# fse_ctrl

File: src/rtl/fse_ctrl.sv
// FSE sequencing controller: sample/symbol strobes, fill/run scheduling,
// training-to-tracking step-size selection and double-buffered I/Q tap bank.
module fse_ctrl #(
  parameter int NUM_TAPS       = 11,
  parameter int NBT_TAPS       = 28,
  parameter int NBF_TAPS       = 25,
  parameter int CLK_PER_SAMPLE = 2,
  parameter int TRAIN_SYMS     = 1024,
  parameter int NB_ADDR        = 4
) (
  input  logic                         clk,
  input  logic                         i_reset,
  input  logic                         i_start,
  input  logic                         i_stop,
  input  logic                         i_phase_sel,
  input  logic                         i_cfg_we,
  input  logic [NB_ADDR-1:0]           i_cfg_addr,
  input  logic [NBT_TAPS-1:0]          i_cfg_tap_I,
  input  logic [NBT_TAPS-1:0]          i_cfg_tap_Q,
  input  logic                         i_cfg_commit,
  output logic                         o_fse_en,
  output logic                         o_sym_strobe,
  output logic                         o_out_valid,
  output logic                         o_adapt_en,
  output logic                         o_mu_sel,
  output logic [NUM_TAPS*NBT_TAPS-1:0] o_taps_I,
  output logic [NUM_TAPS*NBT_TAPS-1:0] o_taps_Q,
  output logic                         o_commit_pend,
  output logic [1:0]                   o_state
);

  localparam int CNT_W  = (CLK_PER_SAMPLE > 1) ? $clog2(CLK_PER_SAMPLE) : 1;
  localparam int FILL_W = $clog2(NUM_TAPS + 1);
  localparam int SYM_W  = $clog2(TRAIN_SYMS + 1);
  localparam int CENTER = NUM_TAPS / 2;

  localparam logic [CNT_W-1:0]  CNT_LAST  = CNT_W'(CLK_PER_SAMPLE - 1);
  localparam logic [FILL_W-1:0] FILL_LAST = FILL_W'(NUM_TAPS - 1);
  localparam logic [SYM_W-1:0]  SYM_SAT   = SYM_W'(TRAIN_SYMS);

  typedef enum logic [1:0] {
    IDLE = 2'd0,
    FILL = 2'd1,
    RUN  = 2'd2
  } state_t;

  typedef logic [NBT_TAPS-1:0] tap_t;

  // Centre real tap is unity, everything else zero: a pass-through filter.
  function automatic tap_t reset_tap_i(input int j);
    return (j == CENTER) ? (tap_t'(1) << NBF_TAPS) : '0;
  endfunction

  state_t            state, state_nxt;
  logic [CNT_W-1:0]  cnt, cnt_nxt;
  logic              ph, ph_nxt;
  logic [FILL_W-1:0] fill_cnt, fill_nxt;
  logic [SYM_W-1:0]  sym_cnt, sym_nxt;
  logic              fse_en, fse_en_nxt;
  logic              sym_strobe, sym_strobe_nxt;
  logic              out_valid, out_valid_nxt;
  logic              mu_sel, mu_sel_nxt;
  logic              commit_pend, commit_pend_nxt;
  logic              commit_req, apply;

  tap_t shadow_i [NUM_TAPS];
  tap_t shadow_q [NUM_TAPS];
  tap_t active_i [NUM_TAPS];
  tap_t active_q [NUM_TAPS];
  tap_t shadow_i_nxt [NUM_TAPS];
  tap_t shadow_q_nxt [NUM_TAPS];
  tap_t active_i_nxt [NUM_TAPS];
  tap_t active_q_nxt [NUM_TAPS];

  always_comb begin
    // NOTE: every signal gets a default before any branch so no path leaves one unassigned (no latches).
    state_nxt    = state;
    cnt_nxt      = cnt;
    ph_nxt       = ph;
    fill_nxt     = fill_cnt;
    sym_nxt      = sym_cnt;
    out_valid_nxt = 1'b0;
    shadow_i_nxt = shadow_i;
    shadow_q_nxt = shadow_q;
    active_i_nxt = active_i;
    active_q_nxt = active_q;

    for (int j = 0; j < NUM_TAPS; j++) begin
      if (i_cfg_we && (int'(i_cfg_addr) == j)) begin
        shadow_i_nxt[j] = i_cfg_tap_I;
        shadow_q_nxt[j] = i_cfg_tap_Q;
      end
    end

    // Taps swap only when the delay line is idle or shifting, using the
    // shadow as it stands after any same-cycle write.
    commit_req      = commit_pend | i_cfg_commit;
    apply           = commit_req & ((state == IDLE) | fse_en);
    commit_pend_nxt = commit_req & ~apply;
    if (apply) begin
      active_i_nxt = shadow_i_nxt;
      active_q_nxt = shadow_q_nxt;
    end

    case (state)
      IDLE: begin
        cnt_nxt  = '0;
        ph_nxt   = 1'b0;
        fill_nxt = '0;
        sym_nxt  = '0;
        if (i_start && !i_stop) state_nxt = FILL;
      end
      FILL, RUN: begin
        if (i_stop) begin
          state_nxt = IDLE;
          cnt_nxt   = '0;
          ph_nxt    = 1'b0;
          fill_nxt  = '0;
          sym_nxt   = '0;
        end else begin
          cnt_nxt = fse_en ? '0 : cnt + CNT_W'(1);
          if (fse_en) ph_nxt = ~ph;
          if (state == FILL && fse_en) begin
            if (fill_cnt == FILL_LAST) begin
              state_nxt = RUN;
              fill_nxt  = '0;
            end else begin
              fill_nxt = fill_cnt + FILL_W'(1);
            end
          end
          if (state == RUN) begin
            out_valid_nxt = sym_strobe;
            if (out_valid && sym_cnt != SYM_SAT) sym_nxt = sym_cnt + SYM_W'(1);
          end
        end
      end
      default: state_nxt = IDLE;
    endcase

    // Strobes are precomputed from next state so they leave the block as flops.
    fse_en_nxt     = (state_nxt != IDLE) && (cnt_nxt == CNT_LAST);
    sym_strobe_nxt = fse_en_nxt && (ph_nxt == i_phase_sel);
    mu_sel_nxt     = (sym_nxt == SYM_SAT);
  end

  always_ff @(posedge clk) begin
    // NOTE: sequential state uses non-blocking assignments so every flop samples pre-edge values.
    if (i_reset) begin
      state       <= IDLE;
      cnt         <= '0;
      ph          <= 1'b0;
      fill_cnt    <= '0;
      sym_cnt     <= '0;
      fse_en      <= 1'b0;
      sym_strobe  <= 1'b0;
      out_valid   <= 1'b0;
      mu_sel      <= 1'b0;
      commit_pend <= 1'b0;
      // NOTE: both tap banks are reset explicitly; the equalizer must start as a known pass-through.
      for (int j = 0; j < NUM_TAPS; j++) begin
        shadow_i[j] <= reset_tap_i(j);
        shadow_q[j] <= '0;
        active_i[j] <= reset_tap_i(j);
        active_q[j] <= '0;
      end
    end else begin
      state       <= state_nxt;
      cnt         <= cnt_nxt;
      ph          <= ph_nxt;
      fill_cnt    <= fill_nxt;
      sym_cnt     <= sym_nxt;
      fse_en      <= fse_en_nxt;
      sym_strobe  <= sym_strobe_nxt;
      out_valid   <= out_valid_nxt;
      mu_sel      <= mu_sel_nxt;
      commit_pend <= commit_pend_nxt;
      shadow_i    <= shadow_i_nxt;
      shadow_q    <= shadow_q_nxt;
      active_i    <= active_i_nxt;
      active_q    <= active_q_nxt;
    end
  end

  assign o_fse_en      = fse_en;
  assign o_sym_strobe  = sym_strobe;
  assign o_out_valid   = out_valid;
  assign o_adapt_en    = out_valid;
  assign o_mu_sel      = mu_sel;
  assign o_commit_pend = commit_pend;
  assign o_state       = state;

  always_comb begin
    o_taps_I = '0;
    o_taps_Q = '0;
    for (int j = 0; j < NUM_TAPS; j++) begin
      o_taps_I[j*NBT_TAPS +: NBT_TAPS] = active_i[j];
      o_taps_Q[j*NBT_TAPS +: NBT_TAPS] = active_q[j];
    end
  end

endmodule
File: config.mk
export PLATFORM = sky130hd
export DESIGN_NAME = fse_ctrl
export DESIGN_NICKNAME = d
export VERILOG_FILES = /design/src/rtl/fse_ctrl.sv
export SDC_FILE = /design/constraint.sdc
export NUM_CORES = 2
export LEC_CHECK = 0
export ABC_AREA = 1
export CAP_MARGIN = 20
export CELL_PAD_IN_SITES_DETAIL_PLACEMENT = 1
export CELL_PAD_IN_SITES_GLOBAL_PLACEMENT = 2
export CORE_MARGIN = 2
export CORE_UTILIZATION = 34
export CTS_CLUSTER_DIAMETER = 40
export DETAILED_ROUTE_END_ITERATION = 16
export PLACE_DENSITY_LB_ADDON = 0.2
export SLEW_MARGIN = 20
export SYNTH_ARGS = -nofsm -noshare
export SYNTH_HDL_FRONTEND = slang
export SYNTH_SLANG_ARGS = --single-unit
File: constraint.sdc
create_clock -name clk -period 5 [get_ports clk]
set_input_delay 1.5 -clock clk [delete_from_list [all_inputs] [get_ports clk]]
set_output_delay 1.5 -clock clk [all_outputs]
set_load 0.05 [all_outputs]
# fpio_fifo_mc

$ cat src/rtl/fpio_fifo_mc.sv
// Multi-channel FIFO: NUM_CHANNELS independent FIFOs sharing one dual-port RAM,
// with one push port and one pop port, each steered by a channel select.
module fpio_fifo_mc #(
    parameter int FIFO_BITS    = 4,
    parameter int DATA_WIDTH   = 32,
    parameter int NUM_CHANNELS = 4,
    parameter int AF_LEVEL     = (1 << FIFO_BITS) - 2,
    parameter int AE_LEVEL     = 2,
    localparam int CH_BITS     = (NUM_CHANNELS > 1) ? $clog2(NUM_CHANNELS) : 1
) (
    input  logic                                  clk,
    input  logic                                  rst,
    input  logic                                  in_data_en,
    input  logic [CH_BITS-1:0]                    in_chan,
    input  logic [DATA_WIDTH-1:0]                 in_data,
    output logic                                  in_data_ack,
    output logic                                  in_err,
    input  logic                                  out_data_en,
    input  logic [CH_BITS-1:0]                    out_chan,
    output logic [DATA_WIDTH-1:0]                 out_data,
    output logic                                  out_data_ack,
    output logic                                  out_err,
    input  logic [NUM_CHANNELS-1:0]               flush,
    output logic [NUM_CHANNELS*(FIFO_BITS+1)-1:0] count,
    output logic [NUM_CHANNELS-1:0]               full,
    output logic [NUM_CHANNELS-1:0]               empty,
    output logic [NUM_CHANNELS-1:0]               afull,
    output logic [NUM_CHANNELS-1:0]               aempty,
    output logic [NUM_CHANNELS-1:0]               ovf,
    output logic [NUM_CHANNELS-1:0]               unf
);

    localparam int DEPTH     = 1 << FIFO_BITS;
    localparam int CNT_W     = FIFO_BITS + 1;
    localparam int ADDR_W    = CH_BITS + FIFO_BITS;
    localparam int RAM_WORDS = NUM_CHANNELS * DEPTH;

    logic [FIFO_BITS-1:0]    w_wr_ptr [NUM_CHANNELS];
    logic [FIFO_BITS-1:0]    w_rd_ptr [NUM_CHANNELS];
    logic [NUM_CHANNELS-1:0] w_full;
    logic [NUM_CHANNELS-1:0] w_empty;
    logic [NUM_CHANNELS-1:0] w_push_sel;
    logic [NUM_CHANNELS-1:0] w_pop_sel;
    logic [NUM_CHANNELS-1:0] w_push_ok_vec;
    logic [NUM_CHANNELS-1:0] w_pop_ok_vec;
    logic                    w_push_ok;
    logic                    w_pop_ok;
    logic [FIFO_BITS-1:0]    w_wr_ptr_sel;
    logic [FIFO_BITS-1:0]    w_rd_ptr_sel;
    logic [ADDR_W-1:0]       w_wr_addr;
    logic [ADDR_W-1:0]       w_rd_addr;

    logic [DATA_WIDTH-1:0]   r_mem [RAM_WORDS];
    logic [DATA_WIDTH-1:0]   r_rd_data;
    logic                    r_in_ack;
    logic                    r_in_err;
    logic                    r_out_ack;
    logic                    r_out_err;

    genvar gi;
    generate
        for (gi = 0; gi < NUM_CHANNELS; gi++) begin : g_chan
            logic [FIFO_BITS-1:0] r_wr_ptr;
            logic [FIFO_BITS-1:0] r_rd_ptr;
            logic [CNT_W-1:0]     r_cnt;
            logic                 r_ovf;
            logic                 r_unf;

            // Requests issued while rst is high never select a channel.
            assign w_push_sel[gi]    = !rst && in_data_en  && (in_chan  == CH_BITS'(gi));
            assign w_pop_sel[gi]     = !rst && out_data_en && (out_chan == CH_BITS'(gi));
            assign w_full[gi]        = (r_cnt == CNT_W'(DEPTH));
            assign w_empty[gi]       = (r_cnt == '0);
            assign w_push_ok_vec[gi] = w_push_sel[gi] && !w_full[gi]  && !flush[gi];
            assign w_pop_ok_vec[gi]  = w_pop_sel[gi]  && !w_empty[gi] && !flush[gi];

            assign w_wr_ptr[gi] = r_wr_ptr;
            assign w_rd_ptr[gi] = r_rd_ptr;
            assign count[gi*CNT_W +: CNT_W] = r_cnt;
            assign full[gi]   = w_full[gi];
            assign empty[gi]  = w_empty[gi];
            assign afull[gi]  = (r_cnt >= CNT_W'(AF_LEVEL));
            assign aempty[gi] = (r_cnt <= CNT_W'(AE_LEVEL));
            assign ovf[gi]    = r_ovf;
            assign unf[gi]    = r_unf;

            always_ff @(posedge clk) begin
                if (rst || flush[gi]) begin
                    r_wr_ptr <= '0;
                    r_rd_ptr <= '0;
                    r_cnt    <= '0;
                    r_ovf    <= 1'b0;
                    r_unf    <= 1'b0;
                end else begin
                    if (w_push_ok_vec[gi]) begin
                        r_wr_ptr <= r_wr_ptr + 1'b1;
                    end
                    if (w_pop_ok_vec[gi]) begin
                        r_rd_ptr <= r_rd_ptr + 1'b1;
                    end
                    if (w_push_sel[gi] && w_full[gi]) begin
                        r_ovf <= 1'b1;
                    end
                    if (w_pop_sel[gi] && w_empty[gi]) begin
                        r_unf <= 1'b1;
                    end
                    case ({w_push_ok_vec[gi], w_pop_ok_vec[gi]})
                        2'b10:   r_cnt <= r_cnt + 1'b1;
                        2'b01:   r_cnt <= r_cnt - 1'b1;
                        default: r_cnt <= r_cnt;
                    endcase
                end
            end
        end
    endgenerate

    assign w_push_ok = |w_push_ok_vec;
    assign w_pop_ok  = |w_pop_ok_vec;

    always_comb begin
        w_wr_ptr_sel = '0;
        w_rd_ptr_sel = '0;
        for (int c = 0; c < NUM_CHANNELS; c++) begin
            if (w_push_sel[c]) begin
                w_wr_ptr_sel = w_wr_ptr[c];
            end
            if (w_pop_sel[c]) begin
                w_rd_ptr_sel = w_rd_ptr[c];
            end
        end
    end

    assign w_wr_addr = {in_chan, w_wr_ptr_sel};
    assign w_rd_addr = {out_chan, w_rd_ptr_sel};

    // A same-channel push and pop never share an address: the pop needs a
    // non-empty channel and the push a non-full one, so the pointers differ.
    always_ff @(posedge clk) begin
        if (w_push_ok) begin
            r_mem[w_wr_addr] <= in_data;
        end
        if (w_pop_ok) begin
            r_rd_data <= r_mem[w_rd_addr];
        end
    end

    always_ff @(posedge clk) begin
        if (rst) begin
            r_in_ack  <= 1'b0;
            r_in_err  <= 1'b0;
            r_out_ack <= 1'b0;
            r_out_err <= 1'b0;
        end else begin
            r_in_ack  <= in_data_en;
            r_in_err  <= in_data_en && !w_push_ok;
            r_out_ack <= out_data_en;
            r_out_err <= out_data_en && !w_pop_ok;
        end
    end

    assign in_data_ack  = r_in_ack;
    assign in_err       = r_in_err;
    assign out_data_ack = r_out_ack;
    assign out_err      = r_out_err;
    assign out_data     = (r_out_ack && !r_out_err) ? r_rd_data : '0;

endmodule

$ cat config.mk
export PLATFORM = sky130hd
export DESIGN_NAME = fpio_fifo_mc
export DESIGN_NICKNAME = d
export VERILOG_FILES = /design/src/rtl/fpio_fifo_mc.sv
export SDC_FILE = /design/constraint.sdc
export NUM_CORES = 2
export LEC_CHECK = 0
export CORE_MARGIN = 5
export CORE_UTILIZATION = 40
export CTS_CLUSTER_SIZE = 12
export DETAILED_ROUTE_END_ITERATION = 8
export GPL_TIMING_DRIVEN = 0
export MAX_ROUTING_LAYER = met4
export PLACE_DENSITY = 0.61
export SYNTH_ARGS = -nofsm -noshare
export SYNTH_HDL_FRONTEND = slang
export SYNTH_SLANG_ARGS = --single-unit
$ cat constraint.sdc
create_clock -name clk -period 4.1 [get_ports clk]
set_input_delay 0.615 -clock clk [delete_from_list [all_inputs] [get_ports clk]]
set_output_delay 0.615 -clock clk [all_outputs]
set_load 0.05 [all_outputs]

==> layout pictures side by side <==
Where the registers sit.
Bar = 100 µm. Other sequential cells in the stronger gray, the rest of the logic in the fainter gray.
image #1
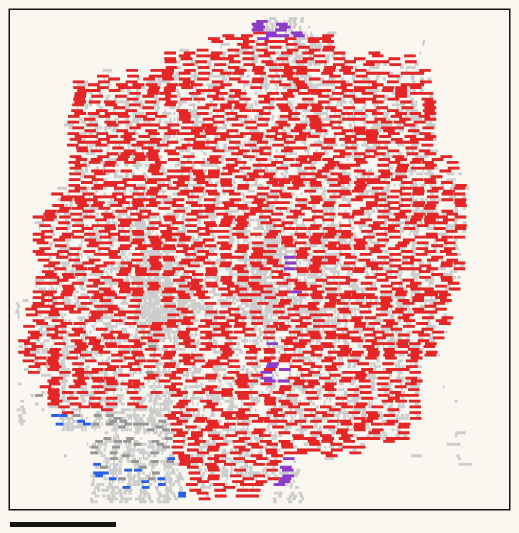
image #2
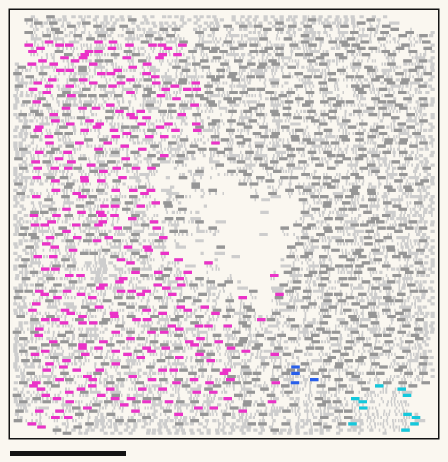
- largest die: image #1
fse_ctrl -> image #2
fpio_fifo_mc -> image #1

Key to image #2:
legend:
  sym_cnt:
    color: cyan
    sequential_cells: 11
    where: bottom right
  fill_cnt:
    color: blue
    sequential_cells: 4
  shadow_q:
    color: magenta
    sequential_cells: 308
not colored: 933

==> fse_ctrl/metal_stack.png <==
Bar = 100 µm.
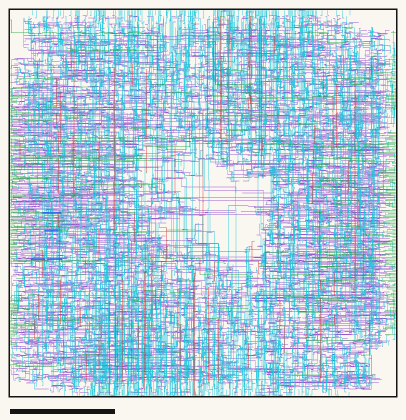
legend:
  met5:
    color: blue
    wire_length: 53.4 µm
  met4:
    color: red
    wire_length: 5180 µm
  met2:
    color: cyan
    wire_length: 80.9 mm
  met3:
    color: green
    wire_length: 8870 µm
  met1:
    color: purple
    wire_length: 78.1 mm

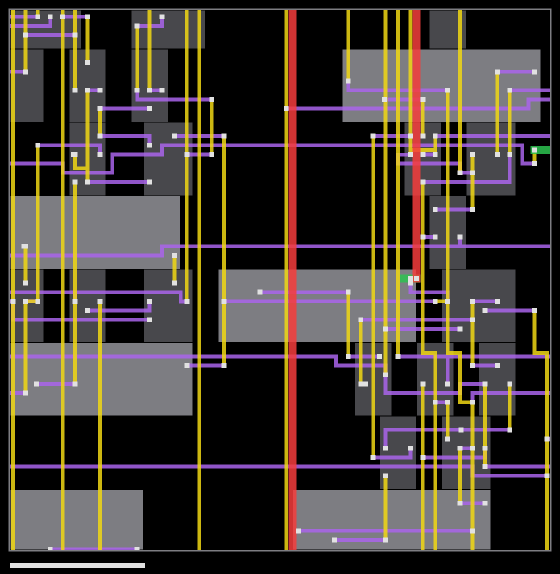
(fse_ctrl/zoom.png)
Bar = 5 µm. Region (174, 248) to (194, 268) µm. Cells in gray, sequential cells in the stronger gray; small squares are vias.
legend:
  met4:
    color: red
  met2:
    color: yellow
  met1:
    color: purple
  met3:
    color: green
netlist names of flops here include: shadow_i (4)
sequential cells in the window: 6
cells with their middle in the window: 25
most frequent: nor2_1 (8), dfxtp_1 (6), a21oi_1 (4)

==> results.txt, fse_ctrl <==
run metrics: Switching Share 0.288, GRT Total Usage 0.249, VDD IR max around 0.33 mV, Pre-Place Util 0.344, Worst Setup SP o_taps_Q[10]$_SDFFE_PP0P_, post-route setup TNS 0 ns, min-delay worst type flop to flop, Mapped Cells 5682, Final setup viols 0, Layout area overhead 33.1%, HP Start o_sym_strobe$_SDFF_PP0_, fin nets ~6300, Compound Share, Synth 0.172, vias in the first global route 38983, number of cells in Yosys stat 5682, status complete, no violations, Seq group 10900 µW
==> fse_ctrl: state kept, by name, indices dropped and copies added, names as in the netlist, 2 cells and up <==
name      cells
shadow_q    308
o_taps_I    308
sym_cnt      11
o_taps_Q    308
o_state       2
shadow_i    308
fill_cnt      4
==> fse_ctrl: stage by stage <==
stage	setup WS (ns)	hold slack, ns	util	cells	total power, µW
after detailed placement	0.673	0.445	0.405	7737	15000
after global routing	1.20	0.471	0.457	8101	30000
after global placement	0.767	0.448	0.405	7736	15000
after CTS	1.29	0.461	0.457	8099	29300
final	1.36	0.461	0.457	8102	28900
after floorplan	2.38	0.434	-	5682	13400
==> fse_ctrl: worst paths after layout <==
kind,end,depth (start not counted)
worst min register to register,o_adapt_en$_SDFF_PP0_,2
worst max register to register,o_taps_I[277]$_SDFFE_PP0P_,9
worst min-delay path,o_adapt_en$_SDFF_PP0_,2
worst max-delay path,o_taps_Q[10],1
==> fse_ctrl: area by class of cell <==
cell class | count | share of cell area
flip-flops and latches | 1256 | 0.417
multi-input cells | 3253 | 0.259
repair buffers | 765 | 0.129
clock buffers | 243 | 0.0891
inverters | 709 | 0.0443
well taps | 1755 | 0.0364
clock inverters | 119 | 0.0250
diodes | 2 | 0.0000830
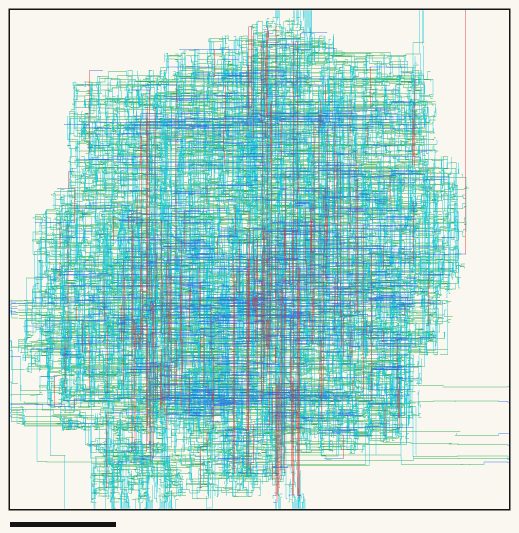
(fpio_fifo_mc/metal_stack.png)
Bar = 100 µm.
legend:
  met2:
    color: cyan
    wire_length: 126 mm
  met3:
    color: blue
    wire_length: 28.1 mm
  met4:
    color: red
    wire_length: 15600 µm
  met1:
    color: green
    wire_length: 107 mm

==> results.txt, fpio_fifo_mc <==
run metrics: H-tree depth 4, vias in the first global route 50617, failing checks negative setup slack, top cell type by total area after synthesis edfxtp_1, GRT overflow 0, Non-clk bufs about 670, final worst slack -0.100 ns, Largest Register r_mem, Clock Skews 0.0501 ns, final hold violations 0, status complete, but fails checks, Reg clk slew, reported paths 0.06 ns, Largest cell class sequential cells, Worst Path Required around 4.7 ns, Final setup viols 14
[fpio_fifo_mc: logic make-up (layout without fill, tap and decap cells)]
kind of cell / after synthesis / in the layout / synth area share
other cells: 0 / 19 / 0
xor+xnor: 38 / 38 / 0.00390
compound gates: 1022 / 1022 / 0.0991
buf+inv: 486 / 1107 / 0.0249
simple gates: 1031 / 1034 / 0.0548
mux: 546 / 546 / 0.0657
fa+ha+maj: 28 / 28 / 0.00446
flops: 2144 / 2144 / 0.747
[fpio_fifo_mc: worst paths after layout]
path | start | to
worst max-delay path | out_chan[1] | r_rd_data[20]$_DFFE_PP_
worst min-delay path | in_data[20] | r_mem[15][20]$_DFFE_PP_
worst max register to register | g_chan[2].r_rd_ptr[0]$_SDFFE_PP0P_ | r_rd_data[24]$_DFFE_PP_
worst min register to register | g_chan[2].r_ovf$_SDFFE_PP0P_ | g_chan[2].r_ovf$_SDFFE_PP0P_
[fpio_fifo_mc: power by group]
group | switching (µW) | internal, µW
logic | 805 | 209
clock network | 8270 | 9860
registers | 11.9 | 24000

# run_arb_ctrl_flat

==> run_arb_ctrl_flat/registers.png <==
Bar = 20 µm. Other sequential cells in the stronger gray, the rest of the logic in the fainter gray.
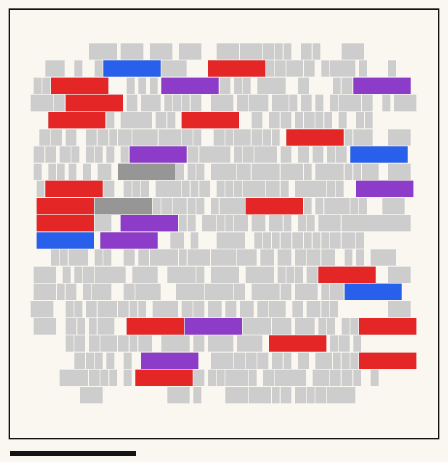

**src/rtl/run_arb_ctrl_if.sv**
```systemverilog
// Request/grant/status bundle for run_arb_ctrl.
// Optional evt_cnt bus is present only when RUN_ARB_STATS_EN is defined.
interface run_arb_ctrl_if;
  logic [3:0] req;
  logic [3:0] bit_in;
  logic [3:0] clr_ch;
  logic [3:0] gnt;
  logic [3:0] run_flag;
  logic [3:0] run_val;
`ifdef RUN_ARB_STATS_EN
  logic [31:0] evt_cnt;

  modport master (output req, bit_in, clr_ch, input gnt, run_flag, run_val, evt_cnt);
  modport slave  (input req, bit_in, clr_ch, output gnt, run_flag, run_val, evt_cnt);
`else
  modport master (output req, bit_in, clr_ch, input gnt, run_flag, run_val);
  modport slave  (input req, bit_in, clr_ch, output gnt, run_flag, run_val);
`endif
endinterface

```
**src/rtl/run_arb_ctrl.sv**
```systemverilog
// Four-channel round-robin arbiter feeding per-channel run-length detectors.
// Define RUN_ARB_STATS_EN to add per-channel run-event counters on evt_cnt.
module run_arb_ctrl #(
  parameter int unsigned THRESH = 3,
  parameter int unsigned CNT_W  = 4
) (
  input  logic          clk,
  input  logic          reset,
  run_arb_ctrl_if.slave bus
);

  localparam int unsigned N_CH  = 4;
  localparam int unsigned PTR_W = 2;
  localparam logic [CNT_W-1:0] CNT_MAX = '1;

  typedef enum logic [1:0] {ST_EMPTY, ST_COUNT, ST_RUN} ch_state_e;

  logic [PTR_W-1:0] r_ptr;
  logic [PTR_W-1:0] w_idx;
  logic [PTR_W-1:0] w_gidx;
  logic [N_CH-1:0]  w_elig;
  logic [N_CH-1:0]  w_gnt;

  assign w_elig  = bus.req & ~bus.clr_ch;
  assign bus.gnt = w_gnt;

  // First eligible channel at or after r_ptr wins; reset forces no grant.
  always_comb begin
    w_gnt  = '0;
    w_gidx = r_ptr;
    w_idx  = r_ptr;
    for (int unsigned k = 0; k < N_CH; k++) begin
      w_idx = r_ptr + PTR_W'(k);
      if ((w_gnt == '0) && w_elig[w_idx] && !reset) begin
        w_gnt[w_idx] = 1'b1;
        w_gidx       = w_idx;
      end
    end
  end

  always_ff @(posedge clk or posedge reset) begin
    if (reset) begin
      r_ptr <= '0;
    end else if (w_gnt != '0) begin
      r_ptr <= w_gidx + PTR_W'(1);
    end
  end

  for (genvar g = 0; g < N_CH; g++) begin : g_ch
    ch_state_e        r_state;
    logic [CNT_W-1:0] r_cnt;
    logic             r_last;
    logic [CNT_W-1:0] w_cnt_nxt;
    logic             w_run_nxt;

    // A sample extends the run only if it repeats the last consumed bit.
    always_comb begin
      w_cnt_nxt = CNT_W'(1);
      if ((r_state != ST_EMPTY) && (bus.bit_in[g] == r_last)) begin
        w_cnt_nxt = (r_cnt == CNT_MAX) ? r_cnt : r_cnt + CNT_W'(1);
      end
    end

    assign w_run_nxt = (w_cnt_nxt >= CNT_W'(THRESH));

    always_ff @(posedge clk or posedge reset) begin
      if (reset) begin
        r_state <= ST_EMPTY;
        r_cnt   <= '0;
        r_last  <= 1'b0;
      end else if (bus.clr_ch[g]) begin
        r_state <= ST_EMPTY;
        r_cnt   <= '0;
        r_last  <= 1'b0;
      end else if (w_gnt[g]) begin
        r_state <= w_run_nxt ? ST_RUN : ST_COUNT;
        r_cnt   <= w_cnt_nxt;
        r_last  <= bus.bit_in[g];
      end
    end

    assign bus.run_flag[g] = (r_state == ST_RUN);
    assign bus.run_val[g]  = r_last;

`ifdef RUN_ARB_STATS_EN
    logic [7:0] r_evt;

    // Counts entries into RUN, saturating.
    always_ff @(posedge clk or posedge reset) begin
      if (reset) begin
        r_evt <= '0;
      end else if (bus.clr_ch[g]) begin
        r_evt <= '0;
      end else if (w_gnt[g] && w_run_nxt && (r_state != ST_RUN) && (r_evt != 8'hFF)) begin
        r_evt <= r_evt + 8'd1;
      end
    end

    assign bus.evt_cnt[8*g +: 8] = r_evt;
`endif
  end

endmodule

```
**src/flat_wrapper.sv**
```systemverilog
// flat-port wrapper written by rule: the top's interface ports become plain ports
module run_arb_ctrl_flat 
#(
  parameter int unsigned THRESH = 3,
  parameter int unsigned CNT_W  = 4
)
  (clk, reset, bus_req, bus_bit_in, bus_clr_ch, bus_gnt, bus_run_flag, bus_run_val);
  run_arb_ctrl_if bus_i ();
  input  logic clk;
  input  logic reset;
  input wire logic [$bits(bus_i.req)-1:0] bus_req;
  input wire logic [$bits(bus_i.bit_in)-1:0] bus_bit_in;
  input wire logic [$bits(bus_i.clr_ch)-1:0] bus_clr_ch;
  output wire logic [$bits(bus_i.gnt)-1:0] bus_gnt;
  output wire logic [$bits(bus_i.run_flag)-1:0] bus_run_flag;
  output wire logic [$bits(bus_i.run_val)-1:0] bus_run_val;
  assign bus_i.req = bus_req;
  assign bus_i.bit_in = bus_bit_in;
  assign bus_i.clr_ch = bus_clr_ch;
  assign bus_gnt = bus_i.gnt;
  assign bus_run_flag = bus_i.run_flag;
  assign bus_run_val = bus_i.run_val;
  run_arb_ctrl #(.THRESH(THRESH), .CNT_W(CNT_W)) u_core (.clk(clk), .reset(reset), .bus(bus_i));
endmodule
```
**config.mk**
```make
export PLATFORM = sky130hd
export DESIGN_NAME = run_arb_ctrl_flat
export DESIGN_NICKNAME = d
export VERILOG_FILES = /design/src/rtl/run_arb_ctrl_if.sv /design/src/rtl/run_arb_ctrl.sv /design/src/flat_wrapper.sv
export SDC_FILE = /design/constraint.sdc
export NUM_CORES = 1
export LEC_CHECK = 0
export ABC_AREA = 1
export CAP_MARGIN = 20
export CORE_MARGIN = 3
export CORE_UTILIZATION = 63
export CTS_BUF_LIST = sky130_fd_sc_hd__clkbuf_4 sky130_fd_sc_hd__clkbuf_8
export DETAILED_ROUTE_END_ITERATION = 7
export PLACE_DENSITY = 0.95
export SLEW_MARGIN = 40
export SYNTH_ARGS = -nofsm -noshare
export SYNTH_HDL_FRONTEND = slang
export SYNTH_SLANG_ARGS = --single-unit
```
**constraint.sdc**
```tcl
create_clock -name clk -period 7.6 [get_ports clk]
set_clock_uncertainty 0.2 [all_clocks]
set_input_delay 1.52 -clock clk [delete_from_list [all_inputs] [get_ports clk]]
set_output_delay 1.52 -clock clk [all_outputs]
set_load 0.01 [all_outputs]
```
# dmem_arbiter

`config.mk`:
```
export PLATFORM = sky130hd
export DESIGN_NAME = dmem_arbiter
export DESIGN_NICKNAME = d
export VERILOG_FILES = /design/src/rtl/dmem_arb_pkg.sv /design/src/rtl/dmem_arb_pick.sv /design/src/rtl/dmem_arbiter.sv
export SDC_FILE = /design/constraint.sdc
export NUM_CORES = 1
export LEC_CHECK = 0
export CORE_MARGIN = 2
export CORE_UTILIZATION = 36
export DETAILED_ROUTE_END_ITERATION = 7
export PLACE_DENSITY = 0.84
export SYNTH_ARGS = -nofsm -noshare
export SYNTH_HDL_FRONTEND = slang
export SYNTH_HIERARCHICAL = 1
export SYNTH_SLANG_ARGS = --single-unit
```
`constraint.sdc`:
```
create_clock -name clk -period 1.7 [get_ports clk]
set_clock_uncertainty 0.15 [all_clocks]
set_input_delay 0.255 -clock clk [delete_from_list [all_inputs] [get_ports clk]]
set_output_delay 0.255 -clock clk [all_outputs]
set_load 0.02 [all_outputs]
```
`src/rtl/dmem_arb_pkg.sv`:
```
// Shared types and defaults for the data-memory arbiter.
//   state_e  : sequencer states (IDLE, ACC, RESP)
//   req_id_e : requester identity (REQ_CPU, REQ_DBG)
//   DefAddrW / DefDataW : default word-index and data widths
package dmem_arb_pkg;

  localparam int unsigned DefAddrW = 10;
  localparam int unsigned DefDataW = 32;

  typedef enum logic [1:0] {
    IDLE,
    ACC,
    RESP
  } state_e;

  // Encoding matters: the pick block reports the winner as 1 = dbg.
  typedef enum logic {
    REQ_CPU = 1'b0,
    REQ_DBG = 1'b1
  } req_id_e;

endpackage

```
`src/rtl/dmem_arb_pick.sv`:
```
// Combinational winner selection for the data-memory arbiter.
// Configuration macro: DMEM_ARB_RR_EN (round-robin on contention; default is fixed CPU priority).
// Ports:
//   cpu_req, dbg_req : pending requests
//   last_dbg         : (DMEM_ARB_RR_EN only) 1 when dbg was granted last
//   winner           : 0 = cpu, 1 = dbg (matches req_id_e encoding)
//   any_req          : at least one request pending
module dmem_arb_pick
  import dmem_arb_pkg::*;
(
  input  logic cpu_req,
  input  logic dbg_req,
`ifdef DMEM_ARB_RR_EN
  input  logic last_dbg,
`endif
  output logic winner,
  output logic any_req
);

  assign any_req = cpu_req | dbg_req;

`ifdef DMEM_ARB_RR_EN
  // On contention the side not granted last wins.
  always_comb begin
    winner = REQ_CPU;
    if (cpu_req && dbg_req) begin
      winner = last_dbg ? REQ_CPU : REQ_DBG;
    end else if (dbg_req) begin
      winner = REQ_DBG;
    end
  end
`else
  assign winner = (dbg_req && !cpu_req) ? REQ_DBG : REQ_CPU;
`endif

endmodule

```
`src/rtl/dmem_arbiter.sv`:
```
// Two-requester arbiter and access sequencer for the single-port data memory.
// Configuration macro: DMEM_ARB_RR_EN (round-robin arbitration; default is fixed CPU priority).
// Ports:
//   clk, reset                           : clock, synchronous active-high reset
//   cpu_req/we/addr/wdata -> cpu_gnt     : CPU request handshake, one-cycle grant
//   cpu_rvalid, cpu_rdata                : CPU read return (rdata holds between pulses)
//   dbg_*                                : same for the debug/loader port
//   mem_en/we/addr/wdata, mem_rdata      : memory pins (read data valid cycle after mem_en)
//   busy                                 : sequencer not idle
module dmem_arbiter
  import dmem_arb_pkg::*;
#(
  parameter int unsigned ADDR_W = DefAddrW,
  parameter int unsigned DATA_W = DefDataW
) (
  input  logic              clk,
  input  logic              reset,
  input  logic              cpu_req,
  input  logic              cpu_we,
  input  logic [31:0]       cpu_addr,
  input  logic [DATA_W-1:0] cpu_wdata,
  output logic              cpu_gnt,
  output logic              cpu_rvalid,
  output logic [DATA_W-1:0] cpu_rdata,
  input  logic              dbg_req,
  input  logic              dbg_we,
  input  logic [31:0]       dbg_addr,
  input  logic [DATA_W-1:0] dbg_wdata,
  output logic              dbg_gnt,
  output logic              dbg_rvalid,
  output logic [DATA_W-1:0] dbg_rdata,
  output logic              mem_en,
  output logic              mem_we,
  output logic [ADDR_W-1:0] mem_addr,
  output logic [DATA_W-1:0] mem_wdata,
  input  logic [DATA_W-1:0] mem_rdata,
  output logic              busy
);

  state_e            state_q;
  req_id_e           id_q;
  logic              we_q;
  logic [DATA_W-1:0] cpu_hold_q;
  logic [DATA_W-1:0] dbg_hold_q;
`ifdef DMEM_ARB_RR_EN
  req_id_e           last_q;
`endif

  logic              pick_win;
  logic              any_req;
  logic              pick_we;
  logic [ADDR_W-1:0] pick_addr;
  logic [DATA_W-1:0] pick_wdata;
  logic              rd_acc;

  // Upper address bits are deliberately ignored (word index aliasing).
  logic addr_unused;
  assign addr_unused = ^{cpu_addr[31:ADDR_W], dbg_addr[31:ADDR_W]};

  dmem_arb_pick u_pick (
    .cpu_req  (cpu_req),
    .dbg_req  (dbg_req),
`ifdef DMEM_ARB_RR_EN
    .last_dbg (last_q == REQ_DBG),
`endif
    .winner   (pick_win),
    .any_req  (any_req)
  );

  assign pick_we    = pick_win ? dbg_we : cpu_we;
  assign pick_addr  = pick_win ? dbg_addr[ADDR_W-1:0] : cpu_addr[ADDR_W-1:0];
  assign pick_wdata = pick_win ? dbg_wdata : cpu_wdata;

  // A read in ACC must be followed by its RESP cycle; every other state may issue.
  assign rd_acc = (state_q == ACC) && !we_q;

  always_ff @(posedge clk) begin
    if (reset) begin
      state_q    <= IDLE;
      id_q       <= REQ_CPU;
      we_q       <= 1'b0;
      cpu_gnt    <= 1'b0;
      dbg_gnt    <= 1'b0;
      cpu_rvalid <= 1'b0;
      dbg_rvalid <= 1'b0;
      mem_en     <= 1'b0;
      mem_we     <= 1'b0;
      mem_addr   <= '0;
      mem_wdata  <= '0;
      cpu_hold_q <= '0;
      dbg_hold_q <= '0;
`ifdef DMEM_ARB_RR_EN
      last_q     <= REQ_DBG;
`endif
    end else begin
      cpu_gnt    <= 1'b0;
      dbg_gnt    <= 1'b0;
      cpu_rvalid <= 1'b0;
      dbg_rvalid <= 1'b0;
      mem_en     <= 1'b0;
      mem_we     <= 1'b0;
      mem_addr   <= '0;
      mem_wdata  <= '0;

      // Keep the returned word visible after the rvalid pulse ends.
      if (cpu_rvalid) cpu_hold_q <= mem_rdata;
      if (dbg_rvalid) dbg_hold_q <= mem_rdata;

      if (rd_acc) begin
        state_q    <= RESP;
        cpu_rvalid <= (id_q == REQ_CPU);
        dbg_rvalid <= (id_q == REQ_DBG);
      end else if (any_req) begin
        state_q   <= ACC;
        id_q      <= req_id_e'(pick_win);
        we_q      <= pick_we;
        cpu_gnt   <= !pick_win;
        dbg_gnt   <= pick_win;
        mem_en    <= 1'b1;
        mem_we    <= pick_we;
        mem_addr  <= pick_addr;
        mem_wdata <= pick_wdata;
`ifdef DMEM_ARB_RR_EN
        last_q    <= req_id_e'(pick_win);
`endif
      end else begin
        state_q <= IDLE;
      end
    end
  end

  assign cpu_rdata = cpu_rvalid ? mem_rdata : cpu_hold_q;
  assign dbg_rdata = dbg_rvalid ? mem_rdata : dbg_hold_q;
  assign busy      = (state_q != IDLE);

endmodule

```
# xor_share_sched

File: src/rtl/xor_sched_pkg.sv
// rtl/xor_sched_pkg.sv - shared types and round-robin pick for the XOR-cell scheduler
package xor_sched_pkg;

  typedef enum logic [1:0] {
    IDLE  = 2'd0,
    SHIFT = 2'd1,
    DONE  = 2'd2
  } state_t;

  // Upper bound on requesters the pick function can handle; callers zero-extend.
  localparam int MAX_REQ = 32;

  // One-hot grant of the first set bit of valid, searching upward from ptr, mod n.
  function automatic logic [MAX_REQ-1:0] rr_pick(input logic [MAX_REQ-1:0] valid,
                                                 input logic [5:0] n,
                                                 input logic [5:0] ptr);
    logic [MAX_REQ-1:0] grant;
    logic               found;
    logic [5:0]         idx;
    grant = '0;
    found = 1'b0;
    for (int k = 0; k < MAX_REQ; k++) begin
      idx = ptr + 6'(k);
      if (idx >= n) idx = idx - n;
      if ((6'(k) < n) && !found && valid[idx[4:0]]) begin
        grant[idx[4:0]] = 1'b1;
        found           = 1'b1;
      end
    end
    return grant;
  endfunction

endpackage

File: src/rtl/xor_cell.sv
// rtl/xor_cell.sv - the single shared 1-bit XOR cell being time-shared
module xor_cell (
  input  logic a,
  input  logic b,
  output logic y
);

  assign y = a ^ b;

endmodule

File: src/rtl/xor_share_sched.sv
// rtl/xor_share_sched.sv - round-robin scheduler streaming operand pairs LSB-first through one XOR cell
module xor_share_sched
  import xor_sched_pkg::*;
#(
  parameter int NREQ  = 4,
  parameter int WIDTH = 8,
  parameter int IDW   = (NREQ > 1) ? $clog2(NREQ) : 1
) (
  input  logic                  clk,
  input  logic                  rst_n,
  input  logic [NREQ-1:0]       req_valid,
  input  logic [NREQ*WIDTH-1:0] req_a,
  input  logic [NREQ*WIDTH-1:0] req_b,
  output logic [NREQ-1:0]       req_ready,
  output logic                  rsp_valid,
  input  logic                  rsp_ready,
  output logic [IDW-1:0]        rsp_id,
  output logic [WIDTH-1:0]      rsp_data,
  output logic                  rsp_parity,
  output logic                  busy
);

  localparam int CW = $clog2(WIDTH);

  state_t             state, state_nxt;
  logic [WIDTH-1:0]   a_sr, b_sr, res_sr;
  logic               parity_acc;
  logic [CW-1:0]      cnt;
  logic [IDW-1:0]     rr_ptr, gidx;
  logic [MAX_REQ-1:0] valid_ext, pick;
  logic [NREQ-1:0]    grant;
  logic               any_grant, cell_y, load, shift_en;

  assign valid_ext = MAX_REQ'(req_valid);
  assign pick      = rr_pick(valid_ext, 6'(NREQ), 6'(rr_ptr));
  assign grant     = pick[NREQ-1:0];
  assign any_grant = |pick;

  always_comb begin
    gidx = '0;
    for (int i = 0; i < NREQ; i++) begin
      if (grant[i]) gidx = IDW'(i);
    end
  end

  xor_cell u_cell (
    .a (a_sr[0]),
    .b (b_sr[0]),
    .y (cell_y)
  );

  always_ff @(posedge clk or negedge rst_n) begin
    if (!rst_n) state <= IDLE;
    else        state <= state_nxt;
  end

  // rst_n gates the grant so req_ready drops the instant reset asserts.
  always_comb begin
    state_nxt = state;
    load      = 1'b0;
    shift_en  = 1'b0;
    req_ready = '0;
    rsp_valid = 1'b0;
    busy      = 1'b0;
    unique case (state)
      IDLE: begin
        if (any_grant && rst_n) begin
          load      = 1'b1;
          req_ready = grant;
          state_nxt = SHIFT;
        end
      end
      SHIFT: begin
        busy     = 1'b1;
        shift_en = 1'b1;
        if (cnt == CW'(WIDTH - 1)) state_nxt = DONE;
      end
      DONE: begin
        busy      = 1'b1;
        rsp_valid = 1'b1;
        if (rsp_ready) state_nxt = IDLE;
      end
      default: state_nxt = IDLE;
    endcase
  end

  always_ff @(posedge clk or negedge rst_n) begin
    if (!rst_n) begin
      a_sr       <= '0;
      b_sr       <= '0;
      res_sr     <= '0;
      parity_acc <= 1'b0;
      cnt        <= '0;
      rsp_id     <= '0;
      rr_ptr     <= '0;
    end else if (load) begin
      a_sr       <= req_a[gidx*WIDTH +: WIDTH];
      b_sr       <= req_b[gidx*WIDTH +: WIDTH];
      res_sr     <= '0;
      parity_acc <= 1'b0;
      cnt        <= '0;
      rsp_id     <= gidx;
      rr_ptr     <= (int'(gidx) == NREQ - 1) ? '0 : gidx + 1'b1;
    end else if (shift_en) begin
      // Result fills from the MSB so bit 0 lands at the LSB after WIDTH shifts.
      a_sr       <= a_sr >> 1;
      b_sr       <= b_sr >> 1;
      res_sr     <= {cell_y, res_sr[WIDTH-1:1]};
      parity_acc <= parity_acc ^ cell_y;
      cnt        <= cnt + 1'b1;
    end
  end

  assign rsp_data   = res_sr;
  assign rsp_parity = parity_acc;

endmodule

File: config.mk
export PLATFORM = sky130hd
export DESIGN_NAME = xor_share_sched
export DESIGN_NICKNAME = d
export VERILOG_FILES = /design/src/rtl/xor_sched_pkg.sv /design/src/rtl/xor_cell.sv /design/src/rtl/xor_share_sched.sv
export SDC_FILE = /design/constraint.sdc
export NUM_CORES = 1
export LEC_CHECK = 0
export CAP_MARGIN = 20
export CORE_UTILIZATION = 45
export CTS_CLUSTER_SIZE = 40
export DETAILED_ROUTE_END_ITERATION = 6
export PLACE_DENSITY_LB_ADDON = 0.08
export SYNTH_ARGS = -nofsm -noshare
export SYNTH_HDL_FRONTEND = slang
export SYNTH_HIERARCHICAL = 1
export SYNTH_SLANG_ARGS = --single-unit
File: constraint.sdc
create_clock -name clk -period 3.4 [get_ports clk]
set_input_delay 0.34 -clock clk [delete_from_list [all_inputs] [get_ports clk]]
set_output_delay 0.34 -clock clk [all_outputs]
set_load 0.005 [all_outputs]
==> xor_share_sched/gate_families.png <==
Bar = 20 µm.
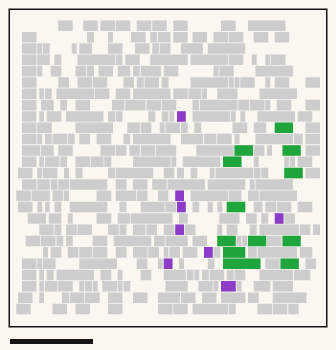
legend:
  adder and majority cells:
    color: green
    cells: 12
    most_used: ha_1
  AND and OR gates:
    color: purple
    cells: 8
    most_used: and2_1

==> results.txt, xor_share_sched <==
run metrics: Top cell area share 0.346, Top non-seq family AND-OR/OR-AND gates, stage-log warning count 35, initial antenna violation count 0, via/cell ratio 5.52, largest net degree at the start of global routing 36, met1 Usage GRT 0.311, Die Ht 75.9 µm, Worst Setup SP rr_ptr[0]$_DFFE_PN0P_, crit path capture type output port, H-tree depth 2, GR peak layer met2, MUX area fraction 0.133, highest metal used met4, Simple Share, Synth 0.145, Synth top cell by count dfrtp_1, IO Port Bufs 87, GRT Total Usage 0.242, Commonest Layout Cell clkdlybuf4s50_1, status complete, no violations, Cell Area, Synth 0.00246 mm², Clock Skews 0.00473 ns, most frequent cells in the layout clkdlybuf4s50_1 (83), dfrtp_1 (32), nand2_1 (29), Worst R2R Setup Slack 0.15 ns, Synth cell types 43, min Tclk post-route between 3 and 4 ns, Pre-Place Util 0.475, CTS Hold Bufs 0, Clock Latency Late Sink 0.29 ns
## xor_share_sched: final cells by class
class	count	area, µm²
Fill cell	440	1540
Multi-Input combinational cell	202	1520
Timing Repair Buffer	109	1040
Sequential cell	34	853
Tap cell	70	87.6
Clock buffer	7	86.3
Inverter	8	32.5
Clock inverter	1	5.00
## xor_share_sched: power breakdown
group | switching, µW | total, µW | internal [µW]
Combinational | 1450 | 2780 | 1330
Clock | 144 | 308 | 163
Sequential | 127 | 731 | 605
Total | 1720 | 3820 | 2100
## xor_share_sched: stage by stage
step | cells | hold slack (ns) | TNS, ns | power, µW
after floorplan | 262 | 0.0444 | 0 | 2610
after global placement | 414 | 0.412 | 0 | 3290
after detailed placement | 414 | 0.413 | 0 | 3340
after CTS | 424 | 0.108 | 0 | 3710
after global routing | 431 | 0.130 | -0.0159 | 4150
final | 431 | 0.0923 | 0 | 3820
## xor_share_sched: worst max-delay path, cell delays in order (launching register included)
cell	delay, ns
dfrtp_2	0.43
buf_6	0.14
mux4_2	0.64
nor3_2	0.27
and2_1	0.22
a221o_1	0.25
and2_1	0.17
clkdlybuf4s50_1	0.50
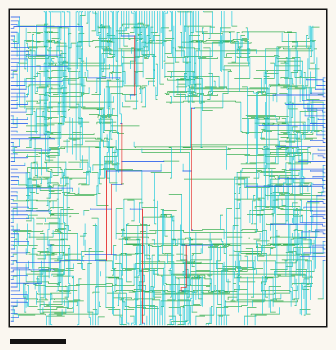
(dmem_arbiter/metal_stack.png)
Bar = 20 µm.
legend:
  met2:
    color: cyan
    wire_length: 6940 µm
  met4:
    color: red
    wire_length: 202 µm
  met1:
    color: green
    wire_length: 4740 µm
  met3:
    color: blue
    wire_length: 887 µm

==> results.txt, dmem_arbiter <==
run metrics: status complete, but fails checks, failing checks design-rule violations, negative setup slack, Final setup viols 64, hold slack final ~0.28 ns, GRT Total Usage 0.201, WS Path Type flop to output port, Resize count post-CTS 502, via/cell ratio 4.59, Simple Share, Synth 0.149, DR iter-0 viols approximately 120, final worst slack -0.150 ns, Root Buffer clkbuf_16, DRC viols 12, Sequential Area 0.00231 mm², Switching Share 0.228, Post-CTS Setup Repair Bufs 11
==> dmem_arbiter: per-layer routing <==
layer	global-route usage	wire (µm)
met5	0	0
met1	0.217	4740
met2	0.379	6940
met3	0.0498	886
met4	0.0691	202
==> dmem_arbiter: flip-flops by register name (all words and copies together), names as in the netlist <==
signal,cells
cpu_hold_q,32
cpu_gnt,1
state_q,2
mem_wdata,32
dbg_hold_q,32
dbg_gnt,1
mem_addr,10
id_q,1
cpu_rvalid,1
dbg_rvalid,1
we_q,1
mem_we,1
==> dmem_arbiter: through the flow <==
stage,utilization,cells
6_report,0.689,782
5_1_grt,0.689,782
4_1_cts,0.694,781
3_5_place_dp,0.591,731
3_3_place_gp,0.591,731
2_1_floorplan,-,371
==> dmem_arbiter: worst paths after layout <==
kind                         start                        end  slack (ns)
max          cpu_rvalid$_SDFF_PP0_              cpu_rdata[20]       -0.15
min              id_q$_SDFFE_PP0P_      cpu_rvalid$_SDFF_PP0_        0.28
max reg2reg  cpu_rvalid$_SDFF_PP0_  cpu_hold_q[14]$_SDFF_PP0_        0.25
min reg2reg      id_q$_SDFFE_PP0P_      cpu_rvalid$_SDFF_PP0_        0.28
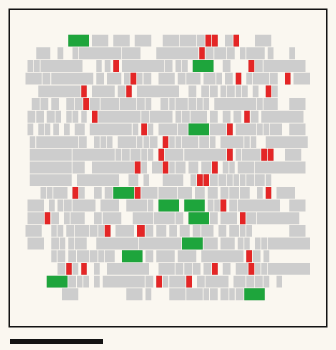
(run_arb_ctrl_flat/gate_families.png)
Bar = 20 µm.
legend:
  inverters:
    color: red
    cells: 42
    most_used: inv_1
  adder and majority cells:
    color: green
    cells: 11
    most_used: ha_1

About run_arb_ctrl_flat/registers.png:
legend:
  u_core.g_ch.r_last:
    color: blue
    sequential_cells: 4
  u_core.g_ch.r_cnt:
    color: red
    sequential_cells: 16
    where: all over the die
  u_core.g_ch.r_state:
    color: purple
    sequential_cells: 8

==> results.txt, run_arb_ctrl_flat <==
run metrics: WS Path Type primary input to output port, clk_buf instances 7, largest net degree at the start of global routing 22, LEAKAGE 0.00135 µW, via count 2329, Switching Share 0.491, Comb pwr share 0.594, Inverters between 40 and 50, GRT overflow 0, # IOs 26, routing usage on met3 0.0466, Synth Flop Type dfrtp_1, Clock Latency Late Sink 0.30 ns, Rows 21, Largest cell class combinational gates, buffering overhead 0.0923, Sw Pwr ~490 µW, R2R depth 14, VDD IR max 0.215 mV, status complete, no violations, stage-log warning count 32, Ys Warns 0
## run_arb_ctrl_flat: worst max path at each step
stage / startpoint / to / cells after the start
floorplan: reset / bus_gnt[3] / 12
global placement: reset / bus_gnt[1] / 14
detailed placement: reset / bus_gnt[1] / 14
CTS: reset / bus_gnt[1] / 14
global route: reset / bus_gnt[3] / 14
finish: reset / bus_gnt[1] / 14
## run_arb_ctrl_flat: power by group through the flow
stage          Sequential [µW]  Clock, µW  Combinational, µW
2_1_floorplan              223          0                454
3_3_place_gp               238          0                553
3_5_place_dp               240          0                579
4_1_cts                    238        167                589
5_1_grt                    244        175                666
6_report                   239        168                598
## run_arb_ctrl_flat: critical path: stages
cell	delay [ns]
clkdlybuf4s50_1	0.48
clkinv_1	0.47
nand2_1	0.31
nor2_4	0.07
o31ai_2	0.11
nand3_1	0.20
nand3_2	0.11
nor2_2	0.06
nand4_1	0.09
nand2_2	0.10
nor2_4	0.23
nand4_2	0.17
nand2_4	0.19
clkdlybuf4s50_1	0.56
## run_arb_ctrl_flat: flip-flops by register name (all words and copies together) (netlist names)
signal / count
u_core.r_ptr: 2
u_core.g_ch.r_last: 4
u_core.g_ch.r_cnt: 16
u_core.g_ch.r_state: 8

==> screenshots <==
Layout detail.
(a)
Bar = 5 µm. Region (24, 37) to (44, 57) µm. Cells in gray, sequential cells in the stronger gray; small squares are vias.
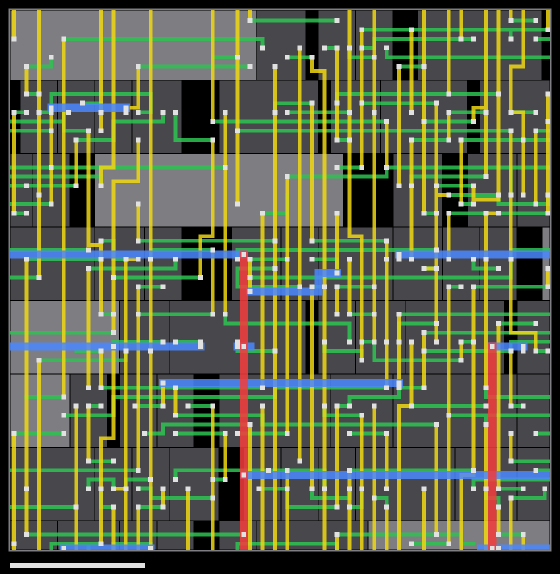
(b)
Bar = 5 µm. Region (47, 69) to (67, 89) µm. Cells in gray, sequential cells in the stronger gray; small squares are vias.
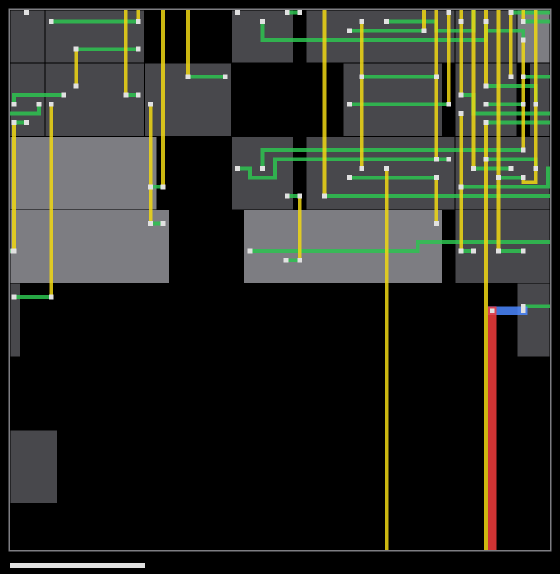
(c)
Bar = 5 µm. Region (28, 43) to (48, 63) µm. Cells in gray, sequential cells in the stronger gray; small squares are vias.
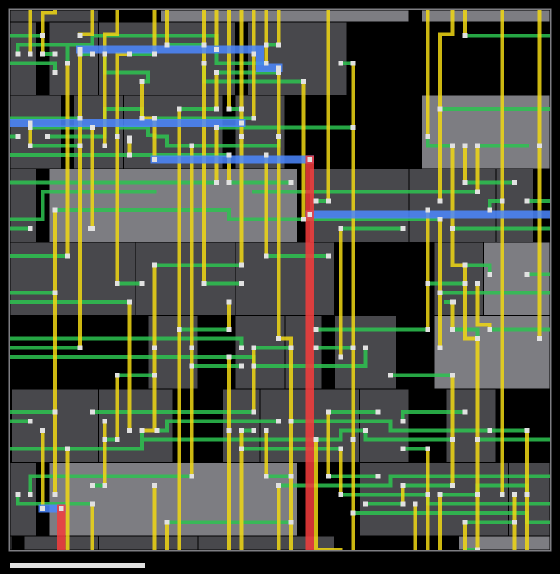
(a): run_arb_ctrl_flat
(c): xor_share_sched
(b): dmem_arbiter
Of these, largest die: (b)
Of these, smallest die: (a)


# mem_fifo_ctrl

<file path="src/rtl/mem_fifo_pkg.sv">
// Shared defaults, grant type and pointer-wrap helper for the mem-backed FIFO controller.
// Latency: none (types and functions only). Backpressure: not applicable.
package mem_fifo_pkg;

    localparam int DEF_DATA_WIDTH = 8;
    localparam int DEF_DEPTH      = 100;

    typedef struct packed {
        logic rd;
        logic wr;
    } grant_t;

    // Depth need not be a power of two, so the wrap is an explicit compare.
    function automatic int wrap_inc(input int ptr, input int depth);
        return (ptr == depth - 1) ? 0 : ptr + 1;
    endfunction

endpackage

</file>
<file path="src/rtl/mem_fifo_arb.sv">
// Read/write arbiter for the shared memory port pair; round-robin on conflict via prio_wr.
// Latency: grants are combinational from the wants; prio_wr updates on the conflict edge.
// Backpressure: the losing requester is simply not granted this cycle.
module mem_fifo_arb
    import mem_fifo_pkg::*;
(
    input  logic   clk,
    input  logic   rst_n,
    input  logic   rd_want,
    input  logic   wr_want,
    output logic   prio_wr,
    output grant_t grant
);

    logic conflict;

    assign conflict = rd_want && wr_want;
    assign grant.wr = wr_want && (!rd_want || prio_wr);
    assign grant.rd = rd_want && (!wr_want || !prio_wr);

    // Priority only moves when both sides actually competed.
    always_ff @(posedge clk or negedge rst_n) begin
        if (!rst_n) begin
            prio_wr <= 1'b0;
        end else if (conflict) begin
            prio_wr <= !prio_wr;
        end
    end

endmodule

</file>
<file path="src/rtl/mem_fifo_ctrl.sv">
// FIFO controller around an external sync memory; optional MEM_FIFO_LEVEL_EN adds a level output.
// Latency: push to first pop 2 cycles; memory read data appears one cycle after mem_rd_en.
// Backpressure: s_ready drops when full or when a read wins arbitration; m_ready low holds m_data.
module mem_fifo_ctrl
    import mem_fifo_pkg::*;
#(
    parameter int DATA_WIDTH = DEF_DATA_WIDTH,
    parameter int DEPTH      = DEF_DEPTH,
    parameter int ADDRSIZE   = $clog2(DEPTH),
    parameter int CNTW       = $clog2(DEPTH + 1)
) (
    input  logic                  clk,
    input  logic                  rst_n,
    input  logic                  s_valid,
    output logic                  s_ready,
    input  logic [DATA_WIDTH-1:0] s_data,
    output logic                  m_valid,
    input  logic                  m_ready,
    output logic [DATA_WIDTH-1:0] m_data,
    output logic                  mem_rd_en,
    output logic [ADDRSIZE-1:0]   mem_rd_addr,
    input  logic [DATA_WIDTH-1:0] mem_rd_data,
    output logic                  mem_wr_en,
    output logic [ADDRSIZE-1:0]   mem_wr_addr,
    output logic [DATA_WIDTH-1:0] mem_wr_data
`ifdef MEM_FIFO_LEVEL_EN
    ,
    output logic [CNTW-1:0]       level
`endif
);

    localparam logic [CNTW-1:0] FULL_CNT = CNTW'(DEPTH);

    logic [ADDRSIZE-1:0] wr_ptr;
    logic [ADDRSIZE-1:0] rd_ptr;
    logic [CNTW-1:0]     mem_cnt;
    logic                not_empty;
    logic                not_full;
    logic                rd_want;
    logic                wr_want;
    logic                prio_wr;
    grant_t              grant;

    function automatic logic [ADDRSIZE-1:0] ptr_inc(input logic [ADDRSIZE-1:0] p);
        return ADDRSIZE'(wrap_inc(int'(p), DEPTH));
    endfunction

    assign not_empty = (mem_cnt != '0);
    assign not_full  = (mem_cnt != FULL_CNT);

    // mem_cnt is zero in reset, so only the write side needs explicit gating.
    assign rd_want = not_empty && (!m_valid || m_ready);
    assign wr_want = rst_n && s_valid && not_full;

    mem_fifo_arb u_arb (
        .clk     (clk),
        .rst_n   (rst_n),
        .rd_want (rd_want),
        .wr_want (wr_want),
        .prio_wr (prio_wr),
        .grant   (grant)
    );

    assign s_ready     = rst_n && not_full && (!rd_want || prio_wr);
    assign mem_wr_en   = grant.wr;
    assign mem_rd_en   = grant.rd;
    assign mem_wr_addr = wr_ptr;
    assign mem_rd_addr = rd_ptr;
    assign mem_wr_data = s_data;
    assign m_data      = mem_rd_data;

`ifdef MEM_FIFO_LEVEL_EN
    assign level = mem_cnt + CNTW'(m_valid);
`endif

    always_ff @(posedge clk or negedge rst_n) begin
        if (!rst_n) begin
            wr_ptr  <= '0;
            rd_ptr  <= '0;
            mem_cnt <= '0;
            m_valid <= 1'b0;
        end else begin
            if (grant.wr) begin
                wr_ptr  <= ptr_inc(wr_ptr);
                mem_cnt <= mem_cnt + CNTW'(1);
            end else if (grant.rd) begin
                rd_ptr  <= ptr_inc(rd_ptr);
                mem_cnt <= mem_cnt - CNTW'(1);
            end
            // The word in flight leaves the count on the read; m_valid tracks it from here.
            if (grant.rd) begin
                m_valid <= 1'b1;
            end else if (m_ready) begin
                m_valid <= 1'b0;
            end
        end
    end

    a_excl_strobe: assert property (@(posedge clk) disable iff (!rst_n) !(mem_rd_en && mem_wr_en));
    a_cnt_range:   assert property (@(posedge clk) disable iff (!rst_n) mem_cnt <= FULL_CNT);

endmodule
</file>
<file path="config.mk">
export PLATFORM = sky130hd
export DESIGN_NAME = mem_fifo_ctrl
export DESIGN_NICKNAME = d
export VERILOG_FILES = /design/src/rtl/mem_fifo_pkg.sv /design/src/rtl/mem_fifo_arb.sv /design/src/rtl/mem_fifo_ctrl.sv
export SDC_FILE = /design/constraint.sdc
export NUM_CORES = 1
export LEC_CHECK = 0
export CORE_ASPECT_RATIO = 2
export CORE_UTILIZATION = 44
export CTS_CLUSTER_SIZE = 25
export DETAILED_ROUTE_END_ITERATION = 8
export MAX_ROUTING_LAYER = met4
export PLACE_DENSITY = 0.77
export SLEW_MARGIN = 15
export SYNTH_ARGS = -nofsm -noshare
export SYNTH_HDL_FRONTEND = slang
export SYNTH_SLANG_ARGS = --single-unit
</file>
<file path="constraint.sdc">
create_clock -name clk -period 3.3 [get_ports clk]
set_input_delay 0.825 -clock clk [delete_from_list [all_inputs] [get_ports clk]]
set_output_delay 0.825 -clock clk [all_outputs]
set_load 0.02 [all_outputs]
</file>
# if_rf_stage_reg_flat

[config.mk]
export PLATFORM = sky130hd
export DESIGN_NAME = if_rf_stage_reg_flat
export DESIGN_NICKNAME = d
export VERILOG_FILES = /design/src/rtl/if_rf_stage_reg_if.sv /design/src/rtl/if_rf_stage_reg.sv /design/src/flat_wrapper.sv
export SDC_FILE = /design/constraint.sdc
export NUM_CORES = 1
export LEC_CHECK = 0
export ABC_AREA = 1
export ABC_CLOCK_PERIOD_IN_PS = 2000
export CAP_MARGIN = 20
export CORE_MARGIN = 2
export CORE_UTILIZATION = 50
export DETAILED_ROUTE_END_ITERATION = 10
export GPL_TIMING_DRIVEN = 0
export PLACE_DENSITY = 0.8
export SLEW_MARGIN = 40
export SYNTH_ARGS = -nofsm -noshare
export SYNTH_HDL_FRONTEND = slang
export SYNTH_SLANG_ARGS = --single-unit
[constraint.sdc]
create_clock -name clk -period 2 [get_ports clk]
set_clock_uncertainty 0.15 [all_clocks]
set_input_delay 0.4 -clock clk [delete_from_list [all_inputs] [get_ports clk]]
set_output_delay 0.4 -clock clk [all_outputs]
set_load 0.01 [all_outputs]
[src/rtl/if_rf_stage_reg_if.sv]
// rtl/if_rf_stage_reg_if.sv - fetch-to-register-read payload and handshake bundle
interface if_rf_stage_reg_if #(
  parameter int INSTR_W = 32,
  parameter int ADDR_W  = 64,
  parameter int CNT_W   = 16
);
  logic [INSTR_W-1:0] instr_in;
  logic [ADDR_W-1:0]  pc_in;
  logic [ADDR_W-1:0]  norm_result_if;
  logic               in_valid;
  logic               in_ready;
  logic               flush;
  logic               out_ready;
  logic               out_valid;
  logic [INSTR_W-1:0] instr_out;
  logic [ADDR_W-1:0]  pc_out;
  logic [ADDR_W-1:0]  norm_result;
  logic [CNT_W-1:0]   stall_cnt;

  modport master (
    output instr_in, pc_in, norm_result_if, in_valid, flush, out_ready,
    input  in_ready, out_valid, instr_out, pc_out, norm_result, stall_cnt
  );

  modport slave (
    input  instr_in, pc_in, norm_result_if, in_valid, flush, out_ready,
    output in_ready, out_valid, instr_out, pc_out, norm_result, stall_cnt
  );
endinterface

[src/rtl/if_rf_stage_reg.sv]
// rtl/if_rf_stage_reg.sv - IF/RF pipeline register with skid buffer, flush and stall counter
module if_rf_stage_reg #(
  parameter int                 INSTR_W   = 32,
  parameter int                 ADDR_W    = 64,
  parameter logic [INSTR_W-1:0] NOP_INSTR = 32'hD503201F,
  parameter int                 CNT_W     = 16
) (
  input logic                clk,
  input logic                reset,
  if_rf_stage_reg_if.slave   bus
);

  logic               r_main_valid;
  logic [INSTR_W-1:0] r_main_instr;
  logic [ADDR_W-1:0]  r_main_pc;
  logic [ADDR_W-1:0]  r_main_norm;
  logic               r_skid_valid;
  logic [INSTR_W-1:0] r_skid_instr;
  logic [ADDR_W-1:0]  r_skid_pc;
  logic [ADDR_W-1:0]  r_skid_norm;
  logic [CNT_W-1:0]   r_stall_cnt;

  logic w_accept;
  logic w_drain;

  assign w_accept = bus.in_valid && !r_skid_valid && !bus.flush;
  assign w_drain  = r_main_valid && bus.out_ready;

  // Skid can only be occupied while main is, so an empty main implies an empty skid.
  always_ff @(posedge clk) begin
    if (!reset) begin
      r_main_valid <= 1'b0;
      r_main_instr <= '0;
      r_main_pc    <= '0;
      r_main_norm  <= '0;
      r_skid_valid <= 1'b0;
      r_skid_instr <= '0;
      r_skid_pc    <= '0;
      r_skid_norm  <= '0;
    end else if (bus.flush) begin
      r_main_valid <= 1'b0;
      r_skid_valid <= 1'b0;
    end else if (!r_main_valid) begin
      if (w_accept) begin
        r_main_valid <= 1'b1;
        r_main_instr <= bus.instr_in;
        r_main_pc    <= bus.pc_in;
        r_main_norm  <= bus.norm_result_if;
      end
    end else if (w_drain) begin
      if (r_skid_valid) begin
        r_main_instr <= r_skid_instr;
        r_main_pc    <= r_skid_pc;
        r_main_norm  <= r_skid_norm;
        r_skid_valid <= 1'b0;
      end else if (w_accept) begin
        r_main_instr <= bus.instr_in;
        r_main_pc    <= bus.pc_in;
        r_main_norm  <= bus.norm_result_if;
      end else begin
        r_main_valid <= 1'b0;
      end
    end else if (w_accept) begin
      r_skid_valid <= 1'b1;
      r_skid_instr <= bus.instr_in;
      r_skid_pc    <= bus.pc_in;
      r_skid_norm  <= bus.norm_result_if;
    end
  end

  // Counts stalled cycles regardless of flush; only reset clears it.
  always_ff @(posedge clk) begin
    if (!reset) begin
      r_stall_cnt <= '0;
    end else if (r_main_valid && !bus.out_ready && (r_stall_cnt != '1)) begin
      r_stall_cnt <= r_stall_cnt + 1'b1;
    end
  end

  assign bus.in_ready    = !r_skid_valid;
  assign bus.out_valid   = r_main_valid;
  assign bus.instr_out   = r_main_valid ? r_main_instr : NOP_INSTR;
  assign bus.pc_out      = r_main_pc;
  assign bus.norm_result = r_main_norm;
  assign bus.stall_cnt   = r_stall_cnt;

endmodule
[src/flat_wrapper.sv]
// flat-port wrapper written by rule: the top's interface ports become plain ports
module if_rf_stage_reg_flat 
#(
  parameter int                 INSTR_W   = 32,
  parameter int                 ADDR_W    = 64,
  parameter logic [INSTR_W-1:0] NOP_INSTR = 32'hD503201F,
  parameter int                 CNT_W     = 16
)
  (clk, reset, bus_instr_in, bus_pc_in, bus_norm_result_if, bus_in_valid, bus_flush, bus_out_ready, bus_in_ready, bus_out_valid, bus_instr_out, bus_pc_out, bus_norm_result, bus_stall_cnt);
  if_rf_stage_reg_if #(.INSTR_W(INSTR_W), .ADDR_W(ADDR_W), .CNT_W(CNT_W)) bus_i ();
  input logic clk;
  input logic reset;
  input wire logic [$bits(bus_i.instr_in)-1:0] bus_instr_in;
  input wire logic [$bits(bus_i.pc_in)-1:0] bus_pc_in;
  input wire logic [$bits(bus_i.norm_result_if)-1:0] bus_norm_result_if;
  input wire logic [$bits(bus_i.in_valid)-1:0] bus_in_valid;
  input wire logic [$bits(bus_i.flush)-1:0] bus_flush;
  input wire logic [$bits(bus_i.out_ready)-1:0] bus_out_ready;
  output wire logic [$bits(bus_i.in_ready)-1:0] bus_in_ready;
  output wire logic [$bits(bus_i.out_valid)-1:0] bus_out_valid;
  output wire logic [$bits(bus_i.instr_out)-1:0] bus_instr_out;
  output wire logic [$bits(bus_i.pc_out)-1:0] bus_pc_out;
  output wire logic [$bits(bus_i.norm_result)-1:0] bus_norm_result;
  output wire logic [$bits(bus_i.stall_cnt)-1:0] bus_stall_cnt;
  assign bus_i.instr_in = bus_instr_in;
  assign bus_i.pc_in = bus_pc_in;
  assign bus_i.norm_result_if = bus_norm_result_if;
  assign bus_i.in_valid = bus_in_valid;
  assign bus_i.flush = bus_flush;
  assign bus_i.out_ready = bus_out_ready;
  assign bus_in_ready = bus_i.in_ready;
  assign bus_out_valid = bus_i.out_valid;
  assign bus_instr_out = bus_i.instr_out;
  assign bus_pc_out = bus_i.pc_out;
  assign bus_norm_result = bus_i.norm_result;
  assign bus_stall_cnt = bus_i.stall_cnt;
  if_rf_stage_reg #(.INSTR_W(INSTR_W), .ADDR_W(ADDR_W), .NOP_INSTR(NOP_INSTR), .CNT_W(CNT_W)) u_core (.clk(clk), .reset(reset), .bus(bus_i));
endmodule
# fifo_sp_ctrl

==> src/rtl/fifo_sp_ctrl_pkg.sv <==
// Shared definitions for the single-port-SRAM FIFO controller: grant encoding
// and the ceil-log2 helper used to size pointers and counters.
package fifo_sp_ctrl_pkg;

  typedef enum logic {
    GNT_READ  = 1'b0,
    GNT_WRITE = 1'b1
  } gnt_e;

  // Ceiling log2, never less than 1 so a 2-word SRAM still gets a 1-bit address.
  function automatic int func_log2(input int value);
    int res;
    res = 1;
    for (int i = 1; i < 31; i++) begin
      if ((1 << i) < value) begin
        res = i + 1;
      end
    end
    return res;
  endfunction

endpackage

==> src/rtl/fifo_ob_2e.sv <==
// Two-entry in-order output buffer between the SRAM read return and the pop
// stream; entry 0 is always the head.
module fifo_ob_2e #(
  parameter int DATA_WD = 16
) (
  input  logic               clk,
  input  logic               rst,
  input  logic               cap_val_i,
  input  logic [DATA_WD-1:0] cap_dat_i,
  output logic               pop_val_o,
  output logic [DATA_WD-1:0] pop_dat_o,
  input  logic               pop_rdy_i,
  output logic [1:0]         ob_cnt_o
);

  logic [DATA_WD-1:0] ent0_q, ent0_d;
  logic [DATA_WD-1:0] ent1_q, ent1_d;
  logic [1:0]         cnt_q, cnt_d;
  logic               pop;

  assign pop = pop_rdy_i && (cnt_q != 2'd0);

  always_comb begin
    ent0_d = ent0_q;
    ent1_d = ent1_q;
    cnt_d  = cnt_q;
    case ({cap_val_i, pop})
      2'b10: begin
        if (cnt_q == 2'd0) ent0_d = cap_dat_i;
        else               ent1_d = cap_dat_i;
        cnt_d = cnt_q + 2'd1;
      end
      2'b01: begin
        ent0_d = ent1_q;
        cnt_d  = cnt_q - 2'd1;
      end
      2'b11: begin
        // Occupancy is unchanged; the capture lands behind whatever survives the pop.
        if (cnt_q == 2'd1) begin
          ent0_d = cap_dat_i;
        end else begin
          ent0_d = ent1_q;
          ent1_d = cap_dat_i;
        end
      end
      default: ;
    endcase
  end

  always_ff @(posedge clk) begin
    if (rst) begin
      ent0_q <= '0;
      ent1_q <= '0;
      cnt_q  <= 2'd0;
    end else begin
      ent0_q <= ent0_d;
      ent1_q <= ent1_d;
      cnt_q  <= cnt_d;
    end
  end

  assign pop_val_o = (cnt_q != 2'd0);
  assign pop_dat_o = ent0_q;
  assign ob_cnt_o  = cnt_q;

endmodule

==> src/rtl/fifo_sp_ctrl.sv <==
// FIFO controller sharing one single-port SRAM between pushes and prefetch reads.
// Optional simulation checker enabled by defining FIFO_SP_CTRL_CHK_EN.
module fifo_sp_ctrl
  import fifo_sp_ctrl_pkg::*;
#(
  parameter  int SIZE    = 32,
  parameter  int DATA_WD = 16,
  localparam int SIZE_WD = func_log2(SIZE),
  localparam int CNT_WD  = func_log2(SIZE + 2) + 1
) (
  input  logic               clk,
  input  logic               rst,
  input  logic               push_val_i,
  input  logic [DATA_WD-1:0] push_dat_i,
  output logic               push_rdy_o,
  output logic               pop_val_o,
  output logic [DATA_WD-1:0] pop_dat_o,
  input  logic               pop_rdy_i,
  output logic [CNT_WD-1:0]  cnt_o,
  output logic [SIZE_WD-1:0] sram_adr_o,
  output logic               sram_wr_val_o,
  output logic [DATA_WD-1:0] sram_wr_dat_o,
  output logic               sram_rd_val_o,
  input  logic [DATA_WD-1:0] sram_rd_dat_i
);

  logic [SIZE_WD-1:0] wr_ptr_q, wr_ptr_d;
  logic [SIZE_WD-1:0] rd_ptr_q, rd_ptr_d;
  logic [CNT_WD-1:0]  sram_cnt_q, sram_cnt_d;
  logic               rd_inflight_q, rd_inflight_d;
  gnt_e               last_gnt_q, last_gnt_d;
  logic [1:0]         ob_cnt;
  logic               rd_req, wr_gnt, rd_gnt;

  // The in-flight read already owns an output-buffer slot, so the buffer never overflows.
  assign rd_req     = (sram_cnt_q != '0) && (({1'b0, ob_cnt} + {2'b00, rd_inflight_q}) < 3'd2);
  assign push_rdy_o = (sram_cnt_q < CNT_WD'(SIZE)) && (!rd_req || (last_gnt_q == GNT_READ));
  assign wr_gnt     = push_val_i && push_rdy_o;
  assign rd_gnt     = rd_req && !wr_gnt;

  always_comb begin
    wr_ptr_d      = wr_ptr_q;
    rd_ptr_d      = rd_ptr_q;
    sram_cnt_d    = sram_cnt_q;
    last_gnt_d    = last_gnt_q;
    rd_inflight_d = rd_gnt;
    if (wr_gnt) begin
      wr_ptr_d   = (wr_ptr_q == SIZE_WD'(SIZE - 1)) ? '0 : wr_ptr_q + 1'b1;
      sram_cnt_d = sram_cnt_q + 1'b1;
      last_gnt_d = GNT_WRITE;
    end else if (rd_gnt) begin
      rd_ptr_d   = (rd_ptr_q == SIZE_WD'(SIZE - 1)) ? '0 : rd_ptr_q + 1'b1;
      sram_cnt_d = sram_cnt_q - 1'b1;
      last_gnt_d = GNT_READ;
    end
  end

  always_ff @(posedge clk) begin
    if (rst) begin
      wr_ptr_q      <= '0;
      rd_ptr_q      <= '0;
      sram_cnt_q    <= '0;
      rd_inflight_q <= 1'b0;
      last_gnt_q    <= GNT_READ;
    end else begin
      wr_ptr_q      <= wr_ptr_d;
      rd_ptr_q      <= rd_ptr_d;
      sram_cnt_q    <= sram_cnt_d;
      rd_inflight_q <= rd_inflight_d;
      last_gnt_q    <= last_gnt_d;
    end
  end

  fifo_ob_2e #(
    .DATA_WD (DATA_WD)
  ) u_ob (
    .clk       (clk),
    .rst       (rst),
    .cap_val_i (rd_inflight_q),
    .cap_dat_i (sram_rd_dat_i),
    .pop_val_o (pop_val_o),
    .pop_dat_o (pop_dat_o),
    .pop_rdy_i (pop_rdy_i),
    .ob_cnt_o  (ob_cnt)
  );

  assign sram_adr_o    = wr_gnt ? wr_ptr_q : rd_ptr_q;
  assign sram_wr_val_o = wr_gnt;
  assign sram_wr_dat_o = push_dat_i;
  assign sram_rd_val_o = rd_gnt;
  assign cnt_o         = sram_cnt_q + CNT_WD'(rd_inflight_q) + CNT_WD'(ob_cnt);

`ifdef FIFO_SP_CTRL_CHK_EN
  int unsigned stall_q;
  logic        stall_hit, ovf_hit, x_hit;

  always_ff @(posedge clk) begin
    if (rst || !(push_val_i && !push_rdy_o)) stall_q <= 0;
    else                                     stall_q <= stall_q + 1;
  end

  assign stall_hit = push_val_i && !push_rdy_o && (stall_q >= 10000);
  assign ovf_hit   = (int'(cnt_o) > SIZE + 2);
  assign x_hit     = rd_inflight_q && $isunknown(sram_rd_dat_i);

  always @(posedge clk) begin
    if (!rst) begin
      if (stall_hit) $display("FIFO ERROR: push while not ready @%m");
      if (ovf_hit)   $display("FIFO ERROR: occupancy %0d exceeds SIZE+2 @%m", cnt_o);
      if (x_hit)     $display("FIFO ERROR: unknown bits in captured read data @%m");
      if (stall_hit || ovf_hit || x_hit) begin
        #1000;
        $finish;
      end
    end
  end
`endif

endmodule

==> config.mk <==
export PLATFORM = sky130hd
export DESIGN_NAME = fifo_sp_ctrl
export DESIGN_NICKNAME = d
export VERILOG_FILES = /design/src/rtl/fifo_sp_ctrl_pkg.sv /design/src/rtl/fifo_ob_2e.sv /design/src/rtl/fifo_sp_ctrl.sv
export SDC_FILE = /design/constraint.sdc
export NUM_CORES = 1
export LEC_CHECK = 0
export CORE_UTILIZATION = 51
export DETAILED_ROUTE_END_ITERATION = 7
export GPL_ROUTABILITY_DRIVEN = 0
export PLACE_DENSITY = 0.85
export SLEW_MARGIN = 30
export SYNTH_ARGS = -nofsm -noshare
export SYNTH_HDL_FRONTEND = slang
export SYNTH_SLANG_ARGS = --single-unit
==> constraint.sdc <==
create_clock -name clk -period 6.3 [get_ports clk]
set_input_delay 1.26 -clock clk [delete_from_list [all_inputs] [get_ports clk]]
set_output_delay 1.26 -clock clk [all_outputs]
set_load 0.02 [all_outputs]
# saph_fpu_arb

`src/rtl/saph_fpu_arb.sv`:
```
// Round-robin share of one FPU among CHANNELS requesters, with an in-order tag FIFO steering results back.
// Latency: grant/dispatch and result steering are combinational, zero added cycles.
// Backpressure: no grant while the FPU is not ready or DEPTH ops are in flight (unless one retires this cycle).

module saph_fpu_fifo #(
  parameter int W     = 2,
  parameter int DEPTH = 4,
  parameter int CNT_W = $clog2(DEPTH + 1)
) (
  input  logic             clk,
  input  logic             rst,
  input  logic             push,
  input  logic [W-1:0]     push_dat,
  input  logic             pop,
  output logic [W-1:0]     head_dat,
  output logic [CNT_W-1:0] count,
  output logic             empty,
  output logic             full
);
  localparam int PTR_W = (DEPTH > 1) ? $clog2(DEPTH) : 1;

  logic [W-1:0]     mem [DEPTH];
  logic [PTR_W-1:0] wr_ptr;
  logic [PTR_W-1:0] rd_ptr;

  // Pointers wrap naturally for power-of-two depths; a single entry never moves.
  function automatic logic [PTR_W-1:0] ptr_inc(input logic [PTR_W-1:0] p);
    if (DEPTH == 1) return '0;
    return p + 1'b1;
  endfunction

  assign head_dat = mem[rd_ptr];
  assign empty    = (count == '0);
  assign full     = (count == CNT_W'(DEPTH));

  always_ff @(posedge clk) begin
    if (push) mem[wr_ptr] <= push_dat;
  end

  always_ff @(posedge clk or posedge rst) begin
    if (rst) begin
      wr_ptr <= '0;
      rd_ptr <= '0;
      count  <= '0;
    end else begin
      if (push) wr_ptr <= ptr_inc(wr_ptr);
      if (pop)  rd_ptr <= ptr_inc(rd_ptr);
      case ({push, pop})
        2'b10:   count <= count + 1'b1;
        2'b01:   count <= count - 1'b1;
        default: count <= count;
      endcase
    end
  end
endmodule

module saph_fpu_arb #(
  parameter int CHANNELS = 4,
  parameter int DEPTH    = 4,
  parameter int FLOAT_W  = 32
) (
  input  logic                          clk,
  input  logic                          rst,
  input  logic [CHANNELS-1:0]           up_trig,
  input  logic [CHANNELS*FLOAT_W-1:0]   up_lhs,
  input  logic [CHANNELS*FLOAT_W-1:0]   up_rhs,
  input  logic [CHANNELS*2-1:0]         up_mode,
  output logic [CHANNELS-1:0]           up_ready,
  output logic [CHANNELS-1:0]           up_q_trig,
  output logic [FLOAT_W-1:0]            up_q_res,
  output logic                          fpu_trig,
  output logic [FLOAT_W-1:0]            fpu_lhs,
  output logic [FLOAT_W-1:0]            fpu_rhs,
  output logic [1:0]                    fpu_mode,
  input  logic                          fpu_ready,
  input  logic                          fpu_q_trig,
  input  logic [FLOAT_W-1:0]            fpu_q_res,
  output logic [$clog2(DEPTH+1)-1:0]    outstanding,
  output logic                          err_orphan
);
  localparam int TAG_W = (CHANNELS > 1) ? $clog2(CHANNELS) : 1;
  localparam int CNT_W = $clog2(DEPTH + 1);

  logic [TAG_W-1:0] rr_ptr;
  logic [TAG_W-1:0] grant_idx;
  logic             grant_vld;
  logic             can_issue;
  logic [TAG_W:0]   rr_sum;
  logic [TAG_W-1:0] rr_cand;

  logic [TAG_W-1:0] head_tag;
  logic             tag_empty;
  logic             tag_full;
  logic             res_vld;

  // A full FIFO still admits a push when the head retires in the same cycle.
  assign can_issue = fpu_ready && (!tag_full || fpu_q_trig);
  assign res_vld   = fpu_q_trig && !tag_empty;

  always_comb begin
    grant_vld = 1'b0;
    grant_idx = rr_ptr;
    rr_sum    = '0;
    rr_cand   = '0;
    for (int k = 0; k < CHANNELS; k++) begin
      rr_sum = {1'b0, rr_ptr} + (TAG_W+1)'(k);
      if (rr_sum >= (TAG_W+1)'(CHANNELS)) rr_sum = rr_sum - (TAG_W+1)'(CHANNELS);
      rr_cand = rr_sum[TAG_W-1:0];
      if (can_issue && !grant_vld && up_trig[rr_cand]) begin
        grant_vld = 1'b1;
        grant_idx = rr_cand;
      end
    end
  end

  // With no grant the mux still selects rr_ptr's channel; fpu_trig qualifies it.
  always_comb begin
    fpu_lhs  = '0;
    fpu_rhs  = '0;
    fpu_mode = '0;
    for (int i = 0; i < CHANNELS; i++) begin
      if (grant_idx == TAG_W'(i)) begin
        fpu_lhs  = up_lhs[i*FLOAT_W +: FLOAT_W];
        fpu_rhs  = up_rhs[i*FLOAT_W +: FLOAT_W];
        fpu_mode = up_mode[i*2 +: 2];
      end
    end
  end

  always_comb begin
    up_ready  = '0;
    up_q_trig = '0;
    for (int i = 0; i < CHANNELS; i++) begin
      up_ready[i]  = grant_vld && (grant_idx == TAG_W'(i));
      up_q_trig[i] = res_vld && (head_tag == TAG_W'(i));
    end
  end

  assign fpu_trig = grant_vld;
  assign up_q_res = fpu_q_res;

  saph_fpu_fifo #(
    .W     (TAG_W),
    .DEPTH (DEPTH),
    .CNT_W (CNT_W)
  ) u_tag_fifo (
    .clk      (clk),
    .rst      (rst),
    .push     (grant_vld),
    .push_dat (grant_idx),
    .pop      (res_vld),
    .head_dat (head_tag),
    .count    (outstanding),
    .empty    (tag_empty),
    .full     (tag_full)
  );

  always_ff @(posedge clk or posedge rst) begin
    if (rst) begin
      rr_ptr     <= '0;
      err_orphan <= 1'b0;
    end else begin
      if (grant_vld)
        rr_ptr <= (grant_idx == TAG_W'(CHANNELS - 1)) ? '0 : grant_idx + 1'b1;
      if (fpu_q_trig && tag_empty)
        err_orphan <= 1'b1;
    end
  end
endmodule

```
`config.mk`:
```
export PLATFORM = sky130hd
export DESIGN_NAME = saph_fpu_arb
export DESIGN_NICKNAME = d
export VERILOG_FILES = /design/src/rtl/saph_fpu_arb.sv
export SDC_FILE = /design/constraint.sdc
export NUM_CORES = 1
export LEC_CHECK = 0
export ABC_AREA = 1
export CORE_AREA = 2 2 163 165
export CTS_CLUSTER_SIZE = 14
export DETAILED_ROUTE_END_ITERATION = 12
export DIE_AREA = 0 0 165 167
export GPL_TIMING_DRIVEN = 0
export PLACE_DENSITY = 0.52
export RECOVER_POWER = 25
export SYNTH_ARGS = -nofsm -noshare
export SYNTH_HDL_FRONTEND = slang
export SYNTH_HIERARCHICAL = 1
export SYNTH_SLANG_ARGS = --single-unit
```
`constraint.sdc`:
```
create_clock -name clk -period 8.6 [get_ports clk]
set_input_delay 1.72 -clock clk [delete_from_list [all_inputs] [get_ports clk]]
set_output_delay 1.72 -clock clk [all_outputs]
set_load 0.02 [all_outputs]
```
# fetch_perf_ctr

[src/rtl/fetch_perf_ctr.sv]
// -----------------------------------------------------------------------------
// fetch_perf_ctr
// Free-running event counter that wraps modulo 2^CNT_W. Counts one per clock
// while en_i is high and is cleared by the asynchronous active-low reset.
//
// Ports
//   CLK    in   1      clock, posedge
//   nRST   in   1      asynchronous active-low clear
//   en_i   in   1      count enable
//   cnt_o  out  CNT_W  current count
//
// Configuration macro: FETCH_PERF_EN (only instantiated when it is defined)
// -----------------------------------------------------------------------------
module fetch_perf_ctr #(
    parameter int CNT_W = 32
) (
    input  logic             CLK,
    input  logic             nRST,
    input  logic             en_i,
    output logic [CNT_W-1:0] cnt_o
);

    logic [CNT_W-1:0] cnt_q;
    logic [CNT_W-1:0] cnt_d;

    // Increment when enabled; natural overflow of the adder gives the wrap
    always_comb begin
        cnt_d = cnt_q;
        if (en_i) begin
            cnt_d = cnt_q + CNT_W'(1);
        end
    end

    // Count register with asynchronous clear
    always_ff @(posedge CLK or negedge nRST) begin
        if (!nRST) begin
            cnt_q <= '0;
        end else begin
            cnt_q <= cnt_d;
        end
    end

    assign cnt_o = cnt_q;

endmodule

[config.mk]
export PLATFORM = sky130hd
export DESIGN_NAME = fetch_perf_ctr
export DESIGN_NICKNAME = d
export VERILOG_FILES = /design/src/rtl/fetch_perf_ctr.sv
export SDC_FILE = /design/constraint.sdc
export NUM_CORES = 1
export LEC_CHECK = 0
export CORE_UTILIZATION = 52
export CTS_CLUSTER_SIZE = 40
export DETAILED_ROUTE_END_ITERATION = 10
export PLACE_DENSITY_LB_ADDON = 0.12
export SLEW_MARGIN = 10
export SYNTH_ARGS = -nofsm -noshare
export SYNTH_HDL_FRONTEND = slang
export SYNTH_SLANG_ARGS = --single-unit
[constraint.sdc]
create_clock -name CLK -period 4.8 [get_ports CLK]
set_clock_uncertainty 0.2 [all_clocks]
set_input_delay 1.44 -clock CLK [delete_from_list [all_inputs] [get_ports CLK]]
set_output_delay 1.44 -clock CLK [all_outputs]
set_load 0.02 [all_outputs]
==> fetch_perf_ctr/zoom.png <==
Bar = 5 µm. Region (17, 28) to (37, 48) µm. Cells in gray, sequential cells in the stronger gray; small squares are vias.
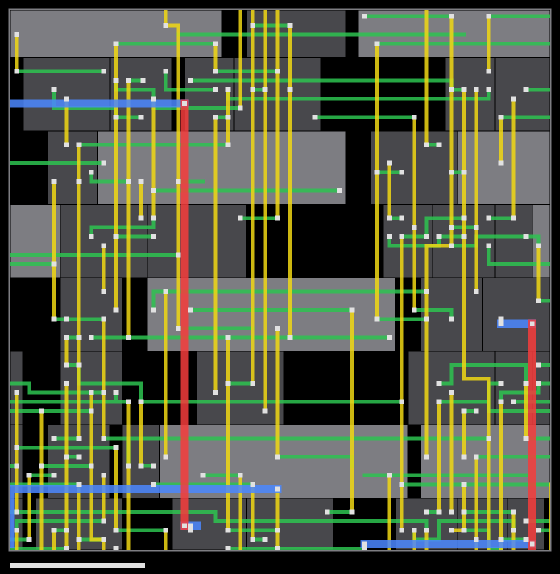
legend:
  met2:
    color: yellow
  met1:
    color: green
  met4:
    color: red
  met3:
    color: blue
netlist names of flops here include: cnt_o (6)
sequential cells in the window: 6
most frequent: xnor2_1 (8), dfrtp_1 (6), nand3_1 (4)
cells with their middle in the window: 35

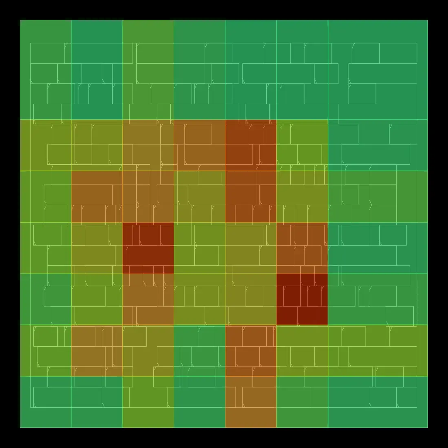
(fetch_perf_ctr/final_congestion.png)
routing usage on met3: 0.0611
drt wl/cell: 14.7 µm

==> results.txt, fetch_perf_ctr <==
run metrics: status complete, no violations, min-delay worst type flop to flop, Post-Synth XOR/XNOR Area 0.187, RSZ-0062 raised after global routing no, buffering overhead 0.184, post-route setup TNS 0 ns, Clock Latency Late Sink ~0.34 ns, combinational share of cell area 0.338, CTS Buf Count 5, die area between 0.003 and 0.004 mm², CP top delay family simple AND/OR/NAND/NOR gates, Ys Warns 0, Post-DP HPWL ~2.1 mm, crit path capture type flop, CTS Hold Bufs 0, Seq group 350 µW, IO Port Bufs 34, Reg clk slew, reported paths around 0.090 ns, n_diodes 0, fraction of layout cells with a size suffix above 1 0.0783, Resize count post-CTS 0
==> fetch_perf_ctr: layer usage <==
metal,global-route usage,vias up,part of all wire
met3,0.0611,8,0.044
li1,-,519,-
met1,0.281,533,0.46
met5,0,-,0
met2,0.341,29,0.48
met4,0.128,0,0.021
==> fetch_perf_ctr: stage by stage <==
stage	instance area (µm²)	power, µW
2_1_floorplan	1450	438
5_1_grt	1890	714
3_3_place_gp	1830	519
6_report	1890	681
3_5_place_dp	1830	527
4_1_cts	1890	687
==> fetch_perf_ctr: final timing paths <==
check	slack (ns)	end	depth (start not counted)	startpoint
min in group asynchronous	1.29	cnt_o[6]$_DFFE_PN0P_	2	nRST
hold / removal	0.27	cnt_o[31]$_DFFE_PN0P_	1	cnt_o[31]$_DFFE_PN0P_
setup / recovery	1.56	cnt_o[31]$_DFFE_PN0P_	5	en_i
setup reg to reg	2.72	cnt_o[28]$_DFFE_PN0P_	4	cnt_o[5]$_DFFE_PN0P_
max in group asynchronous	2.82	cnt_o[12]$_DFFE_PN0P_	2	nRST
hold reg to reg	0.27	cnt_o[31]$_DFFE_PN0P_	1	cnt_o[31]$_DFFE_PN0P_
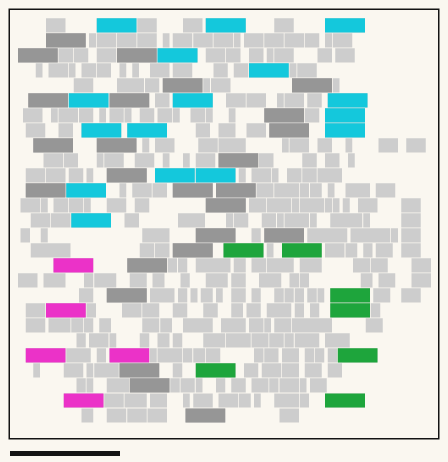
(fifo_sp_ctrl/registers.png)
Bar = 20 µm. Other sequential cells in the stronger gray, the rest of the logic in the fainter gray.
legend:
  rd_ptr_q:
    color: magenta
    sequential_cells: 5
    where: bottom left
  u_ob.pop_dat_o:
    color: cyan
    sequential_cells: 16
  sram_cnt_q:
    color: green
    sequential_cells: 7
not colored: 25

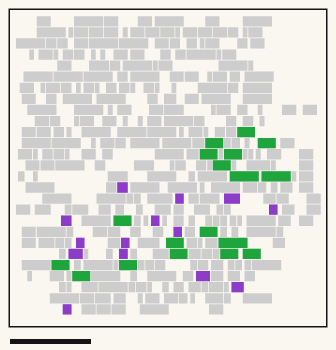
(fifo_sp_ctrl/gate_families.png)
Bar = 20 µm.
legend:
  adder and majority cells:
    color: green
    cells: 18
    most_used: ha_1
  AND and OR gates:
    color: purple
    cells: 14

==> results.txt, fifo_sp_ctrl <==
run metrics: Largest cell class combinational gates, Layout area overhead 18.1%, status complete, no violations, post-route setup TNS 0 ns, drt wl/cell between 10 and 15 µm, # IOs 84, R2R depth 8, top cells, area dfxtp_1 (36%), ha_1 (6.4%), mux2i_1 (6.2%), Placed Instances a little over 400, Core Util, Final 0.625, Resize count post-CTS 0, Filler Cells Inserted 461, worst slack at placement 1.40 ns, Worst Setup SP push_val_i, Post-synth seq share 0.364, EDFF count, synth 0, CTS tree done, Least-Margin Pin Slew 0.851 ns, Startpoint Class primary input, final hold violations 0, Clock Skews 0.0132 ns, Rows 27, clock-cell share of area 0.0284, Nets at Floorplan 372, DRT Wirelength 6.02 mm, worst r2r src sram_cnt_q[1]$_SDFFE_PP0P_
## fifo_sp_ctrl: layer usage
| metal | GRT usage | vias to the layer above | share of wire |
|---|---|---|---|
| met1 | 0.251 | 1142 | 0.45 |
| met4 | 0.0774 | 0 | 0.0098 |
| met2 | 0.358 | 55 | 0.49 |
| met3 | 0.0459 | 10 | 0.044 |
| met5 | 0 | - | 0 |
| li1 | - | 1190 | - |
## fifo_sp_ctrl: stage by stage
step	instance area (µm²)	hold slack, ns
after floorplan	2910	0.457
after global placement	3320	0.473
after detailed placement	3320	0.484
after CTS	3420	0.511
after global routing	3440	0.531
final	3440	0.504
## fifo_sp_ctrl: cells by family (layout without fill, tap and decap cells)
family	after synthesis	after routing	synth area share
AOI/OAI and AO/OA	87	87	0.216
xor gates and xnor gates	8	8	0.0241
adders and majority gates	18	18	0.0851
buffers and inverters	49	75	0.0885
DFF	53	53	0.364
muxes	24	24	0.0850
and+or+nand+nor	79	79	0.137
## fifo_sp_ctrl: worst max-delay path: stages
cell and delay [ns]:
clkdlybuf4s50_1 0.46, nor3b_2 0.54, nand2_2 0.30, clkinv_2 0.19, mux2_2 0.35, clkdlybuf4s50_1 0.53
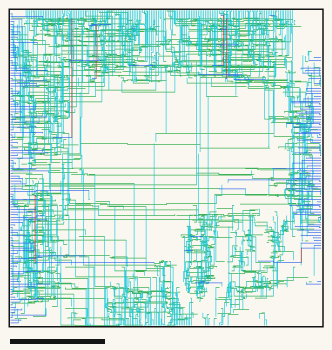
(saph_fpu_arb/metal_stack.png)
Bar = 50 µm.
legend:
  met2:
    color: cyan
    wire_length: 10900 µm
  met4:
    color: red
    wire_length: 191 µm
  met1:
    color: green
    wire_length: 9700 µm
  met3:
    color: blue
    wire_length: 1740 µm

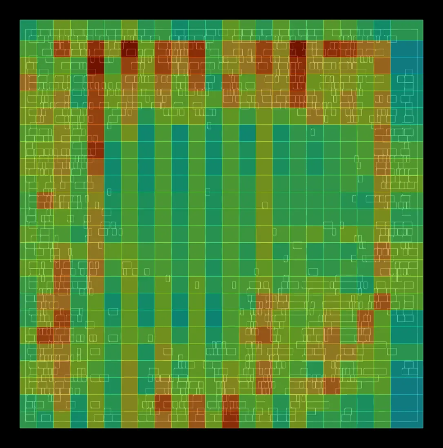
(saph_fpu_arb/final_congestion.png)
Core Util, Final: 0.304
met1 Usage GRT: 0.195
GRT Total Usage: 0.151
routing usage on met3: 0.0291

==> results.txt, saph_fpu_arb <==
run metrics: synth cell count leaders nand2_1 (250), o21ai_0 (105), a21oi_1 (66), VDD IR max 0.325 mV, number of cells in Yosys stat 647, Clock Skews 0.00174 ns, Worst Path Arrival 6.04 ns, post-route setup TNS 0 ns, Area after DPL 0.00777 mm², min Tclk post-route roughly 7.8 ns, drt wl/cell about 16 µm, Layout area overhead 122%, Post-synth ARST share 0.556, top cell type by total area after synthesis nand2_1, CTS tree done, crit path buf inv count 7, DRT met1 WL 9.70 mm, Top cell area share 0.266, Top non-seq family simple AND/OR/NAND/NOR gates, Worst R2R Setup Slack 5.10 ns, MUX area fraction 0, Final setup viols 0, highest-delay cell along the critical path clkdlybuf4s50_1, CTS Buf Count 3, status complete, no violations, highest metal used met4, RSZ-0062 raised after global routing no, GRT overflow 0, Least-Margin Pin Slew 0.735 ns
-- saph_fpu_arb: power by group --
part | switching (µW) | total, µW | internal (µW)
Clock | 31.5 | 93.3 | 61.8
Combinational | 2490 | 4160 | 1660
Sequential | 28.6 | 176 | 148
-- saph_fpu_arb: final cells by class --
class	instances	area [µm²]
diodes	2	5.00
plain buffers	78	443
clock buffers	3	75.1
clock inverters	1	3.75
fillers	2865	17900
inverters	35	133
multi-input cells	516	2430
flip-flops and latches	18	490
well taps	335	419
repair buffers	382	3820
-- saph_fpu_arb: kinds of logic after synthesis --
group,Yosys count
simple gates,294
flops,18
compound gates,208
fa+ha+maj,10
xor+xnor,4
buf+inv,113
-- saph_fpu_arb: state kept, by name (all words and copies together), names as in the netlist --
register / flops
err_orphan: 1
rr_ptr: 2
u_tag_fifo/count: 3
u_tag_fifo/mem: 8
u_tag_fifo/rd_ptr: 2
u_tag_fifo/wr_ptr: 2
-- saph_fpu_arb: per-layer routing --
layer	global-route usage	vias to the layer above
li1	-	2857
met1	0.195	2471
met2	0.265	239
met3	0.0291	12
met4	0.0204	0
met5	0	-
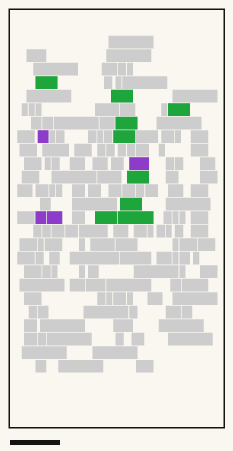
(mem_fifo_ctrl/gate_families.png)
Bar = 10 µm.
legend:
  AND and OR gates:
    color: purple
    cells: 4
    most_used: and3_1
    where: left middle
  adder and majority cells:
    color: green
    cells: 9
    most_used: ha_1

==> results.txt, mem_fifo_ctrl <==
run metrics: CP max FO 4, post-route setup TNS 0 ns, # Taps 31, cell internal pwr 924 µW, first-pass GRT wire length 5.58 mm, Nets at Floorplan 176, hold path endpoint mem_rd_addr[6]$_DFFE_PN0P_, met2 Usage GRT 0.365, number of cells in Yosys stat 147, Worst Path Arrival 2.36 ns, top cells, area dfrtp_1 (39%), buf_4 (8.6%), ha_1 (6.8%), status complete, no violations, Synth cell types 40, EDFF count, synth 0, GR peak layer met2
==> mem_fifo_ctrl: sequential cells by signal (all words and copies together) (netlist names) <==
name           count
m_valid            1
mem_cnt            7
mem_rd_addr        7
mem_wr_addr        7
u_arb.prio_wr      1
==> mem_fifo_ctrl: power groups by stage <==
stage	logic [µW]	clock network (µW)	registers, µW
2_1_floorplan	520	0	616
3_3_place_gp	820	0	570
3_5_place_dp	852	0	577
4_1_cts	864	180	574
5_1_grt	962	190	599
6_report	879	175	576
==> mem_fifo_ctrl: layout by cell type (no fill, tap or decap), drive strengths merged, types with 2 or more instances in the layout <==
master and n:
a211oi 2, a21o 4, a21oi 4, and3 2, buf 9, clkbuf 4, clkdlybuf4s50 18, dfrtp 23
dlygate4sd2 2, ha 8, inv 2, mux2 4, nand2 16, nand3 5, nand4 3, nor2 10
nor2b 3, nor4bb 2, o21ai 15, o21bai 2, o31ai 2, o41ai 3, xnor2 5, xor2 4
==> mem_fifo_ctrl: stage by stage <==
stage	total power [µW]	setup WS [ns]
3_3_place_gp	1390	0.0725
5_1_grt	1750	0.0213
2_1_floorplan	1140	0.410
4_1_cts	1620	0.000225
6_report	1630	0.120
3_5_place_dp	1430	0.0419
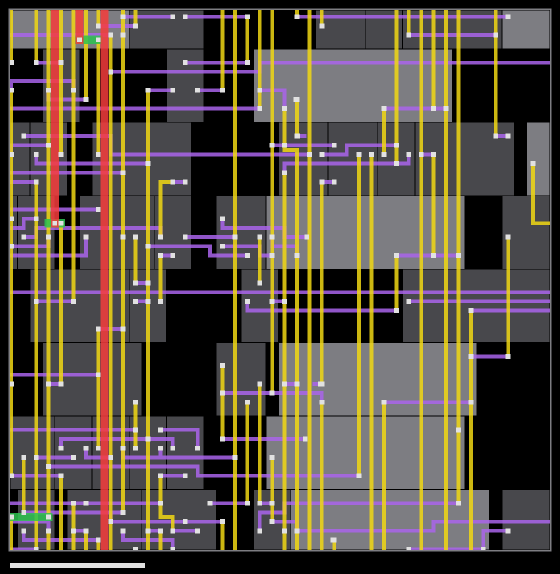
(if_rf_stage_reg_flat/zoom.png)
Bar = 5 µm. Region (77, 112) to (97, 132) µm. Cells in gray, sequential cells in the stronger gray; small squares are vias.
legend:
  met2:
    color: yellow
  met1:
    color: purple
  met4:
    color: red
  met3:
    color: green
cells with their middle in the window: 39
most frequent: nand2_1 (15), dfxtp_1 (6)
netlist names of flops here include: u_core.bus.norm_result (5), u_core.r_skid_norm (1)
sequential cells in the window: 6

==> results.txt, if_rf_stage_reg_flat <==
run metrics: status complete, but fails checks, failing checks negative setup slack, Post-synth ARST share 0, CTS tree done, LEAKAGE 0.00843 µW, Rows 62, worst r2r src u_core.bus.out_valid$_SDFF_PP0_, Clk pwr share 0.441, Mapped Cells 2059, Post-CTS Setup Repair Bufs 7, max_cap viols 0, Post-synth seq share 0.470, crit path buf inv count 5, Final setup viols 26, hold path cells 2, reg2reg end u_core.bus.pc_out[6]$_SDFFE_PN0P_, Compound Share, Synth 0.193, initial antenna violation count 7, Seq group 6930 µW, GRT Total Usage 0.296, final worst slack -0.0847 ns, core area 0.0285 mm², cell internal pwr 11400 µW, Placed Instances 2784
if_rf_stage_reg_flat: worst register-to-register path, stage by stage, from the launching register on:
cell	delay [ns]
dfxtp_4	0.38
nand2_2	0.21
buf_2	0.42
clkbuf_1	0.39
o211ai_1	0.16
a21oi_1	0.17
if_rf_stage_reg_flat: per-layer routing:
layer | share of wire | track usage | up-vias
li1 | - | - | 7470
met1 | 0.41 | 0.365 | 6990
met2 | 0.47 | 0.495 | 699
met3 | 0.087 | 0.0708 | 112
met4 | 0.034 | 0.128 | 4
met5 | 0.00064 | 0 | -
if_rf_stage_reg_flat: cells in the mapped netlist, types with 2 or more instances:
master	n
xnor2_1	2
nand4_1	6
clkbuf_1	106
dfxtp_1	338
nor2_2	3
inv_2	6
xor2_1	4
buf_4	6
a21oi_1	332
buf_6	10
nor2_1	149
nand2_1	795
buf_1	7
buf_2	33
or2_2	13
nand3_1	11
o21ai_0	43
inv_1	71
o211ai_1	118
if_rf_stage_reg_flat: final cells by class:
type                    instances  area [µm²]
plain buffers                 162         911
diodes                          6        15.0
clock inverters                10        85.1
multi-input cells            1481        6710
well taps                     384         480
inverters                      78         305
flip-flops and latches        338        6780
fillers                      2427        8670
clock buffers                  52        1070
repair buffers                352        3510

# hdmi_frame_gate_flat

==> hdmi_frame_gate_flat/gate_families.png <==
Bar = 20 µm.
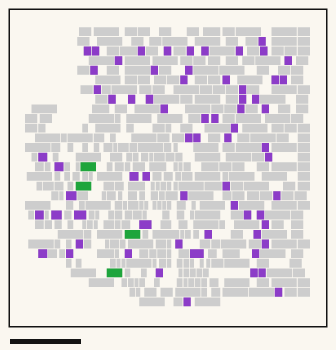

===== src/rtl/hdmi_frame_gate_if.sv =====
// Raw HDMI YCbCr stream in, gated stream with frame markers and error pulses out.
// The source drives through master; hdmi_frame_gate connects through slave.
interface hdmi_frame_gate_if #(
    parameter int N = 2
);
    logic                    en;
    logic                    hdmi_v_sync;
    logic                    hdmi_h_sync;
    logic                    hdmi_data_valid;
    logic signed [N-1:0][7:0] hdmi_data_y;
    logic signed [N-1:0][7:0] hdmi_data_cr;
    logic signed [N-1:0][7:0] hdmi_data_cb;

    logic                    out_v_sync;
    logic                    out_h_sync;
    logic                    out_data_valid;
    logic signed [N-1:0][7:0] out_data_y;
    logic signed [N-1:0][7:0] out_data_cr;
    logic signed [N-1:0][7:0] out_data_cb;
    logic                    out_sof;
    logic                    out_sol;
    logic                    out_eol;
    logic                    out_eof;
    logic                    out_abort;
    logic                    err_x;
    logic                    err_y;

    modport master (
        output en, hdmi_v_sync, hdmi_h_sync, hdmi_data_valid,
               hdmi_data_y, hdmi_data_cr, hdmi_data_cb,
        input  out_v_sync, out_h_sync, out_data_valid,
               out_data_y, out_data_cr, out_data_cb,
               out_sof, out_sol, out_eol, out_eof, out_abort, err_x, err_y
    );

    modport slave (
        input  en, hdmi_v_sync, hdmi_h_sync, hdmi_data_valid,
               hdmi_data_y, hdmi_data_cr, hdmi_data_cb,
        output out_v_sync, out_h_sync, out_data_valid,
               out_data_y, out_data_cr, out_data_cb,
               out_sof, out_sol, out_eol, out_eof, out_abort, err_x, err_y
    );
endinterface


===== src/rtl/hdmi_frame_gate.sv =====
// Forwards only beats of correctly started X_RES x Y_RES frames, tags them with
// sof/sol/eol/eof, and pulses err/abort when the raster geometry breaks.
module hdmi_frame_gate #(
    parameter int N     = 2,
    parameter int X_RES = 2160,
    parameter int Y_RES = 1200
) (
    input  logic              clk,
    input  logic              rst,
    hdmi_frame_gate_if.slave  bus
);
    localparam int BPL = X_RES / N;
    localparam int XW  = (BPL > 1)   ? $clog2(BPL)   : 1;
    localparam int YW  = (Y_RES > 1) ? $clog2(Y_RES) : 1;

    typedef enum logic [2:0] {
        WAIT_VS,
        SYNC,
        ARMED,
        ACTIVE,
        DONE,
        DROP
    } state_t;

    state_t          state;
    logic [XW-1:0]   x_cnt;
    logic [YW-1:0]   y_cnt;
    logic            err_y_seen;

    logic            in_frame;
    logic            x_last;
    logic            y_last;
    logic            last_beat;
    logic            beat_ok;

    always_comb begin
        in_frame  = (state == ARMED) || (state == ACTIVE);
        x_last    = (x_cnt == XW'(BPL - 1));
        y_last    = (y_cnt == YW'(Y_RES - 1));
        last_beat = in_frame && bus.hdmi_data_valid && x_last && y_last;
        // A beat arriving together with a v_sync rise is only kept when it closes the frame.
        beat_ok   = in_frame && bus.hdmi_data_valid && (!bus.hdmi_v_sync || last_beat);
    end

    // NOTE: every register here is updated with <= so all reads see pre-edge values.
    always_ff @(posedge clk) begin
        if (rst) begin
            state               <= WAIT_VS;
            x_cnt               <= '0;
            y_cnt               <= '0;
            err_y_seen          <= 1'b0;
            bus.out_v_sync      <= 1'b0;
            bus.out_h_sync      <= 1'b0;
            bus.out_data_valid  <= 1'b0;
            bus.out_data_y      <= '0;
            bus.out_data_cr     <= '0;
            bus.out_data_cb     <= '0;
            bus.out_sof         <= 1'b0;
            bus.out_sol         <= 1'b0;
            bus.out_eol         <= 1'b0;
            bus.out_eof         <= 1'b0;
            bus.out_abort       <= 1'b0;
            bus.err_x           <= 1'b0;
            bus.err_y           <= 1'b0;
        end else begin
            bus.out_v_sync      <= bus.hdmi_v_sync;
            bus.out_h_sync      <= bus.hdmi_h_sync;
            bus.out_data_valid  <= beat_ok;
            bus.out_data_y      <= beat_ok ? bus.hdmi_data_y  : '0;
            bus.out_data_cr     <= beat_ok ? bus.hdmi_data_cr : '0;
            bus.out_data_cb     <= beat_ok ? bus.hdmi_data_cb : '0;
            bus.out_sof         <= beat_ok && (x_cnt == '0) && (y_cnt == '0);
            bus.out_sol         <= beat_ok && (x_cnt == '0);
            bus.out_eol         <= beat_ok && x_last;
            bus.out_eof         <= beat_ok && x_last && y_last;
            bus.out_abort       <= 1'b0;
            bus.err_x           <= 1'b0;
            bus.err_y           <= 1'b0;

            case (state)
                WAIT_VS: begin
                    if (bus.hdmi_v_sync) state <= SYNC;
                end

                SYNC: begin
                    x_cnt      <= '0;
                    y_cnt      <= '0;
                    err_y_seen <= 1'b0;
                    if (!bus.hdmi_v_sync) state <= bus.en ? ARMED : DROP;
                end

                ARMED, ACTIVE: begin
                    if (last_beat) begin
                        x_cnt <= '0;
                        y_cnt <= '0;
                        state <= bus.hdmi_v_sync ? SYNC : DONE;
                    end else if (bus.hdmi_v_sync) begin
                        bus.err_y     <= 1'b1;
                        bus.out_abort <= (state == ACTIVE);
                        state         <= SYNC;
                    end else if (bus.hdmi_data_valid) begin
                        state <= ACTIVE;
                        if (x_last) begin
                            x_cnt <= '0;
                            y_cnt <= y_cnt + YW'(1);
                        end else begin
                            x_cnt <= x_cnt + XW'(1);
                        end
                    end else if (state == ACTIVE && x_cnt != '0) begin
                        // A gap mid-line ends the run; the line is short.
                        bus.err_x     <= 1'b1;
                        bus.out_abort <= 1'b1;
                        state         <= DROP;
                    end
                end

                DONE: begin
                    if (bus.hdmi_data_valid && !err_y_seen) begin
                        bus.err_y  <= 1'b1;
                        err_y_seen <= 1'b1;
                    end
                    if (bus.hdmi_v_sync) state <= SYNC;
                end

                DROP: begin
                    if (bus.hdmi_v_sync) state <= SYNC;
                end

                default: state <= WAIT_VS;
            endcase
        end
    end
endmodule


===== src/flat_wrapper.sv =====
// flat-port wrapper written by rule: the top's interface ports become plain ports
module hdmi_frame_gate_flat 
#(
    parameter int N     = 2,
    parameter int X_RES = 2160,
    parameter int Y_RES = 1200
)
  (clk, rst, bus_en, bus_hdmi_v_sync, bus_hdmi_h_sync, bus_hdmi_data_valid, bus_hdmi_data_y, bus_hdmi_data_cr, bus_hdmi_data_cb, bus_out_v_sync, bus_out_h_sync, bus_out_data_valid, bus_out_data_y, bus_out_data_cr, bus_out_data_cb, bus_out_sof, bus_out_sol, bus_out_eol, bus_out_eof, bus_out_abort, bus_err_x, bus_err_y);
  hdmi_frame_gate_if #(.N(N)) bus_i ();
  input  logic clk;
  input  logic rst;
  input wire logic [$bits(bus_i.en)-1:0] bus_en;
  input wire logic [$bits(bus_i.hdmi_v_sync)-1:0] bus_hdmi_v_sync;
  input wire logic [$bits(bus_i.hdmi_h_sync)-1:0] bus_hdmi_h_sync;
  input wire logic [$bits(bus_i.hdmi_data_valid)-1:0] bus_hdmi_data_valid;
  input wire logic [$bits(bus_i.hdmi_data_y)-1:0] bus_hdmi_data_y;
  input wire logic [$bits(bus_i.hdmi_data_cr)-1:0] bus_hdmi_data_cr;
  input wire logic [$bits(bus_i.hdmi_data_cb)-1:0] bus_hdmi_data_cb;
  output wire logic [$bits(bus_i.out_v_sync)-1:0] bus_out_v_sync;
  output wire logic [$bits(bus_i.out_h_sync)-1:0] bus_out_h_sync;
  output wire logic [$bits(bus_i.out_data_valid)-1:0] bus_out_data_valid;
  output wire logic [$bits(bus_i.out_data_y)-1:0] bus_out_data_y;
  output wire logic [$bits(bus_i.out_data_cr)-1:0] bus_out_data_cr;
  output wire logic [$bits(bus_i.out_data_cb)-1:0] bus_out_data_cb;
  output wire logic [$bits(bus_i.out_sof)-1:0] bus_out_sof;
  output wire logic [$bits(bus_i.out_sol)-1:0] bus_out_sol;
  output wire logic [$bits(bus_i.out_eol)-1:0] bus_out_eol;
  output wire logic [$bits(bus_i.out_eof)-1:0] bus_out_eof;
  output wire logic [$bits(bus_i.out_abort)-1:0] bus_out_abort;
  output wire logic [$bits(bus_i.err_x)-1:0] bus_err_x;
  output wire logic [$bits(bus_i.err_y)-1:0] bus_err_y;
  assign bus_i.en = bus_en;
  assign bus_i.hdmi_v_sync = bus_hdmi_v_sync;
  assign bus_i.hdmi_h_sync = bus_hdmi_h_sync;
  assign bus_i.hdmi_data_valid = bus_hdmi_data_valid;
  assign bus_i.hdmi_data_y = bus_hdmi_data_y;
  assign bus_i.hdmi_data_cr = bus_hdmi_data_cr;
  assign bus_i.hdmi_data_cb = bus_hdmi_data_cb;
  assign bus_out_v_sync = bus_i.out_v_sync;
  assign bus_out_h_sync = bus_i.out_h_sync;
  assign bus_out_data_valid = bus_i.out_data_valid;
  assign bus_out_data_y = bus_i.out_data_y;
  assign bus_out_data_cr = bus_i.out_data_cr;
  assign bus_out_data_cb = bus_i.out_data_cb;
  assign bus_out_sof = bus_i.out_sof;
  assign bus_out_sol = bus_i.out_sol;
  assign bus_out_eol = bus_i.out_eol;
  assign bus_out_eof = bus_i.out_eof;
  assign bus_out_abort = bus_i.out_abort;
  assign bus_err_x = bus_i.err_x;
  assign bus_err_y = bus_i.err_y;
  hdmi_frame_gate #(.N(N), .X_RES(X_RES), .Y_RES(Y_RES)) u_core (.clk(clk), .rst(rst), .bus(bus_i));
endmodule

===== config.mk =====
export PLATFORM = sky130hd
export DESIGN_NAME = hdmi_frame_gate_flat
export DESIGN_NICKNAME = d
export VERILOG_FILES = /design/src/rtl/hdmi_frame_gate_if.sv /design/src/rtl/hdmi_frame_gate.sv /design/src/flat_wrapper.sv
export SDC_FILE = /design/constraint.sdc
export NUM_CORES = 1
export LEC_CHECK = 0
export CAP_MARGIN = 25
export CORE_MARGIN = 4
export CORE_UTILIZATION = 48
export CTS_CLUSTER_SIZE = 40
export DETAILED_ROUTE_END_ITERATION = 8
export PLACE_DENSITY = 0.85
export SYNTH_ARGS = -nofsm -noshare
export SYNTH_HDL_FRONTEND = slang
export SYNTH_SLANG_ARGS = --single-unit

===== constraint.sdc =====
create_clock -name clk -period 3.18 [get_ports clk]
set_input_delay 0.318 -clock clk [delete_from_list [all_inputs] [get_ports clk]]
set_output_delay 0.318 -clock clk [all_outputs]
set_load 0.005 [all_outputs]

# counter_bank

### src/rtl/counter_bank_pkg.sv
// Shared constants for the counter_bank slice: count direction encodings and
// bound-handling modes used by the SATURATE parameter.
package counter_bank_pkg;

  localparam logic DIR_UP   = 1'b1;
  localparam logic DIR_DOWN = 1'b0;

  localparam int MODE_WRAP = 0;
  localparam int MODE_SAT  = 1;

endpackage : counter_bank_pkg

### src/rtl/counter_bank_ch.sv
// One counter channel: load/step/hold on the rising edge, terminal-count pulse
// and sticky overflow. COUNTER_BANK_NEGEDGE_EN adds a falling-edge copy on cnt_n.
module counter_bank_ch
  import counter_bank_pkg::*;
#(
  parameter int WIDTH    = 8,
  parameter int SATURATE = MODE_WRAP
) (
  input  logic             clk,
  input  logic             rst_n,
  input  logic             cen,
  input  logic             dir,
  input  logic             wen,
  input  logic [WIDTH-1:0] dat,
  input  logic             clr_ovf,
  output logic [WIDTH-1:0] cnt,
  output logic             tc,
  output logic             ovf,
  output logic [WIDTH-1:0] cnt_n
);

  localparam logic [WIDTH-1:0] CNT_MAX  = {WIDTH{1'b1}};
  localparam logic [WIDTH-1:0] CNT_ZERO = {WIDTH{1'b0}};
  localparam logic [WIDTH-1:0] CNT_ONE  = {{(WIDTH-1){1'b0}}, 1'b1};
  localparam bit               SAT_EN   = (SATURATE == MODE_SAT);

  // A step crosses a bound when it would leave [0, 2^WIDTH-1]; loads never do.
  function automatic logic bound_hit(
    input logic [WIDTH-1:0] cur,
    input logic             wen_i,
    input logic             cen_i,
    input logic             dir_i
  );
    logic hit;
    hit = 1'b0;
    if (!wen_i && cen_i) begin
      if (dir_i == DIR_UP) begin
        hit = (cur == CNT_MAX);
      end else begin
        hit = (cur == CNT_ZERO);
      end
    end else begin
      hit = 1'b0;
    end
    return hit;
  endfunction

  function automatic logic [WIDTH-1:0] next_value(
    input logic [WIDTH-1:0] cur,
    input logic             wen_i,
    input logic             cen_i,
    input logic             dir_i,
    input logic [WIDTH-1:0] dat_i
  );
    logic [WIDTH-1:0] val;
    val = cur;
    if (wen_i) begin
      val = dat_i;
    end else if (cen_i) begin
      if (dir_i == DIR_UP) begin
        if (cur == CNT_MAX) begin
          val = SAT_EN ? cur : CNT_ZERO;
        end else begin
          val = cur + CNT_ONE;
        end
      end else begin
        if (cur == CNT_ZERO) begin
          val = SAT_EN ? cur : CNT_MAX;
        end else begin
          val = cur - CNT_ONE;
        end
      end
    end else begin
      val = cur;
    end
    return val;
  endfunction

  logic [WIDTH-1:0] cnt_d, cnt_q;
  logic             tc_d, tc_q;
  logic             ovf_d, ovf_q;

  // Next-state for the rising-edge counter; a coincident set beats clr_ovf.
  always_comb begin
    cnt_d = next_value(cnt_q, wen, cen, dir, dat);
    tc_d  = bound_hit(cnt_q, wen, cen, dir);
    ovf_d = ovf_q;
    if (tc_d) begin
      ovf_d = 1'b1;
    end else if (clr_ovf) begin
      ovf_d = 1'b0;
    end else begin
      ovf_d = ovf_q;
    end
  end

  // Rising-edge state register with asynchronous clear.
  always_ff @(posedge clk or negedge rst_n) begin
    if (!rst_n) begin
      cnt_q <= CNT_ZERO;
      tc_q  <= 1'b0;
      ovf_q <= 1'b0;
    end else begin
      cnt_q <= cnt_d;
      tc_q  <= tc_d;
      ovf_q <= ovf_d;
    end
  end

  assign cnt = cnt_q;
  assign tc  = tc_q;
  assign ovf = ovf_q;

`ifdef COUNTER_BANK_NEGEDGE_EN
  logic [WIDTH-1:0] cnt_n_d, cnt_n_q;

  // Falling-edge copy follows its own state with the same load/step rules.
  always_comb begin
    cnt_n_d = next_value(cnt_n_q, wen, cen, dir, dat);
  end

  // Falling-edge state register with asynchronous clear.
  always_ff @(negedge clk or negedge rst_n) begin
    if (!rst_n) begin
      cnt_n_q <= CNT_ZERO;
    end else begin
      cnt_n_q <= cnt_n_d;
    end
  end

  assign cnt_n = cnt_n_q;
`else
  assign cnt_n = CNT_ZERO;
`endif

endmodule : counter_bank_ch

### src/rtl/counter_bank.sv
// Bank of CHANNELS independent up/down counters sharing one clock and reset.
// Optional falling-edge copies on cnt_n are enabled by COUNTER_BANK_NEGEDGE_EN.
module counter_bank
  import counter_bank_pkg::*;
#(
  parameter int WIDTH    = 8,
  parameter int CHANNELS = 4,
  parameter int SATURATE = MODE_WRAP
) (
  input  logic                      clk,
  input  logic                      rst_n,
  input  logic [CHANNELS-1:0]       cen,
  input  logic [CHANNELS-1:0]       dir,
  input  logic [CHANNELS-1:0]       wen,
  input  logic [CHANNELS*WIDTH-1:0] dat,
  input  logic [CHANNELS-1:0]       clr_ovf,
  output logic [CHANNELS*WIDTH-1:0] cnt,
  output logic [CHANNELS-1:0]       tc,
  output logic [CHANNELS-1:0]       ovf,
  output logic [CHANNELS*WIDTH-1:0] cnt_n
);

  for (genvar g = 0; g < CHANNELS; g++) begin : g_ch
    counter_bank_ch #(
      .WIDTH    (WIDTH),
      .SATURATE (SATURATE)
    ) u_ch (
      .clk     (clk),
      .rst_n   (rst_n),
      .cen     (cen[g]),
      .dir     (dir[g]),
      .wen     (wen[g]),
      .dat     (dat[g*WIDTH +: WIDTH]),
      .clr_ovf (clr_ovf[g]),
      .cnt     (cnt[g*WIDTH +: WIDTH]),
      .tc      (tc[g]),
      .ovf     (ovf[g]),
      .cnt_n   (cnt_n[g*WIDTH +: WIDTH])
    );
  end

endmodule : counter_bank

### config.mk
export PLATFORM = sky130hd
export DESIGN_NAME = counter_bank
export DESIGN_NICKNAME = d
export VERILOG_FILES = /design/src/rtl/counter_bank_pkg.sv /design/src/rtl/counter_bank_ch.sv /design/src/rtl/counter_bank.sv
export SDC_FILE = /design/constraint.sdc
export NUM_CORES = 1
export LEC_CHECK = 0
export ABC_AREA = 1
export CORE_MARGIN = 1.5
export CORE_UTILIZATION = 49
export DETAILED_ROUTE_END_ITERATION = 8
export PLACE_DENSITY = 0.89
export SYNTH_ARGS = -nofsm -noshare
export SYNTH_HDL_FRONTEND = slang
export SYNTH_HIERARCHICAL = 1
export SYNTH_SLANG_ARGS = --single-unit
### constraint.sdc
create_clock -name clk -period 1.75 [get_ports clk]
set_clock_uncertainty 0.05 [all_clocks]
set_input_delay 0.2625 -clock clk [delete_from_list [all_inputs] [get_ports clk]]
set_output_delay 0.2625 -clock clk [all_outputs]
set_load 0.01 [all_outputs]
==> hdmi_frame_gate_flat/metal_stack.png <==
Bar = 20 µm.
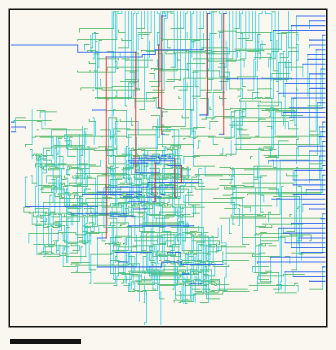
legend:
  met3:
    color: blue
    wire_length: 738 µm
  met4:
    color: red
    wire_length: 225 µm
  met2:
    color: cyan
    wire_length: 3960 µm
  met1:
    color: green
    wire_length: 3370 µm

About hdmi_frame_gate_flat/gate_families.png:
legend:
  adder and majority cells:
    color: green
    cells: 4
    most_used: ha_1
  AND and OR gates:
    color: purple
    cells: 67
    most_used: and2_1

==> results.txt, hdmi_frame_gate_flat <==
run metrics: CTS Buf Count 9, initial antenna violation count 0, HP Start u_core.err_y_seen$_SDFFE_PP0P_, Clock Skews 0.00760 ns, routing usage on met3 0.0544, Startpoint Class flop, Clock Latency Late Sink 0.36 ns, Post-synth regs 84, Worst Path Required approximately 3.5 ns, met3 wire length approximately 740 µm, Post-synth seq share 0.533, Gate Area ~0.0014 mm², status complete, no violations, Top non-seq family simple AND/OR/NAND/NOR gates, met1 Usage GRT 0.241
-- hdmi_frame_gate_flat: registers in the layout, summed over array words and instances, names as in the netlist --
register                   count
u_core.bus.out_data_y         16
u_core.bus.out_eof             1
u_core.err_y_seen              1
u_core.bus.out_data_valid      1
u_core.bus.out_abort           1
u_core.bus.err_x               1
u_core.bus.out_data_cr        16
u_core.state                   3
u_core.bus.out_h_sync          1
u_core.y_cnt                  11
u_core.x_cnt                  11
u_core.bus.out_sol             1
u_core.bus.out_v_sync          1
u_core.bus.out_eol             1
u_core.bus.out_sof             1
u_core.bus.err_y               1
u_core.bus.out_data_cb        16
-- hdmi_frame_gate_flat: tightest hold or removal path, stage by stage, from the launching register on --
cell and delay, ns:
dfxtp_1 0.32, nand2_1 0.05, a21oi_1 0.05
-- hdmi_frame_gate_flat: path summary, 6_finish.rpt --
check	slack [ns]	end	cells past startpoint
worst max register to register	0.57	u_core.bus.out_data_y[14]$_SDFF_PP0_	6
worst max-delay path	0.57	u_core.bus.out_data_y[14]$_SDFF_PP0_	6
worst min-delay path	0.47	u_core.err_y_seen$_SDFFE_PP0P_	2
worst min register to register	0.47	u_core.err_y_seen$_SDFFE_PP0P_	2
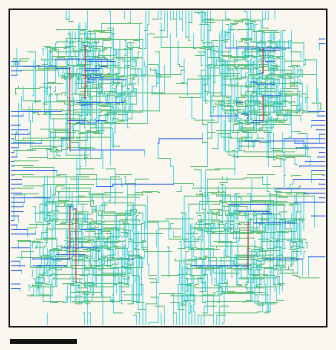
(counter_bank/metal_stack.png)
Bar = 20 µm.
legend:
  met3:
    color: blue
    wire_length: 624 µm
  met4:
    color: red
    wire_length: 106 µm
  met1:
    color: green
    wire_length: 4370 µm
  met2:
    color: cyan
    wire_length: 5100 µm

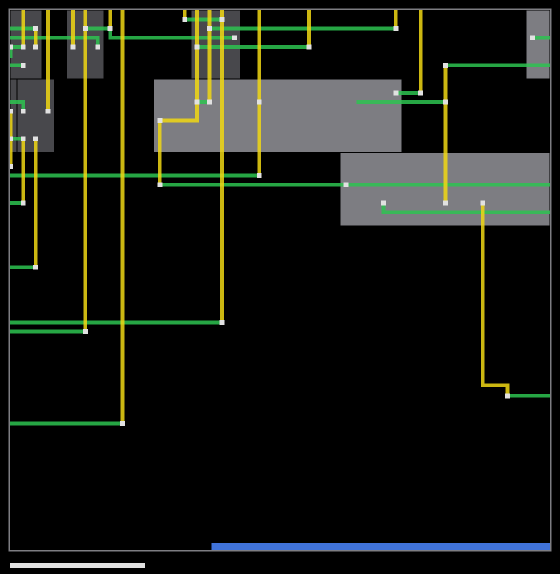
(counter_bank/zoom.png)
Bar = 5 µm. Region (37, 56) to (57, 76) µm. Cells in gray, sequential cells in the stronger gray; small squares are vias.
legend:
  met2:
    color: yellow
  met1:
    color: green
  met3:
    color: blue
netlist names of flops here include: g_ch.u_ch/tc (1), g_ch.u_ch/cnt (1)
sequential cells in the window: 2
most frequent: nand2_1 (3)
cells with their middle in the window: 6

==> results.txt, counter_bank <==
run metrics: initial antenna violation count 0, min Tclk post-route 1.68 ns, Resize count post-CTS 6, Startpoint Class flop, Pre-Place Util 0.504, met3 wire length 623 µm, cell internal pwr roughly 2000 µW, CTS tree done, IO Port Bufs roughly 89, core area 0.00818 mm², status complete, no violations, Sink Count 40, Simple Share, Synth 0.446, Top non-seq family simple AND/OR/NAND/NOR gates, HP Start g_ch[3].u_ch/ovf$_DFFE_PN0P_, pwr dens 650 mW/mm², clk_buf instances 6, DR iter-0 viols ~140, combinational share of cell area 0.507, Largest cell class combinational gates, Total Power 3270 µW, most frequent cells in the layout nand2_1 (168), clkdlybuf4s50_1 (88), nand3_1 (68), stage-log warning count 34
## counter_bank: worst min-delay path, stage by stage (launching register included)
cell	delay [ns]
dfrtp_1	0.38
inv_1	0.05
o21ai_1	0.05
## counter_bank: stage by stage
| stage | std cells | utilization | setup slack [ns] | area [µm²] | hold slack, ns |
|---|---|---|---|---|---|
| floorplan | 636 | - | 0.361 | 4220 | -0.0831 |
| global placement | 787 | 0.600 | 0.123 | 4910 | 0.306 |
| detailed placement | 787 | 0.600 | 0.0681 | 4910 | 0.314 |
| CTS | 796 | 0.614 | 0.000703 | 5020 | 0.465 |
| global route | 796 | 0.616 | 0.0138 | 5040 | 0.472 |
| finish | 796 | 0.616 | 0.0654 | 5040 | 0.460 |
## counter_bank: cell usage after synthesis
cell,n
nand2_1,168
nand3_1,68
inv_1,52
nor2_1,44
dfrtp_1,40
buf_4,32
inv_2,20
o21ai_0,20
nand2_2,16
o21ai_1,16
a22oi_1,12
ha_1,12
nand3_2,12
nand4_1,12
a21oi_1,8
buf_2,8
buf_6,8
nor2_2,8
nor2_4,8
clkbuf_4,4
conb_1,4
nand3_4,4
nand4_2,4
nor2_8,4
nor3_2,4
o211ai_1,4
o21ai_2,4
or2_1,4
xnor2_1,4
xor2_1,4

==> notes/layouts.md <==
Pictures saved along the way, in no particular order.

Routing congestion map.
Plate I
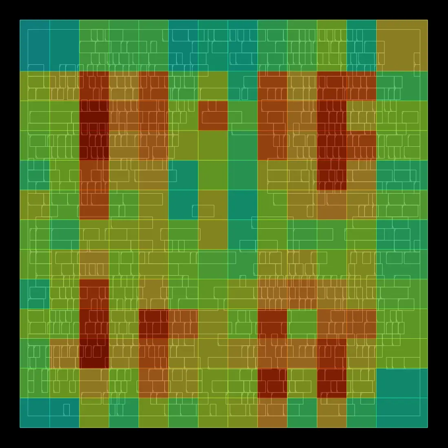
Plate II
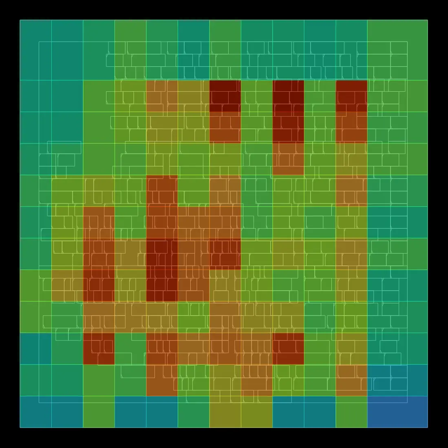
The one with the highest track usage is Plate I.
The one with the most wire per cell is Plate II.
- Plate II = hdmi_frame_gate_flat
- Plate I = counter_bank


# param_mux_fifo

==> param_mux_fifo/zoom.png <==
Bar = 5 µm. Region (152, 216) to (172, 236) µm. Cells in gray, sequential cells in the stronger gray; small squares are vias.
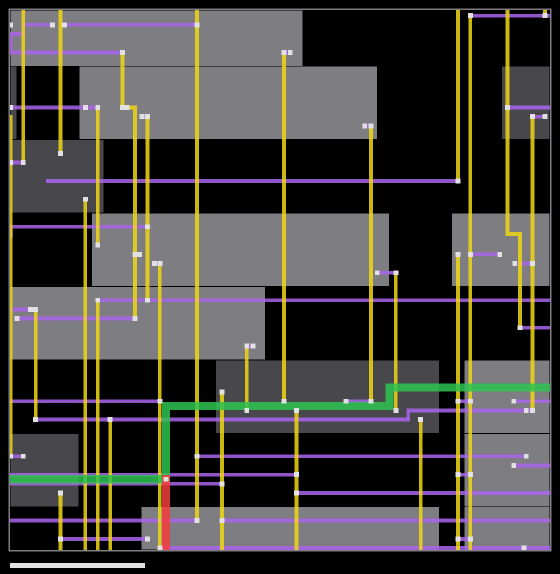

File: config.mk
export PLATFORM = sky130hd
export DESIGN_NAME = param_mux_fifo
export DESIGN_NICKNAME = d
export VERILOG_FILES = /design/src/rtl/param_mux_fifo_pkg.sv /design/src/rtl/param_chan_fifo.sv /design/src/rtl/param_mux_fifo.sv
export SDC_FILE = /design/constraint.sdc
export NUM_CORES = 1
export LEC_CHECK = 0
export CAP_MARGIN = 20
export CELL_PAD_IN_SITES_DETAIL_PLACEMENT = 1
export CELL_PAD_IN_SITES_GLOBAL_PLACEMENT = 1
export CORE_UTILIZATION = 40
export CTS_BUF_LIST = sky130_fd_sc_hd__clkbuf_4
export CTS_CLUSTER_DIAMETER = 120
export DETAILED_ROUTE_END_ITERATION = 10
export PLACE_DENSITY_LB_ADDON = 0.1
export SYNTH_ARGS = -nofsm -noshare
export SYNTH_HDL_FRONTEND = slang
export SYNTH_SLANG_ARGS = --single-unit
File: constraint.sdc
create_clock -name clk_i -period 4.65 [get_ports clk_i]
set_clock_uncertainty 0.05 [all_clocks]
set_input_delay 0.93 -clock clk_i [delete_from_list [all_inputs] [get_ports clk_i]]
set_output_delay 0.93 -clock clk_i [all_outputs]
set_load 0.01 [all_outputs]
File: src/rtl/param_mux_fifo_pkg.sv
// Shared defaults and helpers for the per-channel buffer and its merge arbiter.
// Holds no logic; latency and backpressure are defined by the modules that import it.
package param_mux_fifo_pkg;

    typedef logic [1:0][31:0] default_data_t;

    localparam int DefaultDepth = 4;

    function automatic int idx_width(input int n);
        return (n > 1) ? $clog2(n) : 1;
    endfunction

endpackage

File: src/rtl/param_chan_fifo.sv
// Circular FIFO for one channel. The head is visible the cycle after its push edge.
// The caller gates push with !full_o and pop with !empty_o; flush_i overrides both.
module param_chan_fifo
    import param_mux_fifo_pkg::*;
#(
    parameter int  Depth    = DefaultDepth,
    parameter type data_t   = default_data_t,
    localparam int CntWidth = $clog2(Depth + 1)
) (
    input  logic                clk_i,
    input  logic                rst_i,
    input  logic                flush_i,
    input  logic                push_i,
    input  logic                pop_i,
    input  data_t               wdata_i,
    output data_t               rdata_o,
    output logic                full_o,
    output logic                empty_o,
    output logic [CntWidth-1:0] usage_o
);

    localparam int PtrWidth = (Depth > 1) ? $clog2(Depth) : 1;

    data_t                mem_q [Depth];
    logic [PtrWidth-1:0]  wr_ptr_q, wr_ptr_d;
    logic [PtrWidth-1:0]  rd_ptr_q, rd_ptr_d;
    logic [CntWidth-1:0]  cnt_q, cnt_d;

    // Explicit wrap so non-power-of-two depths never index past the last entry.
    function automatic logic [PtrWidth-1:0] ptr_inc(input logic [PtrWidth-1:0] p);
        return (p == PtrWidth'(Depth - 1)) ? '0 : p + PtrWidth'(1);
    endfunction

    always_comb begin
        wr_ptr_d = wr_ptr_q;
        rd_ptr_d = rd_ptr_q;
        cnt_d    = cnt_q;
        if (flush_i) begin
            wr_ptr_d = '0;
            rd_ptr_d = '0;
            cnt_d    = '0;
        end else begin
            if (push_i) wr_ptr_d = ptr_inc(wr_ptr_q);
            if (pop_i)  rd_ptr_d = ptr_inc(rd_ptr_q);
            case ({push_i, pop_i})
                2'b10:   cnt_d = cnt_q + CntWidth'(1);
                2'b01:   cnt_d = cnt_q - CntWidth'(1);
                default: cnt_d = cnt_q;
            endcase
        end
    end

    always_ff @(posedge clk_i or posedge rst_i) begin
        if (rst_i) begin
            wr_ptr_q <= '0;
            rd_ptr_q <= '0;
            cnt_q    <= '0;
        end else begin
            wr_ptr_q <= wr_ptr_d;
            rd_ptr_q <= rd_ptr_d;
            cnt_q    <= cnt_d;
        end
    end

    always_ff @(posedge clk_i) begin
        if (push_i && !flush_i) mem_q[wr_ptr_q] <= wdata_i;
    end

    assign rdata_o = mem_q[rd_ptr_q];
    assign full_o  = (cnt_q == CntWidth'(Depth));
    assign empty_o = (cnt_q == '0);
    assign usage_o = cnt_q;

    a_cnt_bound: assert property (@(posedge clk_i) disable iff (rst_i) cnt_q <= CntWidth'(Depth));

endmodule

File: src/rtl/param_mux_fifo.sv
// N per-channel FIFOs merged round-robin onto one stream; a push reaches valid_o one cycle later.
// Per-channel ready_o drops only when that FIFO is full; an unaccepted output is held until taken.
module param_mux_fifo
    import param_mux_fifo_pkg::*;
#(
    parameter int  NumChan  = 4,
    parameter int  Depth    = DefaultDepth,
    parameter type data_t   = default_data_t,
    localparam int IdxWidth = idx_width(NumChan),
    localparam int CntWidth = $clog2(Depth + 1)
) (
    input  logic                             clk_i,
    input  logic                             rst_i,
    input  logic                             flush_i,
    input  logic [NumChan-1:0]               valid_i,
    output logic [NumChan-1:0]               ready_o,
    input  data_t                            data_i [NumChan],
    output logic                             valid_o,
    input  logic                             ready_i,
    output data_t                            data_o,
    output logic [IdxWidth-1:0]              chan_o,
    output logic [NumChan-1:0][CntWidth-1:0] usage_o
);

    if (NumChan < 1 || Depth < 1) begin : g_param_err
        $error("param_mux_fifo: NumChan and Depth must both be at least 1");
    end

    logic [NumChan-1:0]  push, pop, full, empty;
    data_t               rdata [NumChan];

    logic [IdxWidth-1:0] rr_q, rr_d;
    logic                lock_q, lock_d;
    logic [IdxWidth-1:0] lock_idx_q, lock_idx_d;
    logic [IdxWidth-1:0] search_idx, sel;
    logic                found, hs;
    int                  probe;

    for (genvar c = 0; c < NumChan; c++) begin : g_chan
        assign push[c] = valid_i[c] & ~full[c];
        assign pop[c]  = hs & (sel == IdxWidth'(c));

        param_chan_fifo #(
            .Depth  (Depth),
            .data_t (data_t)
        ) u_fifo (
            .clk_i   (clk_i),
            .rst_i   (rst_i),
            .flush_i (flush_i),
            .push_i  (push[c]),
            .pop_i   (pop[c]),
            .wdata_i (data_i[c]),
            .rdata_o (rdata[c]),
            .full_o  (full[c]),
            .empty_o (empty[c]),
            .usage_o (usage_o[c])
        );
    end

    // First non-empty channel at or above rr_q, wrapping modulo NumChan.
    always_comb begin
        search_idx = '0;
        found      = 1'b0;
        probe      = 0;
        for (int i = 0; i < NumChan; i++) begin
            probe = int'(rr_q) + i;
            if (probe >= NumChan) probe = probe - NumChan;
            if (!found && !empty[probe[IdxWidth-1:0]]) begin
                found      = 1'b1;
                search_idx = probe[IdxWidth-1:0];
            end
        end
    end

    assign sel     = lock_q ? lock_idx_q : search_idx;
    assign valid_o = |(~empty);
    assign hs      = valid_o & ready_i;
    assign ready_o = ~full;
    assign data_o  = valid_o ? rdata[sel] : '0;
    assign chan_o  = valid_o ? sel : '0;

    always_comb begin
        rr_d       = rr_q;
        lock_d     = lock_q;
        lock_idx_d = lock_idx_q;
        if (flush_i) begin
            rr_d       = '0;
            lock_d     = 1'b0;
            lock_idx_d = '0;
        end else if (hs) begin
            rr_d   = (int'(sel) == NumChan - 1) ? '0 : sel + IdxWidth'(1);
            lock_d = 1'b0;
        end else if (valid_o) begin
            // Pin the presented channel so later arrivals cannot change an offered beat.
            lock_d     = 1'b1;
            lock_idx_d = sel;
        end
    end

    always_ff @(posedge clk_i or posedge rst_i) begin
        if (rst_i) begin
            rr_q       <= '0;
            lock_q     <= 1'b0;
            lock_idx_q <= '0;
        end else begin
            rr_q       <= rr_d;
            lock_q     <= lock_d;
            lock_idx_q <= lock_idx_d;
        end
    end

    a_hold_stable: assert property (@(posedge clk_i) disable iff (rst_i)
        (valid_o && !ready_i && !flush_i) |=> (valid_o && $stable(data_o) && $stable(chan_o)));

endmodule
# ifetch_buf

### config.mk
export PLATFORM = sky130hd
export DESIGN_NAME = ifetch_buf
export DESIGN_NICKNAME = d
export VERILOG_FILES = /design/src/rtl/ifetch_buf.sv
export SDC_FILE = /design/constraint.sdc
export NUM_CORES = 1
export LEC_CHECK = 0
export CORE_MARGIN = 1.5
export CORE_UTILIZATION = 40
export CTS_BUF_LIST = sky130_fd_sc_hd__clkbuf_8
export DETAILED_ROUTE_END_ITERATION = 6
export PLACE_DENSITY_LB_ADDON = 0.3
export SYNTH_ARGS = -nofsm -noshare
export SYNTH_HDL_FRONTEND = slang
export SYNTH_SLANG_ARGS = --single-unit
export TNS_END_PERCENT = 50
### constraint.sdc
create_clock -name clk_i -period 7 [get_ports clk_i]
set_input_delay 1.05 -clock clk_i [delete_from_list [all_inputs] [get_ports clk_i]]
set_output_delay 1.05 -clock clk_i [all_outputs]
set_load 0.02 [all_outputs]
### src/rtl/ifetch_buf.sv
// Instruction-fetch stage: issues in-order imem requests under a credit limit and
// buffers returned instructions with their pc for decode; redirects flush and drop stale data.
module ifetch_buf #(
   parameter logic [31:0] RESET_PC = 32'h0000_0000,
   parameter int          DEPTH    = 2,
   parameter int          CNT_W    = 2
) (
   input  logic        clk_i,
   input  logic        rst_n_i,
   output logic        imem_req_o,
   output logic [31:0] imem_addr_o,
   input  logic        imem_ready_i,
   input  logic        imem_rvalid_i,
   input  logic [31:0] imem_rdata_i,
   output logic        valid_o,
   output logic [31:0] inst_o,
   output logic [31:0] pc_o,
   input  logic        ready_i,
   input  logic        redirect_i,
   input  logic [31:0] redirect_pc_i
);
   localparam int             PTR_W   = (DEPTH > 1) ? $clog2(DEPTH) : 1;
   localparam logic [CNT_W:0] DEPTH_C = (CNT_W + 1)'(DEPTH);
   localparam logic [CNT_W-1:0] ONE   = CNT_W'(1);

   logic [31:0]      r_fetch_pc;
   logic [31:0]      r_resp_pc;
   logic [CNT_W-1:0] r_outst;
   logic [CNT_W-1:0] r_drop;
   logic [CNT_W-1:0] r_count;
   logic [PTR_W-1:0] r_rd_ptr;
   logic [PTR_W-1:0] r_wr_ptr;
   logic [31:0]      r_inst_mem [DEPTH];
   logic [31:0]      r_pc_mem   [DEPTH];

   logic [CNT_W:0] w_credit_sum;
   logic           w_accept;
   logic           w_rsp;
   logic           w_push;
   logic           w_pop;
   logic [31:0]    w_redir_pc;

   // Dropped-but-unreturned requests still hold credit, so the FIFO can never overflow.
   assign w_credit_sum = {1'b0, r_count} + {1'b0, r_outst};
   assign imem_req_o   = rst_n_i && !redirect_i && (w_credit_sum < DEPTH_C);
   assign imem_addr_o  = r_fetch_pc;
   assign w_accept     = imem_req_o && imem_ready_i;
   assign w_rsp        = imem_rvalid_i && (r_outst != '0);
   assign w_push       = w_rsp && (r_drop == '0) && !redirect_i;
   assign w_pop        = valid_o && ready_i && !redirect_i;
   assign w_redir_pc   = redirect_pc_i & 32'hFFFF_FFFC;

   assign valid_o = (r_count != '0);
   assign inst_o  = valid_o ? r_inst_mem[r_rd_ptr] : 32'h0;
   assign pc_o    = valid_o ? r_pc_mem[r_rd_ptr]   : 32'h0;

   always_ff @(posedge clk_i or negedge rst_n_i) begin
      if (!rst_n_i) begin
         r_fetch_pc <= RESET_PC;
         r_resp_pc  <= RESET_PC;
         r_outst    <= '0;
         r_drop     <= '0;
         r_count    <= '0;
         r_rd_ptr   <= '0;
         r_wr_ptr   <= '0;
      end else begin
         if (redirect_i) begin
            r_fetch_pc <= w_redir_pc;
            r_resp_pc  <= w_redir_pc;
            r_drop     <= r_outst - CNT_W'(w_rsp);
            r_count    <= '0;
            r_rd_ptr   <= '0;
            r_wr_ptr   <= '0;
         end else begin
            if (w_accept) r_fetch_pc <= r_fetch_pc + 32'd4;
            if (w_rsp && (r_drop != '0)) r_drop <= r_drop - ONE;
            if (w_push) begin
               r_resp_pc <= r_resp_pc + 32'd4;
               r_wr_ptr  <= r_wr_ptr + PTR_W'(1);
            end
            if (w_pop) r_rd_ptr <= r_rd_ptr + PTR_W'(1);
            case ({w_push, w_pop})
               2'b10:   r_count <= r_count + ONE;
               2'b01:   r_count <= r_count - ONE;
               default: r_count <= r_count;
            endcase
         end
         case ({w_accept, w_rsp})
            2'b10:   r_outst <= r_outst + ONE;
            2'b01:   r_outst <= r_outst - ONE;
            default: r_outst <= r_outst;
         endcase
      end
   end

   // Payload storage needs no reset: reads are masked by valid_o.
   always_ff @(posedge clk_i) begin
      if (w_push) begin
         r_inst_mem[r_wr_ptr] <= imem_rdata_i;
         r_pc_mem[r_wr_ptr]   <= r_resp_pc;
      end
   end
endmodule

# pr_timer

[config.mk]
export PLATFORM = sky130hd
export DESIGN_NAME = pr_timer
export DESIGN_NICKNAME = d
export VERILOG_FILES = /design/src/rtl/pr_timer.sv
export SDC_FILE = /design/constraint.sdc
export NUM_CORES = 1
export LEC_CHECK = 0
export CAP_MARGIN = 10
export CORE_MARGIN = 2
export CORE_UTILIZATION = 49
export CTS_CLUSTER_SIZE = 40
export DETAILED_ROUTE_END_ITERATION = 10
export PLACE_DENSITY = 0.86
export SKIP_LAST_GASP = 1
export SYNTH_ARGS = -nofsm -noshare
export SYNTH_HDL_FRONTEND = slang
export SYNTH_SLANG_ARGS = --single-unit
[constraint.sdc]
create_clock -name clk -period 2.9 [get_ports clk]
set_input_delay 0.58 -clock clk [delete_from_list [all_inputs] [get_ports clk]]
set_output_delay 0.58 -clock clk [all_outputs]
set_load 0.05 [all_outputs]
[src/rtl/pr_timer.sv]
// pr_timer: memory-mapped down-counting timer with one-shot and auto-reload
// modes. Three registers (CTRL, PRESET, COUNT) sit behind a 2-bit word
// address. A four-state FSM (IDLE, LOAD, CNT, INT) sequences the count and
// raises an internal interrupt flag that is masked onto irq.
module pr_timer (
  input  logic        clk,
  input  logic        reset,
  input  logic [1:0]  addr,
  input  logic        we,
  input  logic [3:0]  be,
  input  logic [31:0] wd,
  output logic [31:0] rd,
  output logic        irq
);

  typedef enum logic [1:0] {
    IDLE = 2'd0,
    LOAD = 2'd1,
    CNT  = 2'd2,
    INT  = 2'd3
  } stateType;

  localparam logic [1:0] ADDR_CTRL   = 2'd0;
  localparam logic [1:0] ADDR_PRESET = 2'd1;
  localparam logic [1:0] ADDR_COUNT  = 2'd2;

  stateType    state;
  stateType    stateNext;

  logic [3:0]  ctrl;
  logic [31:0] preset;
  logic [31:0] count;
  logic        irqf;

  logic        ctrlEn;
  logic        ctrlIm;
  logic        autoReload;
  logic        ctrlWr;
  logic        presetWr;

  // FSM action strobes
  logic        loadCount;
  logic        decCount;
  logic        zeroCount;
  logic        setIrq;
  logic        clrIrq;
  logic        clrEn;

  assign ctrlEn     = ctrl[0];
  assign ctrlIm     = ctrl[3];
  // MODE values 2 and 3 fall back to one-shot.
  assign autoReload = (ctrl[2:1] == 2'd1);
  assign ctrlWr     = we && (addr == ADDR_CTRL);
  assign presetWr   = we && (addr == ADDR_PRESET);

  // Merge write data into an existing word, one byte lane per be bit.
  function automatic logic [31:0] mergeBytes(input logic [31:0] oldVal,
                                             input logic [31:0] newVal,
                                             input logic [3:0]  lanes);
    logic [31:0] merged;
    merged = oldVal;
    for (int i = 0; i < 4; i++) begin
      if (lanes[i]) merged[i*8 +: 8] = newVal[i*8 +: 8];
    end
    return merged;
  endfunction

  // State register
  always_ff @(posedge clk) begin
    // NOTE: sequential state is always assigned with <= so every flop samples
    // the pre-edge value of its inputs, independent of statement order.
    if (!reset) state <= IDLE;
    else        state <= stateNext;
  end

  // Next-state logic
  always_comb begin
    // NOTE: a default before the case keeps every path assigned, so no latch
    // is inferred.
    stateNext = state;
    case (state)
      IDLE: if (ctrlEn) stateNext = LOAD;
      LOAD: stateNext = CNT;
      CNT: begin
        if (!ctrlEn)         stateNext = IDLE;
        else if (count <= 1) stateNext = INT;
      end
      INT: stateNext = autoReload ? LOAD : IDLE;
      default: stateNext = IDLE;
    endcase
  end

  // FSM output decode: one-cycle action strobes for the datapath
  always_comb begin
    loadCount = 1'b0;
    decCount  = 1'b0;
    zeroCount = 1'b0;
    setIrq    = 1'b0;
    clrIrq    = 1'b0;
    clrEn     = 1'b0;
    case (state)
      LOAD: loadCount = 1'b1;
      CNT: begin
        if (ctrlEn) begin
          if (count > 1) begin
            decCount = 1'b1;
          end else begin
            zeroCount = 1'b1;
            setIrq    = 1'b1;
          end
        end
      end
      INT: begin
        if (autoReload) clrIrq = 1'b1;
        else            clrEn  = 1'b1;
      end
      default: ;
    endcase
  end

  // CTRL register: only byte lane 0 carries implemented bits; a written EN
  // overrides the one-shot EN clear because the write is applied last.
  always_ff @(posedge clk) begin
    if (!reset) begin
      ctrl <= 4'd0;
    end else begin
      if (clrEn) ctrl[0] <= 1'b0;
      if (ctrlWr && be[0]) ctrl <= wd[3:0];
    end
  end

  // PRESET register: byte-lane writes; COUNT picks it up only at LOAD
  always_ff @(posedge clk) begin
    if (!reset)        preset <= 32'd0;
    else if (presetWr) preset <= mergeBytes(preset, wd, be);
  end

  // COUNT register: load, decrement, or floor at zero; never written by the bus
  always_ff @(posedge clk) begin
    if (!reset)         count <= 32'd0;
    else if (loadCount) count <= preset;
    else if (decCount)  count <= count - 32'd1;
    else if (zeroCount) count <= 32'd0;
  end

  // Interrupt flag: setting beats a coincident CTRL-write clear
  always_ff @(posedge clk) begin
    if (!reset)                 irqf <= 1'b0;
    else if (setIrq)            irqf <= 1'b1;
    else if (clrIrq || ctrlWr)  irqf <= 1'b0;
  end

  // Zero-latency read mux
  always_comb begin
    rd = 32'd0;
    case (addr)
      ADDR_CTRL:   rd = {28'd0, ctrl};
      ADDR_PRESET: rd = preset;
      ADDR_COUNT:  rd = count;
      default:     rd = 32'd0;
    endcase
  end

  assign irq = irqf & ctrlIm;

endmodule

# dram_sequencer

==> config.mk <==
export PLATFORM = sky130hd
export DESIGN_NAME = dram_sequencer
export DESIGN_NICKNAME = d
export VERILOG_FILES = /design/src/rtl/dram_pkg.sv /design/src/rtl/dram_refresh_timer.sv /design/src/rtl/dram_sequencer.sv
export SDC_FILE = /design/constraint.sdc
export NUM_CORES = 1
export LEC_CHECK = 0
export CORE_ASPECT_RATIO = 2
export CORE_UTILIZATION = 45
export CTS_CLUSTER_DIAMETER = 60
export CTS_CLUSTER_SIZE = 25
export DETAILED_ROUTE_END_ITERATION = 8
export GPL_ROUTABILITY_DRIVEN = 0
export PLACE_DENSITY = 0.75
export RECOVER_POWER = 50
export SYNTH_ARGS = -nofsm -noshare
export SYNTH_HDL_FRONTEND = slang
export SYNTH_SLANG_ARGS = --single-unit
==> constraint.sdc <==
create_clock -name CLK -period 2.6 [get_ports CLK]
set_input_delay 0.52 -clock CLK [delete_from_list [all_inputs] [get_ports CLK]]
set_output_delay 0.52 -clock CLK [all_outputs]
set_load 0.005 [all_outputs]
==> src/rtl/dram_pkg.sv <==
//==============================================================
// dram_pkg: shared types and constants for the FastRAM sequencer
// Rev 1.0
//==============================================================
`default_nettype none
`timescale 1ns/1ps

package dram_pkg;

   localparam int DEFAULT_REFRESH_INTERVAL = 108;   // 15.2us at 7.09MHz
   localparam int DEFAULT_MAX_OWED         = 4;

   typedef enum logic [2:0] {
      ST_IDLE     = 3'd0,
      ST_ACC_RAS  = 3'd1,
      ST_ACC_CAS  = 3'd2,
      ST_PRECHG   = 3'd3,
      ST_REF_CAS  = 3'd4,
      ST_REF_RAS  = 3'd5,
      ST_REF_HOLD = 3'd6,
      ST_REF_PRE  = 3'd7
   } state_t;

   localparam logic [3:0] RAS_NONE = 4'hF;
   localparam logic [3:0] RAS_ALL  = 4'h0;

   // ADDR[22:21] = 01/10/11/00 selects RAS1..RAS4 (bit0..bit3)
   function automatic logic [3:0] bank_ras_n(input logic [1:0] bank);
      logic [3:0] ras_n;
      case (bank)
         2'b01:   ras_n = 4'b1110;
         2'b10:   ras_n = 4'b1101;
         2'b11:   ras_n = 4'b1011;
         default: ras_n = 4'b0111;
      endcase
      return ras_n;
   endfunction

endpackage

`default_nettype wire

==> src/rtl/dram_refresh_timer.sv <==
//==============================================================
// dram_refresh_timer: refresh interval counter and saturating owed count
// Rev 1.0
//==============================================================
`default_nettype none
`timescale 1ns/1ps

module dram_refresh_timer
   import dram_pkg::*;
#(
   parameter int REFRESH_INTERVAL = DEFAULT_REFRESH_INTERVAL,
   parameter int MAX_OWED         = DEFAULT_MAX_OWED
) (
   input  logic       clk,
   input  logic       rst_n,
   input  logic       dec,
   output logic [2:0] owed,
   output logic       owed_full
);

   localparam int                 TIMER_W  = $clog2(REFRESH_INTERVAL);
   localparam logic [TIMER_W-1:0] RELOAD   = TIMER_W'(REFRESH_INTERVAL - 1);
   localparam logic [2:0]         OWED_MAX = 3'(MAX_OWED);

   logic [TIMER_W-1:0] timer;
   logic               tick;

   assign tick      = (timer == '0);
   assign owed_full = (owed == OWED_MAX);

   always_ff @(posedge clk or negedge rst_n) begin
      if (!rst_n) begin
         timer <= RELOAD;
      end else if (tick) begin
         timer <= RELOAD;
      end else begin
         timer <= timer - TIMER_W'(1);
      end
   end

   // A tick and a completed refresh in the same cycle cancel out
   always_ff @(posedge clk or negedge rst_n) begin
      if (!rst_n) begin
         owed <= 3'd0;
      end else if (tick && !dec && (owed != OWED_MAX)) begin
         owed <= owed + 3'd1;
      end else if (dec && !tick && (owed != 3'd0)) begin
         owed <= owed - 3'd1;
      end
   end

endmodule

`default_nettype wire

==> src/rtl/dram_sequencer.sv <==
//==============================================================
// dram_sequencer: Zorro II FastRAM RAS/CAS timing and refresh arbiter
// Rev 1.0
//==============================================================
`default_nettype none
`timescale 1ns/1ps

module dram_sequencer
   import dram_pkg::*;
#(
   parameter int REFRESH_INTERVAL = DEFAULT_REFRESH_INTERVAL,
   parameter int MAX_OWED         = DEFAULT_MAX_OWED
) (
   input  logic       CLK,
   input  logic       RESETn,
   input  logic       REQ,
   input  logic [1:0] BANK,
   input  logic       UDSn,
   input  logic       LDSn,
   input  logic       RWn,
   output logic [3:0] RASn,
   output logic       UCASn,
   output logic       LCASn,
   output logic       MEMWn,
   output logic       MUX_COL,
   output logic       ACK,
   output logic       BUSY_REF
);

   state_t     state, state_nxt;
   logic       req_q;
   logic [1:0] lat_bank, lat_bank_nxt;
   logic       lat_rw, lat_rw_nxt;
   logic       lat_uds, lat_uds_nxt;
   logic       lat_lds, lat_lds_nxt;
   logic       ref_done;
   logic [2:0] owed;
   logic       owed_full;

   logic [3:0] ras_nxt;
   logic       ucas_nxt, lcas_nxt, memw_nxt, mux_nxt, ack_nxt, busy_nxt;

   dram_refresh_timer #(
      .REFRESH_INTERVAL (REFRESH_INTERVAL),
      .MAX_OWED         (MAX_OWED)
   ) u_timer (
      .clk       (CLK),
      .rst_n     (RESETn),
      .dec       (ref_done),
      .owed      (owed),
      .owed_full (owed_full)
   );

   // Next state and latched access attributes
   always_comb begin
      state_nxt    = state;
      lat_bank_nxt = lat_bank;
      lat_rw_nxt   = lat_rw;
      lat_uds_nxt  = lat_uds;
      lat_lds_nxt  = lat_lds;
      ref_done     = 1'b0;
      case (state)
         ST_IDLE: begin
            if (owed_full) begin
               state_nxt = ST_REF_CAS;
            end else if (req_q) begin
               state_nxt    = ST_ACC_RAS;
               lat_bank_nxt = BANK;
               lat_rw_nxt   = RWn;
               lat_uds_nxt  = UDSn;
               lat_lds_nxt  = LDSn;
            end else if (owed != 3'd0) begin
               state_nxt = ST_REF_CAS;
            end
         end
         ST_ACC_RAS:  state_nxt = req_q ? ST_ACC_CAS : ST_PRECHG;
         ST_ACC_CAS:  state_nxt = req_q ? ST_ACC_CAS : ST_PRECHG;
         ST_PRECHG:   state_nxt = ST_IDLE;
         ST_REF_CAS:  state_nxt = ST_REF_RAS;
         ST_REF_RAS:  state_nxt = ST_REF_HOLD;
         ST_REF_HOLD: state_nxt = ST_REF_PRE;
         ST_REF_PRE: begin
            state_nxt = ST_IDLE;
            ref_done  = 1'b1;
         end
         default:     state_nxt = ST_IDLE;
      endcase
   end

   // Outputs are decoded from the next state so the pins come straight off flops
   always_comb begin
      ras_nxt  = RAS_NONE;
      ucas_nxt = 1'b1;
      lcas_nxt = 1'b1;
      memw_nxt = 1'b1;
      mux_nxt  = 1'b0;
      ack_nxt  = 1'b0;
      busy_nxt = 1'b0;
      case (state_nxt)
         ST_ACC_RAS: begin
            ras_nxt = bank_ras_n(lat_bank_nxt);
         end
         ST_ACC_CAS: begin
            ras_nxt  = bank_ras_n(lat_bank_nxt);
            ucas_nxt = lat_uds_nxt;
            lcas_nxt = lat_lds_nxt;
            memw_nxt = lat_rw_nxt;
            mux_nxt  = 1'b1;
            ack_nxt  = 1'b1;
         end
         ST_REF_CAS: begin
            ucas_nxt = 1'b0;
            lcas_nxt = 1'b0;
            busy_nxt = 1'b1;
         end
         ST_REF_RAS, ST_REF_HOLD: begin
            ras_nxt  = RAS_ALL;
            ucas_nxt = 1'b0;
            lcas_nxt = 1'b0;
            busy_nxt = 1'b1;
         end
         ST_REF_PRE: begin
            busy_nxt = 1'b1;
         end
         default: begin
            ras_nxt = RAS_NONE;
         end
      endcase
   end

   always_ff @(posedge CLK or negedge RESETn) begin
      if (!RESETn) begin
         state    <= ST_IDLE;
         req_q    <= 1'b0;
         lat_bank <= 2'b00;
         lat_rw   <= 1'b1;
         lat_uds  <= 1'b1;
         lat_lds  <= 1'b1;
         RASn     <= RAS_NONE;
         UCASn    <= 1'b1;
         LCASn    <= 1'b1;
         MEMWn    <= 1'b1;
         MUX_COL  <= 1'b0;
         ACK      <= 1'b0;
         BUSY_REF <= 1'b0;
      end else begin
         state    <= state_nxt;
         req_q    <= REQ;
         lat_bank <= lat_bank_nxt;
         lat_rw   <= lat_rw_nxt;
         lat_uds  <= lat_uds_nxt;
         lat_lds  <= lat_lds_nxt;
         RASn     <= ras_nxt;
         UCASn    <= ucas_nxt;
         LCASn    <= lcas_nxt;
         MEMWn    <= memw_nxt;
         MUX_COL  <= mux_nxt;
         ACK      <= ack_nxt;
         BUSY_REF <= busy_nxt;
      end
   end

endmodule

`default_nettype wire

==> pr_timer/registers.png <==
Bar = 20 µm. Other sequential cells in the stronger gray, the rest of the logic in the fainter gray.
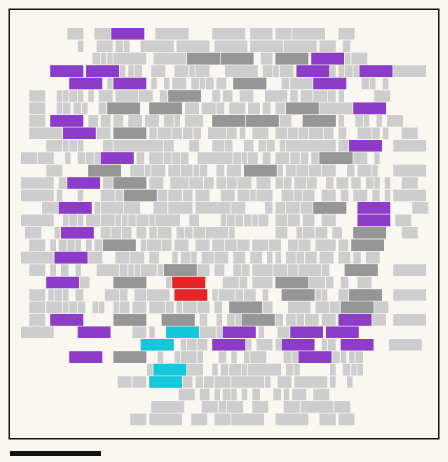
legend:
  ctrl:
    color: cyan
    sequential_cells: 4
  preset:
    color: purple
    sequential_cells: 32
    where: all over the die
  state:
    color: red
    sequential_cells: 2
not colored: 33

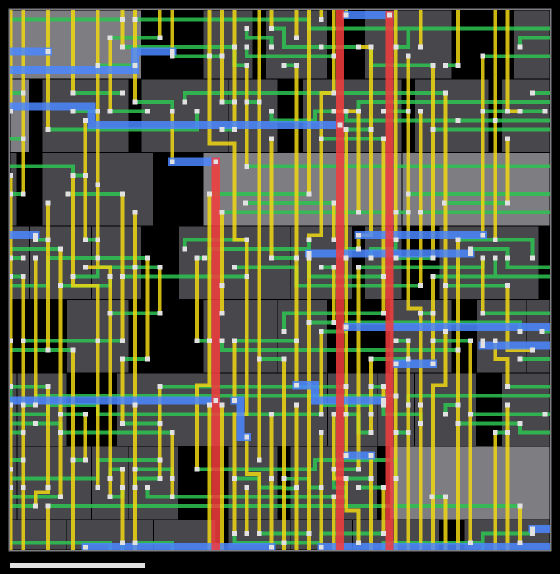
(pr_timer/zoom.png)
Bar = 5 µm. Region (37, 56) to (57, 76) µm. Cells in gray, sequential cells in the stronger gray; small squares are vias.
legend:
  met1:
    color: green
  met2:
    color: yellow
  met4:
    color: red
  met3:
    color: blue
most frequent: nor3_1 (4), o21ai_0 (4), dfxtp_1 (4)
netlist names of flops here include: count (4)
sequential cells in the window: 4
cells with their middle in the window: 36

==> results.txt, pr_timer <==
run metrics: status complete, no violations, Post-CTS Setup Repair Bufs 0, Comb pwr share 0.101, final worst slack 0.292 ns, Total Power 2060 µW, min-delay worst type flop to flop, Worst Path Required roughly 3.1 ns, Filler Cells Inserted 615, Root Buffer clkbuf_8, GRT Total Usage 0.272, CTS tree done, Design Area, Final about 0.0053 mm², GRT overflow 0, CP max FO 11, GR peak layer met2, Reg power frac 0.485, cycle use final 0.899, worst path cell trace or4_1 -> or4_4 -> o31a_1 -> a32o_1 -> o21a_1, Reg clk slew, reported paths approximately 0.070 ns, Top cell area share 0.361, H-tree depth 3, crit path buf inv count 0, Top non-seq family AND-OR/OR-AND gates, met2 Usage GRT 0.437, max_cap viols 0, Synth cell types 59, Clock Latency Late Sink between 0.3 and 0.4 ns, Final setup viols 0, Clock Tree Buf Depth 2
[pr_timer: flip-flops by register name, indices dropped and copies added, names as in the netlist]
signal	cells
count	32
state	2
ctrl	4
preset	32
irqf	1
[pr_timer: final timing paths]
kind / start / endpoint / slack, ns
worst max register to register: count[11]$_SDFFE_PN0P_ / count[2]$_SDFFE_PN0P_ / 0.29
worst max-delay path: count[11]$_SDFFE_PN0P_ / count[2]$_SDFFE_PN0P_ / 0.29
worst min register to register: preset[31]$_SDFFE_PN0P_ / preset[31]$_SDFFE_PN0P_ / 0.48
worst min-delay path: preset[31]$_SDFFE_PN0P_ / preset[31]$_SDFFE_PN0P_ / 0.48
[pr_timer: final cells by class]
class | instances | area, µm² | share of cell area
multi-input cells | 379 | 2320 | 0.438
flip-flops and latches | 71 | 1420 | 0.268
repair buffers | 89 | 1200 | 0.226
clock buffers | 11 | 141 | 0.0267
well taps | 102 | 128 | 0.0241
clock inverters | 4 | 70.1 | 0.0132
inverters | 5 | 18.8 | 0.00355
[pr_timer: worst min-delay path: stages, from the launching register on]
cell,delay [ns]
dfxtp_1,0.32
nand2_1,0.06
a21oi_1,0.05
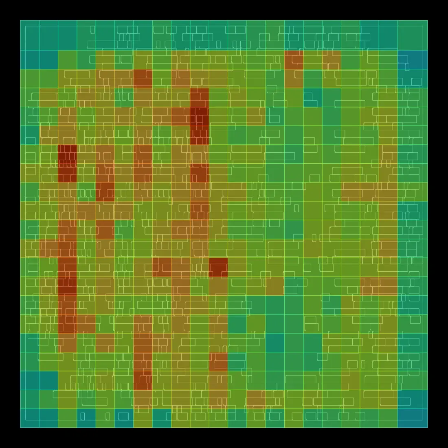
(ifetch_buf/final_congestion.png)
GRT Total Usage: 0.175
routing usage on met3: 0.0379
met2 Usage GRT: 0.275
met1 Usage GRT: 0.243

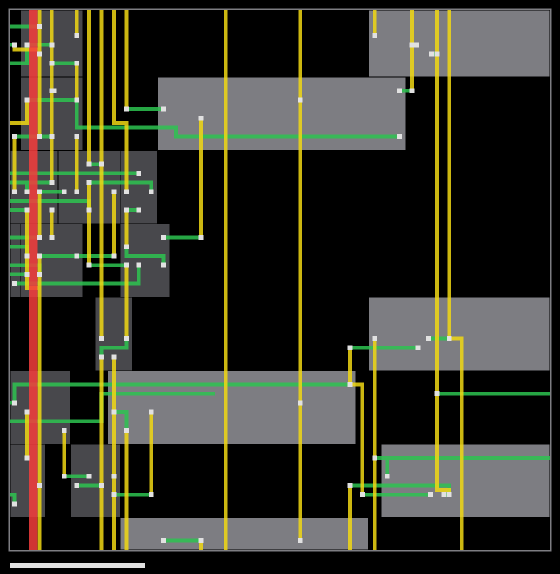
(ifetch_buf/zoom.png)
Bar = 5 µm. Region (64, 94) to (84, 114) µm. Cells in gray, sequential cells in the stronger gray; small squares are vias.
legend:
  met4:
    color: red
  met1:
    color: green
  met2:
    color: yellow
cells with their middle in the window: 16
netlist names of flops here include: r_pc_mem (3), r_resp_pc (2)
sequential cells in the window: 5
most frequent: nand4_1 (4), edfxtp_1 (3)

==> results.txt, ifetch_buf <==
run metrics: # Taps 275, Inverters 18, max-slew violation count 0, # IOs 168, Ys Warns 0, CP max FO 41, Gate Area 0.00292 mm², met2 WL 9.09 mm, final hold violations 0, status complete, no violations, fraction of layout cells with a size suffix above 1 0.0861, Sink Count 192, Post-synth ARST share 0.354, CTS tree done, synthesis area per yosys 0.00852 mm², met3 wire length 1.13 mm, Sw Pwr 869 µW, Top non-seq family simple AND/OR/NAND/NOR gates, Switching Share 0.318, TritonRoute pass-1 iters 5, Clock Skews about 0.014 ns, Design Area, Final 0.0108 mm², final worst slack 3.03 ns, DRT Wirelength about 19 mm, Compound Share, Synth 0.0542, Pwr top sequential cells, number of logic gates 425, Worst R2R Setup Slack about 3.7 ns, number of flip-flops in the largest register 64
## ifetch_buf: synthesized netlist by cell type, types with 2 or more instances
cell | instances | share of area
nor4_4 | 2 | 0.0050
nor4_1 | 2 | 0.0015
and2_1 | 6 | 0.0044
buf_1 | 8 | 0.0035
o211ai_1 | 8 | 0.0070
a311oi_1 | 2 | 0.0021
buf_4 | 5 | 0.0044
o21ai_0 | 26 | 0.015
clkbuf_1 | 16 | 0.0070
mux2_2 | 11 | 0.015
buf_2 | 2 | 0.0012
nor2_1 | 87 | 0.038
and4_1 | 5 | 0.0051
mux2i_1 | 67 | 0.079
nor3_1 | 6 | 0.0035
inv_1 | 17 | 0.0075
nand4_4 | 2 | 0.0050
xor2_1 | 25 | 0.026
nand3_1 | 19 | 0.011
nand2b_1 | 3 | 0.0022
and3_1 | 7 | 0.0051
dfrtp_1 | 68 | 0.20
edfxtp_1 | 124 | 0.44
nand4_1 | 24 | 0.018
o311ai_0 | 3 | 0.0031
a21oi_1 | 17 | 0.010
nand2_1 | 39 | 0.017
xnor2_1 | 22 | 0.023
or3_1 | 3 | 0.0022
ha_1 | 5 | 0.0073
a21boi_0 | 3 | 0.0026
a31oi_1 | 4 | 0.0029
and3_2 | 2 | 0.0018
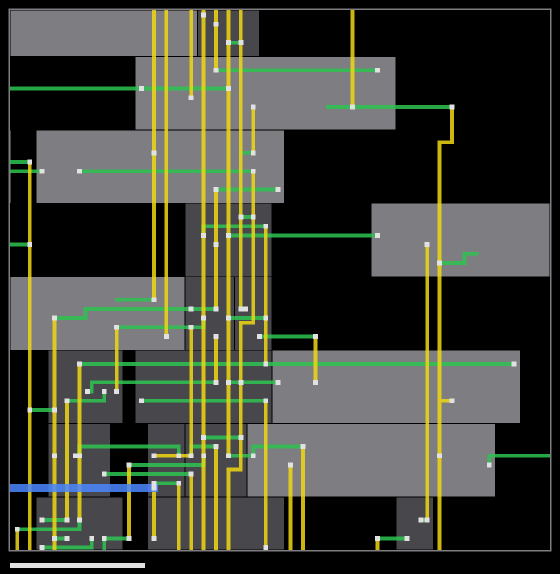
(dram_sequencer/zoom.png)
Bar = 5 µm. Region (11, 47) to (31, 67) µm. Cells in gray, sequential cells in the stronger gray; small squares are vias.
legend:
  met3:
    color: blue
  met2:
    color: yellow
  met1:
    color: green
sequential cells in the window: 7
cells with their middle in the window: 19
most frequent: dfstp_2 (4), dfrtp_1 (3)
netlist names of flops here include: RASn (2), state (2)

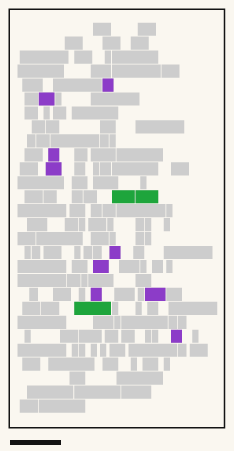
(dram_sequencer/gate_families.png)
Bar = 10 µm.
legend:
  AND and OR gates:
    color: purple
    cells: 9
    most_used: and3_1
  adder and majority cells:
    color: green
    cells: 3
    most_used: ha_1

==> results.txt, dram_sequencer <==
run metrics: Top non-seq family simple AND/OR/NAND/NOR gates, Sequential Area 719 µm², Ys Warns 0, Placed Instances 174, status complete, no violations, H-tree depth 1, CP max FO 5, via count 1055, core area a little under 0.003 mm², clk pwr 235 µW, Sw Pwr about 570 µW, LEAKAGE 0.000697 µW, Die W roughly 42 µm, fraction of layout cells with a size suffix above 1 0.182, Seq group ~780 µW, Comb. pwr 658 µW, buffering overhead 0.110, worst relative slew slack 0.0419, Synth cell types between 40 and 50, combinational share of cell area 0.384, Post-synth regs 28, number of cells in Yosys stat 132, n_diodes 0, Compound Share, Synth 0.154
==> dram_sequencer: path summary, 6_finish.rpt <==
check / depth (start not counted) / startpoint / end / slack [ns]
worst max-delay path: 7 / u_timer.timer[2]$_DFF_PN0_ / u_timer.owed[2]$_DFFE_PN0P_ / 0.22
worst min-delay path: 1 / u_timer.timer[0]$_DFF_PN1_ / u_timer.timer[0]$_DFF_PN1_ / 0.49
worst max register to register: 7 / u_timer.timer[2]$_DFF_PN0_ / u_timer.owed[2]$_DFFE_PN0P_ / 0.22
worst min register to register: 1 / u_timer.timer[0]$_DFF_PN1_ / u_timer.timer[0]$_DFF_PN1_ / 0.49
max in group asynchronous: 2 / RESETn / ACK$_DFF_PN0_ / 0.65
min in group asynchronous: 2 / RESETn / u_timer.timer[2]$_DFF_PN0_ / 1.10
==> dram_sequencer: metrics by stage <==
step	hold slack (ns)	setup slack (ns)	total power (µW)	cell area (µm²)	util
final	0.485	0.224	1670	1640	0.552
after global routing	0.501	0.126	1790	1640	0.552
after detailed placement	0.449	0.243	1450	1600	0.538
after CTS	0.473	0.217	1690	1650	0.553
after global placement	0.446	0.336	1420	1600	0.538
after floorplan	0.224	0.265	1210	1410	-
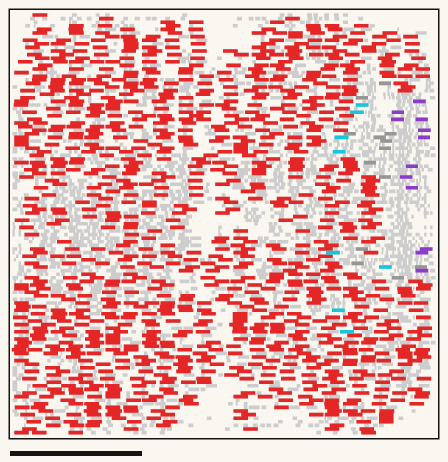
(param_mux_fifo/registers.png)
Bar = 100 µm. Other sequential cells in the stronger gray, the rest of the logic in the fainter gray.
legend:
  g_chan.u_fifo.usage_o:
    color: purple
    sequential_cells: 12
  g_chan.u_fifo.rd_ptr_q:
    color: cyan
    sequential_cells: 8
  g_chan.u_fifo.mem_q:
    color: red
    sequential_cells: 1024
    where: all over the die
not colored: 13

## Picture notes: param_mux_fifo/zoom.png
legend:
  met1:
    color: purple
  met2:
    color: yellow
  met3:
    color: green
  met4:
    color: red
sequential cells in the window: 5
most frequent: edfxtp_1 (5)
netlist names of flops here include: g_chan.u_fifo.mem_q (5)
cells with their middle in the window: 8

==> results.txt, param_mux_fifo <==
run metrics: status complete, but fails checks, failing checks negative setup slack, EDFF count, synth 1024, LEAKAGE 0.0179 µW, Post-synth ARST share 0.0312, highest metal used met5, DRT Wirelength 123 mm, cell internal pwr between 20000 and 30000 µW, most frequent cells in the layout edfxtp_1 (1024), clkbuf_4 (427), clkdlybuf4s50_1 (280), RSZ-0062 raised after global routing yes, Final setup viols 64, number of cells in Yosys stat 1886, worst r2r src g_chan[0].u_fifo.usage_o[2]$_DFFE_PP0P_, Reg power frac 0.285, final worst slack -0.294 ns, Switching Share 0.354, Worst R2R Setup Slack 0.79 ns, core area 0.102 mm², initial antenna violation count 28, highest-delay cell along the critical path or3_4, top cells, area edfxtp_1 (74%), mux4_2 (14%), a211oi_1 (2.4%), Worst Path Required 3.67 ns, Core Util, Final 0.534, hold slack final roughly 0.2 ns, Post-synth seq share 0.764, Non-Filler Instances 4269, yosys adder share 0.00739, max-slew violation count 0, routing usage on met3 0.0689, R2R depth 17
## param_mux_fifo: power groups by stage
stage / registers [µW] / clock network, µW / logic, µW
finish: 11400 / 8120 / 20600
detailed placement: 11600 / 0 / 13100
floorplan: 11500 / 0 / 6380
global route: 11500 / 8860 / 21400
global placement: 11600 / 0 / 13100
CTS: 11400 / 8400 / 18800
## param_mux_fifo: cell type report
class                   count  area [µm²]
fillers                  9202       47600
flip-flops and latches   1057       31600
multi-input cells         708       10800
repair buffers            616        6710
clock buffers             426        3200
well taps                1368        1710
clock inverters            71         354
inverters                  13        48.8
diodes                     10        25.0
## param_mux_fifo: flip-flops by register name, indices dropped and copies added (netlist names)
register / count
g_chan.u_fifo.mem_q: 1024
g_chan.u_fifo.rd_ptr_q: 8
g_chan.u_fifo.usage_o: 12
g_chan.u_fifo.wr_ptr_q: 8
lock_idx_q: 2
lock_q: 1
rr_q: 2
## param_mux_fifo: repair_timing
action,4_1_cts,5_1_grt
setup buffers,130,52
setup endpoints to repair,67,66
cloned,13,1
hold buffers,0,0
gates resized,645,131
pin swaps,83,64

==> gallery <==
Signal wires by layer.
shot_01.png
Bar = 10 µm.
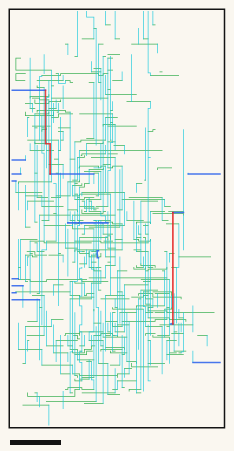
shot_02.png
Bar = 100 µm.
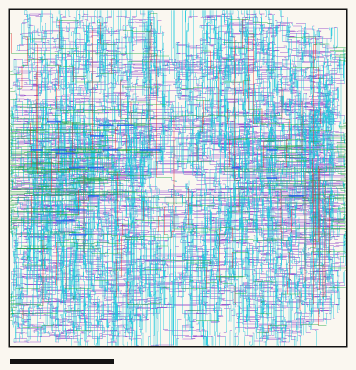
shot_03.png
Bar = 50 µm.
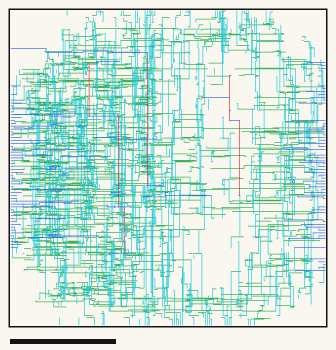
shot_04.png
Bar = 20 µm.
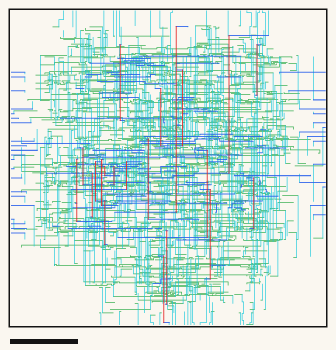
dram_sequencer is shot_01.png.
param_mux_fifo is shot_02.png.
ifetch_buf is shot_03.png.
pr_timer is shot_04.png.
- least wire: shot_01.png
- largest die: shot_02.png

Key to shot_02.png:
legend:
  met2:
    color: cyan
    wire_length: 63.9 mm
  met4:
    color: red
    wire_length: 3520 µm
  met5:
    color: blue
    wire_length: 253 µm
  met1:
    color: purple
    wire_length: 47.1 mm
  met3:
    color: green
    wire_length: 8180 µm



==> layout pictures side by side <==
Layout detail.
panel A
Bar = 5 µm. Region (11, 49) to (31, 69) µm. Cells in gray, sequential cells in the stronger gray; small squares are vias.
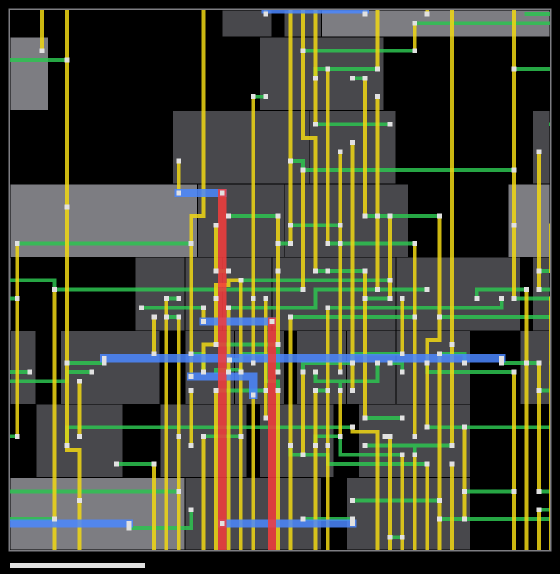
panel B
Bar = 5 µm. Region (226, 320) to (246, 340) µm. Cells in gray, sequential cells in the stronger gray; small squares are vias.
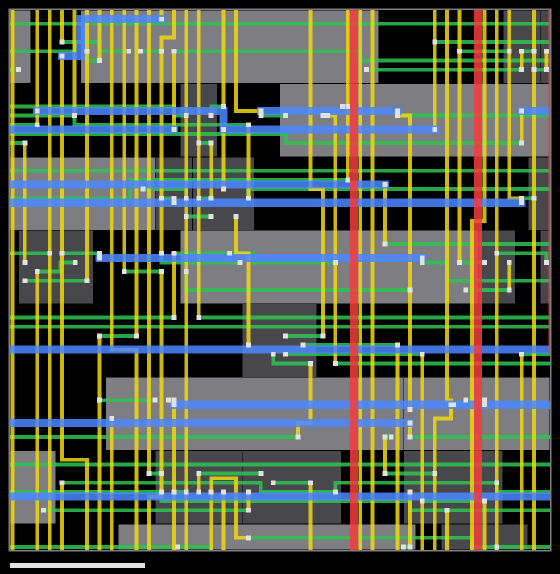
panel C
Bar = 5 µm. Region (29, 44) to (49, 64) µm. Cells in gray, sequential cells in the stronger gray; small squares are vias.
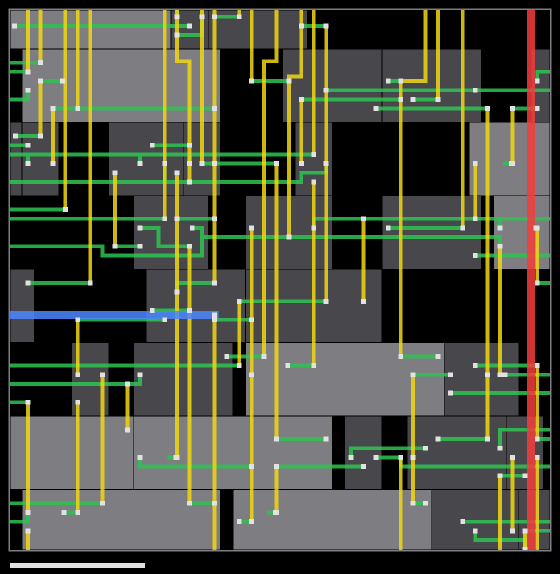
panel D
Bar = 5 µm. Region (35, 52) to (55, 72) µm. Cells in gray, sequential cells in the stronger gray; small squares are vias.
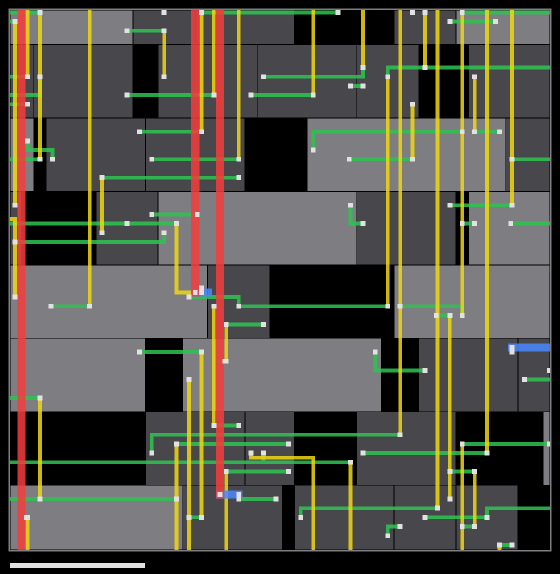
mem_fifo_ctrl: panel A
hdmi_frame_gate_flat: panel D
fpio_fifo_mc: panel B
fifo_sp_ctrl: panel C

Key to panel D:
legend:
  met4:
    color: red
  met2:
    color: yellow
  met1:
    color: green
  met3:
    color: blue
sequential cells in the window: 7
most frequent: clkdlybuf4s50_1 (12), dfxtp_1 (7), and2_1 (6)
cells with their middle in the window: 26
netlist names of flops here include: u_core.bus.out_data_cb (3), u_core.bus.out_data_y (2)


==> screenshots <==
Where the registers sit.
picture 1
Bar = 50 µm. Other sequential cells in the stronger gray, the rest of the logic in the fainter gray.
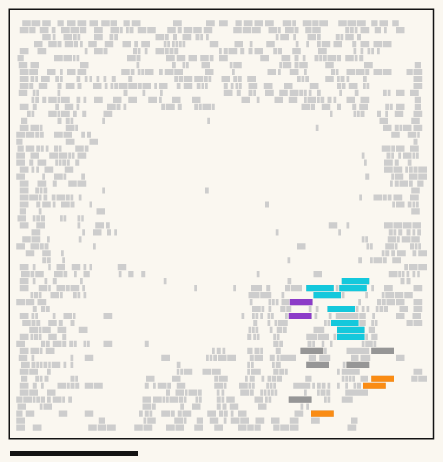
picture 2
Bar = 50 µm. Other sequential cells in the stronger gray, the rest of the logic in the fainter gray.
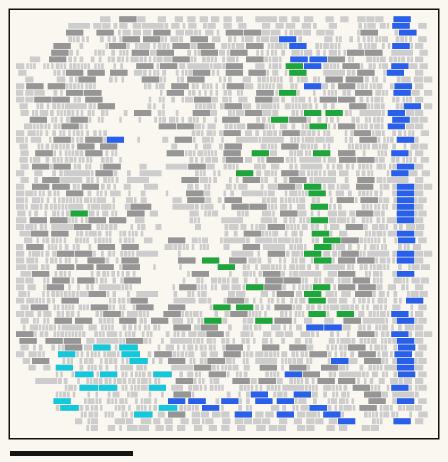
picture 3
Bar = 20 µm. Other sequential cells in the stronger gray, the rest of the logic in the fainter gray.
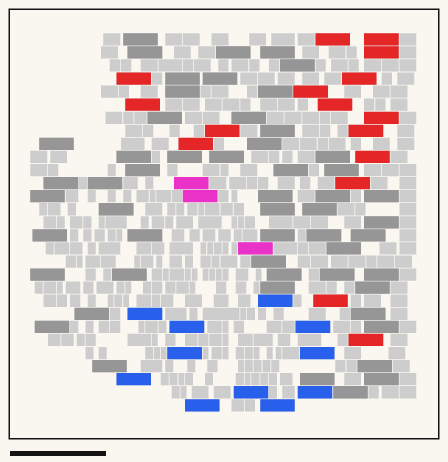
picture 4
Bar = 50 µm. Other sequential cells in the stronger gray, the rest of the logic in the fainter gray.
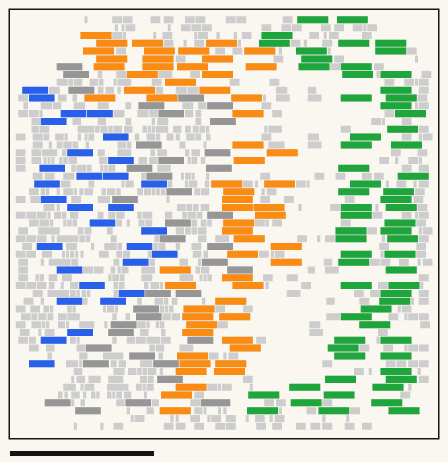
picture 5
Bar = 20 µm. Other sequential cells in the stronger gray, the rest of the logic in the fainter gray.
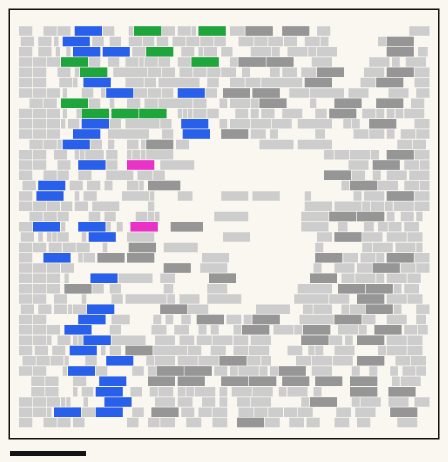
picture 6
Bar = 10 µm. Other sequential cells in the stronger gray, the rest of the logic in the fainter gray.
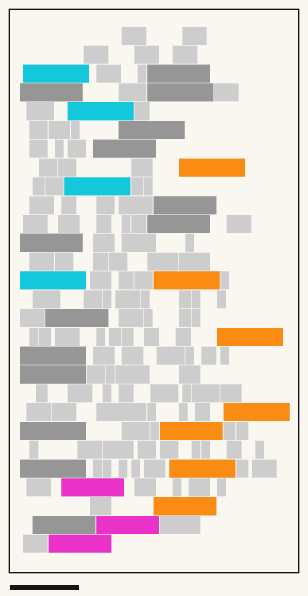
| picture | from |
|---|---|
| picture 4 | ifetch_buf |
| picture 5 | dmem_arbiter |
| picture 1 | saph_fpu_arb |
| picture 3 | hdmi_frame_gate_flat |
| picture 6 | dram_sequencer |
| picture 2 | if_rf_stage_reg_flat |

Key to picture 4:
legend:
  r_pc_mem:
    color: orange
    sequential_cells: 60
  imem_addr_o:
    color: blue
    sequential_cells: 30
  r_inst_mem:
    color: green
    sequential_cells: 64
    where: a vertical strip on the right
not colored: 38

Power is estimated from default activity; no workload was simulated.
